==================== mux_sel_ctrl
### config.mk
export PLATFORM = sky130hd
export DESIGN_NAME = mux_sel_ctrl
export DESIGN_NICKNAME = d
export VERILOG_FILES = /design/src/rtl/tt_mux_pkg.sv /design/src/rtl/mux_sel_ctrl_pin_sync.sv /design/src/rtl/mux_sel_ctrl.sv
export SDC_FILE = /design/constraint.sdc
export NUM_CORES = 1
export LEC_CHECK = 0
export CAP_MARGIN = 15
export CORE_MARGIN = 3
export CORE_UTILIZATION = 30
export CTS_BUF_LIST = sky130_fd_sc_hd__clkbuf_2 sky130_fd_sc_hd__clkbuf_4 sky130_fd_sc_hd__clkbuf_8
export CTS_CLUSTER_SIZE = 10
export DETAILED_ROUTE_END_ITERATION = 6
export SLEW_MARGIN = 5
export SYNTH_ARGS = -nofsm -noshare
export SYNTH_HDL_FRONTEND = slang
export SYNTH_SLANG_ARGS = --single-unit
### constraint.sdc
create_clock -name clk -period 3.8 [get_ports clk]
set_input_delay 0.76 -clock clk [delete_from_list [all_inputs] [get_ports clk]]
set_output_delay 0.76 -clock clk [all_outputs]
set_load 0.1 [all_outputs]
### src/rtl/tt_mux_pkg.sv
// Shared definitions for the project multiplexer and its select controller.
package tt_mux_pkg;

    // Defaults shared with the mux so both sides agree on the address space.
    localparam int MUX_NUM_PROJECTS = 24;
    localparam int MUX_ADDR_W       = 5;

    typedef enum logic [1:0] {
        ST_OFF   = 2'd0,
        ST_GUARD = 2'd1,
        ST_ON    = 2'd2
    } mux_state_t;

endpackage

### src/rtl/mux_sel_ctrl_pin_sync.sv
// Multi-stage synchronizer for one slow asynchronous pin, with an optional
// rising-edge strobe built from the synchronized level.
module pin_sync #(
    parameter int SYNC_STAGES = 2,
    parameter bit EDGE_EN     = 1'b0
) (
    input  logic clk,
    input  logic rst,
    input  logic pin,
    output logic sync,
    output logic rise
);

    logic [SYNC_STAGES-1:0] chain;

    // Shift the raw pin through the synchronizer chain.
    always_ff @(posedge clk or posedge rst) begin
        if (rst) chain <= '0;
        else     chain <= {chain[SYNC_STAGES-2:0], pin};
    end

    assign sync = chain[SYNC_STAGES-1];

    generate
        if (EDGE_EN) begin : g_edge
            logic sync_q;

            // Delay the synchronized level one cycle for edge detection.
            always_ff @(posedge clk or posedge rst) begin
                if (rst) sync_q <= 1'b0;
                else     sync_q <= sync;
            end

            assign rise = sync & ~sync_q;
        end else begin : g_no_edge
            assign rise = 1'b0;
        end
    endgenerate

endmodule

### src/rtl/mux_sel_ctrl.sv
// Project-mux select controller: synchronizes the clear/increment/enable
// pins, sequences the project address and gates the enable with a
// break-before-make guard so no project is enabled while addr settles.
//
//   state | meaning
//   OFF   | no project enabled, waiting for an enable request
//   GUARD | address settling; ena held low until gcnt expires quietly
//   ON    | selected project enabled
module mux_sel_ctrl
    import tt_mux_pkg::*;
#(
    parameter int NUM_PROJECTS = MUX_NUM_PROJECTS,
    parameter int ADDR_W       = MUX_ADDR_W,
    parameter int GUARD_CYCLES = 4,
    parameter int SYNC_STAGES  = 2
) (
    input  logic              clk,
    input  logic              rst,
    input  logic              sel_clr,
    input  logic              sel_inc,
    input  logic              sel_ena,
    output logic [ADDR_W-1:0] addr,
    output logic              ena,
    output logic              busy
);

    localparam int                GCNT_W    = $clog2(GUARD_CYCLES + 1);
    localparam logic [GCNT_W-1:0] GCNT_LOAD = GCNT_W'(GUARD_CYCLES - 1);
    localparam logic [ADDR_W-1:0] ADDR_LAST = ADDR_W'(NUM_PROJECTS - 1);

    logic s_clr, s_inc, s_ena;
    logic inc_pulse;
    logic clr_rise_unused, ena_rise_unused;
    logic change;

    mux_state_t        state;
    logic [GCNT_W-1:0] gcnt;

    pin_sync #(.SYNC_STAGES(SYNC_STAGES), .EDGE_EN(1'b0)) u_sync_clr (
        .clk  (clk),
        .rst  (rst),
        .pin  (sel_clr),
        .sync (s_clr),
        .rise (clr_rise_unused)
    );

    pin_sync #(.SYNC_STAGES(SYNC_STAGES), .EDGE_EN(1'b1)) u_sync_inc (
        .clk  (clk),
        .rst  (rst),
        .pin  (sel_inc),
        .sync (s_inc),
        .rise (inc_pulse)
    );

    pin_sync #(.SYNC_STAGES(SYNC_STAGES), .EDGE_EN(1'b0)) u_sync_ena (
        .clk  (clk),
        .rst  (rst),
        .pin  (sel_ena),
        .sync (s_ena),
        .rise (ena_rise_unused)
    );

    // A held clear counts as a change every cycle so the guard never expires under it.
    assign change = s_clr | inc_pulse;

    // Address register: clear beats increment, increment wraps below NUM_PROJECTS.
    always_ff @(posedge clk or posedge rst) begin
        if (rst) begin
            addr <= '0;
        end else if (s_clr) begin
            addr <= '0;
        end else if (inc_pulse) begin
            addr <= (addr == ADDR_LAST) ? '0 : addr + ADDR_W'(1);
        end
    end

    // Enable sequencer; ena drops on the same edge that moves addr.
    always_ff @(posedge clk or posedge rst) begin
        if (rst) begin
            state <= ST_OFF;
            gcnt  <= '0;
            ena   <= 1'b0;
            busy  <= 1'b0;
        end else begin
            case (state)
                ST_OFF: begin
                    if (s_ena) begin
                        state <= ST_GUARD;
                        gcnt  <= GCNT_LOAD;
                        busy  <= 1'b1;
                    end
                end
                ST_GUARD: begin
                    if (!s_ena) begin
                        state <= ST_OFF;
                        busy  <= 1'b0;
                    end else if (change) begin
                        gcnt <= GCNT_LOAD;
                    end else if (gcnt == '0) begin
                        state <= ST_ON;
                        busy  <= 1'b0;
                        ena   <= 1'b1;
                    end else begin
                        gcnt <= gcnt - 1'b1;
                    end
                end
                ST_ON: begin
                    if (!s_ena) begin
                        state <= ST_OFF;
                        ena   <= 1'b0;
                    end else if (change) begin
                        state <= ST_GUARD;
                        gcnt  <= GCNT_LOAD;
                        ena   <= 1'b0;
                        busy  <= 1'b1;
                    end
                end
                default: begin
                    state <= ST_OFF;
                    ena   <= 1'b0;
                    busy  <= 1'b0;
                end
            endcase
        end
    end

endmodule

==================== tracker_sequencer
### config.mk
export PLATFORM = sky130hd
export DESIGN_NAME = tracker_sequencer
export DESIGN_NICKNAME = d
export VERILOG_FILES = /design/src/rtl/tracker_sequencer_pkg.sv /design/src/rtl/tracker_sequencer_axis_mover.sv /design/src/rtl/tracker_sequencer.sv
export SDC_FILE = /design/constraint.sdc
export NUM_CORES = 1
export LEC_CHECK = 0
export CORE_ASPECT_RATIO = 0.7
export CORE_UTILIZATION = 45
export CTS_CLUSTER_SIZE = 25
export DETAILED_ROUTE_END_ITERATION = 6
export PLACE_DENSITY = 0.68
export SYNTH_ARGS = -nofsm -noshare
export SYNTH_HDL_FRONTEND = slang
export SYNTH_SLANG_ARGS = --single-unit
### constraint.sdc
create_clock -name i_clk -period 4.3 [get_ports i_clk]
set_input_delay 0.86 -clock i_clk [delete_from_list [all_inputs] [get_ports i_clk]]
set_output_delay 0.86 -clock i_clk [all_outputs]
set_load 0.02 [all_outputs]
### src/rtl/tracker_sequencer_pkg.sv
// Shared definitions for the solar tracker sequencer: FSM state codes,
// servo_driver direction codes and servo pulse-width limits.
package tracker_sequencer_pkg;

  typedef enum logic [2:0] {
    ST_IDLE     = 3'd0,
    ST_SAMPLE   = 3'd1,
    ST_ALIGN_H  = 3'd2,
    ST_SETTLE_H = 3'd3,
    ST_ALIGN_V  = 3'd4,
    ST_SETTLE_V = 3'd5,
    ST_MANUAL   = 3'd6
  } state_t;

  // Bit 0 maps to BTN0 (cw) and bit 1 to BTN1 (ccw) of the servo_driver.
  typedef enum logic [1:0] {
    DIR_STOP = 2'b00,
    DIR_CW   = 2'b01,
    DIR_CCW  = 2'b10
  } dir_t;

  localparam int POS_MIN_DEF = 500;
  localparam int POS_MAX_DEF = 2500;

  // Drops a direction that would push the servo further past its limit.
  function automatic dir_t limit_gate(input dir_t dir, input logic [31:0] pos,
                                      input logic [31:0] pos_min,
                                      input logic [31:0] pos_max);
    dir_t d;
    d = dir;
    if ((dir == DIR_CW) && (pos >= pos_max)) d = DIR_STOP;
    if ((dir == DIR_CCW) && (pos <= pos_min)) d = DIR_STOP;
    return d;
  endfunction

endpackage

### src/rtl/tracker_sequencer_axis_mover.sv
// Per-axis move engine: direction decision from the LDR difference, limit
// gating, move/settle counting and the registered BTN/ES outputs of one axis.
module axis_mover
  import tracker_sequencer_pkg::*;
#(
  parameter int THRESH        = 64,
  parameter int MOVE_CYCLES   = 1000,
  parameter int SETTLE_CYCLES = 500,
  parameter int POS_MIN       = POS_MIN_DEF,
  parameter int POS_MAX       = POS_MAX_DEF
) (
  input  logic               i_clk,
  input  logic               i_rst_n,
  input  logic               i_align,
  input  logic               i_settle,
  input  logic               i_manual,
  input  logic               i_abort,
  input  logic signed [12:0] i_diff,
  input  logic [31:0]        i_pos,
  input  logic               i_man_btn0,
  input  logic               i_man_btn1,
  output logic               o_btn0,
  output logic               o_btn1,
  output logic               o_es,
  output logic               o_skip,
  output logic               o_move_done,
  output logic               o_settle_done
);

  logic               r_active;
  dir_t               r_dir;
  logic [31:0]        r_cnt;
  logic signed [12:0] w_mag;
  dir_t               w_want;
  dir_t               w_dec;
  dir_t               w_man_want;
  dir_t               w_man_dir;
  logic               w_lim_hit;

  assign w_mag = (i_diff < 13'sd0) ? -i_diff : i_diff;

  always_comb begin
    w_want = DIR_STOP;
    if (int'(w_mag) > THRESH) w_want = (i_diff > 13'sd0) ? DIR_CCW : DIR_CW;
  end

  always_comb begin
    w_man_want = DIR_STOP;
    if (i_man_btn0 && !i_man_btn1) w_man_want = DIR_CW;
    if (i_man_btn1 && !i_man_btn0) w_man_want = DIR_CCW;
  end

  assign w_dec     = limit_gate(w_want, i_pos, 32'(POS_MIN), 32'(POS_MAX));
  assign w_man_dir = limit_gate(w_man_want, i_pos, 32'(POS_MIN), 32'(POS_MAX));
  // While moving r_dir is never STOP, so a STOP result here means a limit was reached.
  assign w_lim_hit = r_active &&
                     (limit_gate(r_dir, i_pos, 32'(POS_MIN), 32'(POS_MAX)) == DIR_STOP);

  assign o_skip        = i_align && !r_active && (w_dec == DIR_STOP);
  assign o_move_done   = i_align && r_active &&
                         ((r_cnt == 32'(MOVE_CYCLES - 1)) || w_lim_hit);
  assign o_settle_done = i_settle && (r_cnt == 32'(SETTLE_CYCLES - 1));

  always_ff @(posedge i_clk) begin
    if (!i_rst_n || i_abort) begin
      r_active <= 1'b0;
      r_dir    <= DIR_STOP;
      r_cnt    <= '0;
    end else if (i_manual) begin
      r_active <= 1'b0;
      r_dir    <= w_man_dir;
      r_cnt    <= '0;
    end else if (i_align && !r_active) begin
      r_active <= (w_dec != DIR_STOP);
      r_dir    <= w_dec;
      r_cnt    <= '0;
    end else if (i_align) begin
      if (o_move_done) begin
        r_active <= 1'b0;
        r_dir    <= DIR_STOP;
        r_cnt    <= '0;
      end else begin
        r_cnt <= r_cnt + 32'd1;
      end
    end else if (i_settle) begin
      r_cnt <= r_cnt + 32'd1;
    end else begin
      r_active <= 1'b0;
      r_dir    <= DIR_STOP;
      r_cnt    <= '0;
    end
  end

  assign o_btn0 = r_dir[0];
  assign o_btn1 = r_dir[1];
  assign o_es   = r_active;

endmodule

### src/rtl/tracker_sequencer.sv
// Solar tracker sequencer: periodic LDR sampling, horizontal then vertical
// alignment moves with settle time, and a manual jog override.
module tracker_sequencer
  import tracker_sequencer_pkg::*;
#(
  parameter int THRESH        = 64,
  parameter int MOVE_CYCLES   = 1000,
  parameter int SETTLE_CYCLES = 500,
  parameter int PERIOD_CYCLES = 2000,
  parameter int POS_MIN       = POS_MIN_DEF,
  parameter int POS_MAX       = POS_MAX_DEF
) (
  input  logic        i_clk,
  input  logic        i_rst_n,
  input  logic        i_mode_manual,
  input  logic        i_btn_l,
  input  logic        i_btn_r,
  input  logic        i_btn_u,
  input  logic        i_btn_d,
  input  logic        i_ldr_valid,
  input  logic [11:0] i_ldr_l,
  input  logic [11:0] i_ldr_r,
  input  logic [11:0] i_ldr_t,
  input  logic [11:0] i_ldr_b,
  input  logic [31:0] i_pos_h,
  input  logic [31:0] i_pos_v,
  output logic        o_h_btn0,
  output logic        o_h_btn1,
  output logic        o_v_btn0,
  output logic        o_v_btn1,
  output logic        o_es_h,
  output logic        o_es_v,
  output logic        o_mc,
  output logic        o_busy,
  output logic [2:0]  o_state
);

  state_t             r_state;
  state_t             w_next;
  logic [31:0]        r_idle_cnt;
  logic [11:0]        r_ldr_l, r_ldr_r, r_ldr_t, r_ldr_b;
  logic               r_mc;
  logic               r_busy;
  logic signed [12:0] w_dh, w_dv;
  logic               w_abort, w_manual;
  logic               w_h_skip, w_h_move_done, w_h_settle_done;
  logic               w_v_skip, w_v_move_done, w_v_settle_done;

  assign w_dh     = $signed({1'b0, r_ldr_l}) - $signed({1'b0, r_ldr_r});
  assign w_dv     = $signed({1'b0, r_ldr_t}) - $signed({1'b0, r_ldr_b});
  assign w_abort  = i_mode_manual && (r_state != ST_MANUAL);
  assign w_manual = i_mode_manual && (r_state == ST_MANUAL);

  always_comb begin
    w_next = r_state;
    if (i_mode_manual) begin
      w_next = ST_MANUAL;
    end else begin
      case (r_state)
        ST_IDLE:     if (r_idle_cnt == 32'(PERIOD_CYCLES - 1)) w_next = ST_SAMPLE;
        ST_SAMPLE:   if (i_ldr_valid) w_next = ST_ALIGN_H;
        ST_ALIGN_H:  if (w_h_skip) w_next = ST_ALIGN_V;
                     else if (w_h_move_done) w_next = ST_SETTLE_H;
        ST_SETTLE_H: if (w_h_settle_done) w_next = ST_ALIGN_V;
        ST_ALIGN_V:  if (w_v_skip) w_next = ST_IDLE;
                     else if (w_v_move_done) w_next = ST_SETTLE_V;
        ST_SETTLE_V: if (w_v_settle_done) w_next = ST_IDLE;
        ST_MANUAL:   w_next = ST_IDLE;
        default:     w_next = ST_IDLE;
      endcase
    end
  end

  always_ff @(posedge i_clk) begin
    if (!i_rst_n) begin
      r_state    <= ST_IDLE;
      r_idle_cnt <= '0;
      r_ldr_l    <= '0;
      r_ldr_r    <= '0;
      r_ldr_t    <= '0;
      r_ldr_b    <= '0;
      r_mc       <= 1'b0;
      r_busy     <= 1'b0;
    end else begin
      r_state    <= w_next;
      // Idle period restarts from zero on every entry into IDLE.
      r_idle_cnt <= ((r_state == ST_IDLE) && (w_next == ST_IDLE)) ?
                    r_idle_cnt + 32'd1 : '0;
      if ((r_state == ST_SAMPLE) && (w_next == ST_ALIGN_H)) begin
        r_ldr_l <= i_ldr_l;
        r_ldr_r <= i_ldr_r;
        r_ldr_t <= i_ldr_t;
        r_ldr_b <= i_ldr_b;
      end
      r_mc   <= (w_next == ST_MANUAL);
      r_busy <= (w_next != ST_IDLE);
    end
  end

  axis_mover #(
    .THRESH(THRESH), .MOVE_CYCLES(MOVE_CYCLES), .SETTLE_CYCLES(SETTLE_CYCLES),
    .POS_MIN(POS_MIN), .POS_MAX(POS_MAX)
  ) u_axis_h (
    .i_clk(i_clk), .i_rst_n(i_rst_n),
    .i_align(r_state == ST_ALIGN_H), .i_settle(r_state == ST_SETTLE_H),
    .i_manual(w_manual), .i_abort(w_abort),
    .i_diff(w_dh), .i_pos(i_pos_h),
    .i_man_btn0(i_btn_r), .i_man_btn1(i_btn_l),
    .o_btn0(o_h_btn0), .o_btn1(o_h_btn1), .o_es(o_es_h),
    .o_skip(w_h_skip), .o_move_done(w_h_move_done), .o_settle_done(w_h_settle_done)
  );

  axis_mover #(
    .THRESH(THRESH), .MOVE_CYCLES(MOVE_CYCLES), .SETTLE_CYCLES(SETTLE_CYCLES),
    .POS_MIN(POS_MIN), .POS_MAX(POS_MAX)
  ) u_axis_v (
    .i_clk(i_clk), .i_rst_n(i_rst_n),
    .i_align(r_state == ST_ALIGN_V), .i_settle(r_state == ST_SETTLE_V),
    .i_manual(w_manual), .i_abort(w_abort),
    .i_diff(w_dv), .i_pos(i_pos_v),
    .i_man_btn0(i_btn_u), .i_man_btn1(i_btn_d),
    .o_btn0(o_v_btn0), .o_btn1(o_v_btn1), .o_es(o_es_v),
    .o_skip(w_v_skip), .o_move_done(w_v_move_done), .o_settle_done(w_v_settle_done)
  );

  assign o_state = r_state;
  assign o_busy  = r_busy;
  assign o_mc    = r_mc;

endmodule

Fig. 1: tracker_sequencer, placement view
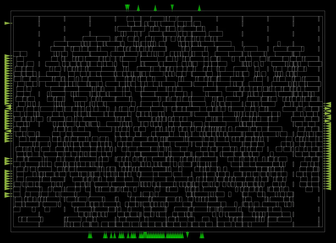
fraction of area in registers: 0.282
Core Util, Final: 0.573
total core area: 19,200 um2

==> impl_metrics.py, tracker_sequencer <==
# Flow results
metrics = {
    "run_status": {
        "status": "finished, final reports clean",
    },
    "cells_and_area": {
        "largestClassByArea": "combinational gates",
        "buf_share": 0.123,
        "layout_top_cell": "nor2_1",
        "flops": 155,
        "most-common-layout-cells": "nor2_1 (167), dfxtp_1 (155), clkdlybuf4s50_1 (129)",
        "comb_share": 0.495,
        "area_delta_synth_final_pct": 22.9,
    },
    "sta": {
        "period_needed_ns": 4.11,
    },
    "routing": {
        "wl_met2_um": 8810,
        "routed_via_density": 5.37,
    },
    "yosys": {
        "yosys-stat-area_um2": 8940,
        "compound_area_frac": 0.151,
        "top_cell_area_share": 0.347,
        "ys_seq_share": 0.347,
        "ys_cells": 1121,
    },
    "pwr": {
        "clkPwrFrac": 0.477,
        "power_frac_seq": 0.467,
    },
    "critical_path": {
        "path_max_fanout": 4,
        "crit_slowest_cell": "or3b_1",
        "r2r_start": "r_ldr_t[0]",
    },
    "placement": {
        "dpl_worst_slack_ns": 0.230,
    },
    "grt": {
        "grt_pass1_wl_um": 35600,
        "antenna_found_initial": 0,
    },
    "floorplanning": {
        "tap_cells": 264,
    },
    "clock_network": {
        "clk_pin_slew_ns": 0.07,
        "clockBufferDepth": 2,
    },
}
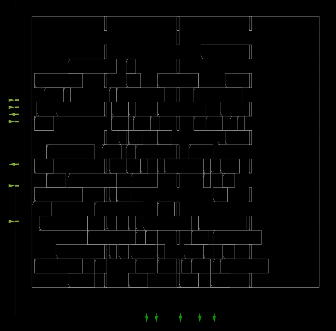
Fig. 2. Placement view (mux_sel_ctrl).
Core Util, Final: 0.377
Fillers: 276
fraction of area in registers: 0.446
total core area: 2830 um2
row cnt: 19

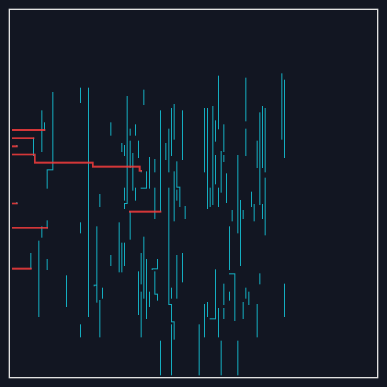
Fig. 3. Wiring by layer (mux_sel_ctrl).
(6 px per um) Two of the layers only.
- cyan: metal 2 (wire length 664 um)
- red: metal 3 (wire length 48.0 um)
GR Util All Layers: 0.0942
routed vias: 568
DRT Wirelength: 1470 um
drt wl/cell: 12.4 um

==> impl_metrics.py, mux_sel_ctrl <==
# Flow results
metrics = {
    "routing": {
        "wl_met2_um": 663,
        "drc": 0,
    },
    "job": {
        "warning_count": 27,
    },
    "yosys": {
        "top_cells_by_count": "dfrtp_1 (19), nand2_1 (8), nor2_1 (5)",
        "compound_area_frac": 0.114,
        "synth_flop_count": 19,
        "top_cell_area_share": 0.521,
    },
    "placement": {
        "port_buffers": 11,
        "gp_congestion": 0.693,
        "dpl_worst_slack_ns": 1.48,
    },
    "run_status": {
        "status": "finished, final reports clean",
    },
    "cells_and_area": {
        "area_delta_synth_final_pct": 16.9,
        "layout_top_cell": "dfrtp_1",
    },
    "sta": {
        "timing.final.hold_violations": 0,
        "timing.hold.ws_ns": 0.359,
        "fmax_ghz": 0.377,
    },
    "floorplanning": {
        "chipWidth_um": 61.1,
    },
    "clock_network": {
        "clockBufferDepth": 2,
        "tritoncts": "built",
    },
    "critical_path": {
        "startpoint": "addr[2]",
    },
    "grt": {
        "met1_usage": 0.133,
    },
    "pwr": {
        "ir_drop_mv": 0.361,
        "combinationalPower_mw": 0.107,
    },
}

==================== mul_sequencer_flat
Fig. 4: mul_sequencer_flat, wiring by layer
(4 px per um) Two of the layers only.
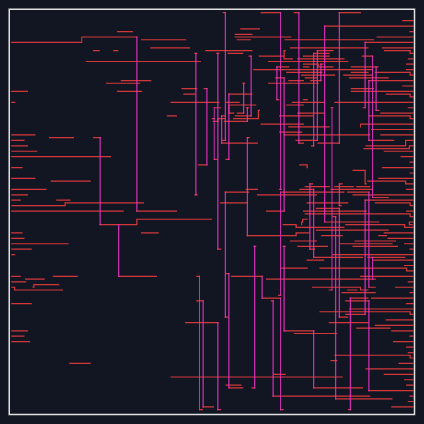

$ cat src/rtl/mul_sequencer_pkg.sv
// Shared ALU definitions: control codes understood by the execute-stage ALU
// and the state encoding of the multiply sequencer that borrows it.
// No ports; imported by the ALU and by mul_sequencer.
package mul_sequencer_pkg;

    localparam logic [3:0] ALU_AND  = 4'b0000;
    localparam logic [3:0] ALU_OR   = 4'b0001;
    localparam logic [3:0] ALU_ADD  = 4'b0010;
    localparam logic [3:0] ALU_SUB  = 4'b0110;
    localparam logic [3:0] ALU_SLT  = 4'b0111;
    localparam logic [3:0] ALU_NOR  = 4'b1100;
    localparam logic [3:0] ALU_IDLE = 4'b1111;

    typedef enum logic [1:0] {
        ST_IDLE = 2'd0,
        ST_RUN  = 2'd1,
        ST_DONE = 2'd2
    } seq_state_t;

endpackage

$ cat src/rtl/mul_sequencer_if.sv
// Request/response bundle between the execute stage and mul_sequencer.
//   start        request pulse with operands op_a (multiplicand), op_b (multiplier)
//   busy / done  stall indication and one-cycle completion strobe
//   result       low WIDTH bits of the product; result_zero flags result == 0
// master: the requester (pipeline / testbench); slave: the sequencer.
interface mul_sequencer_if #(
    parameter int WIDTH = 32
);
    logic             start;
    logic [WIDTH-1:0] op_a;
    logic [WIDTH-1:0] op_b;
    logic             busy;
    logic             done;
    logic [WIDTH-1:0] result;
    logic             result_zero;

    modport master (
        output start, op_a, op_b,
        input  busy, done, result, result_zero
    );

    modport slave (
        input  start, op_a, op_b,
        output busy, done, result, result_zero
    );
endinterface

$ cat src/rtl/mul_sequencer.sv
// Shift-and-add unsigned multiplier that borrows the shared ALU for its adds.
//   clock, reset   rising-edge clock, synchronous active-low reset
//   bus (slave)    start/op_a/op_b request, busy/done/result/result_zero response
//   alu_control    ALU_ADD while iterating, ALU_IDLE otherwise
//   alu_in1/in2    accumulator and shifted multiplicand while iterating, else 0
//   alu_out        same-cycle ALU sum, captured into the accumulator
module mul_sequencer
    import mul_sequencer_pkg::*;
#(
    parameter int         WIDTH     = 32,
    parameter logic [3:0] ADD_CODE  = ALU_ADD,
    parameter logic [3:0] IDLE_CODE = ALU_IDLE
) (
    input  logic             clock,
    input  logic             reset,
    mul_sequencer_if.slave   bus,
    output logic [3:0]       alu_control,
    output logic [WIDTH-1:0] alu_in1,
    output logic [WIDTH-1:0] alu_in2,
    input  logic [WIDTH-1:0] alu_out
);
    seq_state_t       state;
    logic [WIDTH-1:0] acc;
    logic [WIDTH-1:0] mcand;
    logic [WIDTH-1:0] mplr;
    logic             busy;
    logic             done;
    logic             alu_own;

    // busy/done/alu_own are registered alongside the state so they change
    // on the same edge as the state they describe.
    always_ff @(posedge clock) begin
        if (!reset) begin
            state   <= ST_IDLE;
            acc     <= '0;
            mcand   <= '0;
            mplr    <= '0;
            busy    <= 1'b0;
            done    <= 1'b0;
            alu_own <= 1'b0;
        end else begin
            case (state)
                ST_IDLE: begin
                    if (bus.start) begin
                        acc     <= '0;
                        mcand   <= bus.op_a;
                        mplr    <= bus.op_b;
                        state   <= ST_RUN;
                        busy    <= 1'b1;
                        alu_own <= 1'b1;
                    end
                end
                ST_RUN: begin
                    if (mplr[0]) begin
                        acc <= alu_out;
                    end
                    mcand <= mcand << 1;
                    mplr  <= mplr >> 1;
                    // Stop once no set multiplier bits remain above this one.
                    if ((mplr >> 1) == '0) begin
                        state   <= ST_DONE;
                        done    <= 1'b1;
                        alu_own <= 1'b0;
                    end
                end
                ST_DONE: begin
                    state <= ST_IDLE;
                    done  <= 1'b0;
                    busy  <= 1'b0;
                end
                default: begin
                    state   <= ST_IDLE;
                    busy    <= 1'b0;
                    done    <= 1'b0;
                    alu_own <= 1'b0;
                end
            endcase
        end
    end

    assign alu_control     = alu_own ? ADD_CODE : IDLE_CODE;
    assign alu_in1         = alu_own ? acc : '0;
    assign alu_in2         = alu_own ? mcand : '0;

    assign bus.busy        = busy;
    assign bus.done        = done;
    assign bus.result      = acc;
    assign bus.result_zero = (acc == '0);
endmodule

$ cat src/flat_wrapper.sv
// flat-port wrapper written by rule: the top's interface ports become plain ports
module mul_sequencer_flat import mul_sequencer_pkg::*;
#(
    parameter int         WIDTH     = 32,
    parameter logic [3:0] ADD_CODE  = ALU_ADD,
    parameter logic [3:0] IDLE_CODE = ALU_IDLE
)
  (clock, reset, alu_control, alu_in1, alu_in2, alu_out, bus_start, bus_op_a, bus_op_b, bus_busy, bus_done, bus_result, bus_result_zero);
  mul_sequencer_if #(.WIDTH(WIDTH)) bus_i ();
  input  logic clock;
  input  logic reset;
  output logic [3:0] alu_control;
  output logic [WIDTH-1:0] alu_in1;
  output logic [WIDTH-1:0] alu_in2;
  input  logic [WIDTH-1:0] alu_out;
  input wire logic [$bits(bus_i.start)-1:0] bus_start;
  input wire logic [$bits(bus_i.op_a)-1:0] bus_op_a;
  input wire logic [$bits(bus_i.op_b)-1:0] bus_op_b;
  output wire logic [$bits(bus_i.busy)-1:0] bus_busy;
  output wire logic [$bits(bus_i.done)-1:0] bus_done;
  output wire logic [$bits(bus_i.result)-1:0] bus_result;
  output wire logic [$bits(bus_i.result_zero)-1:0] bus_result_zero;
  assign bus_i.start = bus_start;
  assign bus_i.op_a = bus_op_a;
  assign bus_i.op_b = bus_op_b;
  assign bus_busy = bus_i.busy;
  assign bus_done = bus_i.done;
  assign bus_result = bus_i.result;
  assign bus_result_zero = bus_i.result_zero;
  mul_sequencer #(.WIDTH(WIDTH), .ADD_CODE(ADD_CODE), .IDLE_CODE(IDLE_CODE)) u_core (.clock(clock), .reset(reset), .bus(bus_i), .alu_control(alu_control), .alu_in1(alu_in1), .alu_in2(alu_in2), .alu_out(alu_out));
endmodule
$ cat config.mk
export PLATFORM = sky130hd
export DESIGN_NAME = mul_sequencer_flat
export DESIGN_NICKNAME = d
export VERILOG_FILES = /design/src/rtl/mul_sequencer_pkg.sv /design/src/rtl/mul_sequencer_if.sv /design/src/rtl/mul_sequencer.sv /design/src/flat_wrapper.sv
export SDC_FILE = /design/constraint.sdc
export NUM_CORES = 1
export LEC_CHECK = 0
export ABC_AREA = 1
export CAP_MARGIN = 10
export CORE_MARGIN = 2
export CORE_UTILIZATION = 50
export CTS_BUF_LIST = sky130_fd_sc_hd__clkbuf_16
export DETAILED_ROUTE_END_ITERATION = 12
export DONT_BUFFER_PORTS = 1
export MAX_ROUTING_LAYER = met4
export PLACE_DENSITY = 0.65
export SLEW_MARGIN = 20
export SYNTH_ARGS = -nofsm -noshare
export SYNTH_HDL_FRONTEND = slang
export SYNTH_SLANG_ARGS = --single-unit
$ cat constraint.sdc
create_clock -name clock -period 1.4 [get_ports clock]
set_input_delay 0.42 -clock clock [delete_from_list [all_inputs] [get_ports clock]]
set_output_delay 0.42 -clock clock [all_outputs]
set_load 0.03 [all_outputs]
==================== cam_reg_sequencer
`config.mk`:
```
export PLATFORM = sky130hd
export DESIGN_NAME = cam_reg_sequencer
export DESIGN_NICKNAME = d
export VERILOG_FILES = /design/src/rtl/cam_cfg_pkg.sv /design/src/rtl/cfg_delay_timer.sv /design/src/rtl/cam_reg_sequencer.sv
export SDC_FILE = /design/constraint.sdc
export NUM_CORES = 1
export LEC_CHECK = 0
export CAP_MARGIN = 20
export CORE_MARGIN = 3
export CORE_UTILIZATION = 50
export DETAILED_ROUTE_END_ITERATION = 6
export PLACE_DENSITY = 0.81
export RECOVER_POWER = 25
export SYNTH_ARGS = -nofsm -noshare
export SYNTH_HDL_FRONTEND = slang
export SYNTH_HIERARCHICAL = 1
export SYNTH_SLANG_ARGS = --single-unit
```
`constraint.sdc`:
```
create_clock -name clk_i -period 4.1 [get_ports clk_i]
set_input_delay 0.82 -clock clk_i [delete_from_list [all_inputs] [get_ports clk_i]]
set_output_delay 0.82 -clock clk_i [all_outputs]
set_load 0.01 [all_outputs]
```
`src/rtl/cam_cfg_pkg.sv`:
```
// Shared definitions for the camera register sequencer: FSM state encoding
// and the default SCCB write address of the sensor.
package cam_cfg_pkg;

    typedef enum logic [2:0] {
        ST_IDLE,
        ST_FETCH,
        ST_ISSUE,
        ST_WAIT_DONE,
        ST_DELAY,
        ST_DONE,
        ST_ERROR
    } cfg_state_t;

    localparam logic [7:0] DEFAULT_DEV_ADDR = 8'h78;

endpackage

```
`src/rtl/cfg_delay_timer.sv`:
```
// Down-counter for the post-write settling delay: load arms it, and while
// counting it expires after exactly CYCLES counting cycles.
module cfg_delay_timer #(
    parameter int CYCLES = 25000
) (
    input  logic clk_i,
    input  logic rst_n,
    input  logic load_i,
    input  logic count_i,
    output logic expire_o
);

    localparam int CW = (CYCLES > 1) ? $clog2(CYCLES) : 1;
    localparam logic [CW-1:0] LOAD_VAL = CW'(CYCLES - 1);

    logic [CW-1:0] cnt;

    always_ff @(posedge clk_i or negedge rst_n) begin
        if (!rst_n) begin
            cnt <= '0;
        end else if (load_i) begin
            cnt <= LOAD_VAL;
        end else if (count_i && (cnt != '0)) begin
            cnt <= cnt - CW'(1);
        end
    end

    // The terminal cycle is the one where the count has already reached zero.
    assign expire_o = count_i && (cnt == '0);

endmodule

```
`src/rtl/cam_reg_sequencer.sv`:
```
// Walks a register table and writes each entry to the camera through an SCCB
// master, retrying NACKed writes and pausing once after a chosen entry.
module cam_reg_sequencer
    import cam_cfg_pkg::*;
#(
    parameter int         CLK_FREQ_HZ = 25000000,
    parameter logic [7:0] DEV_ADDR    = DEFAULT_DEV_ADDR,
    parameter int         DELAY_INDEX = 1,
    parameter int         DELAY_MS    = 5,
    parameter int         MAX_RETRY   = 3
) (
    input  logic        clk_i,
    input  logic        rst_n,
    input  logic        cfg_start_i,
    output logic [8:0]  reg_index_o,
    input  logic [31:0] reg_data_i,
    input  logic [8:0]  reg_size_i,
    output logic        iic_req_o,
    output logic [7:0]  iic_dev_o,
    output logic [15:0] iic_reg_o,
    output logic [7:0]  iic_wdata_o,
    input  logic        iic_ack_i,
    input  logic        iic_done_i,
    input  logic        iic_nack_i,
    output logic        cfg_busy_o,
    output logic        cfg_done_o,
    output logic        cfg_err_o
);

    localparam int DELAY_CYCLES = CLK_FREQ_HZ / 1000 * DELAY_MS;
    localparam int RW = (MAX_RETRY > 0) ? $clog2(MAX_RETRY + 1) : 1;
    localparam logic [RW-1:0] RETRY_LIMIT = RW'(MAX_RETRY);
    localparam logic [8:0] DELAY_IDX = 9'(DELAY_INDEX);

    cfg_state_t    state;
    logic [RW-1:0] retry_cnt;
    logic          write_ok;
    logic          delay_load;
    logic          delay_expire;
    logic          advance;
    logic          is_last;
    logic          unused_data;

    assign iic_dev_o   = DEV_ADDR;
    assign unused_data = ^reg_data_i[31:24];

    assign write_ok   = (state == ST_WAIT_DONE) && iic_done_i && !iic_nack_i;
    assign delay_load = write_ok && (reg_index_o == DELAY_IDX);
    assign advance    = (write_ok && (reg_index_o != DELAY_IDX))
                      || ((state == ST_DELAY) && delay_expire);
    assign is_last    = (reg_index_o + 9'd1) == reg_size_i;

    cfg_delay_timer #(
        .CYCLES (DELAY_CYCLES)
    ) u_delay (
        .clk_i    (clk_i),
        .rst_n    (rst_n),
        .load_i   (delay_load),
        .count_i  (state == ST_DELAY),
        .expire_o (delay_expire)
    );

    always_ff @(posedge clk_i or negedge rst_n) begin
        if (!rst_n) begin
            state       <= ST_IDLE;
            reg_index_o <= '0;
            retry_cnt   <= '0;
            iic_req_o   <= 1'b0;
            iic_reg_o   <= '0;
            iic_wdata_o <= '0;
            cfg_busy_o  <= 1'b0;
            cfg_done_o  <= 1'b0;
            cfg_err_o   <= 1'b0;
        end else begin
            case (state)
                ST_IDLE, ST_DONE, ST_ERROR: begin
                    if (cfg_start_i) begin
                        reg_index_o <= '0;
                        retry_cnt   <= '0;
                        cfg_done_o  <= 1'b0;
                        cfg_err_o   <= 1'b0;
                        if (reg_size_i == '0) begin
                            state      <= ST_DONE;
                            cfg_done_o <= 1'b1;
                        end else begin
                            state      <= ST_FETCH;
                            cfg_busy_o <= 1'b1;
                        end
                    end
                end
                ST_FETCH: begin
                    iic_reg_o   <= reg_data_i[23:8];
                    iic_wdata_o <= reg_data_i[7:0];
                    iic_req_o   <= 1'b1;
                    state       <= ST_ISSUE;
                end
                ST_ISSUE: begin
                    if (iic_ack_i) begin
                        iic_req_o <= 1'b0;
                        state     <= ST_WAIT_DONE;
                    end
                end
                // Shared by WAIT_DONE and DELAY so both leave through one advance path.
                ST_WAIT_DONE, ST_DELAY: begin
                    if (write_ok) begin
                        retry_cnt <= '0;
                    end
                    if (advance) begin
                        if (is_last) begin
                            state      <= ST_DONE;
                            cfg_busy_o <= 1'b0;
                            cfg_done_o <= 1'b1;
                        end else begin
                            reg_index_o <= reg_index_o + 9'd1;
                            state       <= ST_FETCH;
                        end
                    end else if (delay_load) begin
                        state <= ST_DELAY;
                    end else if ((state == ST_WAIT_DONE) && iic_done_i && iic_nack_i) begin
                        if (retry_cnt < RETRY_LIMIT) begin
                            retry_cnt <= retry_cnt + RW'(1);
                            iic_req_o <= 1'b1;
                            state     <= ST_ISSUE;
                        end else begin
                            state      <= ST_ERROR;
                            cfg_busy_o <= 1'b0;
                            cfg_err_o  <= 1'b1;
                        end
                    end
                end
                default: state <= ST_IDLE;
            endcase
        end
    end

endmodule

```
==================== rd_wait_target
==> config.mk <==
export PLATFORM = sky130hd
export DESIGN_NAME = rd_wait_target
export DESIGN_NICKNAME = d
export VERILOG_FILES = /design/src/rtl/rd_wait_target.sv
export SDC_FILE = /design/constraint.sdc
export NUM_CORES = 1
export LEC_CHECK = 0
export ABC_AREA = 1
export ABC_CLOCK_PERIOD_IN_PS = 3550
export CORE_MARGIN = 5
export CORE_UTILIZATION = 48
export CTS_CLUSTER_DIAMETER = 150
export DETAILED_ROUTE_END_ITERATION = 6
export PLACE_DENSITY = 0.77
export SYNTH_ARGS = -nofsm -noshare
export SYNTH_HDL_FRONTEND = slang
export SYNTH_SLANG_ARGS = --single-unit
==> constraint.sdc <==
create_clock -name clk -period 3.55 [get_ports clk]
set_input_delay 0.8875 -clock clk [delete_from_list [all_inputs] [get_ports clk]]
set_output_delay 0.8875 -clock clk [all_outputs]
set_load 0.03 [all_outputs]
==> src/rtl/rd_wait_target.sv <==
// Read target: takes the sequencer's rd strobe, issues one memory read, drives ws, queues data on ds.
// Latency: rd in cycle 0, ws low from cycle 1+wait_cfg, ds in the following cycle, out_valid one cycle later.
// Backpressure: ws stays high while the output FIFO is full; out_valid/out_ready pops the FIFO head.
// Optional build macro RD_WAIT_TARGET_ERR_EN adds a sticky protocol-error output err.
module rd_wait_target #(
  parameter int AW         = 8,
  parameter int DW         = 16,
  parameter int WCW        = 4,
  parameter int FIFO_DEPTH = 2
) (
  input  logic                          clk,
  input  logic                          rst_n,
  input  logic                          rd,
  input  logic                          ds,
  input  logic [AW-1:0]                 addr,
  input  logic [WCW-1:0]                wait_cfg,
  output logic                          ws,
  output logic                          mem_en,
  output logic [AW-1:0]                 mem_addr,
  input  logic [DW-1:0]                 mem_rdata,
  output logic                          out_valid,
  input  logic                          out_ready,
  output logic [DW-1:0]                 out_data,
  output logic [$clog2(FIFO_DEPTH):0]   fifo_cnt
`ifdef RD_WAIT_TARGET_ERR_EN
  ,
  output logic                          err
`endif
);

  localparam int PW = (FIFO_DEPTH > 1) ? $clog2(FIFO_DEPTH) : 1;
  localparam int CW = $clog2(FIFO_DEPTH) + 1;

  typedef enum logic [1:0] {
    T_IDLE = 2'd0,
    T_WAIT = 2'd1,
    T_HOLD = 2'd2
  } state_t;

  state_t          state_q, state_d;
  logic [WCW-1:0]  cnt_q;
  logic [AW-1:0]   addr_q;
  logic [DW-1:0]   data_q;
  logic            cap_q;
  logic            push;
  logic            pop;
  logic            fifo_full;

  // Output FIFO storage and pointers
  logic [DW-1:0]   fifo_mem [FIFO_DEPTH];
  logic [PW-1:0]   wr_ptr, rd_ptr;
  logic [DW-1:0]   last_q;

  assign fifo_full = (fifo_cnt == CW'(FIFO_DEPTH));
  assign pop       = out_valid && out_ready;
  assign out_valid = (fifo_cnt != '0);
  // When empty, present the last popped word so out_data stays stable.
  assign out_data  = out_valid ? fifo_mem[rd_ptr] : last_q;
  // Accepting cycle drives the live address; afterwards the registered copy.
  assign mem_addr  = mem_en ? addr : addr_q;

  // State register
  always_ff @(posedge clk or negedge rst_n) begin
    if (!rst_n) state_q <= T_IDLE;
    else        state_q <= state_d;
  end

  // Next-state and handshake decode; rd during T_WAIT/T_HOLD never starts a new read
  always_comb begin
    state_d = state_q;
    ws      = 1'b0;
    mem_en  = 1'b0;
    push    = 1'b0;
    case (state_q)
      T_IDLE: begin
        if (rd) begin
          mem_en  = 1'b1;
          state_d = T_WAIT;
        end
      end
      T_WAIT: begin
        ws = (cnt_q != '0) || fifo_full;
        if (!ws) state_d = T_HOLD;
      end
      T_HOLD: begin
        if (ds) begin
          push    = 1'b1;
          state_d = T_IDLE;
        end
      end
      default: state_d = T_IDLE;
    endcase
  end

  // Transaction datapath: latch addr/wait count on accept, grab memory data exactly once
  always_ff @(posedge clk or negedge rst_n) begin
    if (!rst_n) begin
      cnt_q  <= '0;
      addr_q <= '0;
      data_q <= '0;
      cap_q  <= 1'b0;
    end else begin
      if (mem_en) begin
        addr_q <= addr;
        cnt_q  <= wait_cfg;
        cap_q  <= 1'b1;
      end else begin
        if (state_q == T_WAIT && cnt_q != '0) cnt_q <= cnt_q - 1'b1;
        if (cap_q) begin
          data_q <= mem_rdata;
          cap_q  <= 1'b0;
        end
      end
    end
  end

  // FIFO storage write; contents are don't-care until counted valid
  always_ff @(posedge clk) begin
    if (push) fifo_mem[wr_ptr] <= data_q;
  end

  // FIFO pointers, occupancy and last-popped word; pointers wrap naturally at the power-of-2 depth
  always_ff @(posedge clk or negedge rst_n) begin
    if (!rst_n) begin
      wr_ptr   <= '0;
      rd_ptr   <= '0;
      fifo_cnt <= '0;
      last_q   <= '0;
    end else begin
      if (push) wr_ptr <= wr_ptr + 1'b1;
      if (pop) begin
        rd_ptr <= rd_ptr + 1'b1;
        last_q <= fifo_mem[rd_ptr];
      end
      case ({push, pop})
        2'b10:   fifo_cnt <= fifo_cnt + 1'b1;
        2'b01:   fifo_cnt <= fifo_cnt - 1'b1;
        default: fifo_cnt <= fifo_cnt;
      endcase
    end
  end

`ifdef RD_WAIT_TARGET_ERR_EN
  // Sticky protocol error: ds outside T_HOLD or rd while in T_HOLD
  always_ff @(posedge clk or negedge rst_n) begin
    if (!rst_n) begin
      err <= 1'b0;
    end else if ((ds && state_q != T_HOLD) || (rd && state_q == T_HOLD)) begin
      err <= 1'b1;
    end
  end
`endif

endmodule

Fig. 5: rd_wait_target, cells colored by class
(3 px per um) Fill, decap, tap and diode cells in gray.
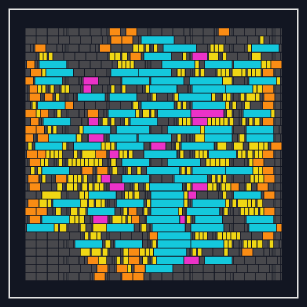
- yellow: combinational and other logic (cells 262; share of their area 28%)
- cyan: sequential cells (cells 83; share of their area 53%)
- magenta: clock drivers and dummy loads (cells 16; share of their area 4.7%)
- orange: remaining buffers and delay cells (cells 66; share of their area 15%)
Design Area, Final: 4350 um2
Core Util, Final: 0.604
total core area: 7210 um2
row cnt: 31

==> impl_metrics.py, rd_wait_target <==
# Flow results
metrics = {
    "clock_network": {
        "cts-resized-gates": 0,
    },
    "yosys": {
        "ys_cells": 362,
        "simple_gate_share": 0.218,
        "synth_warnings": 0,
        "top_cells_by_count": "nand2_1 (149), dfrtp_1 (51), edfxtp_1 (32)",
        "top_cell_area_share": 0.362,
    },
    "cells_and_area": {
        "most-common-layout-cells": "nand2_1 (149), dfrtp_1 (51), clkdlybuf4s50_1 (51)",
        "comb_area_um2": 1060,
        "clock_area_frac": 0.0460,
    },
    "critical_path": {
        "max_stage_delay_ns": 0.72,
        "worstPathCellList": "inv_2, nand2_1, nand2_1, nand2_1, o21ai_0, clkdlybuf4s50_1",
        "start_kind": "register",
    },
    "sta": {
        "slew_violations": 0,
        "slew_headroom": 0.574,
        "timing.final.hold_violations": 0,
        "fmax_ghz": 0.303,
    },
    "pwr": {
        "p_sw_mw": 1.75,
    },
    "run_status": {
        "status": "finished, final reports clean",
    },
}
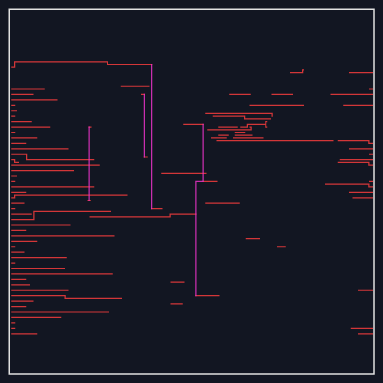
Fig. 6. Wiring by layer (cam_reg_sequencer).
(4 px per um) Two of the layers only.
- magenta: metal 4 (wire length 115 um)
- red: metal 3 (wire length 772 um)
drt wl/cell: 16.1 um
routed vias: 3,132

==> impl_metrics.py, cam_reg_sequencer <==
# Flow results
metrics = {
    "run_status": {
        "status": "complete, but fails checks",
        "violations": "capacitance limit, slew limit",
    },
    "yosys": {
        "topCombFamilyByArea": "simple AND/OR/NAND/NOR gates",
        "ys_cells": 363,
        "yosys-stat-area_um2": 3600,
        "ys_sh_xor": 0.0289,
        "synthDistinctLibCells": 69,
        "syn_inst": 363,
    },
    "sta": {
        "slew_violations": 33,
        "timing.hold.ws_ns": 0.484,
        "setup_violations": 0,
        "rsz0062_at_grt": "false",
    },
    "pwr": {
        "power_frac_seq": 0.353,
        "combinationalPower_mw": 1.35,
        "swShare": 0.368,
        "finalPower_mw": 2.97,
    },
    "cells_and_area": {
        "clock_area_frac": 0.0455,
        "most-common-layout-cells": "clkdlybuf4s50_1 (74), dfrtp_1 (59), mux2_2 (28)",
    },
    "critical_path": {
        "crit_arrival_ns": 3.76,
        "cp-end-kind": "register",
    },
    "floorplanning": {
        "die_area_um2": 8250,
        "io_pins": 92,
    },
    "grt": {
        "grt_pass1_vias": 3095,
        "overflow": 0,
    },
    "clock_network": {
        "postCtsSetupBuffers": 0,
        "tritoncts": "built",
    },
    "job": {
        "cap_violations": 1,
    },
    "routing": {
        "wl_met2_um": 4020,
    },
}
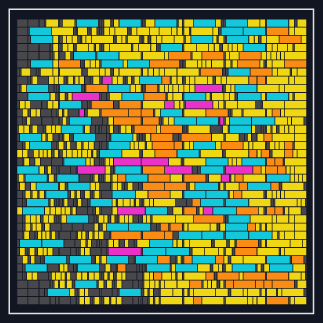
Fig. 7. Cells colored by class (mul_sequencer_flat).
(3 px per um) Fill, decap, tap and diode cells in gray.
- yellow: combinational and other logic (cells 547; share of their area 51%)
- cyan: sequential cells (cells 101; share of their area 28%)
- orange: remaining buffers and delay cells (cells 87; share of their area 17%)
- magenta: clock drivers and dummy loads (cells 16; share of their area 4.0%)
Design Area, Final: 7560 um2
fraction of area in registers: 0.272
total core area: 9200 um2
row cnt: 35
Core Util, Final: 0.822

About Fig. 4:
- red: metal 3 (wire length 1,940 um)
- magenta: metal 4 (wire length 1,190 um)
GR Util All Layers: 0.307
routed vias: 5,314
DRT Wirelength: 19,300 um
drt wl/cell: 22.3 um

==> impl_metrics.py, mul_sequencer_flat <==
# Flow results
metrics = {
    "grt": {
        "top_usage_layer": "met2",
    },
    "worst_hold_path": {
        "holdPathStages": 2,
    },
    "sta": {
        "skew_ns": 0.00669,
        "layout_setup_ws_ns": -0.797,
        "timing.final.hold_violations": 0,
        "period_used_share": 1.57,
        "setup_violations": 73,
    },
    "critical_path": {
        "reg2reg_slack_ns": -0.04,
        "cp.depth": 3,
    },
    "pwr": {
        "power_leader": "sequential cells",
        "combinationalPower_mw": 1.89,
    },
    "clock_network": {
        "clk_root_buffer_cell": "clkbuf_16",
    },
    "cells_and_area": {
        "nNonClkBuffers": 87,
        "clock_area_frac": 0.0394,
    },
    "placement": {
        "post-place-cells": 807,
    },
    "yosys": {
        "synth_nets": 800,
        "simple_gate_share": 0.210,
        "syn_area_per_cell_um2": 6.70,
    },
    "run_status": {
        "status": "complete, but fails checks",
        "violations": "setup timing",
    },
}

==================== sfifo_param
==> config.mk <==
export PLATFORM = sky130hd
export DESIGN_NAME = sfifo_param
export DESIGN_NICKNAME = d
export VERILOG_FILES = /design/src/rtl/sfifo_param.sv
export SDC_FILE = /design/constraint.sdc
export NUM_CORES = 1
export LEC_CHECK = 0
export CORE_AREA = 2 2 110 112
export DETAILED_ROUTE_END_ITERATION = 8
export DIE_AREA = 0 0 112 114
export PLACE_DENSITY = 0.73
export RECOVER_POWER = 50
export SYNTH_ARGS = -nofsm -noshare
export SYNTH_HDL_FRONTEND = slang
export SYNTH_SLANG_ARGS = --single-unit
export TNS_END_PERCENT = 10
==> constraint.sdc <==
create_clock -name clk -period 4.9 [get_ports clk]
set_input_delay 0.98 -clock clk [delete_from_list [all_inputs] [get_ports clk]]
set_output_delay 0.98 -clock clk [all_outputs]
set_load 0.02 [all_outputs]
==> src/rtl/sfifo_param.sv <==
// ---------------------------------------------------------------------------
// sfifo_param -- single-clock parametrised FIFO.
//
// Successor to the dual-clock FIFO for producer/consumer pairs that share a
// clock. It keeps the winc/wdata/wfull and rinc/rdata/rempty semantics and
// adds the following:
//   - a generic depth
//   - almost-full and almost-empty levels
//   - an occupancy count
//   - sticky overflow and underflow flags
//   - an optional first-word-fall-through read port
//
// Parameters:
//   DATA_WIDTH  width of wdata/rdata
//   ADDR_WIDTH  pointer address bits, DEPTH = 2**ADDR_WIDTH
//   AFULL_LVL   walmost_full when count >= AFULL_LVL
//   AEMPTY_LVL  ralmost_empty when count <= AEMPTY_LVL
//   FWFT        0: registered read, 1-cycle latency; 1: head word shown
//               combinationally while not empty
//
// Ports:
//   clk            rising-edge clock
//   rst            synchronous active-high reset
//   winc, wdata    write request and data; accepted when !wfull
//   wfull          count == DEPTH
//   walmost_full   count >= AFULL_LVL
//   rinc           read request; accepted when !rempty
//   rdata          read data (registered or fall-through, see FWFT)
//   rempty         count == 0
//   ralmost_empty  count <= AEMPTY_LVL
//   count          occupancy, 0..DEPTH
//   overflow       sticky: write attempted while full
//   underflow      sticky: read attempted while empty
//   err_clr        clears overflow/underflow (a same-cycle error wins)
// ---------------------------------------------------------------------------
module sfifo_param #(
    parameter int DATA_WIDTH = 8,
    parameter int ADDR_WIDTH = 4,
    parameter int AFULL_LVL  = 12,
    parameter int AEMPTY_LVL = 4,
    parameter int FWFT       = 0
) (
    input  logic                  clk,
    input  logic                  rst,
    input  logic                  winc,
    input  logic [DATA_WIDTH-1:0] wdata,
    output logic                  wfull,
    output logic                  walmost_full,
    input  logic                  rinc,
    output logic [DATA_WIDTH-1:0] rdata,
    output logic                  rempty,
    output logic                  ralmost_empty,
    output logic [ADDR_WIDTH:0]   count,
    output logic                  overflow,
    output logic                  underflow,
    input  logic                  err_clr
);

    localparam int DEPTH = 1 << ADDR_WIDTH;
    localparam logic [ADDR_WIDTH:0] DEPTH_C  = (ADDR_WIDTH + 1)'(DEPTH);
    localparam logic [ADDR_WIDTH:0] AFULL_C  = (ADDR_WIDTH + 1)'(AFULL_LVL);
    localparam logic [ADDR_WIDTH:0] AEMPTY_C = (ADDR_WIDTH + 1)'(AEMPTY_LVL);
    localparam logic [ADDR_WIDTH:0] ONE_C    = (ADDR_WIDTH + 1)'(1);

    logic [DATA_WIDTH-1:0] mem [DEPTH];

    // Pointers carry one extra wrap bit above the memory index.
    logic [ADDR_WIDTH:0] wptr;
    logic [ADDR_WIDTH:0] rptr;
    logic [ADDR_WIDTH:0] count_nxt;
    logic                wr_en;
    logic                rd_en;

    // Acceptance is gated by the registered flags, so at the full boundary a
    // simultaneous read still drains a word while the write is refused, and
    // at the empty boundary the write lands while the read is refused.
    assign wr_en = winc && !wfull;
    assign rd_en = rinc && !rempty;

    // NOTE: every branch assigns count_nxt after a default, so no latch is inferred.
    always_comb begin
        count_nxt = count;
        if (wr_en && !rd_en) begin
            count_nxt = count + ONE_C;
        end else if (rd_en && !wr_en) begin
            count_nxt = count - ONE_C;
        end
    end

    // NOTE: sequential state uses non-blocking assignments so every register
    // samples the pre-edge values of the others.
    always_ff @(posedge clk) begin
        if (rst) begin
            wptr          <= '0;
            rptr          <= '0;
            count         <= '0;
            wfull         <= 1'b0;
            walmost_full  <= 1'b0;
            rempty        <= 1'b1;
            ralmost_empty <= 1'b1;
        end else begin
            if (wr_en) wptr <= wptr + ONE_C;
            if (rd_en) rptr <= rptr + ONE_C;
            count         <= count_nxt;
            // Flags are decoded from the next-state count so they line up
            // with count in the cycle after the causing edge.
            wfull         <= (count_nxt == DEPTH_C);
            walmost_full  <= (count_nxt >= AFULL_C);
            rempty        <= (count_nxt == '0);
            ralmost_empty <= (count_nxt <= AEMPTY_C);
        end
    end

    // Sticky error flags: a new error event takes priority over err_clr.
    always_ff @(posedge clk) begin
        if (rst) begin
            overflow  <= 1'b0;
            underflow <= 1'b0;
        end else begin
            if (winc && wfull)  overflow <= 1'b1;
            else if (err_clr)   overflow <= 1'b0;
            if (rinc && rempty) underflow <= 1'b1;
            else if (err_clr)   underflow <= 1'b0;
        end
    end

    // NOTE: the storage array has no reset; pointers and count define which
    // entries are valid, and leaving it reset-free lets it map onto RAM.
    always_ff @(posedge clk) begin
        if (wr_en && !rst) begin
            mem[wptr[ADDR_WIDTH-1:0]] <= wdata;
        end
    end

    // The wrapping pointer difference must always equal the tracked count.
    always_ff @(posedge clk) begin
        if (!rst) begin
            assert ((wptr - rptr) == count);
        end
    end

    generate
        if (FWFT != 0) begin : g_fwft
            // Head word falls through; value is don't-care while empty.
            assign rdata = rempty ? '0 : mem[rptr[ADDR_WIDTH-1:0]];
        end else begin : g_reg_read
            logic [DATA_WIDTH-1:0] rdata_q;
            always_ff @(posedge clk) begin
                if (rst) begin
                    rdata_q <= '0;
                end else if (rd_en) begin
                    rdata_q <= mem[rptr[ADDR_WIDTH-1:0]];
                end
            end
            assign rdata = rdata_q;
        end
    endgenerate

endmodule

==================== detector_conjunto_programable
`src/rtl/detector_conjunto_programable.sv`:
```
// Pipelined set-membership detector: a run-time writable 2^ANCHO-bit table flags each
// valid input word (optionally complemented) two edges later and counts hits with saturation.
module detector_conjunto_programable #(
  parameter int unsigned               ANCHO         = 6,
  parameter int unsigned               ANCHO_CUENTA  = 16,
  parameter logic [(1 << ANCHO)-1:0]   TABLA_INICIAL = '0
) (
  input  logic                    Reloj,
  input  logic                    Reset_n,
  input  logic                    Valido_in,
  input  logic [ANCHO-1:0]        Entrada,
  input  logic                    Invertir,
  input  logic                    Escribir,
  input  logic [ANCHO-1:0]        DirEscritura,
  input  logic                    DatoEscritura,
  input  logic                    LimpiarCuenta,
  output logic                    Valido_out,
  output logic                    Salida,
  output logic [ANCHO_CUENTA-1:0] Cuenta
);

  localparam int unsigned Entradas = 1 << ANCHO;

  logic [Entradas-1:0]     tabla_q, tabla_d;
  logic                    valido1_q;
  logic [ANCHO-1:0]        entrada1_q;
  logic                    invertir1_q;
  logic                    valido2_q;
  logic                    salida_q, salida_d;
  logic [ANCHO_CUENTA-1:0] cuenta_q, cuenta_d;

  always_comb begin
    tabla_d = tabla_q;
    if (Escribir) begin
      tabla_d[DirEscritura] = DatoEscritura;
    end
  end

  // Lookup reads tabla_q, so a write at the same edge is only seen from the next edge on.
  assign salida_d = valido1_q & (tabla_q[entrada1_q] ^ invertir1_q);

  always_comb begin
    cuenta_d = cuenta_q;
    if (LimpiarCuenta) begin
      cuenta_d = '0;
    end else if (salida_d && (cuenta_q != {ANCHO_CUENTA{1'b1}})) begin
      cuenta_d = cuenta_q + ANCHO_CUENTA'(1);
    end
  end

  always_ff @(posedge Reloj) begin
    if (!Reset_n) begin
      tabla_q     <= TABLA_INICIAL;
      valido1_q   <= 1'b0;
      entrada1_q  <= '0;
      invertir1_q <= 1'b0;
      valido2_q   <= 1'b0;
      salida_q    <= 1'b0;
      cuenta_q    <= '0;
    end else begin
      tabla_q     <= tabla_d;
      valido1_q   <= Valido_in;
      entrada1_q  <= Entrada;
      invertir1_q <= Invertir;
      valido2_q   <= valido1_q;
      salida_q    <= salida_d;
      cuenta_q    <= cuenta_d;
    end
  end

  assign Valido_out = valido2_q;
  assign Salida     = salida_q;
  assign Cuenta     = cuenta_q;

endmodule
```
`config.mk`:
```
export PLATFORM = sky130hd
export DESIGN_NAME = detector_conjunto_programable
export DESIGN_NICKNAME = d
export VERILOG_FILES = /design/src/rtl/detector_conjunto_programable.sv
export SDC_FILE = /design/constraint.sdc
export NUM_CORES = 1
export LEC_CHECK = 0
export CELL_PAD_IN_SITES_DETAIL_PLACEMENT = 0
export CELL_PAD_IN_SITES_GLOBAL_PLACEMENT = 1
export CORE_UTILIZATION = 49
export CTS_BUF_LIST = sky130_fd_sc_hd__clkbuf_4
export CTS_CLUSTER_SIZE = 10
export DETAILED_ROUTE_END_ITERATION = 10
export PLACE_DENSITY_LB_ADDON = 0.1
export SLEW_MARGIN = 20
export SYNTH_ARGS = -nofsm -noshare
export SYNTH_HDL_FRONTEND = slang
export SYNTH_SLANG_ARGS = --single-unit
```
`constraint.sdc`:
```
create_clock -name Reloj -period 7.29 [get_ports Reloj]
set_input_delay 0.729 -clock Reloj [delete_from_list [all_inputs] [get_ports Reloj]]
set_output_delay 0.729 -clock Reloj [all_outputs]
set_load 0.02 [all_outputs]
```
==================== cpu_fetch
[src/rtl/cpu_fetch.sv]
`default_nettype none
// ============================================================================
// Module      : cpu_fetch
// Description : Instruction fetch stage of the LEGv8 single-cycle CPU. Owns
//               the program counter, reads instruction memory over a
//               req/ack handshake, hands each instruction to decode under a
//               valid/ready handshake, applies branch redirects from execute
//               and stops fetching once a HALT instruction is accepted.
// Revision    : 1.0 - initial release
// ----------------------------------------------------------------------------
// Parameters:
//   ADDR_W     - PC / instruction address width
//   RESET_PC   - PC loaded on reset (bits [1:0] must be 0)
// Ports:
//   clk        in   clock, rising edge
//   rst_n      in   asynchronous active-low reset
//   imem_req   out  instruction memory read request
//   imem_addr  out  read address, held stable until imem_ack
//   imem_ack   in   read data valid (may coincide with imem_req)
//   imem_rdata in   instruction word, sampled only with imem_ack
//   inst       out  instruction presented to decode
//   inst_pc    out  address of inst
//   inst_valid out  inst / inst_pc valid
//   inst_ready in   decode accepts inst this cycle
//   br_taken   in   single-cycle redirect pulse from execute
//   br_target  in   redirect address (bits [1:0] forced to 00)
//   halted     out  HALT accepted, fetch stopped
// ============================================================================
module cpu_fetch #(
    parameter int          ADDR_W   = 64,
    parameter logic [63:0] RESET_PC = 64'h0
) (
    input  logic              clk,
    input  logic              rst_n,
    output logic              imem_req,
    output logic [ADDR_W-1:0] imem_addr,
    input  logic              imem_ack,
    input  logic [31:0]       imem_rdata,
    output logic [31:0]       inst,
    output logic [ADDR_W-1:0] inst_pc,
    output logic              inst_valid,
    input  logic              inst_ready,
    input  logic              br_taken,
    input  logic [ADDR_W-1:0] br_target,
    output logic              halted
);

    typedef enum logic [1:0] {
        S_IDLE  = 2'd0,
        S_FETCH = 2'd1,
        S_HOLD  = 2'd2,
        S_HALT  = 2'd3
    } state_t;

    localparam logic [ADDR_W-1:0] C_RESET_PC = RESET_PC[ADDR_W-1:0];
    localparam logic [10:0]       C_HALT_OP  = 11'h7FF;

    state_t            r_state,     w_state_nxt;
    logic [ADDR_W-1:0] r_pc,        w_pc_nxt;
    logic              r_squash,    w_squash_nxt;
    logic              r_halt_pend, w_halt_pend_nxt;
    logic              r_req,       w_req_nxt;
    logic [ADDR_W-1:0] r_addr,      w_addr_nxt;
    logic [31:0]       r_inst,      w_inst_nxt;
    logic [ADDR_W-1:0] r_inst_pc,   w_inst_pc_nxt;
    logic              r_valid,     w_valid_nxt;
    logic              r_halted,    w_halted_nxt;

    logic [ADDR_W-1:0] w_br_tgt;

    // Redirect targets are always word aligned.
    assign w_br_tgt = br_target & ~(ADDR_W'(3));

    always_ff @(posedge clk or negedge rst_n) begin
        if (!rst_n) begin
            r_state     <= S_IDLE;
            r_pc        <= C_RESET_PC;
            r_squash    <= 1'b0;
            r_halt_pend <= 1'b0;
            r_req       <= 1'b0;
            r_addr      <= C_RESET_PC;
            r_inst      <= 32'h0;
            r_inst_pc   <= '0;
            r_valid     <= 1'b0;
            r_halted    <= 1'b0;
        end else begin
            r_state     <= w_state_nxt;
            r_pc        <= w_pc_nxt;
            r_squash    <= w_squash_nxt;
            r_halt_pend <= w_halt_pend_nxt;
            r_req       <= w_req_nxt;
            r_addr      <= w_addr_nxt;
            r_inst      <= w_inst_nxt;
            r_inst_pc   <= w_inst_pc_nxt;
            r_valid     <= w_valid_nxt;
            r_halted    <= w_halted_nxt;
        end
    end

    always_comb begin
        w_state_nxt     = r_state;
        w_pc_nxt        = r_pc;
        w_squash_nxt    = r_squash;
        w_halt_pend_nxt = r_halt_pend;
        w_req_nxt       = r_req;
        w_addr_nxt      = r_addr;
        w_inst_nxt      = r_inst;
        w_inst_pc_nxt   = r_inst_pc;
        w_valid_nxt     = r_valid;
        w_halted_nxt    = r_halted;

        case (r_state)
            S_IDLE: begin
                w_state_nxt = S_FETCH;
                w_req_nxt   = 1'b1;
                w_addr_nxt  = r_pc;
            end

            S_FETCH: begin
                if (imem_ack) begin
                    if (r_squash || br_taken) begin
                        // Data belongs to the wrong path: drop it and
                        // immediately re-request at the (new) PC.
                        w_squash_nxt = 1'b0;
                        w_req_nxt    = 1'b1;
                        if (br_taken) begin
                            w_pc_nxt   = w_br_tgt;
                            w_addr_nxt = w_br_tgt;
                        end else begin
                            w_addr_nxt = r_pc;
                        end
                    end else begin
                        w_inst_nxt      = imem_rdata;
                        w_inst_pc_nxt   = r_pc;
                        w_valid_nxt     = 1'b1;
                        w_pc_nxt        = r_pc + ADDR_W'(4);
                        w_halt_pend_nxt = (imem_rdata[31:21] == C_HALT_OP);
                        w_req_nxt       = 1'b0;
                        w_state_nxt     = S_HOLD;
                    end
                end else if (br_taken) begin
                    // Request in flight cannot be cancelled; r_addr keeps
                    // the old address while r_pc parks the target.
                    w_squash_nxt = 1'b1;
                    w_pc_nxt     = w_br_tgt;
                end
            end

            S_HOLD: begin
                if (br_taken) begin
                    // Flush wins over a simultaneous decode accept.
                    w_valid_nxt     = 1'b0;
                    w_halt_pend_nxt = 1'b0;
                    w_pc_nxt        = w_br_tgt;
                    w_addr_nxt      = w_br_tgt;
                    w_req_nxt       = 1'b1;
                    w_state_nxt     = S_FETCH;
                end else if (inst_ready) begin
                    w_valid_nxt = 1'b0;
                    if (r_halt_pend) begin
                        w_halted_nxt = 1'b1;
                        w_state_nxt  = S_HALT;
                    end else begin
                        w_req_nxt   = 1'b1;
                        w_addr_nxt  = r_pc;
                        w_state_nxt = S_FETCH;
                    end
                end
            end

            S_HALT: begin
                // Terminal: only reset leaves this state.
                w_req_nxt    = 1'b0;
                w_valid_nxt  = 1'b0;
                w_halted_nxt = 1'b1;
            end

            default: begin
                w_state_nxt = S_IDLE;
            end
        endcase
    end

    assign imem_req   = r_req;
    assign imem_addr  = r_addr;
    assign inst       = r_inst;
    assign inst_pc    = r_inst_pc;
    assign inst_valid = r_valid;
    assign halted     = r_halted;

endmodule
`default_nettype wire
[config.mk]
export PLATFORM = sky130hd
export DESIGN_NAME = cpu_fetch
export DESIGN_NICKNAME = d
export VERILOG_FILES = /design/src/rtl/cpu_fetch.sv
export SDC_FILE = /design/constraint.sdc
export NUM_CORES = 1
export LEC_CHECK = 0
export CORE_UTILIZATION = 50
export DETAILED_ROUTE_END_ITERATION = 16
export PLACE_DENSITY = 0.8
export SYNTH_ARGS = -nofsm -noshare
export SYNTH_HDL_FRONTEND = slang
export SYNTH_SLANG_ARGS = --single-unit
[constraint.sdc]
create_clock -name clk -period 2.7 [get_ports clk]
set_input_delay 0.54 -clock clk [delete_from_list [all_inputs] [get_ports clk]]
set_output_delay 0.54 -clock clk [all_outputs]
set_load 0.02 [all_outputs]
Fig. 8: sfifo_param, placement view
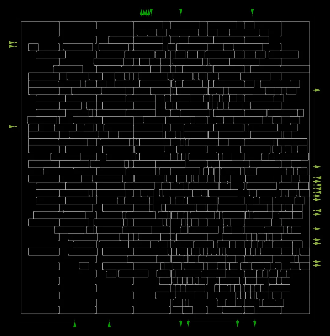
Seq cells: 155
tap cells: 147
number of cells in the finished layout apart from fillers: 586
fraction of area in registers: 0.606

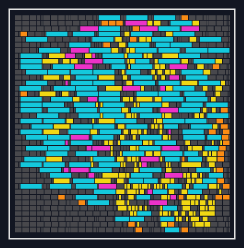
Fig. 9. Cells colored by class (sfifo_param).
(2 px per um) Fill, decap, tap and diode cells in gray.
- orange: remaining buffers and delay cells (cells 33; share of their area 4.6%)
- cyan: sequential cells (cells 155; share of their area 62%)
- yellow: combinational and other logic (cells 219; share of their area 25%)
- magenta: clock drivers and dummy loads (cells 32; share of their area 8.1%)
Design Area, Final: 7230 um2
total core area: 11,700 um2
row cnt: 40
Core Util, Final: 0.618

==> impl_metrics.py, sfifo_param <==
# Flow results
metrics = {
    "sta": {
        "setup_violations": 0,
        "slew_headroom": 0.210,
    },
    "critical_path": {
        "startpoint": "rst",
        "start_kind": "primary input",
        "critPathTopFamily": "simple AND/OR/NAND/NOR gates",
        "required_ns": 4.94,
    },
    "clock_network": {
        "clk-insertion-delay-late_ns": 0.42,
        "clk_pin_slew_ns": 0.06,
        "clockBufferDepth": 2,
    },
    "cells_and_area": {
        "buf_share": 0.0445,
        "clkbuf_count": 23,
    },
    "pwr": {
        "power_leader": "sequential cells",
    },
    "yosys": {
        "synth_flop_count": 155,
    },
    "worst_hold_path": {
        "whs_endpoint": "overflow",
    },
    "run_status": {
        "status": "finished, final reports clean",
    },
    "floorplanning": {
        "chipWidth_um": 112,
    },
}
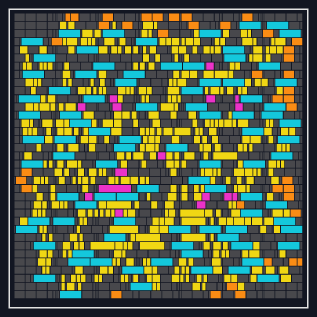
Fig. 10. Cells colored by class (detector_conjunto_programable).
(3 px per um) Fill, decap, tap and diode cells in gray.
- yellow: combinational and other logic (cells 419; share of their area 53%)
- orange: remaining buffers and delay cells (cells 40; share of their area 7.7%)
- cyan: sequential cells (cells 90; share of their area 37%)
- magenta: clock drivers and dummy loads (cells 16; share of their area 2.9%)
Design Area, Final: 5060 um2
total core area: 9150 um2
fraction of area in registers: 0.356

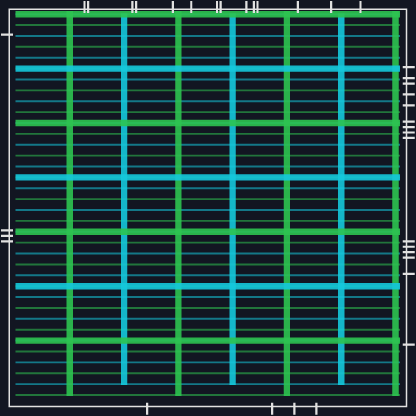
Fig. 11. Power grid (detector_conjunto_programable).
(4 px per um) Pins as bars on the die edge.
- green: VSS
- cyan: VDD
- met5 straps: 7
- met4 straps: 7
- met1 rails: 36
- rows: 35
- signal pins: 37
Peak supply drop: 0.109 mV
die height: 99.0 um
die width: 99.0 um

==> impl_metrics.py, detector_conjunto_programable <==
# Flow results
metrics = {
    "run_status": {
        "status": "finished, final reports clean",
    },
    "cells_and_area": {
        "comb_area_um2": 2600,
        "largestClassByArea": "combinational gates",
        "final_util": 0.553,
        "flops": 90,
        "fin_nets": 580,
    },
    "yosys": {
        "ys_seq_share": 0.391,
        "synth_warnings": 0,
        "syn_area_per_cell_um2": 8.30,
        "synth_flop_count": 90,
        "most_common_cell": "nand2_1",
        "edf_count": 0,
    },
    "clock_network": {
        "cts_made_buffers": 9,
        "clk_root_buffer_cell": "clkbuf_4",
        "tritoncts": "built",
        "clk-insertion-delay-late_ns": 0.45,
    },
    "sta": {
        "slew_violations": 0,
        "layout_setup_ws_ns": 4.10,
        "timing.hold.ws_ns": 0.474,
    },
    "pwr": {
        "pg_seq_mw": 0.503,
    },
    "grt": {
        "antenna_found_initial": 0,
        "met2_usage": 0.359,
        "met1_usage": 0.360,
    },
    "placement": {
        "hpwl_um": 7710,
    },
    "routing": {
        "first_pass_iters": 5,
        "drc": 0,
    },
    "critical_path": {
        "crit_slowest_cell": "dfxtp_1",
    },
}
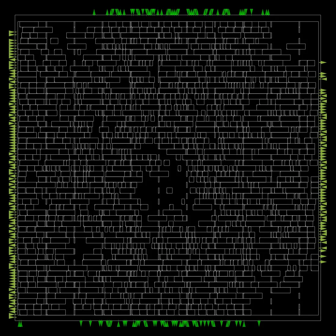
Fig. 12. Placement view (cpu_fetch).
tap cells: 275
Seq cells: 231
total core area: 21,300 um2
fraction of area in registers: 0.388
number of cells in the finished layout apart from fillers: 1,645

==> impl_metrics.py, cpu_fetch <==
# Flow results
metrics = {
    "floorplanning": {
        "io_pins": 264,
    },
    "clock_network": {
        "clk_root_buffer_cell": "clkbuf_16",
    },
    "pwr": {
        "p_leak_nw": 6.18,
        "pg_seq_mw": 6.72,
        "power_leader": "combinational logic",
    },
    "grt": {
        "met3_usage": 0.0755,
    },
    "sta": {
        "worst_pin_slew_ns": 0.630,
        "slew_violations": 0,
    },
    "routing": {
        "vias": 9762,
        "met1_length_um": 13300,
    },
    "yosys": {
        "yosysTopAreaCell": "dfrtp_1",
        "synth_nets": 1198,
    },
    "run_status": {
        "status": "finished, final reports clean",
    },
    "cells_and_area": {
        "clock_area_frac": 0.0533,
        "comb_area_um2": 4800,
    },
    "critical_path": {
        "cp-end-kind": "register",
    },
}

==> notes/layouts.md <==
Pictures saved along the way, in no particular order.

Wiring by layer.
(a)
(3 px per um) Two of the layers only.
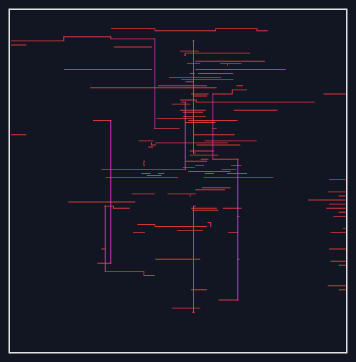
(b)
(4 px per um) Two of the layers only.
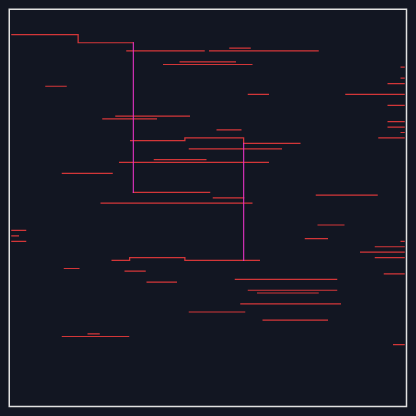
(c)
(2 px per um) Two of the layers only.
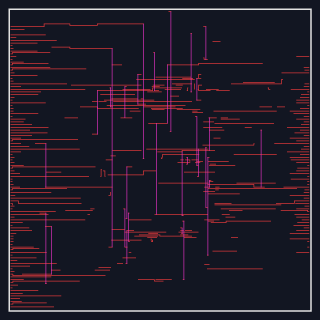
(c) is cpu_fetch.
(a) is sfifo_param.
(b) is detector_conjunto_programable.
Of these, most wire: (c)
Of these, smallest die: (b)

Key to (c):
- magenta: metal 4 (wire length 828 um)
- red: metal 3 (wire length 3,200 um)


==================== encode_ctl
Fig. 13: encode_ctl, wiring by layer
(3 px per um) Two of the layers only.
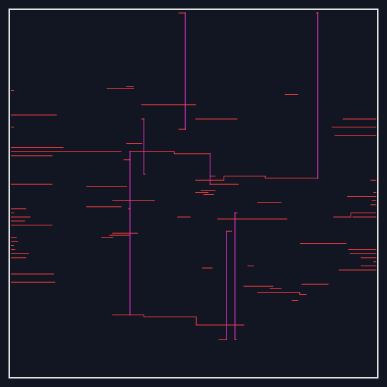

**src/rtl/lzs_pkg.sv**
```systemverilog
// Shared LZS constants: encoder/decoder state encodings, field widths and prefixes.
// Used by encode_ctl and decode_ctl so both sides agree on the bitstream format.
package lzs_pkg;

  typedef enum logic [2:0] {
    S_IDLE = 3'd0,
    S_TOK  = 3'd1,
    S_LEN  = 3'd2,
    S_EXT  = 3'd3,
    S_ENDM = 3'd4,
    S_DONE = 3'd5
  } state_t;

  localparam logic [3:0]  LIT_W      = 4'd9;
  localparam logic [3:0]  SOFF_W     = 4'd9;
  localparam logic [3:0]  LOFF_W     = 4'd13;
  localparam logic [3:0]  LEN_W2     = 4'd2;
  localparam logic [3:0]  LEN_W4     = 4'd4;
  localparam logic [3:0]  EXT_W      = 4'd4;
  localparam logic [3:0]  END_W      = 4'd9;
  localparam logic [1:0]  SOFF_PFX   = 2'b11;
  localparam logic [1:0]  LOFF_PFX   = 2'b10;
  localparam logic [1:0]  LEN4_PFX   = 2'b11;
  localparam logic [3:0]  EXT_ESC    = 4'hF;
  localparam logic [8:0]  END_MARKER = 9'h180;
  localparam logic [10:0] SOFF_LIMIT = 11'd128;

endpackage

```
**src/rtl/lzs_len_enc.sv**
```systemverilog
// Combinational length-code / extension-nibble encoder. In length mode rem holds the
// raw match length; in extension mode it holds the remaining length still to send.
module lzs_len_enc
  import lzs_pkg::*;
#(
  parameter int LW = 12
) (
  input  logic          is_ext,
  input  logic [LW-1:0] rem,
  output logic [12:0]   code,
  output logic [3:0]    width,
  output logic [LW-1:0] rem_nxt,
  output logic          last
);

  logic [LW-1:0] rem_m8_s;
  logic [LW-1:0] rem_m15_s;

  assign rem_m8_s  = rem - LW'(8);
  assign rem_m15_s = rem - LW'(15);

  // Select the field for the current length/extension step and the remainder after it.
  always_comb begin
    code    = 13'd0;
    width   = 4'd0;
    rem_nxt = '0;
    last    = 1'b1;
    if (is_ext) begin
      if (rem >= LW'(15)) begin
        code    = {9'd0, EXT_ESC};
        width   = EXT_W;
        rem_nxt = rem_m15_s;
        last    = 1'b0;
      end else begin
        code    = {9'd0, rem[3:0]};
        width   = EXT_W;
        rem_nxt = '0;
        last    = 1'b1;
      end
    end else if (rem < LW'(5)) begin
      // lengths 2..4 map to 0..2 using only the low bits
      code    = {11'd0, rem[1:0] - 2'd2};
      width   = LEN_W2;
      rem_nxt = '0;
      last    = 1'b1;
    end else if (rem < LW'(8)) begin
      code    = {9'd0, LEN4_PFX, rem[1:0] - 2'd1};
      width   = LEN_W4;
      rem_nxt = '0;
      last    = 1'b1;
    end else begin
      code    = {9'd0, EXT_ESC};
      width   = LEN_W4;
      rem_nxt = rem_m8_s;
      last    = 1'b0;
    end
  end

endmodule

```
**src/rtl/encode_ctl.sv**
```systemverilog
// LZS encoder back-end: turns literal/match tokens into variable-width code fields
// held in a single registered output slot for the downstream bit packer.
module encode_ctl
  import lzs_pkg::*;
#(
  parameter int LW = 12,
  parameter int SW = 32
) (
  input  logic          clk,
  input  logic          rst,
  input  logic          ce,
  input  logic          tok_valid,
  output logic          tok_ack,
  input  logic          tok_match,
  input  logic [7:0]    tok_lit,
  input  logic [10:0]   tok_off,
  input  logic [LW-1:0] tok_len,
  input  logic          in_done,
  output logic [12:0]   code_data,
  output logic [3:0]    code_width,
  output logic          code_valid,
  input  logic          code_ack,
  output logic          out_done,
  output logic          err,
  output logic [SW-1:0] stat_bits,
  output logic [2:0]    encode_ctl_state
);

  state_t        state_r, state_s;
  logic [LW-1:0] rem_r, rem_s;
  logic [12:0]   code_data_r, ld_data_s;
  logic [3:0]    code_width_r, ld_width_s;
  logic          code_valid_r;
  logic          load_s, ack_s, err_r, err_set_s, slot_free_s, illegal_s;
  logic [SW-1:0] stat_r;
  logic [12:0]   enc_code_s;
  logic [3:0]    enc_width_s;
  logic [LW-1:0] enc_rem_s;
  logic          enc_last_s;

  assign slot_free_s = !code_valid_r || code_ack;
  assign illegal_s   = (tok_len < LW'(2)) || (tok_off == 11'd0);

  lzs_len_enc #(.LW(LW)) u_len_enc (
    .is_ext  (state_r == S_EXT),
    .rem     (rem_r),
    .code    (enc_code_s),
    .width   (enc_width_s),
    .rem_nxt (enc_rem_s),
    .last    (enc_last_s)
  );

  // Next-state, slot load request and token handshake.
  always_comb begin
    state_s    = state_r;
    rem_s      = rem_r;
    load_s     = 1'b0;
    ld_data_s  = 13'd0;
    ld_width_s = 4'd0;
    ack_s      = 1'b0;
    err_set_s  = 1'b0;
    case (state_r)
      S_IDLE: begin
        if (ce) state_s = S_TOK;
        else    state_s = S_IDLE;
      end
      S_TOK: begin
        if (rst && tok_valid && slot_free_s) begin
          ack_s = 1'b1;
          if (!tok_match) begin
            load_s     = 1'b1;
            ld_data_s  = {4'd0, 1'b0, tok_lit};
            ld_width_s = LIT_W;
          end else if (illegal_s) begin
            err_set_s = 1'b1;
          end else begin
            load_s  = 1'b1;
            rem_s   = tok_len;
            state_s = S_LEN;
            if (tok_off < SOFF_LIMIT) begin
              ld_data_s  = {4'd0, SOFF_PFX, tok_off[6:0]};
              ld_width_s = SOFF_W;
            end else begin
              ld_data_s  = {LOFF_PFX, tok_off};
              ld_width_s = LOFF_W;
            end
          end
        end else if (!tok_valid && in_done) begin
          state_s = S_ENDM;
        end else begin
          state_s = S_TOK;
        end
      end
      S_LEN, S_EXT: begin
        if (slot_free_s) begin
          load_s     = 1'b1;
          ld_data_s  = enc_code_s;
          ld_width_s = enc_width_s;
          rem_s      = enc_rem_s;
          state_s    = enc_last_s ? S_TOK : S_EXT;
        end else begin
          state_s = state_r;
        end
      end
      S_ENDM: begin
        if (slot_free_s) begin
          load_s     = 1'b1;
          ld_data_s  = {4'd0, END_MARKER};
          ld_width_s = END_W;
          state_s    = S_DONE;
        end else begin
          state_s = S_ENDM;
        end
      end
      S_DONE: begin
        if (!ce) state_s = S_IDLE;
        else     state_s = S_DONE;
      end
      default: state_s = S_IDLE;
    endcase
  end

  // State, output slot, sticky error and transferred-bit counter.
  always_ff @(posedge clk) begin
    if (!rst) begin
      state_r      <= S_IDLE;
      rem_r        <= '0;
      code_data_r  <= 13'd0;
      code_width_r <= 4'd0;
      code_valid_r <= 1'b0;
      err_r        <= 1'b0;
      stat_r       <= '0;
    end else begin
      state_r <= state_s;
      rem_r   <= rem_s;
      err_r   <= err_r | err_set_s;
      if (code_valid_r && code_ack) stat_r <= stat_r + SW'(code_width_r);
      if (load_s) begin
        code_data_r  <= ld_data_s;
        code_width_r <= ld_width_s;
        code_valid_r <= 1'b1;
      end else if (code_valid_r && code_ack) begin
        code_valid_r <= 1'b0;
      end
    end
  end

  assign tok_ack          = ack_s;
  assign code_data        = code_data_r;
  assign code_width       = code_width_r;
  assign code_valid       = code_valid_r;
  assign out_done         = (state_r == S_DONE) && !code_valid_r;
  assign err              = err_r;
  assign stat_bits        = stat_r;
  assign encode_ctl_state = state_r;

endmodule
```
**config.mk**
```make
export PLATFORM = sky130hd
export DESIGN_NAME = encode_ctl
export DESIGN_NICKNAME = d
export VERILOG_FILES = /design/src/rtl/lzs_pkg.sv /design/src/rtl/lzs_len_enc.sv /design/src/rtl/encode_ctl.sv
export SDC_FILE = /design/constraint.sdc
export NUM_CORES = 1
export LEC_CHECK = 0
export CAP_MARGIN = 20
export CORE_MARGIN = 1.5
export CORE_UTILIZATION = 28
export DETAILED_ROUTE_END_ITERATION = 6
export GPL_TIMING_DRIVEN = 0
export PLACE_DENSITY = 0.57
export RECOVER_POWER = 100
export SLEW_MARGIN = 40
export SYNTH_ARGS = -nofsm -noshare
export SYNTH_HDL_FRONTEND = slang
export SYNTH_HIERARCHICAL = 1
export SYNTH_SLANG_ARGS = --single-unit
```
**constraint.sdc**
```tcl
create_clock -name clk -period 3.3 [get_ports clk]
set_input_delay 0.66 -clock clk [delete_from_list [all_inputs] [get_ports clk]]
set_output_delay 0.66 -clock clk [all_outputs]
set_load 0.03 [all_outputs]
```
==================== mem_bus_arbiter
## src/rtl/jimbo_bus_pkg.sv

```systemverilog
// jimbo_bus_pkg: shared memory-bus widths, FSM states and the requester record
package jimbo_bus_pkg;
  localparam int ADDR_W = 12;
  localparam int DATA_W = 4;
  typedef enum logic [1:0] {IDLE, ADDR, DATA} bus_state_t;
  typedef struct packed {
    logic              we;
    logic [ADDR_W-1:0] addr;
    logic [DATA_W-1:0] wdata;
  } mem_req_t;
endpackage

```

## src/rtl/mem_bus_arbiter_arb2_rr.sv

```systemverilog
// arb2_rr: two-input round-robin picker; on a tie the port that did not win last goes first
module arb2_rr (
  input  logic req0,
  input  logic req1,
  input  logic last_owner,
  output logic grant_valid,
  output logic grant_idx
);
  always_comb begin
    grant_valid = req0 | req1;
    grant_idx = (req0 & req1) ? ~last_owner : req1;
  end
endmodule

```

## src/rtl/mem_bus_arbiter.sv

```systemverilog
// mem_bus_arbiter: two-port round-robin arbiter sequencing one memory transaction at a time
module mem_bus_arbiter #(
  parameter int ADDR_W = jimbo_bus_pkg::ADDR_W,
  parameter int DATA_W = jimbo_bus_pkg::DATA_W,
  parameter int MEM_LAT = 1
) (
  input  logic              clk,
  input  logic              reset,
  input  logic              req0,
  input  logic              we0,
  input  logic [ADDR_W-1:0] addr0,
  input  logic [DATA_W-1:0] wdata0,
  output logic              ack0,
  output logic [DATA_W-1:0] rdata0,
  input  logic              req1,
  input  logic              we1,
  input  logic [ADDR_W-1:0] addr1,
  input  logic [DATA_W-1:0] wdata1,
  output logic              ack1,
  output logic [DATA_W-1:0] rdata1,
  output logic [ADDR_W-1:0] mem_addr,
  output logic [DATA_W-1:0] mem_wdata,
  output logic              mem_we,
  output logic              mem_oe,
  input  logic [DATA_W-1:0] mem_rdata,
  output logic              busy,
  output logic              owner
);
  import jimbo_bus_pkg::*;
  localparam int CW = 3;
  bus_state_t state_q, state_d;
  mem_req_t req_q, req_d;
  logic [CW-1:0] cnt_q, cnt_d;
  logic [1:0] ack_q, ack_d;
  logic [DATA_W-1:0] rd0_q, rd0_d, rd1_q, rd1_d;
  logic owner_q, owner_d, last_q, last_d, strobe_q, strobe_d, busy_q, busy_d;
  logic grant_valid, grant_idx;

  arb2_rr u_rr (
    .req0(req0),
    .req1(req1),
    .last_owner(last_q),
    .grant_valid(grant_valid),
    .grant_idx(grant_idx)
  );

  // every output is a flop: next values for the strobe, ack and busy are decided here
  always_comb begin
    state_d = state_q;
    req_d = req_q;
    cnt_d = cnt_q;
    ack_d = 2'b00;
    rd0_d = rd0_q;
    rd1_d = rd1_q;
    owner_d = owner_q;
    last_d = last_q;
    strobe_d = 1'b0;
    if (state_q == IDLE && grant_valid) begin
      state_d = ADDR;
      req_d = grant_idx ? {we1, addr1, wdata1} : {we0, addr0, wdata0};
      owner_d = grant_idx;
      cnt_d = CW'(MEM_LAT - 1);
      strobe_d = grant_idx ? we1 : we0;
    end else if (state_q == ADDR) begin
      if (cnt_q == '0) begin
        state_d = DATA;
        ack_d[owner_q] = 1'b1;
        last_d = owner_q;
        rd0_d = (!req_q.we && !owner_q) ? mem_rdata : rd0_q;
        rd1_d = (!req_q.we && owner_q) ? mem_rdata : rd1_q;
      end else begin
        cnt_d = cnt_q - 1'b1;
        strobe_d = req_q.we;
      end
    end else if (state_q == DATA) begin
      state_d = IDLE;
    end
    busy_d = state_d != IDLE;
  end

  always_ff @(posedge clk or posedge reset) begin
    if (reset) begin
      state_q <= IDLE;
      req_q <= '0;
      cnt_q <= '0;
      ack_q <= '0;
      rd0_q <= '0;
      rd1_q <= '0;
      owner_q <= 1'b0;
      last_q <= 1'b1;
      strobe_q <= 1'b0;
      busy_q <= 1'b0;
    end else begin
      state_q <= state_d;
      req_q <= req_d;
      cnt_q <= cnt_d;
      ack_q <= ack_d;
      rd0_q <= rd0_d;
      rd1_q <= rd1_d;
      owner_q <= owner_d;
      last_q <= last_d;
      strobe_q <= strobe_d;
      busy_q <= busy_d;
    end
  end

  always_comb begin
    mem_addr = req_q.addr;
    mem_wdata = req_q.wdata;
    mem_we = strobe_q;
    mem_oe = strobe_q;
    ack0 = ack_q[0];
    ack1 = ack_q[1];
    rdata0 = rd0_q;
    rdata1 = rd1_q;
    busy = busy_q;
    owner = owner_q;
  end
endmodule

```

## config.mk

```make
export PLATFORM = sky130hd
export DESIGN_NAME = mem_bus_arbiter
export DESIGN_NICKNAME = d
export VERILOG_FILES = /design/src/rtl/jimbo_bus_pkg.sv /design/src/rtl/mem_bus_arbiter_arb2_rr.sv /design/src/rtl/mem_bus_arbiter.sv
export SDC_FILE = /design/constraint.sdc
export NUM_CORES = 1
export LEC_CHECK = 0
export CAP_MARGIN = 30
export CORE_MARGIN = 4
export CORE_UTILIZATION = 46
export DETAILED_ROUTE_END_ITERATION = 6
export GPL_TIMING_DRIVEN = 1
export HOLD_SLACK_MARGIN = 0.15
export PLACE_DENSITY = 0.82
export SLEW_MARGIN = 20
export SYNTH_ARGS = -nofsm -noshare
export SYNTH_HDL_FRONTEND = slang
export SYNTH_SLANG_ARGS = --single-unit
```

## constraint.sdc

```tcl
create_clock -name clk -period 4.21 [get_ports clk]
set_input_delay 0.421 -clock clk [delete_from_list [all_inputs] [get_ports clk]]
set_output_delay 0.421 -clock clk [all_outputs]
set_load 0.02 [all_outputs]
```

==================== alu_share_arb
## config.mk

```make
export PLATFORM = sky130hd
export DESIGN_NAME = alu_share_arb
export DESIGN_NICKNAME = d
export VERILOG_FILES = /design/src/rtl/alu_share_arb_pkg.sv /design/src/rtl/alu_share_arb_rr_arbiter.sv /design/src/rtl/alu_share_arb.sv
export SDC_FILE = /design/constraint.sdc
export NUM_CORES = 1
export LEC_CHECK = 0
export ABC_AREA = 0
export CORE_ASPECT_RATIO = 0.5
export CORE_MARGIN = 2
export CORE_UTILIZATION = 25
export CTS_BUF_LIST = sky130_fd_sc_hd__clkbuf_2 sky130_fd_sc_hd__clkbuf_4 sky130_fd_sc_hd__clkbuf_8
export DETAILED_ROUTE_END_ITERATION = 6
export PLACE_DENSITY = 0.43
export SLEW_MARGIN = 20
export SYNTH_ARGS = -nofsm -noshare
export SYNTH_HDL_FRONTEND = slang
export SYNTH_SLANG_ARGS = --single-unit
```

## constraint.sdc

```tcl
create_clock -name clk -period 6.14 [get_ports clk]
set_input_delay 0.614 -clock clk [delete_from_list [all_inputs] [get_ports clk]]
set_output_delay 0.614 -clock clk [all_outputs]
set_load 0.01 [all_outputs]
```

## src/rtl/alu_share_arb_pkg.sv

```systemverilog
// Shared definitions for the shared-ALU arbiter slice.
//   f3OpInt      : RV32I integer funct3 encodings (OP / OP-IMM)
//   F7_ZERO/ALT  : funct7 values accepted by the integer alu
//   alu_illegal  : encoding legality check for one operation
//   alu_exec     : the combinational integer alu (RV32 semantics)
package alu_share_arb_pkg;

    localparam int ALU_W = 32;

    typedef enum logic [2:0] {
        F3_ADD  = 3'b000,
        F3_SL   = 3'b001,
        F3_SLT  = 3'b010,
        F3_SLTU = 3'b011,
        F3_XOR  = 3'b100,
        F3_SR   = 3'b101,
        F3_OR   = 3'b110,
        F3_AND  = 3'b111
    } f3OpInt;

    localparam logic [6:0] F7_ZERO = 7'b0000000;
    localparam logic [6:0] F7_ALT  = 7'b0100000;

    // Returns 1 for encodings the alu cannot execute.
    function automatic logic alu_illegal(input logic       op,
                                         input logic       op_imm,
                                         input logic [2:0] f3,
                                         input logic [6:0] f7);
        logic bad;
        logic f7_ok;
        f7_ok = (f7 == F7_ZERO) || (f7 == F7_ALT);
        bad   = (op == op_imm);
        case (f3)
            F3_ADD:  if (op && !f7_ok) bad = 1'b1;
            F3_SL:   if (f7 != F7_ZERO) bad = 1'b1;
            F3_SR:   if (!f7_ok) bad = 1'b1;
            default: if (op && (f7 != F7_ZERO)) bad = 1'b1;
        endcase
        return bad;
    endfunction

    // sub : OP-class ADD with F7_ALT (SUB); sra : SR with F7_ALT.
    // Shift amounts arrive already masked to 5 bits.
    function automatic logic [ALU_W-1:0] alu_exec(input logic             sub,
                                                  input logic             sra,
                                                  input logic [2:0]       f3,
                                                  input logic [ALU_W-1:0] a,
                                                  input logic [ALU_W-1:0] b);
        logic [ALU_W-1:0] r;
        r = '0;
        case (f3)
            F3_ADD:  r = sub ? (a - b) : (a + b);
            F3_SL:   r = a << b[4:0];
            F3_SLT:  r = {{(ALU_W-1){1'b0}}, ($signed(a) < $signed(b))};
            F3_SLTU: r = {{(ALU_W-1){1'b0}}, (a < b)};
            F3_XOR:  r = a ^ b;
            F3_SR:   r = sra ? ALU_W'($signed(a) >>> b[4:0]) : (a >> b[4:0]);
            F3_OR:   r = a | b;
            F3_AND:  r = a & b;
            default: r = '0;
        endcase
        return r;
    endfunction

endpackage

```

## src/rtl/alu_share_arb_rr_arbiter.sv

```systemverilog
// Round-robin arbiter: one-hot grant to the first requesting index found
// scanning ptr, ptr+1, ... wrapping modulo N_REQ.
//   req   in  N_REQ   request vector
//   ptr   in  PW      highest-priority index this cycle
//   grant out N_REQ   one-hot (or zero) grant
module rr_arbiter #(
    parameter int N_REQ = 2,
    parameter int PW    = (N_REQ > 1) ? $clog2(N_REQ) : 1
) (
    input  logic [N_REQ-1:0] req,
    input  logic [PW-1:0]    ptr,
    output logic [N_REQ-1:0] grant
);

    logic          found;
    logic [PW-1:0] idx;

    always_comb begin
        grant = '0;
        found = 1'b0;
        idx   = '0;
        for (int k = 0; k < N_REQ; k++) begin
            idx = PW'((int'(ptr) + k) % N_REQ);
            if (!found && req[idx]) begin
                grant[idx] = 1'b1;
                found      = 1'b1;
            end
        end
    end

endmodule

```

## src/rtl/alu_share_arb.sv

```systemverilog
// Shares one combinational integer alu among N_REQ requesters. One operation
// is granted per cycle (round robin); its result lands in that requester's
// one-entry response slot on the next cycle.
//   clk, rst_n              clock, async active-low reset
//   req_valid/req_ready     request handshake per requester (ready = grant)
//   req_op/req_op_imm       instruction class per requester
//   req_funct3/req_funct7   packed 3/7-bit fields, slice i at [3i+:3]/[7i+:7]
//   req_a/req_b             packed XLEN operands per requester
//   rsp_valid/rsp_ready     response slot handshake per requester
//   rsp_data/rsp_err        packed result; err flags an illegal encoding (data 0)
module alu_share_arb
    import alu_share_arb_pkg::*;
#(
    parameter int N_REQ = 2,
    parameter int XLEN  = 32
) (
    input  logic                  clk,
    input  logic                  rst_n,
    input  logic [N_REQ-1:0]      req_valid,
    output logic [N_REQ-1:0]      req_ready,
    input  logic [N_REQ-1:0]      req_op,
    input  logic [N_REQ-1:0]      req_op_imm,
    input  logic [3*N_REQ-1:0]    req_funct3,
    input  logic [7*N_REQ-1:0]    req_funct7,
    input  logic [XLEN*N_REQ-1:0] req_a,
    input  logic [XLEN*N_REQ-1:0] req_b,
    output logic [N_REQ-1:0]      rsp_valid,
    input  logic [N_REQ-1:0]      rsp_ready,
    output logic [XLEN*N_REQ-1:0] rsp_data,
    output logic [N_REQ-1:0]      rsp_err
);

    localparam int PW = (N_REQ > 1) ? $clog2(N_REQ) : 1;

    logic [PW-1:0]    ptr;
    logic [PW-1:0]    gidx;
    logic [N_REQ-1:0] elig;
    logic [N_REQ-1:0] grant;

    logic             s_op, s_op_imm;
    logic [2:0]       s_f3;
    logic [6:0]       s_f7;
    logic [XLEN-1:0]  s_a, s_b, s_b_cond, s_res;
    logic             s_err;

    // A full slot only blocks its own requester, and only until it drains.
    // Gating with rst_n keeps req_ready low for the whole reset.
    assign elig = req_valid & (~rsp_valid | rsp_ready) & {N_REQ{rst_n}};

    rr_arbiter #(.N_REQ(N_REQ), .PW(PW)) u_arb (
        .req   (elig),
        .ptr   (ptr),
        .grant (grant)
    );

    assign req_ready = grant;

    // One-hot AND-OR mux onto the shared alu inputs.
    always_comb begin
        s_op     = 1'b0;
        s_op_imm = 1'b0;
        s_f3     = '0;
        s_f7     = '0;
        s_a      = '0;
        s_b      = '0;
        gidx     = '0;
        for (int i = 0; i < N_REQ; i++) begin
            s_op     = s_op     | (grant[i] & req_op[i]);
            s_op_imm = s_op_imm | (grant[i] & req_op_imm[i]);
            s_f3     = s_f3     | ({3{grant[i]}} & req_funct3[3*i +: 3]);
            s_f7     = s_f7     | ({7{grant[i]}} & req_funct7[7*i +: 7]);
            s_a      = s_a      | ({XLEN{grant[i]}} & req_a[XLEN*i +: XLEN]);
            s_b      = s_b      | ({XLEN{grant[i]}} & req_b[XLEN*i +: XLEN]);
            if (grant[i]) gidx = PW'(i);
        end
    end

    // Shifts only see the low five bits; this also strips imm[10] (the SRAI
    // marker) from an OP-IMM shift immediate.
    always_comb begin
        s_b_cond = s_b;
        if (s_f3 == F3_SL || s_f3 == F3_SR) s_b_cond = {{(XLEN-5){1'b0}}, s_b[4:0]};
    end

    assign s_err = alu_illegal(s_op, s_op_imm, s_f3, s_f7);
    assign s_res = alu_exec(s_op && (s_f7 == F7_ALT),
                            (s_f7 == F7_ALT),
                            s_f3, s_a, s_b_cond);

    always_ff @(posedge clk or negedge rst_n) begin
        if (!rst_n) begin
            ptr       <= '0;
            rsp_valid <= '0;
            rsp_data  <= '0;
            rsp_err   <= '0;
        end else begin
            if (|grant) ptr <= (gidx == PW'(N_REQ-1)) ? '0 : gidx + 1'b1;
            for (int i = 0; i < N_REQ; i++) begin
                if (grant[i]) begin
                    // Fill wins over a same-cycle drain: slot stays full with new data.
                    rsp_valid[i]                <= 1'b1;
                    rsp_err[i]                  <= s_err;
                    rsp_data[XLEN*i +: XLEN]    <= s_err ? '0 : s_res;
                end else if (rsp_ready[i]) begin
                    rsp_valid[i] <= 1'b0;
                end
            end
        end
    end

endmodule

```

Fig. 14: alu_share_arb, clock wires, drivers and flops
(2 px per um)
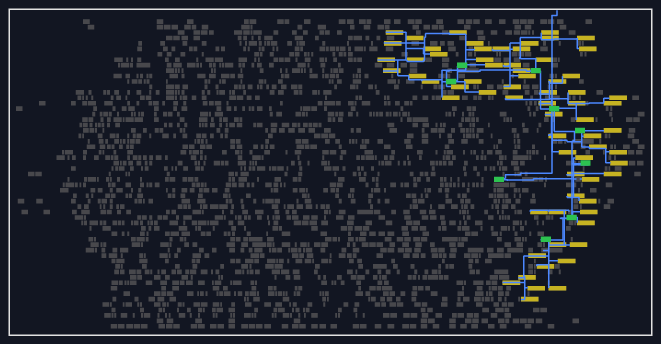
- blue: clock wires (length 1,110 um)
- green: clock drivers (count 9)
- yellow: flip-flops (count 69)
- routed clock nets: 10
clock group power: 0.475 mW
Setup Skew: 0.0127 ns

==> impl_metrics.py, alu_share_arb <==
# Flow results
metrics = {
    "yosys": {
        "edf_count": 0,
        "flop_cell": "dfrtp_1",
        "compound_area_frac": 0.324,
        "mux_area_frac": 0.143,
        "yosys.area_share.adder": 0.100,
    },
    "pwr": {
        "power.internal_mw": 1.74,
        "p_leak_nw": 7.20,
        "combPwrFrac": 0.690,
    },
    "critical_path": {
        "cp-endpoint": "rsp_data[25]",
        "crit_arrival_ns": 6.03,
    },
    "sta": {
        "timing.hold.ws_ns": 0.481,
        "period_needed_ns": 5.77,
        "setup_violations": 0,
    },
    "worst_hold_path": {
        "holdCritStartpoint": "rsp_data[10]",
    },
    "routing": {
        "met1_length_um": 34200,
        "first_pass_iters": 7,
        "ant_nets": 0,
    },
    "floorplanning": {
        "fp.dieH_um": 162,
        "core-area_um2": 49000,
    },
    "cells_and_area": {
        "largest_reg_flops": 64,
        "most-common-layout-cells": "nand2_1 (239), clkdlybuf4s50_1 (226), buf_4 (153)",
    },
    "grt": {
        "grt_max_degree": 74,
    },
    "run_status": {
        "status": "finished, final reports clean",
    },
}
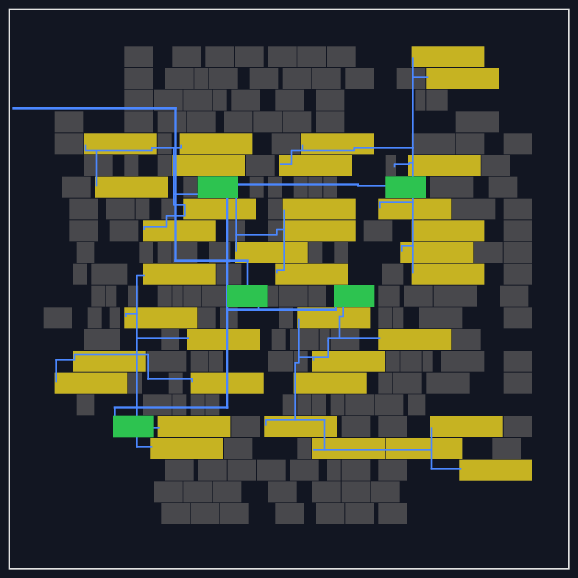
Fig. 15. Clock wires, drivers and flops (mem_bus_arbiter).
(8 px per um)
- blue: clock wires (length 391 um)
- green: clock drivers (count 5)
- yellow: flip-flops (count 36)
- routed clock nets: 6
clk ins delay skew pair: 0.28 ns
Clock power frac: 0.138
clock group power: 0.243 mW
Setup Skew: 0.00385 ns

==> impl_metrics.py, mem_bus_arbiter <==
# Flow results
metrics = {
    "run_status": {
        "status": "finished, final reports clean",
    },
    "yosys": {
        "compound_area_frac": 0.141,
        "synth_nets": 201,
    },
    "pwr": {
        "pg_seq_mw": 0.621,
        "finalPower_mw": 1.76,
    },
    "critical_path": {
        "max_stage_delay_ns": 0.59,
        "reg2regPathDepth": 5,
        "crit_arrival_ns": 2.08,
        "reg2reg_slack_ns": 2.29,
    },
    "clock_network": {
        "cts-resized-gates": 0,
        "clk_pin_slew_ns": 0.06,
    },
    "routing": {
        "wl_um": 4260,
        "highest_layer": "met4",
    },
    "sta": {
        "setup_violations": 0,
    },
    "placement": {
        "post-place-cells": 251,
    },
    "cells_and_area": {
        "seq_area_frac": 0.367,
    },
}
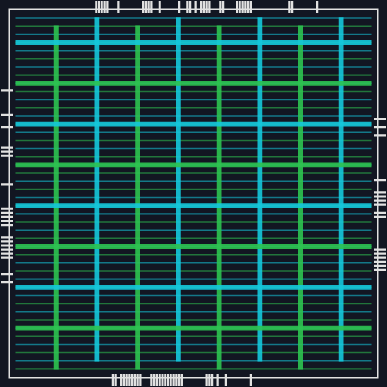
Fig. 16. Power grid (encode_ctl).
(3 px per um) Pins as bars on the die edge.
- green: VSS
- cyan: VDD
- met4 straps: 8
- met5 straps: 8
- rows: 43
die width: 122 um
die height: 122 um
total core area: 13,900 um2
Peak supply drop: 0.261 mV

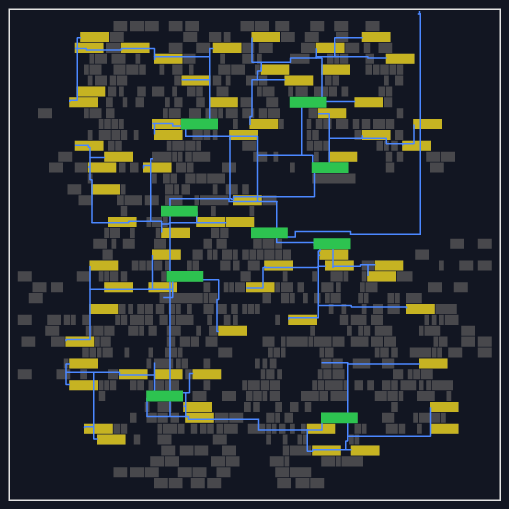
Fig. 17. Clock wires, drivers and flops (encode_ctl).
(4 px per um)
- green: clock drivers (count 9)
- yellow: flip-flops (count 66)
- blue: clock wires (length 1,070 um)
- flops lie: spread over the die
- routed clock nets: 10
clk ins delay skew pair: 0.34 ns
clock group power: 1.09 mW
Setup Skew: 0.00506 ns
Clock power frac: 0.458

Notes on Fig. 13 above:
- red: metal 3 (wire length 646 um)
- magenta: metal 4 (wire length 255 um)
routed vias: 4,234
GR Util All Layers: 0.174
DRT Wirelength: 12,800 um

==> impl_metrics.py, encode_ctl <==
# Flow results
metrics = {
    "run_status": {
        "status": "finished, final reports clean",
    },
    "worst_hold_path": {
        "hp-class": "reg2reg",
    },
    "placement": {
        "placed_cell_area_um2": 5170,
        "dpl_worst_slack_ns": -0.123,
        "gp_congestion": 0.884,
    },
    "grt": {
        "grt_pass1_vias": 3936,
        "grt_pass1_wl_um": 20200,
        "overflow": 0,
        "grt_max_degree": 12,
    },
    "floorplanning": {
        "rows": 43,
        "tap_cells": 180,
    },
    "sta": {
        "slew_headroom": 0.396,
        "worst_pin_slew_ns": 0.897,
        "timing.hold.ws_ns": 0.474,
    },
    "pwr": {
        "power_leader": "clock",
        "finalPower_mw": 2.37,
    },
    "yosys": {
        "yosysTopAreaCell": "dfxtp_1",
        "top_cells_by_count": "dfxtp_1 (66), nand2_1 (56), nor2_1 (49)",
        "top_cell_area_share": 0.331,
    },
    "cells_and_area": {
        "fin_nets": 661,
    },
    "clock_network": {
        "cts_made_buffers": 9,
        "clockBufferDepth": 2,
        "cts.sinks": 66,
    },
    "routing": {
        "wl_met2_um": 5600,
        "drtIter0Drc": 299,
    },
    "critical_path": {
        "startpoint": "code_ack",
        "reg2regPathDepth": 10,
        "reg2reg_slack_ns": 0.28,
    },
}

==> notes/layouts.md <==
Pictures saved along the way, in no particular order.

Placement view.
Plate I
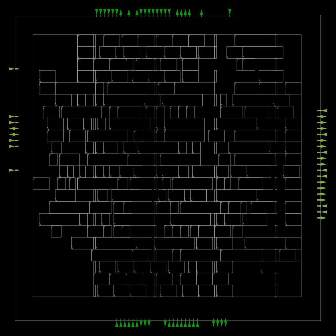
Plate II
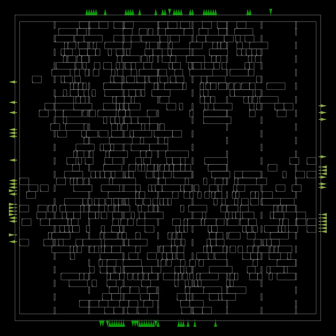
Plate III
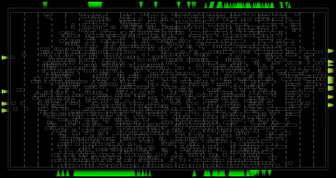
Plate I: mem_bus_arbiter
Plate III: alu_share_arb
Plate II: encode_ctl
The one with the fewest sequential cells is Plate I.
The one with the fewest cells is Plate I.


==================== rx_window_controller
Fig. 18: rx_window_controller, wiring by layer
(4 px per um) Two of the layers only.
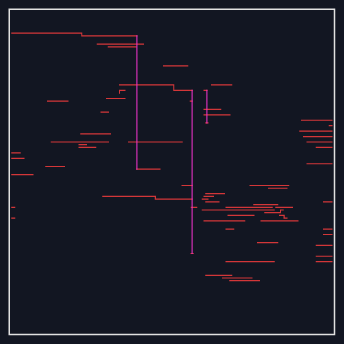

<file path="src/rtl/rx_window_controller.sv">
`default_nettype none
// ============================================================================
// Module   : rx_window_controller
// Purpose  : Sequences one tag-reply receive window (guard, listen, receive)
//            around the preamble detector and reports the closing status.
// Revision : 1.0 - initial release
// ============================================================================
module rx_window_controller #(
    parameter  int BANKS         = 4,
    parameter  int CNT_WIDTH     = 10,
    parameter  int TMR_WIDTH     = 16,
    parameter  int GUARD_CYCLES  = 200,
    parameter  int LISTEN_CYCLES = 4000,
    parameter  int BIT_TIMEOUT   = 1000,
    localparam int BANK_WIDTH    = (BANKS > 1) ? $clog2(BANKS) : 1
) (
    input  logic                  clk,
    input  logic                  rst,
    input  logic                  arm,
    input  logic [CNT_WIDTH-1:0]  expected_bits,
    input  logic                  abort,
    input  logic                  tx_busy,
    input  logic                  smp_vld_in,
    output logic                  smp_vld_out,
    output logic                  det_rst,
    input  logic                  preamble_detected,
    input  logic                  postamble_detected,
    input  logic [BANK_WIDTH-1:0] frequency_bank,
    input  logic                  bit_vld,
    output logic                  rx_busy,
    output logic                  rx_done,
    output logic [1:0]            rx_status,
    output logic [BANK_WIDTH-1:0] rx_bank,
    output logic [CNT_WIDTH-1:0]  rx_bit_count
);

    localparam logic [TMR_WIDTH-1:0] c_guard_last  = TMR_WIDTH'(GUARD_CYCLES - 1);
    localparam logic [TMR_WIDTH-1:0] c_listen_last = TMR_WIDTH'(LISTEN_CYCLES - 1);
    localparam logic [TMR_WIDTH-1:0] c_bit_last    = TMR_WIDTH'(BIT_TIMEOUT - 1);

    localparam logic [1:0] c_st_ok    = 2'b00;
    localparam logic [1:0] c_st_nopre = 2'b01;
    localparam logic [1:0] c_st_short = 2'b10;
    localparam logic [1:0] c_st_stall = 2'b11;

    typedef enum logic [2:0] {
        ST_IDLE    = 3'd0,
        ST_GUARD   = 3'd1,
        ST_LISTEN  = 3'd2,
        ST_RECEIVE = 3'd3,
        ST_DONE    = 3'd4
    } state_t;

    state_t                r_state;
    logic [TMR_WIDTH-1:0]  r_timer;
    logic [CNT_WIDTH-1:0]  r_exp_bits;
    logic [CNT_WIDTH-1:0]  w_cnt_inc;
    logic                  w_final_bit;

    // Bit counter saturates so an unbounded reply can never wrap to a false match.
    assign w_cnt_inc   = (&rx_bit_count) ? rx_bit_count : rx_bit_count + 1'b1;
    assign w_final_bit = bit_vld && (r_exp_bits != '0) && (w_cnt_inc == r_exp_bits);

    assign smp_vld_out = smp_vld_in && ((r_state == ST_LISTEN) || (r_state == ST_RECEIVE));
    assign rx_busy     = (r_state != ST_IDLE);

    always_ff @(posedge clk) begin
        if (rst) begin
            r_state      <= ST_IDLE;
            r_timer      <= '0;
            r_exp_bits   <= '0;
            det_rst      <= 1'b1;
            rx_done      <= 1'b0;
            rx_status    <= c_st_ok;
            rx_bank      <= '0;
            rx_bit_count <= '0;
        end else begin
            rx_done <= 1'b0;
            if (abort && (r_state != ST_IDLE)) begin
                r_state <= ST_IDLE;
                r_timer <= '0;
                det_rst <= 1'b1;
            end else begin
                case (r_state)
                    ST_IDLE: begin
                        if (arm) begin
                            r_state      <= ST_GUARD;
                            r_exp_bits   <= expected_bits;
                            r_timer      <= '0;
                            rx_bit_count <= '0;
                            rx_bank      <= '0;
                            rx_status    <= c_st_ok;
                        end
                    end
                    ST_GUARD: begin
                        if (tx_busy) begin
                            r_timer <= '0;
                        end else if (r_timer == c_guard_last) begin
                            r_state <= ST_LISTEN;
                            r_timer <= '0;
                            det_rst <= 1'b0;
                        end else begin
                            r_timer <= r_timer + 1'b1;
                        end
                    end
                    ST_LISTEN: begin
                        if (preamble_detected) begin
                            r_state <= ST_RECEIVE;
                            rx_bank <= frequency_bank;
                            r_timer <= '0;
                        end else if (r_timer == c_listen_last) begin
                            r_state   <= ST_DONE;
                            r_timer   <= '0;
                            rx_status <= c_st_nopre;
                            rx_done   <= 1'b1;
                            det_rst   <= 1'b1;
                        end else begin
                            r_timer <= r_timer + 1'b1;
                        end
                    end
                    ST_RECEIVE: begin
                        if (bit_vld) begin
                            rx_bit_count <= w_cnt_inc;
                            r_timer      <= '0;
                        end else begin
                            r_timer <= r_timer + 1'b1;
                        end
                        // A final bit outranks a coincident postamble, so that case reports OK.
                        if (w_final_bit || postamble_detected) begin
                            r_state   <= ST_DONE;
                            r_timer   <= '0;
                            rx_status <= (w_final_bit || (r_exp_bits == '0)) ? c_st_ok : c_st_short;
                            rx_done   <= 1'b1;
                            det_rst   <= 1'b1;
                        end else if (!bit_vld && (r_timer == c_bit_last)) begin
                            r_state   <= ST_DONE;
                            r_timer   <= '0;
                            rx_status <= c_st_stall;
                            rx_done   <= 1'b1;
                            det_rst   <= 1'b1;
                        end
                    end
                    ST_DONE: begin
                        r_state <= ST_IDLE;
                    end
                    default: begin
                        r_state <= ST_IDLE;
                        r_timer <= '0;
                        det_rst <= 1'b1;
                    end
                endcase
            end
        end
    end

endmodule
`default_nettype wire
</file>
<file path="config.mk">
export PLATFORM = sky130hd
export DESIGN_NAME = rx_window_controller
export DESIGN_NICKNAME = d
export VERILOG_FILES = /design/src/rtl/rx_window_controller.sv
export SDC_FILE = /design/constraint.sdc
export NUM_CORES = 1
export LEC_CHECK = 0
export CORE_MARGIN = 2
export CORE_UTILIZATION = 45
export CTS_CLUSTER_SIZE = 30
export DETAILED_ROUTE_END_ITERATION = 7
export GPL_TIMING_DRIVEN = 0
export PLACE_DENSITY = 0.72
export SETUP_SLACK_MARGIN = 0.2
export SYNTH_ARGS = -nofsm -noshare
export SYNTH_HDL_FRONTEND = slang
export SYNTH_SLANG_ARGS = --single-unit
</file>
<file path="constraint.sdc">
create_clock -name clk -period 3.4 [get_ports clk]
set_input_delay 0.68 -clock clk [delete_from_list [all_inputs] [get_ports clk]]
set_output_delay 0.68 -clock clk [all_outputs]
set_load 0.01 [all_outputs]
</file>
==================== sobel_window_ctrl_flat
**config.mk**
```make
export PLATFORM = sky130hd
export DESIGN_NAME = sobel_window_ctrl_flat
export DESIGN_NICKNAME = d
export VERILOG_FILES = /design/src/rtl/sobel_pkg.sv /design/src/rtl/sobel_window_ctrl_if.sv /design/src/rtl/sobel_pos_cnt.sv /design/src/rtl/sobel_window_ctrl.sv /design/src/flat_wrapper.sv
export SDC_FILE = /design/constraint.sdc
export NUM_CORES = 1
export LEC_CHECK = 0
export CORE_MARGIN = 8
export CORE_UTILIZATION = 40
export CTS_BUF_LIST = sky130_fd_sc_hd__clkbuf_16
export DETAILED_ROUTE_END_ITERATION = 8
export GPL_TIMING_DRIVEN = 0
export PLACE_DENSITY = 0.7
export SLEW_MARGIN = 20
export SYNTH_ARGS = -nofsm -noshare
export SYNTH_HDL_FRONTEND = slang
export SYNTH_SLANG_ARGS = --single-unit
```
**constraint.sdc**
```tcl
create_clock -name clk -period 2.2 [get_ports clk]
set_input_delay 0.33 -clock clk [delete_from_list [all_inputs] [get_ports clk]]
set_output_delay 0.33 -clock clk [all_outputs]
set_load 0.02 [all_outputs]
```
**src/rtl/sobel_pkg.sv**
```systemverilog
// Shared FSM state type, default frame geometry and the minimum-size check
// for the Sobel window sequencer.
package sobel_pkg;

  typedef enum logic [1:0] {
    IDLE  = 2'd0,
    PRIME = 2'd1,
    RUN   = 2'd2
  } win_state_t;

  localparam int DEF_LINE_WIDTH   = 1920;
  localparam int DEF_FRAME_HEIGHT = 1080;
  localparam int MIN_DIM          = 3;

  function automatic bit dims_ok(input int line_width, input int frame_height);
    return (line_width >= MIN_DIM) && (frame_height >= MIN_DIM);
  endfunction

endpackage

```
**src/rtl/sobel_window_ctrl_if.sv**
```systemverilog
// Pixel-in / window-out handshake bundle of the Sobel window sequencer.
// frame_cnt and sof_err exist only when SOBEL_WIN_CTRL_STATS_EN is defined.
interface sobel_window_ctrl_if
  import sobel_pkg::*;
#(
  parameter int LINE_WIDTH   = DEF_LINE_WIDTH,
  parameter int FRAME_HEIGHT = DEF_FRAME_HEIGHT
) ();

  localparam int COL_W = $clog2(LINE_WIDTH);
  localparam int ROW_W = $clog2(FRAME_HEIGHT);

  logic             in_valid;
  logic             in_sof;
  logic             in_ready;
  logic             lb_shift_en;
  logic             win_valid;
  logic             win_ready;
  logic [COL_W-1:0] win_col;
  logic [ROW_W-1:0] win_row;
  logic             win_sol;
  logic             win_eol;
  logic             win_eof;
  logic             busy;
`ifdef SOBEL_WIN_CTRL_STATS_EN
  logic [15:0]      frame_cnt;
  logic             sof_err;
`endif

  // master is the sequencer itself; slave is the pixel source / Sobel core side
`ifdef SOBEL_WIN_CTRL_STATS_EN
  modport master (
    input  in_valid, in_sof, win_ready,
    output in_ready, lb_shift_en, win_valid, win_col, win_row,
           win_sol, win_eol, win_eof, busy, frame_cnt, sof_err
  );
  modport slave (
    output in_valid, in_sof, win_ready,
    input  in_ready, lb_shift_en, win_valid, win_col, win_row,
           win_sol, win_eol, win_eof, busy, frame_cnt, sof_err
  );
`else
  modport master (
    input  in_valid, in_sof, win_ready,
    output in_ready, lb_shift_en, win_valid, win_col, win_row,
           win_sol, win_eol, win_eof, busy
  );
  modport slave (
    output in_valid, in_sof, win_ready,
    input  in_ready, lb_shift_en, win_valid, win_col, win_row,
           win_sol, win_eol, win_eof, busy
  );
`endif

endinterface

```
**src/rtl/sobel_pos_cnt.sv**
```systemverilog
// Column/row position counter pair with explicit wrap at the active frame size.
// A load takes priority over the count enable.
module sobel_pos_cnt
  import sobel_pkg::*;
#(
  parameter int LINE_WIDTH   = DEF_LINE_WIDTH,
  parameter int FRAME_HEIGHT = DEF_FRAME_HEIGHT
) (
  input  logic                            clk,
  input  logic                            rst_n,
  input  logic                            en,
  input  logic                            load,
  input  logic [$clog2(LINE_WIDTH)-1:0]   load_col,
  input  logic [$clog2(FRAME_HEIGHT)-1:0] load_row,
  output logic [$clog2(LINE_WIDTH)-1:0]   col,
  output logic [$clog2(FRAME_HEIGHT)-1:0] row,
  output logic                            col_last,
  output logic                            row_last
);

  localparam int COL_W = $clog2(LINE_WIDTH);
  localparam int ROW_W = $clog2(FRAME_HEIGHT);
  localparam logic [COL_W-1:0] COL_MAX = COL_W'(LINE_WIDTH - 1);
  localparam logic [ROW_W-1:0] ROW_MAX = ROW_W'(FRAME_HEIGHT - 1);

  assign col_last = (col == COL_MAX);
  assign row_last = (row == ROW_MAX);

  // Wrap is at the frame size, not the counter's power-of-two range
  always_ff @(posedge clk or negedge rst_n) begin
    if (!rst_n) begin
      col <= '0;
      row <= '0;
    end else if (load) begin
      col <= load_col;
      row <= load_row;
    end else if (en) begin
      if (col_last) begin
        col <= '0;
        row <= row_last ? '0 : row + ROW_W'(1);
      end else begin
        col <= col + COL_W'(1);
      end
    end
  end

endmodule

```
**src/rtl/sobel_window_ctrl.sv**
```systemverilog
// Sobel front-end sequencer: line-delay shift enable, priming, window flags.
// Optional statistics outputs are built when SOBEL_WIN_CTRL_STATS_EN is defined.
module sobel_window_ctrl
  import sobel_pkg::*;
#(
  parameter int LINE_WIDTH   = DEF_LINE_WIDTH,
  parameter int FRAME_HEIGHT = DEF_FRAME_HEIGHT
) (
  input  logic                clk,
  input  logic                rst_n,
  sobel_window_ctrl_if.master bus
);

  localparam int COL_W = $clog2(LINE_WIDTH);
  localparam int ROW_W = $clog2(FRAME_HEIGHT);
  localparam logic [COL_W-1:0] COL_FIRST_WIN  = COL_W'(2);
  localparam logic [COL_W-1:0] COL_SOF_LOAD   = COL_W'(1);
  localparam logic [ROW_W-1:0] ROW_PRIME_LAST = ROW_W'(1);

  if (!dims_ok(LINE_WIDTH, FRAME_HEIGHT)) begin : g_bad_dims
    $error("sobel_window_ctrl: LINE_WIDTH and FRAME_HEIGHT must be >= 3");
  end

  win_state_t       state;
  win_state_t       state_next;
  logic             in_ready;
  logic             accept;
  logic             shift;
  logic             cnt_en;
  logic             cnt_load;
  logic             set_win;
  logic [COL_W-1:0] col;
  logic [ROW_W-1:0] row;
  logic             col_last;
  logic             row_last;

  logic             win_valid_q;
  logic [COL_W-1:0] win_col_q;
  logic [ROW_W-1:0] win_row_q;
  logic             win_sol_q;
  logic             win_eol_q;
  logic             win_eof_q;

  // Single-slot output stage: a new pixel is taken only if the slot frees this cycle
  assign in_ready = !win_valid_q || bus.win_ready;
  assign accept   = bus.in_valid && in_ready;

  sobel_pos_cnt #(
    .LINE_WIDTH   (LINE_WIDTH),
    .FRAME_HEIGHT (FRAME_HEIGHT)
  ) u_pos_cnt (
    .clk      (clk),
    .rst_n    (rst_n),
    .en       (cnt_en),
    .load     (cnt_load),
    .load_col (COL_SOF_LOAD),
    .load_row ('0),
    .col      (col),
    .row      (row),
    .col_last (col_last),
    .row_last (row_last)
  );

  always_ff @(posedge clk or negedge rst_n) begin
    if (!rst_n) state <= IDLE;
    else        state <= state_next;
  end

  // col/row name the pixel about to be accepted; the sof pixel itself is (0,0)
  always_comb begin
    state_next = state;
    shift      = 1'b0;
    cnt_en     = 1'b0;
    cnt_load   = 1'b0;
    set_win    = 1'b0;
    if (accept) begin
      case (state)
        IDLE: begin
          if (bus.in_sof) begin
            shift      = 1'b1;
            cnt_load   = 1'b1;
            state_next = PRIME;
          end
        end
        PRIME, RUN: begin
          shift = 1'b1;
          if (bus.in_sof) begin
            cnt_load   = 1'b1;
            state_next = PRIME;
          end else begin
            cnt_en = 1'b1;
            if (state == PRIME) begin
              if (col_last && (row == ROW_PRIME_LAST)) state_next = RUN;
            end else begin
              set_win = (col >= COL_FIRST_WIN);
              if (col_last && row_last) state_next = IDLE;
            end
          end
        end
        default: state_next = IDLE;
      endcase
    end
  end

  always_ff @(posedge clk or negedge rst_n) begin
    if (!rst_n) begin
      win_valid_q <= 1'b0;
      win_col_q   <= '0;
      win_row_q   <= '0;
      win_sol_q   <= 1'b0;
      win_eol_q   <= 1'b0;
      win_eof_q   <= 1'b0;
    end else if (accept) begin
      win_valid_q <= set_win;
      win_sol_q   <= set_win && (col == COL_FIRST_WIN);
      win_eol_q   <= set_win && col_last;
      win_eof_q   <= set_win && col_last && row_last;
      if (set_win) begin
        win_col_q <= col;
        win_row_q <= row;
      end
    end else if (bus.win_ready) begin
      win_valid_q <= 1'b0;
      win_sol_q   <= 1'b0;
      win_eol_q   <= 1'b0;
      win_eof_q   <= 1'b0;
    end
  end

  assign bus.in_ready    = in_ready;
  assign bus.lb_shift_en = shift;
  assign bus.win_valid   = win_valid_q;
  assign bus.win_col     = win_col_q;
  assign bus.win_row     = win_row_q;
  assign bus.win_sol     = win_sol_q;
  assign bus.win_eol     = win_eol_q;
  assign bus.win_eof     = win_eof_q;
  assign bus.busy        = (state != IDLE);

`ifdef SOBEL_WIN_CTRL_STATS_EN
  logic [15:0] frame_cnt_q;
  logic        sof_err_q;

  // A frame counts when its last window is handed to the core
  always_ff @(posedge clk or negedge rst_n) begin
    if (!rst_n) begin
      frame_cnt_q <= '0;
      sof_err_q   <= 1'b0;
    end else begin
      if (win_valid_q && win_eof_q && bus.win_ready) frame_cnt_q <= frame_cnt_q + 16'd1;
      sof_err_q <= accept && bus.in_sof && (state != IDLE);
    end
  end

  assign bus.frame_cnt = frame_cnt_q;
  assign bus.sof_err   = sof_err_q;
`endif

endmodule

```
**src/flat_wrapper.sv**
```systemverilog
// flat-port wrapper written by rule: the top's interface ports become plain ports
module sobel_window_ctrl_flat import sobel_pkg::*;
#(
  parameter int LINE_WIDTH   = DEF_LINE_WIDTH,
  parameter int FRAME_HEIGHT = DEF_FRAME_HEIGHT
)
  (clk, rst_n, bus_in_valid, bus_in_sof, bus_win_ready, bus_in_ready, bus_lb_shift_en, bus_win_valid, bus_win_col, bus_win_row, bus_win_sol, bus_win_eol, bus_win_eof, bus_busy);
  sobel_window_ctrl_if #(.LINE_WIDTH(LINE_WIDTH), .FRAME_HEIGHT(FRAME_HEIGHT)) bus_i ();
  input  logic clk;
  input  logic rst_n;
  input wire logic [$bits(bus_i.in_valid)-1:0] bus_in_valid;
  input wire logic [$bits(bus_i.in_sof)-1:0] bus_in_sof;
  input wire logic [$bits(bus_i.win_ready)-1:0] bus_win_ready;
  output wire logic [$bits(bus_i.in_ready)-1:0] bus_in_ready;
  output wire logic [$bits(bus_i.lb_shift_en)-1:0] bus_lb_shift_en;
  output wire logic [$bits(bus_i.win_valid)-1:0] bus_win_valid;
  output wire logic [$bits(bus_i.win_col)-1:0] bus_win_col;
  output wire logic [$bits(bus_i.win_row)-1:0] bus_win_row;
  output wire logic [$bits(bus_i.win_sol)-1:0] bus_win_sol;
  output wire logic [$bits(bus_i.win_eol)-1:0] bus_win_eol;
  output wire logic [$bits(bus_i.win_eof)-1:0] bus_win_eof;
  output wire logic [$bits(bus_i.busy)-1:0] bus_busy;
  assign bus_i.in_valid = bus_in_valid;
  assign bus_i.in_sof = bus_in_sof;
  assign bus_i.win_ready = bus_win_ready;
  assign bus_in_ready = bus_i.in_ready;
  assign bus_lb_shift_en = bus_i.lb_shift_en;
  assign bus_win_valid = bus_i.win_valid;
  assign bus_win_col = bus_i.win_col;
  assign bus_win_row = bus_i.win_row;
  assign bus_win_sol = bus_i.win_sol;
  assign bus_win_eol = bus_i.win_eol;
  assign bus_win_eof = bus_i.win_eof;
  assign bus_busy = bus_i.busy;
  sobel_window_ctrl #(.LINE_WIDTH(LINE_WIDTH), .FRAME_HEIGHT(FRAME_HEIGHT)) u_core (.clk(clk), .rst_n(rst_n), .bus(bus_i));
endmodule
```
==================== mem_arbiter
### config.mk
export PLATFORM = sky130hd
export DESIGN_NAME = mem_arbiter
export DESIGN_NICKNAME = d
export VERILOG_FILES = /design/src/rtl/mem_arb_pkg.sv /design/src/rtl/mem_rr_pick.sv /design/src/rtl/mem_arbiter.sv
export SDC_FILE = /design/constraint.sdc
export NUM_CORES = 1
export LEC_CHECK = 0
export CAP_MARGIN = 0
export CORE_MARGIN = 2
export CORE_UTILIZATION = 25
export CTS_BUF_LIST = sky130_fd_sc_hd__clkbuf_8 sky130_fd_sc_hd__clkbuf_16
export CTS_CLUSTER_SIZE = 10
export DETAILED_ROUTE_END_ITERATION = 7
export GPL_ROUTABILITY_DRIVEN = 0
export GPL_TIMING_DRIVEN = 0
export PLACE_DENSITY = 0.54
export SLEW_MARGIN = 5
export SYNTH_ARGS = -nofsm -noshare
export SYNTH_HDL_FRONTEND = slang
export SYNTH_SLANG_ARGS = --single-unit
### constraint.sdc
create_clock -name i_clk -period 3.7 [get_ports i_clk]
set_clock_uncertainty 0.2 [all_clocks]
set_input_delay 0.555 -clock i_clk [delete_from_list [all_inputs] [get_ports i_clk]]
set_output_delay 0.555 -clock i_clk [all_outputs]
set_load 0.02 [all_outputs]
### src/rtl/mem_arb_pkg.sv
// Shared types, widths and helpers for the two-port program/data RAM arbiter.
package mem_arb_pkg;

  localparam int unsigned DATA_W    = 16;
  localparam int unsigned ADDR_W    = 16;
  localparam int unsigned MEM_DEPTH = 9;

  localparam logic PORT_F = 1'b0;
  localparam logic PORT_D = 1'b1;

  typedef enum logic [1:0] {
    IDLE   = 2'd0,
    ACCESS = 2'd1,
    RESP   = 2'd2
  } arb_state_e;

  // Full-width compare so high address bits can never alias into the RAM.
  function automatic logic addr_in_range(input logic [ADDR_W-1:0] addr);
    return addr < ADDR_W'(MEM_DEPTH);
  endfunction

endpackage

### src/rtl/mem_rr_pick.sv
// Combinational two-way round-robin picker; the last-grant pointer is held by the caller.
module mem_rr_pick
  import mem_arb_pkg::*;
(
  input  logic f_req,
  input  logic d_req,
  input  logic last_grant,
  output logic win_c,
  output logic valid_c
);

  always_comb begin
    valid_c = f_req | d_req;
    win_c   = PORT_F;
    if (f_req && d_req) begin
      win_c = (last_grant == PORT_D) ? PORT_F : PORT_D;
    end else if (d_req) begin
      win_c = PORT_D;
    end
  end

endmodule

### src/rtl/mem_arbiter.sv
// Shares one single-port RAM between instruction fetch and load/store:
// grant, one RAM access cycle, then a one-cycle acknowledge with read data.
module mem_arbiter
  import mem_arb_pkg::*;
(
  input  logic              i_clk,
  input  logic              i_rst,
  input  logic              i_f_req,
  input  logic [ADDR_W-1:0] i_f_addr,
  output logic              o_f_ack,
  output logic [DATA_W-1:0] o_f_rdata,
  output logic              o_f_err,
  input  logic              i_d_req,
  input  logic              i_d_we,
  input  logic [ADDR_W-1:0] i_d_addr,
  input  logic [DATA_W-1:0] i_d_wdata,
  output logic              o_d_ack,
  output logic [DATA_W-1:0] o_d_rdata,
  output logic              o_d_err,
  output logic              o_ram_we,
  output logic [ADDR_W-1:0] o_ram_addr,
  output logic [DATA_W-1:0] o_ram_wdata,
  input  logic [DATA_W-1:0] i_ram_rdata,
  output logic              o_busy
);

  arb_state_e        state_q, state_d;
  logic              last_q, last_d;
  logic              lat_id_q, lat_id_d;
  logic              lat_we_q, lat_we_d;
  logic              lat_ok_q, lat_ok_d;
  logic              ram_we_q, ram_we_d;
  logic [ADDR_W-1:0] ram_addr_q, ram_addr_d;
  logic [DATA_W-1:0] ram_wdata_q, ram_wdata_d;
  logic              f_ack_q, f_ack_d;
  logic              d_ack_q, d_ack_d;
  logic [DATA_W-1:0] f_rdata_q, f_rdata_d;
  logic [DATA_W-1:0] d_rdata_q, d_rdata_d;
  logic              f_err_q, f_err_d;
  logic              d_err_q, d_err_d;
  logic              busy_q, busy_d;

  logic              win_c;
  logic              valid_c;
  logic              grant_we_c;
  logic [ADDR_W-1:0] grant_addr_c;
  logic [DATA_W-1:0] grant_wdata_c;
  logic [DATA_W-1:0] acc_rdata_c;

  mem_rr_pick u_pick (
    .f_req      (i_f_req),
    .d_req      (i_d_req),
    .last_grant (last_q),
    .win_c      (win_c),
    .valid_c    (valid_c)
  );

  // Attributes of the winning request; fetch never writes.
  always_comb begin
    grant_we_c    = 1'b0;
    grant_addr_c  = i_f_addr;
    grant_wdata_c = '0;
    if (win_c == PORT_D) begin
      grant_we_c    = i_d_we;
      grant_addr_c  = i_d_addr;
      grant_wdata_c = i_d_wdata;
    end
  end

  assign acc_rdata_c = (lat_we_q || !lat_ok_q) ? '0 : i_ram_rdata;

  // Next-state and registered-output logic.
  always_comb begin
    state_d     = state_q;
    last_d      = last_q;
    lat_id_d    = lat_id_q;
    lat_we_d    = lat_we_q;
    lat_ok_d    = lat_ok_q;
    ram_we_d    = 1'b0;
    ram_addr_d  = ram_addr_q;
    ram_wdata_d = ram_wdata_q;
    f_ack_d     = 1'b0;
    d_ack_d     = 1'b0;
    f_rdata_d   = f_rdata_q;
    d_rdata_d   = d_rdata_q;
    f_err_d     = f_err_q;
    d_err_d     = d_err_q;

    case (state_q)
      IDLE: begin
        if (valid_c) begin
          state_d     = ACCESS;
          last_d      = win_c;
          lat_id_d    = win_c;
          lat_we_d    = grant_we_c;
          lat_ok_d    = addr_in_range(grant_addr_c);
          ram_we_d    = grant_we_c & addr_in_range(grant_addr_c);
          ram_addr_d  = grant_addr_c;
          ram_wdata_d = grant_wdata_c;
        end
      end
      ACCESS: begin
        state_d = RESP;
        if (lat_id_q == PORT_D) begin
          d_ack_d   = 1'b1;
          d_rdata_d = acc_rdata_c;
          d_err_d   = ~lat_ok_q;
        end else begin
          f_ack_d   = 1'b1;
          f_rdata_d = acc_rdata_c;
          f_err_d   = ~lat_ok_q;
        end
      end
      RESP: begin
        state_d = IDLE;
      end
      default: begin
        state_d = IDLE;
      end
    endcase

    busy_d = (state_d != IDLE);
  end

  always_ff @(posedge i_clk or posedge i_rst) begin
    if (i_rst) begin
      state_q     <= IDLE;
      last_q      <= PORT_D;
      lat_id_q    <= PORT_F;
      lat_we_q    <= 1'b0;
      lat_ok_q    <= 1'b0;
      ram_we_q    <= 1'b0;
      ram_addr_q  <= '0;
      ram_wdata_q <= '0;
      f_ack_q     <= 1'b0;
      d_ack_q     <= 1'b0;
      f_rdata_q   <= '0;
      d_rdata_q   <= '0;
      f_err_q     <= 1'b0;
      d_err_q     <= 1'b0;
      busy_q      <= 1'b0;
    end else begin
      state_q     <= state_d;
      last_q      <= last_d;
      lat_id_q    <= lat_id_d;
      lat_we_q    <= lat_we_d;
      lat_ok_q    <= lat_ok_d;
      ram_we_q    <= ram_we_d;
      ram_addr_q  <= ram_addr_d;
      ram_wdata_q <= ram_wdata_d;
      f_ack_q     <= f_ack_d;
      d_ack_q     <= d_ack_d;
      f_rdata_q   <= f_rdata_d;
      d_rdata_q   <= d_rdata_d;
      f_err_q     <= f_err_d;
      d_err_q     <= d_err_d;
      busy_q      <= busy_d;
    end
  end

  assign o_ram_we    = ram_we_q;
  assign o_ram_addr  = ram_addr_q;
  assign o_ram_wdata = ram_wdata_q;
  assign o_f_ack     = f_ack_q;
  assign o_d_ack     = d_ack_q;
  assign o_f_rdata   = f_rdata_q;
  assign o_d_rdata   = d_rdata_q;
  assign o_f_err     = f_err_q;
  assign o_d_err     = d_err_q;
  assign o_busy      = busy_q;

endmodule

==================== fir_capture_buffer
`src/rtl/fir_capture_buffer.sv`:
```
// Capture buffer for the FIR output stream: arm/trigger/capture FSM, peak-magnitude tracker, registered read port.
// Optional amplitude trigger (WAIT_TRIG state) is built only when FIR_CAP_TRIGGER_EN is defined.
module fir_capture_buffer #(
  parameter int DATA_W = 16,
  parameter int DEPTH  = 32,
  parameter int ADDR_W = 5
) (
  input  logic              i_clk,
  input  logic              i_rst_n,
  input  logic [DATA_W-1:0] i_sample_in,
  input  logic              i_sample_valid,
  input  logic              i_arm,
  input  logic              i_abort,
  input  logic [DATA_W-1:0] i_trig_level,
  input  logic              i_rd_en,
  input  logic [ADDR_W-1:0] i_rd_addr,
  output logic [DATA_W-1:0] o_rd_data,
  output logic              o_rd_valid,
  output logic              o_busy,
  output logic              o_done,
  output logic [ADDR_W:0]   o_cap_count,
  output logic [DATA_W-1:0] o_peak_abs
);

  typedef enum logic [1:0] {
    S_IDLE      = 2'd0,
`ifdef FIR_CAP_TRIGGER_EN
    S_WAIT_TRIG = 2'd1,
`endif
    S_CAPTURE   = 2'd2,
    S_DONE      = 2'd3
  } state_t;

  localparam logic [ADDR_W:0]   CNT_LAST = (ADDR_W+1)'(DEPTH - 1);
  localparam logic [DATA_W-1:0] MOST_NEG = {1'b1, {(DATA_W-1){1'b0}}};
  localparam logic [DATA_W-1:0] MOST_POS = {1'b0, {(DATA_W-1){1'b1}}};

  state_t              r_state;
  state_t              w_next;
  logic                w_we;
  logic                w_clr;
  logic [ADDR_W-1:0]   r_wr_addr;
  logic [ADDR_W:0]     r_cap_count;
  logic [DATA_W-1:0]   r_peak_abs;
  logic                r_done;
  logic                r_busy;
  logic [DATA_W-1:0]   r_rd_data;
  logic                r_rd_valid;
  logic [DATA_W-1:0]   w_abs;
  logic [DATA_W-1:0]   r_mem [DEPTH];

`ifndef FIR_CAP_TRIGGER_EN
  logic w_unused_trig;
  assign w_unused_trig = ^i_trig_level;
`endif

  // |x| with the most negative code saturated to the most positive one
  always_comb begin
    w_abs = i_sample_in;
    if (i_sample_in[DATA_W-1])
      w_abs = (i_sample_in == MOST_NEG) ? MOST_POS : DATA_W'(-i_sample_in);
  end

  always_comb begin
    w_next = r_state;
    w_we   = 1'b0;
    w_clr  = 1'b0;
    if (i_abort) begin
      w_next = S_IDLE;
    end else begin
      case (r_state)
        S_IDLE, S_DONE: begin
          if (i_arm) begin
            w_clr = 1'b1;
`ifdef FIR_CAP_TRIGGER_EN
            w_next = S_WAIT_TRIG;
`else
            w_next = S_CAPTURE;
`endif
          end
        end
`ifdef FIR_CAP_TRIGGER_EN
        S_WAIT_TRIG: begin
          if (i_sample_valid && ($signed(i_sample_in) >= $signed(i_trig_level))) begin
            w_we   = 1'b1;
            w_next = (DEPTH == 1) ? S_DONE : S_CAPTURE;
          end
        end
`endif
        S_CAPTURE: begin
          if (i_sample_valid) begin
            w_we = 1'b1;
            if (r_cap_count == CNT_LAST)
              w_next = S_DONE;
          end
        end
        default: w_next = S_IDLE;
      endcase
    end
  end

  always_ff @(posedge i_clk or negedge i_rst_n) begin
    if (!i_rst_n) begin
      r_state     <= S_IDLE;
      r_wr_addr   <= '0;
      r_cap_count <= '0;
      r_peak_abs  <= '0;
      r_done      <= 1'b0;
      r_busy      <= 1'b0;
    end else begin
      r_state <= w_next;
      r_done  <= (w_next == S_DONE);
      r_busy  <= (w_next != S_IDLE) && (w_next != S_DONE);
      if (w_clr) begin
        r_wr_addr   <= '0;
        r_cap_count <= '0;
        r_peak_abs  <= '0;
      end else if (w_we) begin
        r_wr_addr   <= r_wr_addr + 1'b1;
        r_cap_count <= r_cap_count + 1'b1;
        if (w_abs > r_peak_abs)
          r_peak_abs <= w_abs;
      end
    end
  end

  // Buffer is deliberately unreset so it maps onto plain RAM
  always_ff @(posedge i_clk) begin
    if (w_we)
      r_mem[r_wr_addr] <= i_sample_in;
  end

  always_ff @(posedge i_clk or negedge i_rst_n) begin
    if (!i_rst_n) begin
      r_rd_data  <= '0;
      r_rd_valid <= 1'b0;
    end else begin
      r_rd_valid <= i_rd_en;
      if (i_rd_en)
        r_rd_data <= r_mem[i_rd_addr];
    end
  end

  assign o_rd_data   = r_rd_data;
  assign o_rd_valid  = r_rd_valid;
  assign o_busy      = r_busy;
  assign o_done      = r_done;
  assign o_cap_count = r_cap_count;
  assign o_peak_abs  = r_peak_abs;

endmodule
```
`config.mk`:
```
export PLATFORM = sky130hd
export DESIGN_NAME = fir_capture_buffer
export DESIGN_NICKNAME = d
export VERILOG_FILES = /design/src/rtl/fir_capture_buffer.sv
export SDC_FILE = /design/constraint.sdc
export NUM_CORES = 1
export LEC_CHECK = 0
export CELL_PAD_IN_SITES_DETAIL_PLACEMENT = 0
export CELL_PAD_IN_SITES_GLOBAL_PLACEMENT = 1
export CORE_AREA = 2 2 205 207
export DETAILED_ROUTE_END_ITERATION = 12
export DIE_AREA = 0 0 207 209
export DONT_BUFFER_PORTS = 1
export GPL_ROUTABILITY_DRIVEN = 0
export GPL_TIMING_DRIVEN = 0
export PLACE_DENSITY_LB_ADDON = 0.1
export SKIP_LAST_GASP = 1
export SLEW_MARGIN = 20
export SYNTH_ARGS = -nofsm -noshare
export SYNTH_HDL_FRONTEND = slang
export SYNTH_SLANG_ARGS = --single-unit
```
`constraint.sdc`:
```
create_clock -name i_clk -period 4.1 [get_ports i_clk]
set_input_delay 0.82 -clock i_clk [delete_from_list [all_inputs] [get_ports i_clk]]
set_output_delay 0.82 -clock i_clk [all_outputs]
set_load 0.02 [all_outputs]
```

==> layout pictures side by side <==
Clock wires, drivers and flops.
image #1
(3 px per um)
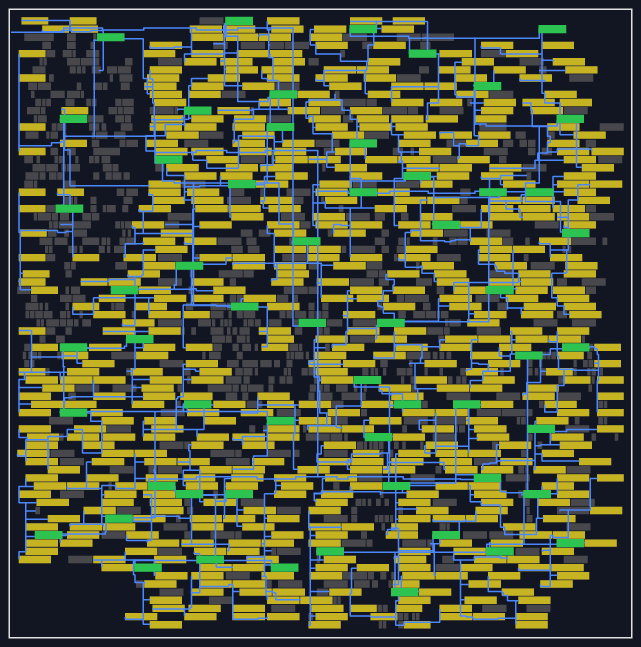
image #2
(8 px per um)
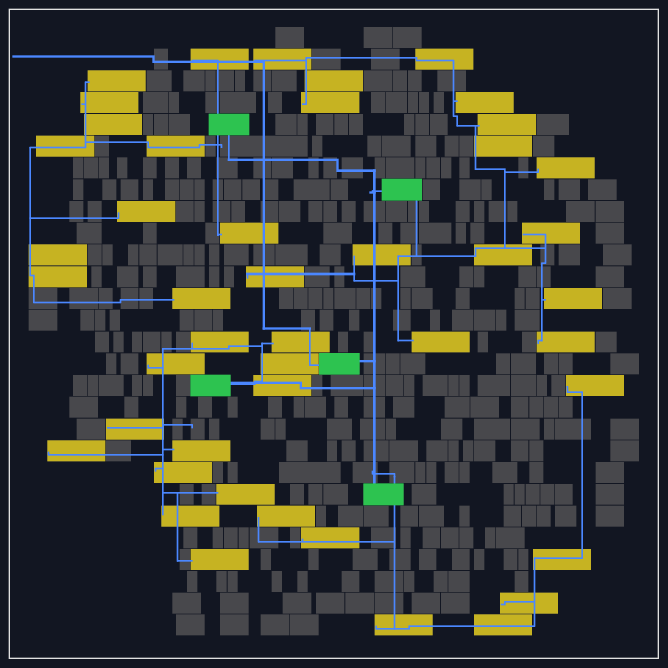
image #3
(6 px per um)
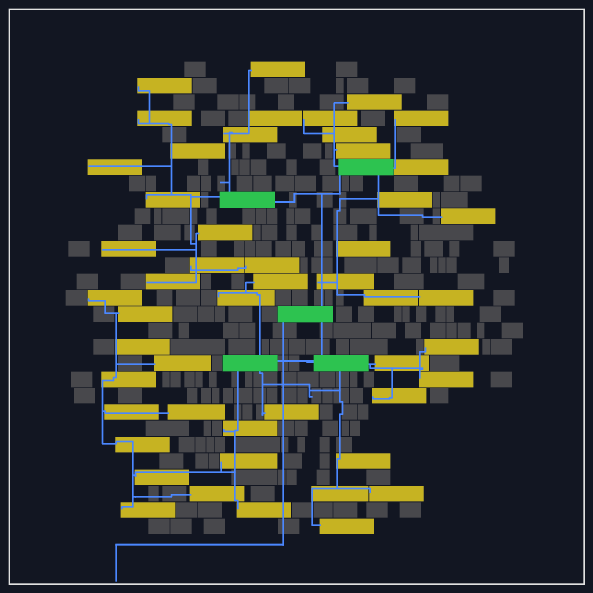
image #4
(4 px per um)
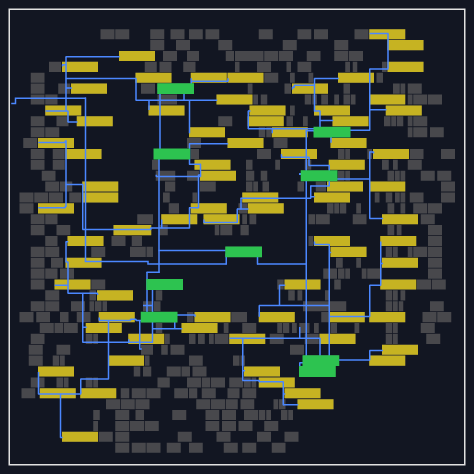
rx_window_controller is image #2.
sobel_window_ctrl_flat is image #3.
mem_arbiter is image #4.
fir_capture_buffer is image #1.
Of these, most sequential cells: image #1

Fig. 19: sobel_window_ctrl_flat, power grid
(4 px per um) Pins as bars on the die edge.
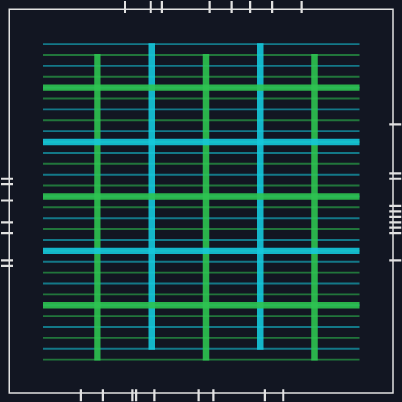
- cyan: VDD
- green: VSS
- met1 rails: 30
- signal pins: 34
- met4 straps: 5
- rows: 29
- met5 straps: 5
Peak supply drop: 0.531 mV
die height: 95.6 um
total core area: 6240 um2
die width: 95.6 um

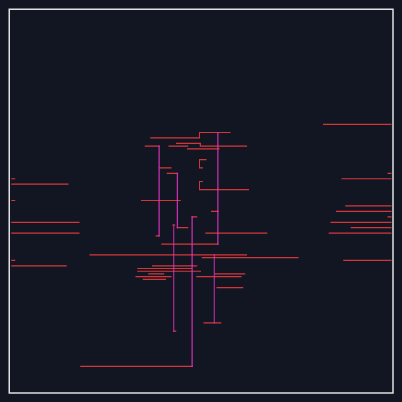
Fig. 20. Wiring by layer (sobel_window_ctrl_flat).
(4 px per um) Two of the layers only.
- magenta: metal 4 (wire length 145 um)
- red: metal 3 (wire length 473 um)
routed vias: 2,137
GR Util All Layers: 0.137
drt wl/cell: 16.8 um
DRT Wirelength: 6250 um

==> impl_metrics.py, sobel_window_ctrl_flat <==
# Flow results
metrics = {
    "run_status": {
        "status": "finished, final reports clean",
    },
    "pwr": {
        "finalPower_mw": 2.94,
        "p_sw_mw": 0.987,
        "power_frac_seq": 0.404,
        "power.internal_mw": 1.95,
    },
    "placement": {
        "dpl_worst_slack_ns": -0.551,
    },
    "yosys": {
        "top_cell_area_share": 0.494,
        "flop_cell": "dfrtp_1",
        "mux_area_frac": 0.0978,
    },
    "worst_hold_path": {
        "holdCritStartpoint": "u_core.bus.win_eol",
        "holdPathStages": 2,
    },
    "sta": {
        "skew_ns": 0.00659,
    },
    "cells_and_area": {
        "final_cell_count_no_fill": 372,
        "largestClassByArea": "combinational gates",
        "area_delta_synth_final_pct": 31.5,
    },
    "floorplanning": {
        "io_pins": 34,
    },
    "routing": {
        "drtIter0Drc": 205,
        "met1_length_um": 2700,
    },
    "grt": {
        "met2_usage": 0.208,
    },
}
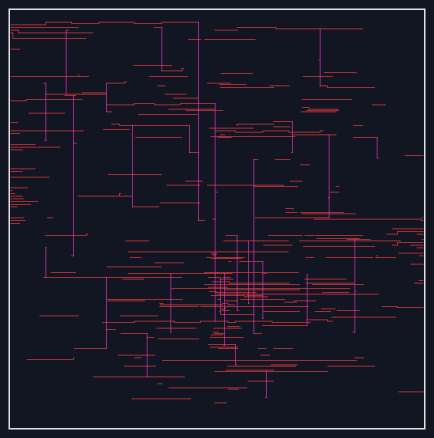
Fig. 21. Wiring by layer (fir_capture_buffer).
(2 px per um) Two of the layers only.
- red: metal 3 (wire length 4,160 um)
- magenta: metal 4 (wire length 968 um)
GR Util All Layers: 0.250
DRT Wirelength: 52,800 um
drt wl/cell: 29.2 um
routed vias: 11,228

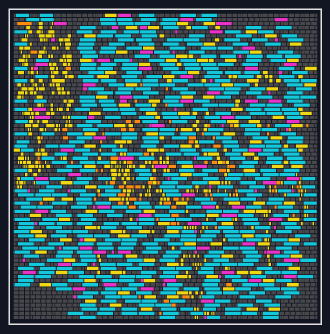
Fig. 22. Cells colored by class (fir_capture_buffer).
(1.5 px per um) Fill, decap, tap and diode cells in gray.
- cyan: sequential cells (cells 560; share of their area 67%)
- yellow: combinational and other logic (cells 514; share of their area 22%)
- magenta: clock drivers and dummy loads (cells 106; share of their area 7.3%)
- orange: remaining buffers and delay cells (cells 92; share of their area 2.9%)
Core Util, Final: 0.612
Design Area, Final: 25,300 um2
fraction of area in registers: 0.655
total core area: 41,300 um2

==> impl_metrics.py, fir_capture_buffer <==
# Flow results
metrics = {
    "run_status": {
        "status": "finished, final reports clean",
    },
    "critical_path": {
        "required_ns": 4.59,
        "worstPathCellList": "inv_6, ha_4, or3b_4, or4_4, or2_1, buf_6, nand2_2, inv_1, ha_1, nand4_1, or4_1, nand2_1, a31oi_1, nor2b_1, clkbuf_2, clkbuf_8, a22o_1",
        "path_buffers": 5,
        "startpoint": "i_sample_in[1]",
        "path_max_fanout": 36,
    },
    "yosys": {
        "ys_sh_xor": 0.00551,
        "yosys.area_share.adder": 0.0141,
        "synth_nets": 1199,
    },
    "sta": {
        "period_needed_ns": 3.82,
        "fmax_ghz": 0.262,
        "setup_violations": 0,
        "worst_pin_slew_ns": 1.08,
        "period_used_share": 0.931,
    },
    "placement": {
        "post-place-cells": 1704,
        "placed_cell_area_um2": 23500,
        "port_buffers": 0,
        "hpwl_um": 34500,
    },
    "cells_and_area": {
        "area_delta_synth_final_pct": 13.7,
        "comb_share": 0.212,
        "largestClassByArea": "registers",
        "largest_reg_flops": 512,
        "inverters": 42,
        "comb_area_um2": 5350,
    },
    "clock_network": {
        "cts-resized-gates": 0,
        "clk-insertion-delay-late_ns": 0.61,
    },
    "pwr": {
        "pg_seq_mw": 6.43,
        "p_clk_mw": 5.01,
    },
    "routing": {
        "met1_length_um": 23000,
    },
    "floorplanning": {
        "fp.dieH_um": 209,
    },
}
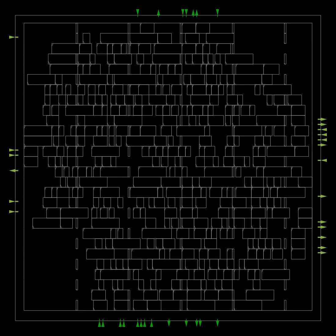
Fig. 23. Placement view (rx_window_controller).
total core area: 5820 um2
number of cells in the finished layout apart from fillers: 474
Fillers: 573
fraction of area in registers: 0.277

## Picture notes: Fig. 18
- red: metal 3 (wire length 393 um)
- magenta: metal 4 (wire length 82.3 um)
routed vias: 2,806
drt wl/cell: 15.0 um
DRT Wirelength: 7130 um

==> impl_metrics.py, rx_window_controller <==
# Flow results
metrics = {
    "job": {
        "warning_count": 26,
    },
    "cells_and_area": {
        "fin_nets": 421,
        "top_register": "r_timer",
        "largestClassByArea": "combinational gates",
    },
    "sta": {
        "worst_pin_slew_ns": 0.940,
        "fmax_ghz": 0.331,
        "timing.hold.ws_ns": 0.487,
        "slew_violations": 0,
    },
    "grt": {
        "grt_pass1_vias": 2528,
    },
    "critical_path": {
        "reg2reg_slack_ns": 0.38,
        "worstPathCellList": "ha_1, nand3_1, xor2_1, a22oi_1, o2111ai_1, or4_4, o21a_1, o311a_1, a41o_1",
        "startpoint": "rx_bit_count[0]",
    },
    "pwr": {
        "pg_seq_mw": 0.633,
    },
    "yosys": {
        "ys_cells": 353,
        "synth_flop_count": 45,
        "topCombFamilyByArea": "simple AND/OR/NAND/NOR gates",
        "ys_seq_share": 0.338,
    },
    "floorplanning": {
        "die_area_um2": 6550,
        "fp.dieH_um": 80.9,
    },
    "placement": {
        "post-place-cells": 466,
    },
    "routing": {
        "drtIter0Drc": 195,
    },
    "clock_network": {
        "ctsHoldBuffers": 0,
    },
    "run_status": {
        "status": "finished, final reports clean",
    },
}
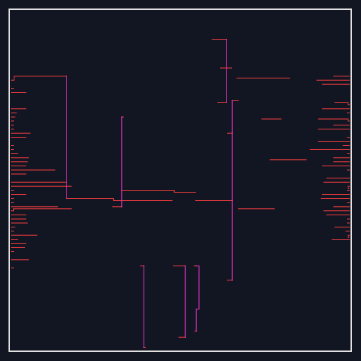
Fig. 24. Wiring by layer (mem_arbiter).
(3 px per um) Two of the layers only.
- magenta: metal 4 (wire length 226 um)
- red: metal 3 (wire length 544 um)
GR Util All Layers: 0.142
DRT Wirelength: 8880 um

==> impl_metrics.py, mem_arbiter <==
# Flow results
metrics = {
    "sta": {
        "slew_headroom": 0.650,
        "layout_setup_ws_ns": 1.63,
        "setup_tns_ns": 0,
    },
    "pwr": {
        "power.internal_mw": 2.25,
        "clkPwrFrac": 0.260,
    },
    "floorplanning": {
        "io_pins": 139,
    },
    "cells_and_area": {
        "nNonClkBuffers": 157,
        "clock_area_frac": 0.0637,
        "layout_top_cell": "clkdlybuf4s50_1",
    },
    "job": {
        "cap_violations": 0,
    },
    "yosys": {
        "synth_area_um2": 3000,
        "flop_cell": "dfrtp_1",
    },
    "routing": {
        "drtIter0Drc": 102,
        "met1_length_um": 3930,
    },
    "clock_network": {
        "ctsHoldBuffers": 0,
        "clk_root_buffer_cell": "clkbuf_16",
    },
    "critical_path": {
        "path_max_fanout": 2,
    },
    "run_status": {
        "status": "finished, final reports clean",
    },
    "placement": {
        "placed_cell_area_um2": 4580,
    },
}

==================== x86_ucode_sequencer
Fig. 25: x86_ucode_sequencer, clock wires, drivers and flops
(8 px per um)
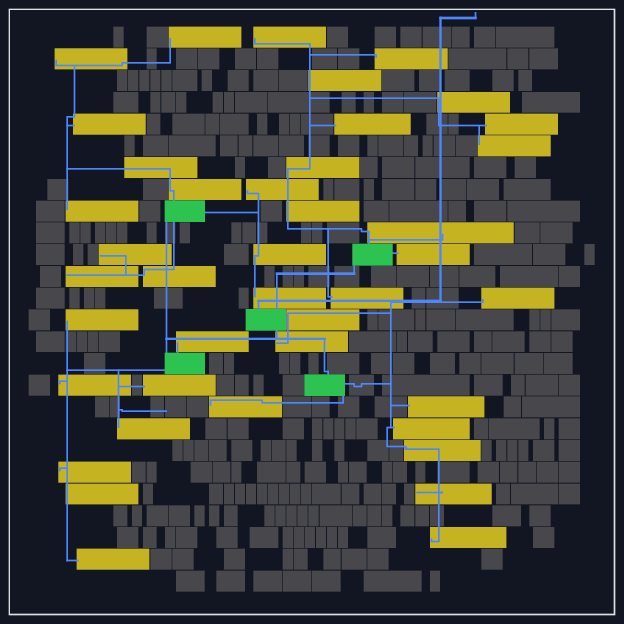

## config.mk

```make
export PLATFORM = sky130hd
export DESIGN_NAME = x86_ucode_sequencer
export DESIGN_NICKNAME = d
export VERILOG_FILES = /design/src/rtl/x86_ucode_sequencer.sv
export SDC_FILE = /design/constraint.sdc
export NUM_CORES = 1
export LEC_CHECK = 0
export ABC_AREA = 1
export CAP_MARGIN = 20
export CORE_MARGIN = 2
export CORE_UTILIZATION = 43
export DETAILED_ROUTE_END_ITERATION = 8
export PLACE_DENSITY = 0.77
export SETUP_SLACK_MARGIN = 0.2
export SLEW_MARGIN = 20
export SYNTH_ARGS = -nofsm -noshare
export SYNTH_HDL_FRONTEND = slang
export SYNTH_SLANG_ARGS = --single-unit
```

## constraint.sdc

```tcl
create_clock -name clk -period 1.5 [get_ports clk]
set_input_delay 0.15 -clock clk [delete_from_list [all_inputs] [get_ports clk]]
set_output_delay 0.15 -clock clk [all_outputs]
set_load 0.05 [all_outputs]
```

## src/rtl/x86_ucode_sequencer.sv

```systemverilog
// Microsequencer stepping through the fixed microstate sequence of each accepted instruction
// class, with a memory handshake, a wait timeout, fault reporting and a retired-instruction count.
module x86_ucode_sequencer #(
    parameter int unsigned MEM_TIMEOUT = 16,
    parameter int unsigned CNT_W       = 16
) (
    input  logic             clk,
    input  logic             rst_n,
    input  logic             inst_valid,
    input  logic [7:0]       opcode,
    input  logic [7:0]       modrm,
    output logic             inst_ready,
    output logic [7:0]       opcode_q,
    output logic [7:0]       modrm_q,
    output logic [7:0]       state,
    output logic             mem_req,
    output logic             mem_we,
    input  logic             mem_ready,
    output logic             done,
    output logic             fault,
    output logic [CNT_W-1:0] retired
);

    localparam int unsigned WaitW = (MEM_TIMEOUT > 2) ? $clog2(MEM_TIMEOUT) : 1;

    // Encodings are shared with the datapath control decoder and must not change.
    typedef enum logic [7:0] {
        StIdle   = 8'd0,
        StAgen   = 8'd1,
        StMemRd  = 8'd2,
        StAluMdr = 8'd3,
        StRegAlu = 8'd4,
        StMdrAlu = 8'd5,
        StMemWr  = 8'd6,
        StAluRr  = 8'd8,
        StMovImm = 8'd12,
        StJmp    = 8'd16
    } state_e;

    typedef enum logic [2:0] {
        ClsIllegal,
        ClsMov,
        ClsRegReg,
        ClsLoadOp,
        ClsRmw,
        ClsJmp
    } cls_e;

    function automatic cls_e classify(input logic [7:0] op, input logic [1:0] md);
        logic alu_load;
        logic alu_rmw;
        alu_load = (op == 8'h03) || (op == 8'h0B);
        alu_rmw  = (op == 8'h01) || (op == 8'h09) || (op == 8'h81) || (op == 8'h83) ||
                   (op == 8'hC1) || (op == 8'hD1) || (op == 8'hD3);
        if (op[7:4] == 4'hB) begin
            return ClsMov;
        end else if ((alu_load || alu_rmw) && (md == 2'b11)) begin
            return ClsRegReg;
        end else if (alu_load) begin
            return ClsLoadOp;
        end else if (alu_rmw) begin
            return ClsRmw;
        end else if ((op == 8'hE9) || (op == 8'hEB)) begin
            return ClsJmp;
        end
        return ClsIllegal;
    endfunction

    state_e             state_q, state_d;
    logic [WaitW-1:0]   wait_q, wait_d;
    logic               fault_q, fault_d;
    logic [CNT_W-1:0]   retired_q;
    logic [7:0]         opcode_r, modrm_r;
    logic               accept;
    logic               retire;
    logic               wait_last;

    assign accept    = inst_valid && (state_q == StIdle);
    assign wait_last = (wait_q == WaitW'(MEM_TIMEOUT - 1));

    always_comb begin
        state_d = state_q;
        wait_d  = wait_q;
        fault_d = 1'b0;
        retire  = 1'b0;
        case (state_q)
            StIdle: begin
                if (inst_valid) begin
                    case (classify(opcode, modrm[7:6]))
                        ClsMov:              state_d = StMovImm;
                        ClsRegReg:           state_d = StAluRr;
                        ClsLoadOp, ClsRmw:   state_d = StAgen;
                        ClsJmp:              state_d = StJmp;
                        default:             fault_d = 1'b1;
                    endcase
                end
            end
            StAgen: begin
                state_d = StMemRd;
                wait_d  = '0;
            end
            StMemRd, StMemWr: begin
                // A ready in the last allowed cycle takes priority over the timeout.
                if (mem_ready) begin
                    wait_d  = '0;
                    if (state_q == StMemRd) begin
                        state_d = StAluMdr;
                    end else begin
                        state_d = StIdle;
                        retire  = 1'b1;
                    end
                end else if (wait_last) begin
                    state_d = StIdle;
                    wait_d  = '0;
                    fault_d = 1'b1;
                end else begin
                    wait_d = wait_q + WaitW'(1);
                end
            end
            StAluMdr: begin
                state_d = (classify(opcode_r, modrm_r[7:6]) == ClsLoadOp) ? StRegAlu : StMdrAlu;
            end
            StMdrAlu: begin
                state_d = StMemWr;
                wait_d  = '0;
            end
            StRegAlu, StAluRr, StMovImm, StJmp: begin
                state_d = StIdle;
                retire  = 1'b1;
            end
            default: state_d = StIdle;
        endcase
    end

    always_ff @(posedge clk or negedge rst_n) begin
        if (!rst_n) begin
            state_q   <= StIdle;
            wait_q    <= '0;
            fault_q   <= 1'b0;
            retired_q <= '0;
            opcode_r  <= '0;
            modrm_r   <= '0;
        end else begin
            state_q <= state_d;
            wait_q  <= wait_d;
            fault_q <= fault_d;
            if (retire) begin
                retired_q <= retired_q + CNT_W'(1);
            end
            if (accept) begin
                opcode_r <= opcode;
                modrm_r  <= modrm;
            end
        end
    end

    assign state      = state_q;
    assign inst_ready = (state_q == StIdle);
    assign mem_req    = (state_q == StMemRd) || (state_q == StMemWr);
    assign mem_we     = (state_q == StMemWr);
    assign done       = retire;
    assign fault      = fault_q;
    assign retired    = retired_q;
    assign opcode_q   = opcode_r;
    assign modrm_q    = modrm_r;

endmodule

```

==================== fetch_unit
## src/rtl/fetch_unit.sv

```systemverilog
// Instruction-fetch front end: owns the PC, reads instruction memory over req/ack,
// and hands {instruction, pc} to decode over valid/ready, honouring redirects.
module fetch_unit #(
  parameter logic [31:0] RESET_PC = 32'h0000_0000
) (
  input  logic        clk,
  input  logic        rst,
  output logic        imem_req,
  output logic [31:0] imem_addr,
  input  logic        imem_ack,
  input  logic [31:0] imem_rdata,
  input  logic        redirect_valid,
  input  logic [31:0] redirect_target,
  output logic        inst_valid,
  input  logic        inst_ready,
  output logic [31:0] inst_data,
  output logic [31:0] inst_pc,
  output logic [31:0] inst_count,
  output logic        misalign_err
);

  // Handshakes: imem side completes on imem_req & imem_ack (addr held until then);
  // decode side transfers on inst_valid & inst_ready (payload held until then).
  typedef enum logic [1:0] {
    S_REQ  = 2'd0,
    S_FULL = 2'd1,
    S_KILL = 2'd2
  } state_e;

  state_e      state_q, state_d;
  logic [31:0] pc_q, pc_d;
  logic [31:0] addr_q, addr_d;
  logic [31:0] data_q, data_d;
  logic [31:0] ipc_q, ipc_d;
  logic [31:0] count_q, count_d;
  logic        valid_q, valid_d;
  logic        misalign_q, misalign_d;

  logic [31:0] tgt;
  logic        ack;
  logic        xfer;

  assign tgt  = {redirect_target[31:2], 2'b00};
  assign ack  = imem_req && imem_ack;
  assign xfer = valid_q && inst_ready;

  assign imem_req     = ((state_q == S_REQ) || (state_q == S_KILL)) && !rst;
  assign imem_addr    = addr_q;
  assign inst_valid   = valid_q;
  assign inst_data    = data_q;
  assign inst_pc      = ipc_q;
  assign inst_count   = count_q;
  assign misalign_err = misalign_q;

  always_comb begin
    state_d    = state_q;
    pc_d       = pc_q;
    addr_d     = addr_q;
    data_d     = data_q;
    ipc_d      = ipc_q;
    valid_d    = valid_q;
    count_d    = count_q + (xfer ? 32'd1 : 32'd0);
    misalign_d = misalign_q | (redirect_valid && (redirect_target[1:0] != 2'b00));

    case (state_q)
      S_REQ: begin
        if (ack && redirect_valid) begin
          pc_d   = tgt;
          addr_d = tgt;
        end else if (ack) begin
          data_d  = imem_rdata;
          ipc_d   = addr_q;
          valid_d = 1'b1;
          pc_d    = addr_q + 32'd4;
          state_d = S_FULL;
        end else if (redirect_valid) begin
          // The in-flight read must still complete at its original address.
          pc_d    = tgt;
          state_d = S_KILL;
        end
      end
      S_KILL: begin
        if (ack && redirect_valid) begin
          pc_d    = tgt;
          addr_d  = tgt;
          state_d = S_REQ;
        end else if (ack) begin
          addr_d  = pc_q;
          state_d = S_REQ;
        end else if (redirect_valid) begin
          pc_d = tgt;
        end
      end
      S_FULL: begin
        if (redirect_valid) begin
          valid_d = 1'b0;
          pc_d    = tgt;
          addr_d  = tgt;
          state_d = S_REQ;
        end else if (inst_ready) begin
          valid_d = 1'b0;
          addr_d  = pc_q;
          state_d = S_REQ;
        end
      end
      default: begin
        state_d = S_REQ;
        valid_d = 1'b0;
      end
    endcase
  end

  always_ff @(posedge clk) begin
    if (rst) begin
      state_q    <= S_REQ;
      pc_q       <= RESET_PC;
      addr_q     <= RESET_PC;
      data_q     <= 32'd0;
      ipc_q      <= 32'd0;
      valid_q    <= 1'b0;
      count_q    <= 32'd0;
      misalign_q <= 1'b0;
    end else begin
      state_q    <= state_d;
      pc_q       <= pc_d;
      addr_q     <= addr_d;
      data_q     <= data_d;
      ipc_q      <= ipc_d;
      valid_q    <= valid_d;
      count_q    <= count_d;
      misalign_q <= misalign_d;
    end
  end

endmodule

```

## config.mk

```make
export PLATFORM = sky130hd
export DESIGN_NAME = fetch_unit
export DESIGN_NICKNAME = d
export VERILOG_FILES = /design/src/rtl/fetch_unit.sv
export SDC_FILE = /design/constraint.sdc
export NUM_CORES = 1
export LEC_CHECK = 0
export CORE_MARGIN = 2
export CORE_UTILIZATION = 64
export DETAILED_ROUTE_END_ITERATION = 8
export DONT_BUFFER_PORTS = 1
export GPL_TIMING_DRIVEN = 0
export PLACE_DENSITY_LB_ADDON = 0.12
export SLEW_MARGIN = 40
export SYNTH_ARGS = -nofsm -noshare
export SYNTH_HDL_FRONTEND = slang
export SYNTH_SLANG_ARGS = --single-unit
```

## constraint.sdc

```tcl
create_clock -name clk -period 2.5 [get_ports clk]
set_input_delay 0.5 -clock clk [delete_from_list [all_inputs] [get_ports clk]]
set_output_delay 0.5 -clock clk [all_outputs]
set_load 0.02 [all_outputs]
```

==================== alu_share_arbiter
$ cat src/rtl/alu_share_arbiter.sv
// Two-port round-robin arbiter and sequencer for a shared external combinational ALU.
// Operands are registered onto the ALU, the result is captured one cycle later and held until accepted.
//
// state | meaning
// IDLE  | arbitrating; a requester may hand over an operation
// EXEC  | operands on alu_*; alu_y is captured into rsp_y at the end of this cycle
// RESP  | result held on rsp_y for the owner until its rsp_ready
module alu_share_arbiter #(
    parameter int W  = 4,
    parameter int SW = 4
) (
    input  logic          clk,
    input  logic          rst_n,
    input  logic          req0_valid,
    output logic          req0_ready,
    input  logic [W-1:0]  req0_a,
    input  logic [W-1:0]  req0_b,
    input  logic [SW-1:0] req0_s,
    input  logic          req1_valid,
    output logic          req1_ready,
    input  logic [W-1:0]  req1_a,
    input  logic [W-1:0]  req1_b,
    input  logic [SW-1:0] req1_s,
    output logic          rsp0_valid,
    input  logic          rsp0_ready,
    output logic          rsp1_valid,
    input  logic          rsp1_ready,
    output logic [W-1:0]  rsp_y,
    output logic [W-1:0]  alu_a,
    output logic [W-1:0]  alu_b,
    output logic [SW-1:0] alu_s,
    input  logic [W-1:0]  alu_y,
    output logic          busy
);

    typedef enum logic [1:0] {
        IDLE = 2'd0,
        EXEC = 2'd1,
        RESP = 2'd2
    } state_t;

    state_t state, state_nxt;
    logic   prio;
    logic   owner;
    logic   grant0, grant1;
    logic   handshake;

    // On a tie the pointer picks; a lone valid always wins.
    assign grant0    = req0_valid && (!req1_valid || !prio);
    assign grant1    = req1_valid && (!req0_valid ||  prio);
    assign handshake = req0_ready || req1_ready;

    always_comb begin
        state_nxt  = state;
        req0_ready = 1'b0;
        req1_ready = 1'b0;
        case (state)
            IDLE: begin
                req0_ready = rst_n && grant0;
                req1_ready = rst_n && grant1;
                if (req0_ready || req1_ready) state_nxt = EXEC;
            end
            EXEC: state_nxt = RESP;
            RESP: begin
                if ((!owner && rsp0_ready) || (owner && rsp1_ready)) state_nxt = IDLE;
            end
            default: state_nxt = IDLE;
        endcase
    end

    always_ff @(posedge clk) begin
        if (!rst_n) begin
            state <= IDLE;
            prio  <= 1'b0;
            owner <= 1'b0;
            alu_a <= '0;
            alu_b <= '0;
            alu_s <= '0;
            rsp_y <= '0;
        end else begin
            state <= state_nxt;
            if (handshake) begin
                owner <= req1_ready;
                prio  <= ~req1_ready;
                alu_a <= req1_ready ? req1_a : req0_a;
                alu_b <= req1_ready ? req1_b : req0_b;
                alu_s <= req1_ready ? req1_s : req0_s;
            end
            if (state == EXEC) rsp_y <= alu_y;
        end
    end

    assign rsp0_valid = (state == RESP) && !owner;
    assign rsp1_valid = (state == RESP) &&  owner;
    assign busy       = (state != IDLE);

endmodule

$ cat config.mk
export PLATFORM = sky130hd
export DESIGN_NAME = alu_share_arbiter
export DESIGN_NICKNAME = d
export VERILOG_FILES = /design/src/rtl/alu_share_arbiter.sv
export SDC_FILE = /design/constraint.sdc
export NUM_CORES = 1
export LEC_CHECK = 0
export ABC_AREA = 1
export CORE_ASPECT_RATIO = 1.1
export CORE_MARGIN = 2
export CORE_UTILIZATION = 39
export DETAILED_ROUTE_END_ITERATION = 10
export GPL_TIMING_DRIVEN = 0
export PLACE_DENSITY = 0.75
export SYNTH_ARGS = -nofsm -noshare
export SYNTH_HDL_FRONTEND = slang
export SYNTH_SLANG_ARGS = --single-unit
$ cat constraint.sdc
create_clock -name clk -period 1.3 [get_ports clk]
set_input_delay 0.26 -clock clk [delete_from_list [all_inputs] [get_ports clk]]
set_output_delay 0.26 -clock clk [all_outputs]
set_load 0.05 [all_outputs]
==================== mem_access_unit_flat
**src/rtl/mem_access_unit_if.sv**
```systemverilog
// Word-wide data RAM port used by the memory stage.
// The unit (master) raises Mem_Req with stable Mem_We/Mem_Addr/Mem_BE/Mem_WData and keeps them
// that way until the RAM (slave) returns a one-cycle Mem_Ack, with Mem_RData valid in that cycle.
interface mem_access_unit_if #(
    parameter int ADDR_W = 10
);
    logic              Mem_Req;
    logic              Mem_We;
    logic [ADDR_W-1:0] Mem_Addr;
    logic [3:0]        Mem_BE;
    logic [31:0]       Mem_WData;
    logic              Mem_Ack;
    logic [31:0]       Mem_RData;

    modport master (
        output Mem_Req, Mem_We, Mem_Addr, Mem_BE, Mem_WData,
        input  Mem_Ack, Mem_RData
    );

    modport slave (
        input  Mem_Req, Mem_We, Mem_Addr, Mem_BE, Mem_WData,
        output Mem_Ack, Mem_RData
    );
endinterface

```
**src/rtl/mem_access_unit.sv**
```systemverilog
// Memory stage: performs one lw/lb/sw/sb per Start over the RAM req/ack port,
// holding Busy until the access completes (Done) or is aborted (Err).
module mem_access_unit #(
    parameter logic [31:0] BASE_ADDR = 32'h0000_0400,
    parameter int          ADDR_W    = 10,
    parameter int          TIMEOUT   = 16
) (
    input  logic                     Clk,
    input  logic                     Reset,
    input  logic                     Start,
    input  logic                     MEM_WrEn,
    input  logic                     ByteOp,
    input  logic [31:0]              ALU_MEM_Addr,
    input  logic [31:0]              MEM_DataIn,
    output logic [31:0]              MEM_DataOut,
    output logic                     Busy,
    output logic                     Done,
    output logic                     Err,
    output logic [1:0]               o_dbg_state,
    mem_access_unit_if.master        mem
);

    localparam int CNT_W = $clog2(TIMEOUT + 1);

    typedef enum logic [1:0] {
        S_IDLE = 2'd0,
        S_REQ  = 2'd1,
        S_RESP = 2'd2,
        S_FAIL = 2'd3
    } state_t;

    state_t             r_state;
    logic [CNT_W-1:0]   r_cnt;
    logic [1:0]         r_lane;
    logic               r_byte;

    logic               w_misaligned;
    logic [ADDR_W-1:0]  w_word_addr;
    logic [3:0]         w_be;
    logic [31:0]        w_wdata;
    logic [CNT_W-1:0]   w_cnt_next;
    logic               w_timeout;
    logic [7:0]         w_rbyte;
    logic [31:0]        w_load;

    assign o_dbg_state = r_state;

    // Out-of-range addresses simply wrap onto the RAM word index.
    assign w_word_addr  = ADDR_W'((ALU_MEM_Addr - BASE_ADDR) >> 2);
    assign w_misaligned = !ByteOp && (ALU_MEM_Addr[1:0] != 2'b00);
    assign w_be         = ByteOp ? (4'b0001 << ALU_MEM_Addr[1:0]) : 4'b1111;
    assign w_wdata      = ByteOp ? {4{MEM_DataIn[7:0]}} : MEM_DataIn;

    assign w_cnt_next   = r_cnt + 1'b1;
    assign w_timeout    = (w_cnt_next == CNT_W'(TIMEOUT));

    always_comb begin
        w_rbyte = 8'h00;
        case (r_lane)
            2'd0:    w_rbyte = mem.Mem_RData[7:0];
            2'd1:    w_rbyte = mem.Mem_RData[15:8];
            2'd2:    w_rbyte = mem.Mem_RData[23:16];
            default: w_rbyte = mem.Mem_RData[31:24];
        endcase
    end

    assign w_load = r_byte ? {24'h0, w_rbyte} : mem.Mem_RData;

    always_ff @(posedge Clk) begin
        if (!Reset) begin
            r_state       <= S_IDLE;
            r_cnt         <= '0;
            r_lane        <= 2'd0;
            r_byte        <= 1'b0;
            MEM_DataOut   <= 32'h0;
            Busy          <= 1'b0;
            Done          <= 1'b0;
            Err           <= 1'b0;
            mem.Mem_Req   <= 1'b0;
            mem.Mem_We    <= 1'b0;
            mem.Mem_Addr  <= '0;
            mem.Mem_BE    <= 4'h0;
            mem.Mem_WData <= 32'h0;
        end else begin
            Done <= 1'b0;
            Err  <= 1'b0;
            case (r_state)
                S_IDLE: begin
                    if (Start) begin
                        r_lane <= ALU_MEM_Addr[1:0];
                        r_byte <= ByteOp;
                        r_cnt  <= '0;
                        Busy   <= 1'b1;
                        if (w_misaligned) begin
                            r_state <= S_FAIL;
                            Err     <= 1'b1;
                        end else begin
                            r_state       <= S_REQ;
                            mem.Mem_Req   <= 1'b1;
                            mem.Mem_We    <= MEM_WrEn;
                            mem.Mem_Addr  <= w_word_addr;
                            mem.Mem_BE    <= w_be;
                            mem.Mem_WData <= w_wdata;
                        end
                    end
                end
                S_REQ: begin
                    r_cnt <= w_cnt_next;
                    // An ack arriving on the final allowed cycle still counts as success.
                    if (mem.Mem_Ack) begin
                        r_state     <= S_RESP;
                        mem.Mem_Req <= 1'b0;
                        mem.Mem_We  <= 1'b0;
                        Done        <= 1'b1;
                        if (!mem.Mem_We) begin
                            MEM_DataOut <= w_load;
                        end
                    end else if (w_timeout) begin
                        r_state     <= S_FAIL;
                        mem.Mem_Req <= 1'b0;
                        mem.Mem_We  <= 1'b0;
                        Err         <= 1'b1;
                    end
                end
                S_RESP, S_FAIL: begin
                    r_state <= S_IDLE;
                    r_cnt   <= '0;
                    Busy    <= 1'b0;
                end
                default: begin
                    r_state <= S_IDLE;
                end
            endcase
        end
    end

endmodule
```
**src/flat_wrapper.sv**
```systemverilog
// flat-port wrapper written by rule: the top's interface ports become plain ports
module mem_access_unit_flat 
#(
    parameter logic [31:0] BASE_ADDR = 32'h0000_0400,
    parameter int          ADDR_W    = 10,
    parameter int          TIMEOUT   = 16
)
  (Clk, Reset, Start, MEM_WrEn, ByteOp, ALU_MEM_Addr, MEM_DataIn, MEM_DataOut, Busy, Done, Err, o_dbg_state, mem_Mem_Req, mem_Mem_We, mem_Mem_Addr, mem_Mem_BE, mem_Mem_WData, mem_Mem_Ack, mem_Mem_RData);
  mem_access_unit_if #(.ADDR_W(ADDR_W)) mem_i ();
  input  logic Clk;
  input  logic Reset;
  input  logic Start;
  input  logic MEM_WrEn;
  input  logic ByteOp;
  input  logic [31:0] ALU_MEM_Addr;
  input  logic [31:0] MEM_DataIn;
  output logic [31:0] MEM_DataOut;
  output logic Busy;
  output logic Done;
  output logic Err;
  output logic [1:0] o_dbg_state;
  output wire logic [$bits(mem_i.Mem_Req)-1:0] mem_Mem_Req;
  output wire logic [$bits(mem_i.Mem_We)-1:0] mem_Mem_We;
  output wire logic [$bits(mem_i.Mem_Addr)-1:0] mem_Mem_Addr;
  output wire logic [$bits(mem_i.Mem_BE)-1:0] mem_Mem_BE;
  output wire logic [$bits(mem_i.Mem_WData)-1:0] mem_Mem_WData;
  input wire logic [$bits(mem_i.Mem_Ack)-1:0] mem_Mem_Ack;
  input wire logic [$bits(mem_i.Mem_RData)-1:0] mem_Mem_RData;
  assign mem_Mem_Req = mem_i.Mem_Req;
  assign mem_Mem_We = mem_i.Mem_We;
  assign mem_Mem_Addr = mem_i.Mem_Addr;
  assign mem_Mem_BE = mem_i.Mem_BE;
  assign mem_Mem_WData = mem_i.Mem_WData;
  assign mem_i.Mem_Ack = mem_Mem_Ack;
  assign mem_i.Mem_RData = mem_Mem_RData;
  mem_access_unit #(.BASE_ADDR(BASE_ADDR), .ADDR_W(ADDR_W), .TIMEOUT(TIMEOUT)) u_core (.Clk(Clk), .Reset(Reset), .Start(Start), .MEM_WrEn(MEM_WrEn), .ByteOp(ByteOp), .ALU_MEM_Addr(ALU_MEM_Addr), .MEM_DataIn(MEM_DataIn), .MEM_DataOut(MEM_DataOut), .Busy(Busy), .Done(Done), .Err(Err), .o_dbg_state(o_dbg_state), .mem(mem_i));
endmodule
```
**config.mk**
```make
export PLATFORM = sky130hd
export DESIGN_NAME = mem_access_unit_flat
export DESIGN_NICKNAME = d
export VERILOG_FILES = /design/src/rtl/mem_access_unit_if.sv /design/src/rtl/mem_access_unit.sv /design/src/flat_wrapper.sv
export SDC_FILE = /design/constraint.sdc
export NUM_CORES = 1
export LEC_CHECK = 0
export CORE_MARGIN = 3
export CORE_UTILIZATION = 35
export CTS_BUF_LIST = sky130_fd_sc_hd__clkbuf_4 sky130_fd_sc_hd__clkbuf_8
export DETAILED_ROUTE_END_ITERATION = 10
export PLACE_DENSITY = 0.69
export SYNTH_ARGS = -nofsm -noshare
export SYNTH_HDL_FRONTEND = slang
export SYNTH_SLANG_ARGS = --single-unit
```
**constraint.sdc**
```tcl
create_clock -name Clk -period 1.6 [get_ports Clk]
set_input_delay 0.16 -clock Clk [delete_from_list [all_inputs] [get_ports Clk]]
set_output_delay 0.16 -clock Clk [all_outputs]
set_load 0.03 [all_outputs]
```
==================== clock_monitor
`src/rtl/clock_monitor.sv`:
```
// clock_monitor: measures an asynchronous square wave against clk.
// Reports rising edges per gate window (freq_count), the length of the last
// complete high/low phase in cycles (half_period), and flags a stalled input.
module clock_monitor #(
  parameter int unsigned GATE_CYCLES = 100000000,
  parameter int unsigned TIMEOUT     = 200000000,
  parameter int          CNT_W       = 32
) (
  input  logic             clk,
  input  logic             rst,
  input  logic             sig_in,
  input  logic             en,
  output logic [CNT_W-1:0] freq_count,
  output logic [CNT_W-1:0] half_period,
  output logic             meas_valid,
  output logic             stalled
);

  localparam logic [CNT_W-1:0] GATE_LAST = CNT_W'(GATE_CYCLES - 1);
  localparam logic [CNT_W-1:0] TO_VAL    = CNT_W'(TIMEOUT);
  localparam logic [CNT_W-1:0] CNT_MAX   = '1;
  localparam logic [CNT_W-1:0] ONE       = CNT_W'(1);

  logic             sync1_q, sync1_d;
  logic             sync2_q, sync2_d;
  logic             sdly_q, sdly_d;
  logic [CNT_W-1:0] gcnt_q, gcnt_d;
  logic [CNT_W-1:0] ecnt_q, ecnt_d;
  logic [CNT_W-1:0] pcnt_q, pcnt_d;
  logic [CNT_W-1:0] freq_q, freq_d;
  logic [CNT_W-1:0] half_q, half_d;
  logic             armed_q, armed_d;
  logic             valid_q, valid_d;
  logic             stalled_q, stalled_d;
  logic             rise;
  logic             edg;

  // Synchronized edge detection: s is sync2_q, s_d is sdly_q.
  assign rise = sync2_q & ~sdly_q;
  assign edg  = sync2_q ^ sdly_q;

  // Next-state logic for synchronizer, gate window, edge and phase counters.
  always_comb begin
    sync1_d   = sig_in;
    sync2_d   = sync1_q;
    sdly_d    = sync2_q;
    gcnt_d    = gcnt_q;
    ecnt_d    = ecnt_q;
    pcnt_d    = pcnt_q;
    freq_d    = freq_q;
    half_d    = half_q;
    armed_d   = armed_q;
    valid_d   = 1'b0;
    stalled_d = 1'b0;

    if (en) begin
      // A rise in the terminal cycle belongs to the closing window.
      if (gcnt_q == GATE_LAST) begin
        gcnt_d  = '0;
        freq_d  = (rise && (ecnt_q != CNT_MAX)) ? ecnt_q + ONE : ecnt_q;
        ecnt_d  = '0;
        valid_d = 1'b1;
      end else begin
        gcnt_d = gcnt_q + ONE;
        if (rise && (ecnt_q != CNT_MAX))
          ecnt_d = ecnt_q + ONE;
      end

      // Phases that hit TIMEOUT or started before arming are discarded.
      if (edg) begin
        pcnt_d  = ONE;
        if (armed_q && (pcnt_q < TO_VAL))
          half_d = pcnt_q;
        armed_d = 1'b1;
      end else if (pcnt_q < TO_VAL) begin
        pcnt_d = pcnt_q + ONE;
      end

      // Cleared directly by an edge so it drops the cycle after that edge.
      stalled_d = (pcnt_q == TO_VAL) && !edg;
    end else begin
      gcnt_d  = '0;
      ecnt_d  = '0;
      pcnt_d  = '0;
      armed_d = 1'b0;
    end
  end

  // State registers with asynchronous active-high reset.
  always_ff @(posedge clk or posedge rst) begin
    if (rst) begin
      sync1_q   <= 1'b0;
      sync2_q   <= 1'b0;
      sdly_q    <= 1'b0;
      gcnt_q    <= '0;
      ecnt_q    <= '0;
      pcnt_q    <= '0;
      freq_q    <= '0;
      half_q    <= '0;
      armed_q   <= 1'b0;
      valid_q   <= 1'b0;
      stalled_q <= 1'b0;
    end else begin
      sync1_q   <= sync1_d;
      sync2_q   <= sync2_d;
      sdly_q    <= sdly_d;
      gcnt_q    <= gcnt_d;
      ecnt_q    <= ecnt_d;
      pcnt_q    <= pcnt_d;
      freq_q    <= freq_d;
      half_q    <= half_d;
      armed_q   <= armed_d;
      valid_q   <= valid_d;
      stalled_q <= stalled_d;
    end
  end

  assign freq_count  = freq_q;
  assign half_period = half_q;
  assign meas_valid  = valid_q;
  assign stalled     = stalled_q;

endmodule

```
`config.mk`:
```
export PLATFORM = sky130hd
export DESIGN_NAME = clock_monitor
export DESIGN_NICKNAME = d
export VERILOG_FILES = /design/src/rtl/clock_monitor.sv
export SDC_FILE = /design/constraint.sdc
export NUM_CORES = 1
export LEC_CHECK = 0
export CAP_MARGIN = 40
export CORE_MARGIN = 4
export CORE_UTILIZATION = 40
export CTS_CLUSTER_SIZE = 8
export DETAILED_ROUTE_END_ITERATION = 10
export GPL_TIMING_DRIVEN = 1
export HOLD_SLACK_MARGIN = 0.05
export PLACE_DENSITY = 0.58
export SLEW_MARGIN = 30
export SYNTH_ARGS = -nofsm -noshare
export SYNTH_HDL_FRONTEND = slang
export SYNTH_SLANG_ARGS = --single-unit
```
`constraint.sdc`:
```
create_clock -name clk -period 8.5 [get_ports clk]
set_input_delay 1.7 -clock clk [delete_from_list [all_inputs] [get_ports clk]]
set_output_delay 1.7 -clock clk [all_outputs]
set_load 0.02 [all_outputs]
```
Fig. 26: fetch_unit, cells colored by class
(2 px per um) Fill, decap, tap and diode cells in gray.
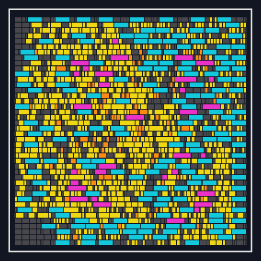
- yellow: combinational and other logic (cells 815; share of their area 54%)
- magenta: clock drivers and dummy loads (cells 32; share of their area 6.3%)
- cyan: sequential cells (cells 164; share of their area 35%)
- orange: remaining buffers and delay cells (cells 86; share of their area 4.7%)
total core area: 13,200 um2
row cnt: 42
fraction of area in registers: 0.342

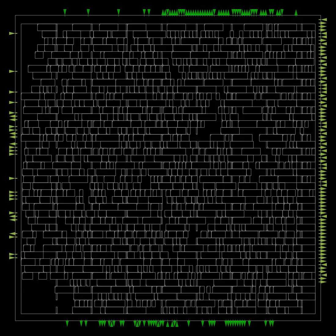
Fig. 27. Placement view (fetch_unit).
Core Util, Final: 0.728
tap cells: 176
Seq cells: 164

==> impl_metrics.py, fetch_unit <==
# Flow results
metrics = {
    "worst_hold_path": {
        "holdPathStages": 2,
    },
    "cells_and_area": {
        "fin_nets": 1160,
        "clkbuf_count": 17,
        "area_delta_synth_final_pct": 11.2,
    },
    "critical_path": {
        "critPathTopFamily": "AND-OR/OR-AND gates",
        "path_buffers": 2,
    },
    "pwr": {
        "swShare": 0.335,
    },
    "grt": {
        "grtUsageTotal": 0.376,
        "met3_usage": 0.132,
        "grt_pass1_vias": 8016,
        "grt_pass1_wl_um": 43100,
    },
    "sta": {
        "period_used_share": 0.982,
        "setup_violations": 0,
        "setup_tns_ns": 0,
        "timing.final.hold_violations": 0,
    },
    "floorplanning": {
        "chipWidth_um": 120,
    },
    "yosys": {
        "syn_area_per_cell_um2": 8.17,
        "simple_gate_share": 0.221,
        "syn_inst": 1061,
        "synthDistinctLibCells": 65,
    },
    "clock_network": {
        "postCtsSetupBuffers": 3,
        "clk_pin_slew_ns": 0.07,
        "tritoncts": "built",
    },
    "routing": {
        "wl_um": 27700,
        "first_pass_iters": 6,
        "wl_met2_um": 12200,
        "met1_length_um": 10500,
    },
    "placement": {
        "post-place-cells": 1237,
    },
    "run_status": {
        "status": "finished, final reports clean",
    },
}
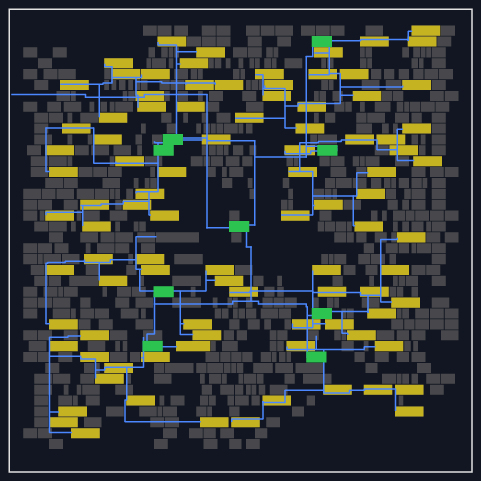
Fig. 28. Clock wires, drivers and flops (mem_access_unit_flat).
(4 px per um)
- blue: clock wires (length 1,170 um)
- green: clock drivers (count 9)
- yellow: flip-flops (count 93)
- flops lie: spread over the die
- routed clock nets: 10
clk ins delay skew pair: 0.36 ns
Clock power frac: 0.293
Setup Skew: 0.00660 ns
clock group power: 1.65 mW

==> impl_metrics.py, mem_access_unit_flat <==
# Flow results
metrics = {
    "cells_and_area": {
        "buf_share": 0.318,
        "final_util": 0.556,
        "area_delta_synth_final_pct": 53.8,
        "largestClassByArea": "combinational gates",
    },
    "sta": {
        "setup_violations": 0,
        "period_used_share": 0.971,
        "timing.final.hold_violations": 0,
        "slew_headroom": 0.609,
        "fmax_ghz": 0.644,
    },
    "routing": {
        "met1_length_um": 5540,
        "routed_via_density": 5.19,
        "vias": 4070,
        "wl_um": 13200,
        "wl_met2_um": 6120,
    },
    "yosys": {
        "synth_area_um2": 4180,
        "flop_cell": "dfxtp_1",
        "ys_sh_xor": 0.00838,
    },
    "critical_path": {
        "crit_slowest_cell": "clkdlybuf4s50_1",
        "worstPathCellList": "clkdlybuf4s50_1",
    },
    "placement": {
        "dpl_worst_slack_ns": -0.272,
    },
    "pwr": {
        "power.internal_mw": 3.97,
    },
    "clock_network": {
        "cts-resized-gates": 8,
        "htreeDepth": 3,
    },
    "grt": {
        "overflow": 0,
        "grt_pass1_vias": 3975,
    },
    "floorplanning": {
        "io_pins": 187,
        "core-area_um2": 11600,
    },
    "run_status": {
        "status": "finished, final reports clean",
    },
}
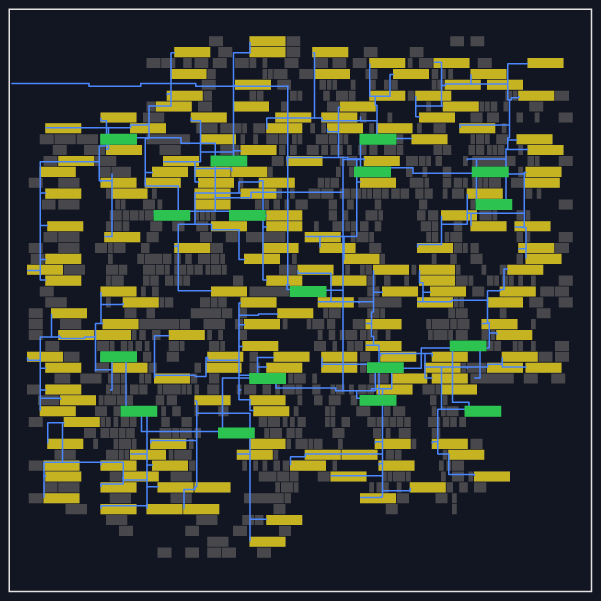
Fig. 29. Clock wires, drivers and flops (clock_monitor).
(4 px per um)
- blue: clock wires (length 2,020 um)
- yellow: flip-flops (count 166)
- green: clock drivers (count 17)
- flops lie: spread over the die
Clock power frac: 0.486
clock group power: 0.814 mW
clk ins delay skew pair: 0.42 ns
Setup Skew: 0.00658 ns

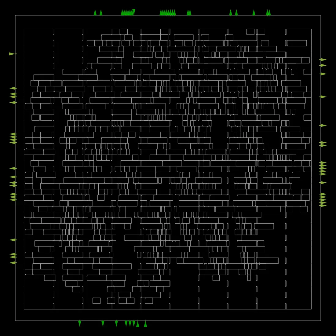
Fig. 30. Placement view (clock_monitor).
fraction of area in registers: 0.453
number of cells in the finished layout apart from fillers: 1,033
Core Util, Final: 0.503
row cnt: 49

==> impl_metrics.py, clock_monitor <==
# Flow results
metrics = {
    "routing": {
        "wl_per_cell_um": 15.2,
    },
    "clock_network": {
        "cts.sinks": 166,
        "clockBufferDepth": 2,
        "cts-resized-gates": 0,
        "postCtsSetupBuffers": 0,
    },
    "critical_path": {
        "cp-end-kind": "register",
        "path_buffers": 2,
        "startpoint": "en",
    },
    "cells_and_area": {
        "drive_gt1_frac": 0.0933,
        "n_antenna_cell": 0,
    },
    "yosys": {
        "flop_cell": "dfrtp_1",
        "mux_area_frac": 0.0562,
    },
    "pwr": {
        "swShare": 0.205,
    },
    "placement": {
        "gp_congestion": 0.795,
        "dpl_worst_slack_ns": 4.67,
    },
    "floorplanning": {
        "die_area_um2": 21100,
    },
    "sta": {
        "layout_setup_ws_ns": 5.17,
        "slew_headroom": 0.544,
    },
    "grt": {
        "overflow": 0,
    },
    "run_status": {
        "status": "finished, final reports clean",
    },
}
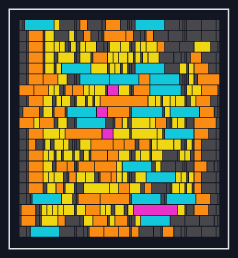
Fig. 31. Cells colored by class (alu_share_arbiter).
(4 px per um) Fill, decap, tap and diode cells in gray.
- cyan: sequential cells (cells 20; share of their area 21%)
- yellow: combinational and other logic (cells 127; share of their area 36%)
- orange: remaining buffers and delay cells (cells 80; share of their area 40%)
- magenta: clock drivers and dummy loads (cells 4; share of their area 2.8%)
Design Area, Final: 1950 um2
row cnt: 20
Core Util, Final: 0.714
fraction of area in registers: 0.207
total core area: 2730 um2

==> impl_metrics.py, alu_share_arbiter <==
# Flow results
metrics = {
    "run_status": {
        "status": "complete, but fails checks",
        "violations": "setup timing",
    },
    "job": {
        "cap_violations": 0,
    },
    "critical_path": {
        "r2r-end": "alu_a[2]",
        "r2r_start": "state[1]",
        "crit_arrival_ns": 1.81,
    },
    "cells_and_area": {
        "area_delta_synth_final_pct": 78.2,
        "comb_share": 0.328,
    },
    "sta": {
        "skew_ns": 0.00755,
        "setup_violations": 17,
        "layout_setup_ws_ns": -0.290,
    },
    "grt": {
        "grtUsageTotal": 0.222,
        "met2_usage": 0.418,
    },
    "pwr": {
        "p_leak_nw": 0.929,
    },
    "yosys": {
        "ys_sh_xor": 0,
    },
    "floorplanning": {
        "die_area_um2": 3240,
        "chipWidth_um": 54.5,
    },
    "worst_hold_path": {
        "holdCritStartpoint": "rst_n",
    },
    "routing": {
        "routed_via_density": 4.78,
        "drc": 0,
    },
    "clock_network": {
        "clk_root_buffer_cell": "clkbuf_4",
        "postCtsSetupBuffers": 14,
        "cts.sinks": 20,
        "ctsHoldBuffers": 0,
    },
}
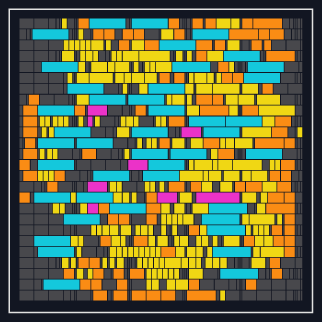
Fig. 32. Cells colored by class (x86_ucode_sequencer).
(4 px per um) Fill, decap, tap and diode cells in gray.
- orange: remaining buffers and delay cells (cells 101; share of their area 27%)
- cyan: sequential cells (cells 42; share of their area 31%)
- magenta: clock drivers and dummy loads (cells 8; share of their area 3.2%)
- yellow: combinational and other logic (cells 215; share of their area 39%)
Core Util, Final: 0.700
Design Area, Final: 3510 um2
fraction of area in registers: 0.302
row cnt: 26
total core area: 5010 um2

## Picture notes: Fig. 25
- yellow: flip-flops (count 42)
- green: clock drivers (count 5)
- blue: clock wires (length 525 um)
- routed clock nets: 6
- flops lie: spread over the die
Clock power frac: 0.127
clock group power: 0.889 mW

==> impl_metrics.py, x86_ucode_sequencer <==
# Flow results
metrics = {
    "run_status": {
        "status": "complete, but fails checks",
        "violations": "setup timing",
    },
    "clock_network": {
        "cts.sinks": 42,
    },
    "pwr": {
        "swShare": 0.484,
        "combPwrFrac": 0.598,
        "combinationalPower_mw": 4.19,
    },
    "routing": {
        "drc": 0,
        "ant_nets": 0,
        "drtIter0Drc": 114,
        "met1_length_um": 2600,
    },
    "yosys": {
        "yosys.area_share.adder": 0.0114,
        "syn_area_per_cell_um2": 8.45,
        "synth_warnings": 0,
        "edf_count": 0,
        "ys_cells": 260,
        "mux_area_frac": 0,
        "simple_gate_share": 0.313,
    },
    "sta": {
        "layout_setup_ws_ns": -0.153,
        "fmax_ghz": 0.605,
        "setup_tns_ns": -1.27,
        "setup_violations": 21,
    },
    "placement": {
        "gp_congestion": 0.853,
        "hpwl_um": 3920,
        "post-place-cells": 410,
    },
    "cells_and_area": {
        "clkbuf_count": 6,
        "clock_area_frac": 0.0314,
    },
    "grt": {
        "top_usage_layer": "met2",
        "overflow": 0,
    },
    "floorplanning": {
        "chipWidth_um": 75.5,
    },
    "critical_path": {
        "crit_slowest_cell": "dfrtp_2",
    },
}

==================== cacheline_adaptor
[src/rtl/cacheline_adaptor.sv]
// cacheline_adaptor
//
// Bridges the cache's single-transfer line interface to a multi-beat burst
// protocol toward physical memory. One full line is buffered. A write
// latches the line and streams it out beat 0 first. A read assembles the
// incoming beats in the same order. The cache gets one resp_o pulse per line.
//
// Ports
//   clk        in   clock, rising edge
//   rst_n      in   asynchronous active-low reset
//   line_i     in   s_line   write line from the cache
//   line_o     out  s_line   assembled read line to the cache
//   address_i  in   32       line address from the cache
//   read_i     in   1        line read request
//   write_i    in   1        line write request (wins over read_i)
//   resp_o     out  1        one-cycle line completion pulse
//   burst_i    in   s_burst  read beat from memory
//   burst_o    out  s_burst  write beat to memory
//   address_o  out  32       line-aligned burst address
//   read_o     out  1        burst read request
//   write_o    out  1        burst write request
//   resp_i     in   1        memory beat handshake
module cacheline_adaptor #(
  parameter int s_line   = 256,
  parameter int s_burst  = 64,
  parameter int s_offset = 5
) (
  input  logic               clk,
  input  logic               rst_n,
  input  logic [s_line-1:0]  line_i,
  output logic [s_line-1:0]  line_o,
  input  logic [31:0]        address_i,
  input  logic               read_i,
  input  logic               write_i,
  output logic               resp_o,
  input  logic [s_burst-1:0] burst_i,
  output logic [s_burst-1:0] burst_o,
  output logic [31:0]        address_o,
  output logic               read_o,
  output logic               write_o,
  input  logic               resp_i
);

  localparam int n_beats = s_line / s_burst;
  localparam int IDX_W   = $clog2(n_beats);
  localparam int CNT_W   = IDX_W + 1;

  typedef enum logic [1:0] {IDLE, READ, WRITE, DONE} state_t;

  state_t                          r_state;
  logic [CNT_W-1:0]                r_cnt;
  // Line buffer viewed as beats so the counter indexes it directly.
  logic [n_beats-1:0][s_burst-1:0] r_line;

  logic [IDX_W-1:0]                w_idx;
  logic                            w_last;

  assign w_idx  = r_cnt[IDX_W-1:0];
  assign w_last = (r_cnt == CNT_W'(n_beats - 1));

  assign line_o = r_line;
  // Current write beat, held until memory accepts it; zero outside WRITE.
  assign burst_o = write_o ? r_line[w_idx] : '0;

  always_ff @(posedge clk or negedge rst_n) begin
    if (!rst_n) begin
      r_state   <= IDLE;
      r_cnt     <= '0;
      r_line    <= '0;
      address_o <= '0;
      read_o    <= 1'b0;
      write_o   <= 1'b0;
      resp_o    <= 1'b0;
    end else begin
      case (r_state)
        IDLE: begin
          resp_o <= 1'b0;
          if (write_i) begin
            r_line    <= line_i;
            address_o <= {address_i[31:s_offset], {s_offset{1'b0}}};
            r_cnt     <= '0;
            write_o   <= 1'b1;
            r_state   <= WRITE;
          end else if (read_i) begin
            address_o <= {address_i[31:s_offset], {s_offset{1'b0}}};
            r_cnt     <= '0;
            read_o    <= 1'b1;
            r_state   <= READ;
          end
        end
        READ: begin
          if (resp_i) begin
            r_line[w_idx] <= burst_i;
            r_cnt         <= r_cnt + 1'b1;
            if (w_last) begin
              read_o  <= 1'b0;
              resp_o  <= 1'b1;
              r_state <= DONE;
            end
          end
        end
        WRITE: begin
          if (resp_i) begin
            r_cnt <= r_cnt + 1'b1;
            if (w_last) begin
              write_o <= 1'b0;
              resp_o  <= 1'b1;
              r_state <= DONE;
            end
          end
        end
        DONE: begin
          // Requests are ignored here; the cache drops them on this edge.
          resp_o  <= 1'b0;
          r_state <= IDLE;
        end
        default: begin
          r_state <= IDLE;
        end
      endcase
    end
  end

endmodule

[config.mk]
export PLATFORM = sky130hd
export DESIGN_NAME = cacheline_adaptor
export DESIGN_NICKNAME = d
export VERILOG_FILES = /design/src/rtl/cacheline_adaptor.sv
export SDC_FILE = /design/constraint.sdc
export NUM_CORES = 1
export LEC_CHECK = 0
export CELL_PAD_IN_SITES_DETAIL_PLACEMENT = 0
export CELL_PAD_IN_SITES_GLOBAL_PLACEMENT = 1
export CORE_AREA = 2 2 275 277
export DETAILED_ROUTE_END_ITERATION = 10
export DIE_AREA = 0 0 277 279
export GPL_TIMING_DRIVEN = 0
export PLACE_DENSITY = 0.7
export SYNTH_ARGS = -nofsm -noshare
export SYNTH_HDL_FRONTEND = slang
export SYNTH_SLANG_ARGS = --single-unit
[constraint.sdc]
create_clock -name clk -period 3.5 [get_ports clk]
set_clock_uncertainty 0.1 [all_clocks]
set_input_delay 1.05 -clock clk [delete_from_list [all_inputs] [get_ports clk]]
set_output_delay 1.05 -clock clk [all_outputs]
set_load 0.02 [all_outputs]
==================== truth_table_sweeper
`config.mk`:
```
export PLATFORM = sky130hd
export DESIGN_NAME = truth_table_sweeper
export DESIGN_NICKNAME = d
export VERILOG_FILES = /design/src/rtl/truth_table_sweeper.sv
export SDC_FILE = /design/constraint.sdc
export NUM_CORES = 1
export LEC_CHECK = 0
export CORE_MARGIN = 1.5
export CORE_UTILIZATION = 47
export CTS_CLUSTER_SIZE = 40
export DETAILED_ROUTE_END_ITERATION = 16
export PLACE_DENSITY_LB_ADDON = 0.12
export SLEW_MARGIN = 20
export SYNTH_ARGS = -nofsm -noshare
export SYNTH_HDL_FRONTEND = slang
export SYNTH_SLANG_ARGS = --single-unit
```
`constraint.sdc`:
```
create_clock -name clk -period 3 [get_ports clk]
set_clock_uncertainty 0.05 [all_clocks]
set_input_delay 0.9 -clock clk [delete_from_list [all_inputs] [get_ports clk]]
set_output_delay 0.9 -clock clk [all_outputs]
set_load 0.01 [all_outputs]
```
`src/rtl/truth_table_sweeper.sv`:
```
// Sweeps an N-input function pair through every minterm, capturing both truth tables and their mismatch.
// Optional early stop on first mismatch: define TRUTH_TABLE_SWEEPER_STOP_ON_MISMATCH_EN.
module truth_table_sweeper #(
    parameter int N      = 2,
    parameter int SETTLE = 1
) (
    input  logic                clk,
    input  logic                reset,
    input  logic                start,
    output logic [N-1:0]        x_out,
    input  logic                sa,
    input  logic                sb,
    output logic                busy,
    output logic                done,
    output logic [(1<<N)-1:0]   table_a,
    output logic [(1<<N)-1:0]   table_b,
    output logic [(1<<N)-1:0]   mismatch,
    output logic [N:0]          err_count,
    output logic                equal
);

    localparam int TW = 1 << N;
    localparam int CW = (SETTLE > 1) ? $clog2(SETTLE) : 1;

    localparam logic [1:0] S_IDLE = 2'd0;
    localparam logic [1:0] S_RUN  = 2'd1;
    localparam logic [1:0] S_DONE = 2'd2;

    localparam logic [CW-1:0] CNT_LOAD = CW'(SETTLE - 1);
    localparam logic [N-1:0]  X_LAST   = N'(TW - 1);

    logic [1:0]    state;
    logic [CW-1:0] cnt;
    logic          diff;
    logic          last;
    logic          finish;
    logic [N:0]    err_next;

    // equal must reflect the count including the final sample, so it uses err_next.
    always_comb begin
        diff     = sa ^ sb;
        last     = (x_out == X_LAST);
        err_next = err_count + {{N{1'b0}}, diff};
`ifdef TRUTH_TABLE_SWEEPER_STOP_ON_MISMATCH_EN
        finish   = last | diff;
`else
        finish   = last;
`endif
    end

    always_ff @(posedge clk) begin
        if (reset) begin
            state     <= S_IDLE;
            cnt       <= '0;
            x_out     <= '0;
            busy      <= 1'b0;
            done      <= 1'b0;
            table_a   <= '0;
            table_b   <= '0;
            mismatch  <= '0;
            err_count <= '0;
            equal     <= 1'b0;
        end else begin
            case (state)
                S_IDLE: begin
                    done <= 1'b0;
                    if (start) begin
                        table_a   <= '0;
                        table_b   <= '0;
                        mismatch  <= '0;
                        err_count <= '0;
                        equal     <= 1'b0;
                        x_out     <= '0;
                        cnt       <= CNT_LOAD;
                        busy      <= 1'b1;
                        state     <= S_RUN;
                    end
                end
                S_RUN: begin
                    if (cnt != '0) begin
                        cnt <= cnt - CW'(1);
                    end else begin
                        table_a[x_out]  <= sa;
                        table_b[x_out]  <= sb;
                        mismatch[x_out] <= diff;
                        err_count       <= err_next;
                        if (finish) begin
                            state <= S_DONE;
                            busy  <= 1'b0;
                            done  <= 1'b1;
                            x_out <= '0;
                            equal <= (err_next == '0);
                        end else begin
                            x_out <= x_out + N'(1);
                            cnt   <= CNT_LOAD;
                        end
                    end
                end
                S_DONE: begin
                    done  <= 1'b0;
                    state <= S_IDLE;
                end
                default: begin
                    state <= S_IDLE;
                    busy  <= 1'b0;
                    done  <= 1'b0;
                    x_out <= '0;
                end
            endcase
        end
    end

endmodule

```
==================== uart_echo_responder
===== config.mk =====
export PLATFORM = sky130hd
export DESIGN_NAME = uart_echo_responder
export DESIGN_NICKNAME = d
export VERILOG_FILES = /design/src/rtl/uart_pkg.sv /design/src/rtl/uart_byte_fifo.sv /design/src/rtl/uart_echo_responder.sv
export SDC_FILE = /design/constraint.sdc
export NUM_CORES = 1
export LEC_CHECK = 0
export ABC_AREA = 1
export CAP_MARGIN = 0
export CORE_MARGIN = 4
export CORE_UTILIZATION = 45
export DETAILED_ROUTE_END_ITERATION = 8
export SYNTH_ARGS = -nofsm -noshare
export SYNTH_HDL_FRONTEND = slang
export SYNTH_SLANG_ARGS = --single-unit

===== constraint.sdc =====
create_clock -name clk -period 5.9 [get_ports clk]
set_clock_uncertainty 0.05 [all_clocks]
set_input_delay 1.18 -clock clk [delete_from_list [all_inputs] [get_ports clk]]
set_output_delay 1.18 -clock clk [all_outputs]
set_load 0.03 [all_outputs]

===== src/rtl/uart_pkg.sv =====
`default_nettype none
// ============================================================================
//  Module      : uart_pkg
//  Description : Shared definitions for the UART blocks (uart_tx, uart_rx,
//                uart_echo_responder): frame width, default bit period and
//                the RX/TX state encodings.
//  Revision    : 1.0  initial release
// ============================================================================
package uart_pkg;

    localparam int DATA_BITS            = 8;
    localparam int DEFAULT_CLKS_PER_BIT = 16;

    typedef enum logic [2:0] {
        RX_IDLE      = 3'd0,
        RX_START     = 3'd1,
        RX_DATA      = 3'd2,
        RX_STOP      = 3'd3,
        RX_WAIT_HIGH = 3'd4
    } rx_state_t;

    typedef enum logic [1:0] {
        TX_IDLE  = 2'd0,
        TX_START = 2'd1,
        TX_DATA  = 2'd2,
        TX_STOP  = 2'd3
    } tx_state_t;

endpackage
`default_nettype wire


===== src/rtl/uart_byte_fifo.sv =====
`default_nettype none
// ============================================================================
//  Module      : uart_byte_fifo
//  Description : Small synchronous byte FIFO holding bytes awaiting echo.
//                Pointers carry one extra wrap bit so full and empty are
//                distinguished without a separate counter. Read data is the
//                entry at the read pointer (first-word fall-through).
//  Revision    : 1.0  initial release
//
//  Ports
//    clk          rising-edge clock
//    i_rst_n      asynchronous active-low reset (empties the FIFO)
//    i_push       write i_push_data (ignored when full unless popping)
//    i_push_data  byte to store
//    i_pop        remove head entry (ignored when empty)
//    o_pop_data   current head entry
//    o_full       no free entry
//    o_empty      no stored entry
// ============================================================================
module uart_byte_fifo
    import uart_pkg::*;
#(
    parameter int DEPTH = 4
) (
    input  logic                 clk,
    input  logic                 i_rst_n,
    input  logic                 i_push,
    input  logic [DATA_BITS-1:0] i_push_data,
    input  logic                 i_pop,
    output logic [DATA_BITS-1:0] o_pop_data,
    output logic                 o_full,
    output logic                 o_empty
);

    localparam int c_AW = $clog2(DEPTH);

    logic [DATA_BITS-1:0] r_mem [DEPTH];
    logic [c_AW:0]        r_wr_ptr;
    logic [c_AW:0]        r_rd_ptr;
    logic                 w_do_push;
    logic                 w_do_pop;

    assign o_empty = (r_wr_ptr == r_rd_ptr);
    assign o_full  = (r_wr_ptr[c_AW] != r_rd_ptr[c_AW]) &&
                     (r_wr_ptr[c_AW-1:0] == r_rd_ptr[c_AW-1:0]);

    // A push while full is still accepted when the head leaves in the same
    // cycle: the freed slot is the one being written.
    assign w_do_pop  = i_pop && !o_empty;
    assign w_do_push = i_push && (!o_full || w_do_pop);

    assign o_pop_data = r_mem[r_rd_ptr[c_AW-1:0]];

    always_ff @(posedge clk or negedge i_rst_n) begin
        if (!i_rst_n) begin
            r_wr_ptr <= '0;
            r_rd_ptr <= '0;
        end else begin
            if (w_do_push) r_wr_ptr <= r_wr_ptr + 1'b1;
            if (w_do_pop)  r_rd_ptr <= r_rd_ptr + 1'b1;
        end
    end

    // Storage needs no reset: entries are only visible between push and pop.
    always_ff @(posedge clk) begin
        if (w_do_push) r_mem[r_wr_ptr[c_AW-1:0]] <= i_push_data;
    end

endmodule
`default_nettype wire


===== src/rtl/uart_echo_responder.sv =====
`default_nettype none
// ============================================================================
//  Module      : uart_echo_responder
//  Description : Far-end UART peer. Receives 8N1 frames, buffers good bytes
//                in a small FIFO and retransmits them unchanged. Framing
//                errors and FIFO overflow are flagged, never echoed.
//  Revision    : 1.0  initial release
//
//  Ports
//    clk        rising-edge system clock
//    reset      asynchronous active-low reset
//    rx_serial  serial input from initiator, idle high, asynchronous
//    echo_en    allows the transmitter to start frames from the FIFO
//    tx_serial  serial output to initiator, idle high
//    rx_byte    last good received byte, held until the next good frame
//    rx_valid   one-cycle pulse, rx_byte updated
//    frame_err  one-cycle pulse, stop bit sampled low
//    overflow   one-cycle pulse, good byte dropped because FIFO full
//    tx_active  high while a frame (start..stop) is on tx_serial
//    tx_done    one-cycle pulse after the last stop-bit cycle
// ============================================================================
module uart_echo_responder
    import uart_pkg::*;
#(
    parameter int CLKS_PER_BIT = DEFAULT_CLKS_PER_BIT,
    parameter int FIFO_DEPTH   = 4
) (
    input  logic                 clk,
    input  logic                 reset,
    input  logic                 rx_serial,
    input  logic                 echo_en,
    output logic                 tx_serial,
    output logic [DATA_BITS-1:0] rx_byte,
    output logic                 rx_valid,
    output logic                 frame_err,
    output logic                 overflow,
    output logic                 tx_active,
    output logic                 tx_done
);

    localparam int c_CW = $clog2(CLKS_PER_BIT);
    localparam int c_BW = $clog2(DATA_BITS);

    localparam logic [c_CW-1:0] c_BIT_LAST  = c_CW'(CLKS_PER_BIT - 1);
    localparam logic [c_CW-1:0] c_HALF_LAST = c_CW'(CLKS_PER_BIT / 2 - 1);
    localparam logic [c_BW-1:0] c_LAST_BIT  = c_BW'(DATA_BITS - 1);

    // ------------------------------------------------------------------
    // Input synchroniser (idles high so reset does not look like a start)
    // ------------------------------------------------------------------
    logic r_rx_meta;
    logic r_rx_sync;

    always_ff @(posedge clk or negedge reset) begin
        if (!reset) begin
            r_rx_meta <= 1'b1;
            r_rx_sync <= 1'b1;
        end else begin
            r_rx_meta <= rx_serial;
            r_rx_sync <= r_rx_meta;
        end
    end

    // ------------------------------------------------------------------
    // FIFO hookup
    // ------------------------------------------------------------------
    rx_state_t            r_rx_state;
    logic [c_CW-1:0]      r_rx_cnt;
    logic [c_BW-1:0]      r_rx_bit;
    logic [DATA_BITS-1:0] r_rx_shift;

    tx_state_t            r_tx_state;
    logic [c_CW-1:0]      r_tx_cnt;
    logic [c_BW-1:0]      r_tx_bit;
    logic [DATA_BITS-1:0] r_tx_shift;

    logic                 w_rx_good;
    logic                 w_fifo_push;
    logic                 w_fifo_pop;
    logic                 w_fifo_full;
    logic                 w_fifo_empty;
    logic [DATA_BITS-1:0] w_fifo_rd_data;

    // Good frame: stop bit sampled high at the end of the stop period.
    assign w_rx_good = (r_rx_state == RX_STOP) && (r_rx_cnt == c_BIT_LAST) &&
                       r_rx_sync;

    assign w_fifo_pop  = (r_tx_state == TX_IDLE) && echo_en && !w_fifo_empty;
    assign w_fifo_push = w_rx_good && (!w_fifo_full || w_fifo_pop);

    uart_byte_fifo #(
        .DEPTH (FIFO_DEPTH)
    ) u_fifo (
        .clk         (clk),
        .i_rst_n     (reset),
        .i_push      (w_fifo_push),
        .i_push_data (r_rx_shift),
        .i_pop       (w_fifo_pop),
        .o_pop_data  (w_fifo_rd_data),
        .o_full      (w_fifo_full),
        .o_empty     (w_fifo_empty)
    );

    // ------------------------------------------------------------------
    // RX FSM: mid-bit sampling from the synchronised line
    // ------------------------------------------------------------------
    always_ff @(posedge clk or negedge reset) begin
        if (!reset) begin
            r_rx_state <= RX_IDLE;
            r_rx_cnt   <= '0;
            r_rx_bit   <= '0;
            r_rx_shift <= '0;
            rx_byte    <= '0;
            rx_valid   <= 1'b0;
            frame_err  <= 1'b0;
            overflow   <= 1'b0;
        end else begin
            rx_valid  <= 1'b0;
            frame_err <= 1'b0;
            overflow  <= 1'b0;
            case (r_rx_state)
                RX_IDLE: begin
                    r_rx_cnt <= '0;
                    r_rx_bit <= '0;
                    if (!r_rx_sync) r_rx_state <= RX_START;
                end
                RX_START: begin
                    // Half a bit in: a line already back high was a glitch.
                    if (r_rx_cnt == c_HALF_LAST) begin
                        r_rx_cnt   <= '0;
                        r_rx_state <= r_rx_sync ? RX_IDLE : RX_DATA;
                    end else begin
                        r_rx_cnt <= r_rx_cnt + 1'b1;
                    end
                end
                RX_DATA: begin
                    if (r_rx_cnt == c_BIT_LAST) begin
                        r_rx_cnt   <= '0;
                        r_rx_shift <= {r_rx_sync, r_rx_shift[DATA_BITS-1:1]};
                        if (r_rx_bit == c_LAST_BIT) r_rx_state <= RX_STOP;
                        else                        r_rx_bit   <= r_rx_bit + 1'b1;
                    end else begin
                        r_rx_cnt <= r_rx_cnt + 1'b1;
                    end
                end
                RX_STOP: begin
                    if (r_rx_cnt == c_BIT_LAST) begin
                        r_rx_cnt <= '0;
                        if (r_rx_sync) begin
                            rx_byte    <= r_rx_shift;
                            rx_valid   <= 1'b1;
                            overflow   <= !w_fifo_push;
                            r_rx_state <= RX_IDLE;
                        end else begin
                            frame_err  <= 1'b1;
                            r_rx_state <= RX_WAIT_HIGH;
                        end
                    end else begin
                        r_rx_cnt <= r_rx_cnt + 1'b1;
                    end
                end
                RX_WAIT_HIGH: begin
                    // A held-low line (break) must not restart reception.
                    if (r_rx_sync) r_rx_state <= RX_IDLE;
                end
                default: r_rx_state <= RX_IDLE;
            endcase
        end
    end

    // ------------------------------------------------------------------
    // TX FSM: all outputs registered, tx_serial changes on bit boundaries
    // ------------------------------------------------------------------
    always_ff @(posedge clk or negedge reset) begin
        if (!reset) begin
            r_tx_state <= TX_IDLE;
            r_tx_cnt   <= '0;
            r_tx_bit   <= '0;
            r_tx_shift <= '0;
            tx_serial  <= 1'b1;
            tx_active  <= 1'b0;
            tx_done    <= 1'b0;
        end else begin
            tx_done <= 1'b0;
            case (r_tx_state)
                TX_IDLE: begin
                    r_tx_cnt <= '0;
                    r_tx_bit <= '0;
                    if (w_fifo_pop) begin
                        r_tx_shift <= w_fifo_rd_data;
                        tx_serial  <= 1'b0;
                        tx_active  <= 1'b1;
                        r_tx_state <= TX_START;
                    end
                end
                TX_START: begin
                    if (r_tx_cnt == c_BIT_LAST) begin
                        r_tx_cnt   <= '0;
                        tx_serial  <= r_tx_shift[0];
                        r_tx_state <= TX_DATA;
                    end else begin
                        r_tx_cnt <= r_tx_cnt + 1'b1;
                    end
                end
                TX_DATA: begin
                    if (r_tx_cnt == c_BIT_LAST) begin
                        r_tx_cnt <= '0;
                        if (r_tx_bit == c_LAST_BIT) begin
                            tx_serial  <= 1'b1;
                            r_tx_state <= TX_STOP;
                        end else begin
                            // shift[0] is on the line; shift[1] goes next.
                            r_tx_bit   <= r_tx_bit + 1'b1;
                            tx_serial  <= r_tx_shift[1];
                            r_tx_shift <= {1'b0, r_tx_shift[DATA_BITS-1:1]};
                        end
                    end else begin
                        r_tx_cnt <= r_tx_cnt + 1'b1;
                    end
                end
                TX_STOP: begin
                    if (r_tx_cnt == c_BIT_LAST) begin
                        r_tx_cnt   <= '0;
                        tx_active  <= 1'b0;
                        tx_done    <= 1'b1;
                        r_tx_state <= TX_IDLE;
                    end else begin
                        r_tx_cnt <= r_tx_cnt + 1'b1;
                    end
                end
                default: r_tx_state <= TX_IDLE;
            endcase
        end
    end

endmodule
`default_nettype wire


==================== pwm_ramp_ctrl
[src/rtl/pwm_pkg.sv]
// pwm_pkg: widths, PWM period and ramp state encoding shared by the PWM ramp sequencer.
package pwm_pkg;
    localparam int SPEED_W     = 3;
    localparam int PERIOD_BITS = 5;
    localparam int PWM_PERIOD  = 2 ** PERIOD_BITS;
    typedef enum logic [1:0] {OFF, HOLD, UP, DOWN} ramp_state_t;
endpackage

[src/rtl/pwm_phase_tracker.sv]
// pwm_phase_tracker: mirrors the PWM counter phase and counts period ends while ramping.
module pwm_phase_tracker #(
    parameter int PERIOD_BITS  = pwm_pkg::PERIOD_BITS,
    parameter int STEP_PERIODS = 4
) (
    input  logic clock,
    input  logic reset_n,
    input  logic pwm_off,
    input  logic ramp_active,
    input  logic clear,
    output logic period_tick,
    output logic step_due
);
    localparam int CNT_W = STEP_PERIODS > 1 ? $clog2(STEP_PERIODS) : 1;
    localparam logic [CNT_W-1:0] LAST_STEP = CNT_W'(STEP_PERIODS - 1);
    logic [PERIOD_BITS-1:0] phase;
    logic [CNT_W-1:0]       step_cnt;
    assign period_tick = !pwm_off && (&phase);
    assign step_due    = ramp_active && period_tick && step_cnt == LAST_STEP;
    always_ff @(posedge clock or negedge reset_n) begin
        if (!reset_n) phase <= '0;
        else          phase <= pwm_off ? '0 : phase + PERIOD_BITS'(1);
    end
    // cleared outside a ramp so a partial first period from HOLD counts as a whole one
    always_ff @(posedge clock or negedge reset_n) begin
        if (!reset_n)                             step_cnt <= '0;
        else if (clear || !ramp_active || step_due) step_cnt <= '0;
        else if (period_tick)                     step_cnt <= step_cnt + CNT_W'(1);
    end
endmodule

[src/rtl/pwm_ramp_ctrl.sv]
// pwm_ramp_ctrl: soft-start/soft-stop sequencer stepping the PWM speed by one every
// STEP_PERIODS PWM periods toward a handshaked target; brake forces an immediate stop.
module pwm_ramp_ctrl #(
    parameter int SPEED_W      = pwm_pkg::SPEED_W,
    parameter int PERIOD_BITS  = pwm_pkg::PERIOD_BITS,
    parameter int STEP_PERIODS = 4
) (
    input  logic               clock,
    input  logic               reset_n,
    input  logic               cmd_valid,
    output logic               cmd_ready,
    input  logic [SPEED_W-1:0] cmd_speed,
    input  logic               brake,
    output logic [SPEED_W-1:0] speed,
    output logic               pwm_off,
    output logic               busy,
    output logic               at_target,
    output logic               period_tick
);
    import pwm_pkg::*;
    ramp_state_t        state, state_next;
    logic [SPEED_W-1:0] target, speed_inc, speed_dec;
    logic               accept, step_due;
    assign speed_inc = speed + SPEED_W'(1);
    assign speed_dec = speed - SPEED_W'(1);
    assign accept    = cmd_valid && cmd_ready;
    pwm_phase_tracker #(
        .PERIOD_BITS (PERIOD_BITS),
        .STEP_PERIODS(STEP_PERIODS)
    ) u_phase (
        .clock      (clock),
        .reset_n    (reset_n),
        .pwm_off    (pwm_off),
        .ramp_active(busy),
        .clear      (brake),
        .period_tick(period_tick),
        .step_due   (step_due)
    );
    always_ff @(posedge clock or negedge reset_n) begin
        if (!reset_n) state <= OFF;
        else          state <= state_next;
    end
    always_comb begin
        state_next = state;
        if (brake) state_next = OFF;
        else begin
            case (state)
                OFF:  if (accept && cmd_speed != '0) state_next = UP;
                HOLD: if (accept) state_next = cmd_speed > speed ? UP : cmd_speed < speed ? DOWN : HOLD;
                UP:   if (step_due && speed_inc == target) state_next = HOLD;
                DOWN: if (step_due && speed_dec == target) state_next = target == '0 ? OFF : HOLD;
                default: state_next = OFF;
            endcase
        end
    end
    always_comb begin
        busy      = state == UP || state == DOWN;
        at_target = !busy;
        cmd_ready = at_target && !brake;
    end
    // the PWM is held off exactly when the sequencer rests in OFF
    always_ff @(posedge clock or negedge reset_n) begin
        if (!reset_n) begin
            speed   <= '0;
            target  <= '0;
            pwm_off <= 1'b1;
        end else begin
            pwm_off <= state_next == OFF;
            target  <= brake ? '0 : accept ? cmd_speed : target;
            speed   <= brake ? '0 :
                       (step_due && state == UP)   ? speed_inc :
                       (step_due && state == DOWN) ? speed_dec : speed;
        end
    end
endmodule

[config.mk]
export PLATFORM = sky130hd
export DESIGN_NAME = pwm_ramp_ctrl
export DESIGN_NICKNAME = d
export VERILOG_FILES = /design/src/rtl/pwm_pkg.sv /design/src/rtl/pwm_phase_tracker.sv /design/src/rtl/pwm_ramp_ctrl.sv
export SDC_FILE = /design/constraint.sdc
export NUM_CORES = 1
export LEC_CHECK = 0
export CAP_MARGIN = 20
export CELL_PAD_IN_SITES_DETAIL_PLACEMENT = 1
export CELL_PAD_IN_SITES_GLOBAL_PLACEMENT = 1
export CORE_AREA = 2 2 56 58
export CTS_CLUSTER_SIZE = 30
export DETAILED_ROUTE_END_ITERATION = 16
export DIE_AREA = 0 0 58 60
export GPL_TIMING_DRIVEN = 0
export PLACE_DENSITY_LB_ADDON = 0.05
export SKIP_LAST_GASP = 1
export SYNTH_ARGS = -nofsm -noshare
export SYNTH_HDL_FRONTEND = slang
export SYNTH_SLANG_ARGS = --single-unit
[constraint.sdc]
create_clock -name clock -period 1.88 [get_ports clock]
set_input_delay 0.282 -clock clock [delete_from_list [all_inputs] [get_ports clock]]
set_output_delay 0.282 -clock clock [all_outputs]
set_load 0.005 [all_outputs]
Fig. 33: pwm_ramp_ctrl, power grid
(6 px per um) Pins as bars on the die edge.
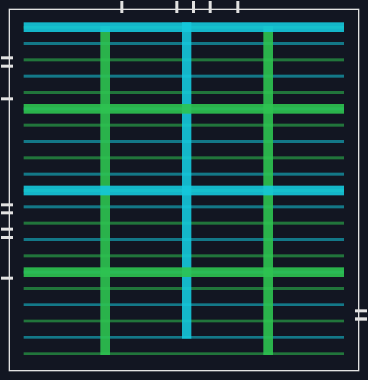
- cyan: VDD
- green: VSS
- met5 straps: 4
- signal pins: 15
- met4 straps: 3
- met1 rails: 21
- rows: 20
die width: 58 um
die height: 60 um

==> impl_metrics.py, pwm_ramp_ctrl <==
# Flow results
metrics = {
    "run_status": {
        "status": "finished, final reports clean",
    },
    "yosys": {
        "area_leaders": "dfrtp_1 (38%), ha_1 (10%), nor2_1 (5.3%), xnor2_1 (5.3%), dfstp_2 (2.7%)",
        "synthArstFlopShare": 1.00,
        "synthDistinctLibCells": 36,
        "synth_nets": 117,
        "synth_flop_count": 16,
        "synth_warnings": 0,
    },
    "sta": {
        "setup_violations": 0,
        "fmax_ghz": 0.540,
    },
    "placement": {
        "port_buffers": 13,
    },
    "critical_path": {
        "reg2regPathDepth": 8,
        "path_buffers": 0,
        "crit_arrival_ns": 2.08,
        "worstPathCellList": "ha_2, and3_4, ha_4, nand2b_4, or3_4, o2111ai_2, o211ai_1, nor2_2",
        "cp.depth": 8,
        "max_stage_delay_ns": 0.42,
        "crit_type": "reg2reg",
    },
    "cells_and_area": {
        "comb_share": 0.462,
        "n_antenna_cell": 0,
        "comb_area_um2": 593,
        "final_cell_count_no_fill": 157,
        "layout_top_cell": "dfrtp_1",
    },
    "pwr": {
        "power_frac_seq": 0.514,
        "swShare": 0.258,
        "clkPwrFrac": 0.339,
    },
    "worst_hold_path": {
        "whs_endpoint": "speed[2]",
    },
    "routing": {
        "drc": 0,
    },
    "grt": {
        "grtUsageTotal": 0.154,
    },
    "clock_network": {
        "cts-resized-gates": 10,
    },
}
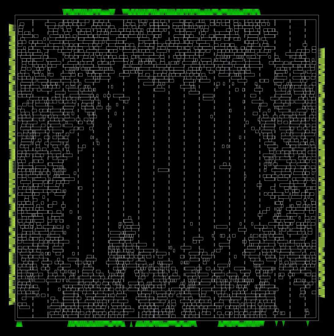
Fig. 34. Placement view (cacheline_adaptor).
Core Util, Final: 0.352
total core area: 74,100 um2

==> impl_metrics.py, cacheline_adaptor <==
# Flow results
metrics = {
    "run_status": {
        "status": "complete, but fails checks",
        "violations": "setup timing",
    },
    "yosys": {
        "simple_gate_share": 0.0568,
        "synth_flop_count": 291,
        "compound_area_frac": 0.105,
        "syn_inst": 1302,
        "mux_area_frac": 0.321,
        "ys_cells": 1302,
    },
    "floorplanning": {
        "rows": 100,
    },
    "grt": {
        "met3_usage": 0.0590,
    },
    "sta": {
        "setup_violations": 4,
        "period_needed_ns": 3.54,
        "rsz0062_at_grt": "true",
        "fmax_ghz": 0.283,
        "layout_setup_ws_ns": -0.0375,
    },
    "cells_and_area": {
        "num-fill-cells": 7376,
    },
    "routing": {
        "highest_layer": "met5",
        "wl_per_cell_um": 27.3,
    },
    "critical_path": {
        "start_kind": "register",
        "crit_top_cell": "buf_4",
    },
    "pwr": {
        "ir_drop_mv": 0.514,
    },
    "clock_network": {
        "clk_pin_slew_ns": 0.06,
    },
}
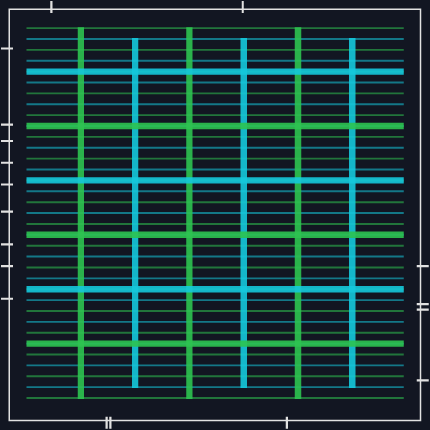
Fig. 35. Power grid (uart_echo_responder).
(4 px per um) Pins as bars on the die edge.
- green: VSS
- cyan: VDD
- rows: 34
- met5 straps: 6
- met4 straps: 6
- signal pins: 18
- met1 rails: 35
Peak supply drop: 0.140 mV
die width: 102 um
total core area: 8720 um2

==> impl_metrics.py, uart_echo_responder <==
# Flow results
metrics = {
    "pwr": {
        "p_clk_mw": 0.397,
        "combPwrFrac": 0.338,
        "power_frac_seq": 0.446,
        "power.internal_mw": 1.10,
    },
    "sta": {
        "slew_violations": 0,
        "period_used_share": 0.471,
        "slew_headroom": 0.514,
    },
    "cells_and_area": {
        "area_delta_synth_final_pct": 10.7,
        "flop_area_um2": 2390,
        "design_area_um2": 4440,
        "comb_share": 0.316,
        "final_cell_count_no_fill": 544,
    },
    "yosys": {
        "ys_seq_share": 0.596,
        "yosys.area_share.adder": 0.0499,
    },
    "routing": {
        "met1_length_um": 3840,
        "ant_nets": 0,
    },
    "critical_path": {
        "path_buffers": 1,
        "crit_slowest_cell": "clkdlybuf4s50_1",
        "crit_type": "reg2out",
    },
    "grt": {
        "grtUsageTotal": 0.156,
        "overflow": 0,
        "grt_pass1_wl_um": 12600,
    },
    "clock_network": {
        "postCtsSetupBuffers": 0,
        "clockBufferDepth": 2,
        "cts_made_buffers": 9,
    },
    "floorplanning": {
        "io_pins": 18,
    },
    "run_status": {
        "status": "finished, final reports clean",
    },
}
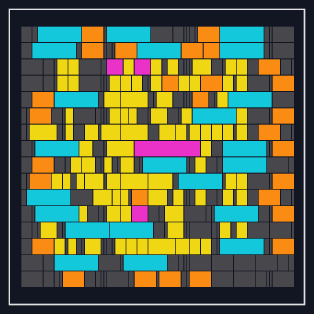
Fig. 36. Cells colored by class (truth_table_sweeper).
(6 px per um) Fill, decap, tap and diode cells in gray.
- cyan: sequential cells (cells 22; share of their area 35%)
- orange: remaining buffers and delay cells (cells 28; share of their area 21%)
- yellow: combinational and other logic (cells 84; share of their area 40%)
- magenta: clock drivers and dummy loads (cells 4; share of their area 4.1%)
total core area: 1980 um2
row cnt: 16
fraction of area in registers: 0.338
Core Util, Final: 0.658
Design Area, Final: 1300 um2

==> impl_metrics.py, truth_table_sweeper <==
# Flow results
metrics = {
    "grt": {
        "grt_pass1_wl_um": 3310,
        "met3_usage": 0.0307,
    },
    "yosys": {
        "flop_cell": "dfxtp_1",
        "syn_inst": 114,
        "topCombFamilyByArea": "simple AND/OR/NAND/NOR gates",
        "ys_cells": 114,
        "most_common_cell": "nand3_1",
    },
    "sta": {
        "timing.hold.ws_ns": 0.423,
    },
    "routing": {
        "wl_met3_um": 86,
    },
    "pwr": {
        "p_sw_mw": 0.143,
        "p_clk_mw": 0.226,
        "combPwrFrac": 0.131,
        "power_frac_seq": 0.502,
        "power_leader": "sequential cells",
    },
    "placement": {
        "dpl_worst_slack_ns": -0.0324,
        "placed_cell_area_um2": 1250,
    },
    "clock_network": {
        "clockBufferDepth": 2,
    },
    "cells_and_area": {
        "clkbuf_count": 3,
        "most-common-layout-cells": "nand3_1 (28), clkdlybuf4s50_1 (24), dfxtp_1 (22)",
        "comb_area_um2": 495,
        "drive_gt1_frac": 0.0797,
        "num-fill-cells": 174,
    },
    "critical_path": {
        "cp-end-kind": "register",
        "critPathTopFamily": "AND-OR/OR-AND gates",
        "required_ns": 3.19,
    },
    "worst_hold_path": {
        "holdPathStages": 2,
    },
    "run_status": {
        "status": "finished, final reports clean",
    },
    "floorplanning": {
        "die_area_um2": 2400,
    },
}

## Gallery

Clock wires, drivers and flops.
shot_01.png
(2 px per um)
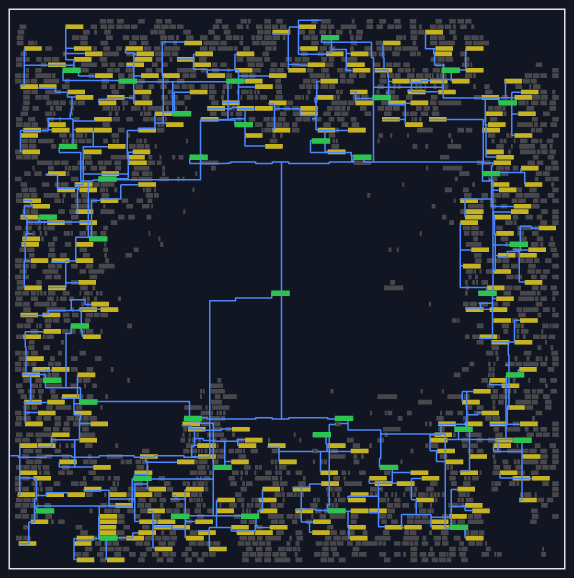
shot_02.png
(12 px per um)
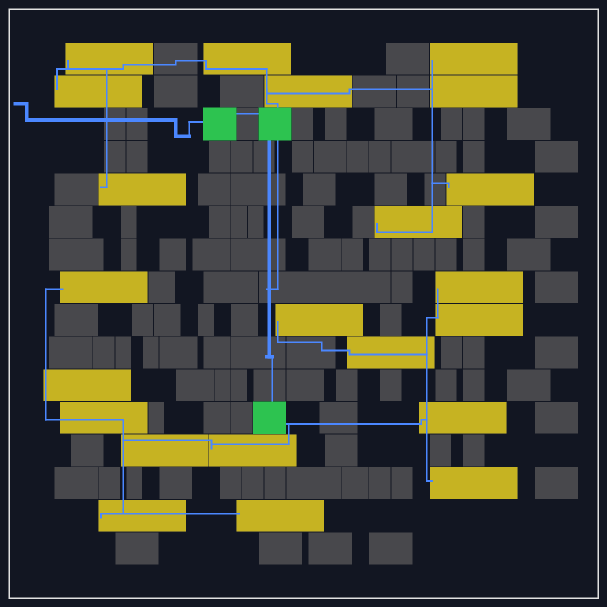
shot_03.png
(6 px per um)
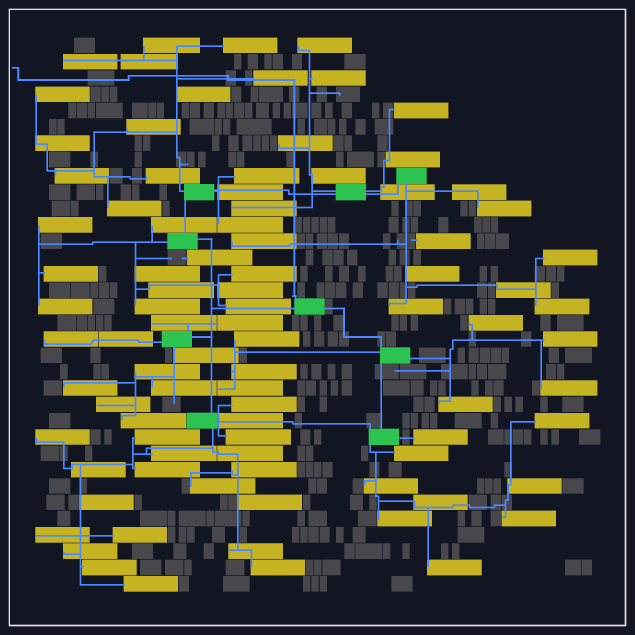
shot_04.png
(10 px per um)
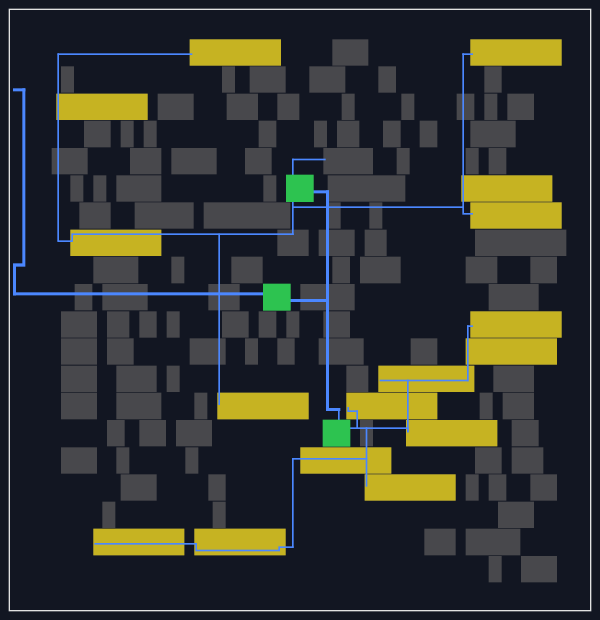
cacheline_adaptor is shot_01.png.
pwm_ramp_ctrl is shot_04.png.
truth_table_sweeper is shot_02.png.
uart_echo_responder is shot_03.png.
- smallest die: shot_02.png
- most sequential cells: shot_01.png



==> notes/layouts.md <==
Pictures saved along the way, in no particular order.

Placement view.
picture 1
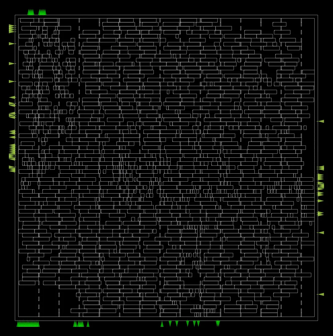
picture 2
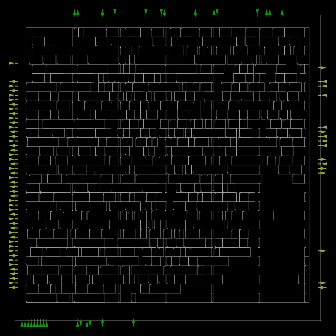
picture 3
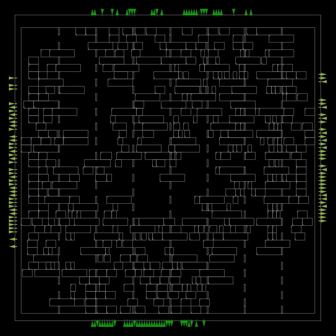
picture 4
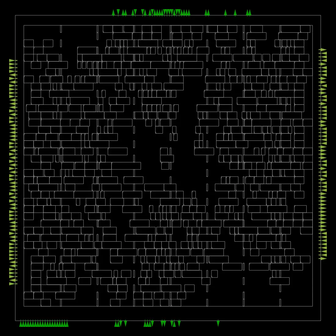
picture 5
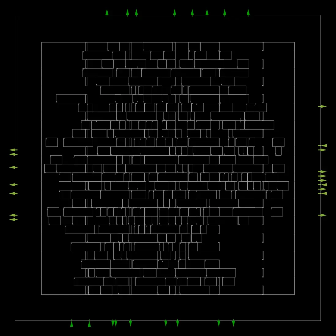
picture 6
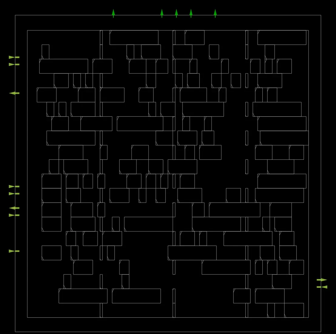
mem_access_unit_flat: picture 4
sobel_window_ctrl_flat: picture 5
pwm_ramp_ctrl: picture 6
fir_capture_buffer: picture 1
mem_arbiter: picture 3
cam_reg_sequencer: picture 2


## Gallery

Cells colored by class.
panel A
(2 px per um) Fill, decap, tap and diode cells in gray.
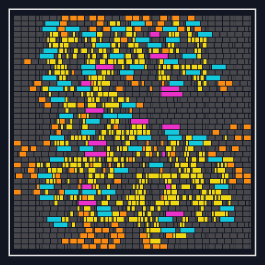
panel B
(1 px per um) Fill, decap, tap and diode cells in gray.
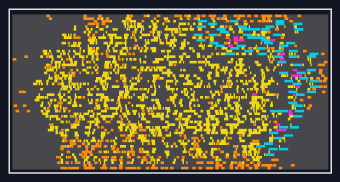
panel C
(4 px per um) Fill, decap, tap and diode cells in gray.
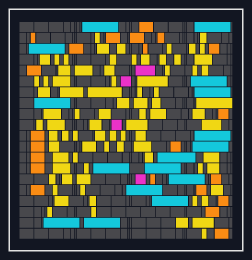
panel D
(2 px per um) Fill, decap, tap and diode cells in gray.
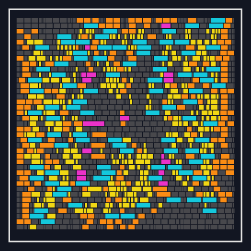
panel E
(3 px per um) Fill, decap, tap and diode cells in gray.
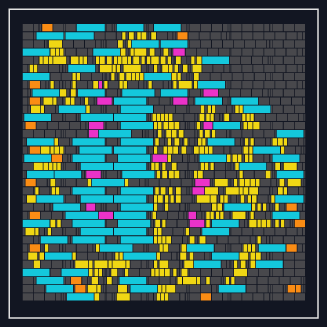
panel F
(2 px per um) Fill, decap, tap and diode cells in gray.
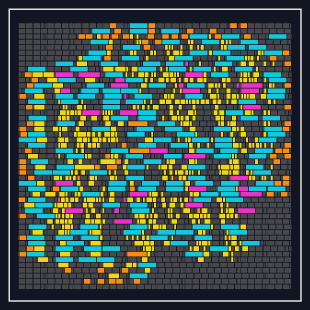
panel A: encode_ctl
panel C: pwm_ramp_ctrl
panel E: uart_echo_responder
panel F: clock_monitor
panel B: alu_share_arb
panel D: mem_access_unit_flat
Of these, most cells: panel B
Of these, smallest die: panel C

Power figures rest on the tool's default switching activity, not on a simulated workload.
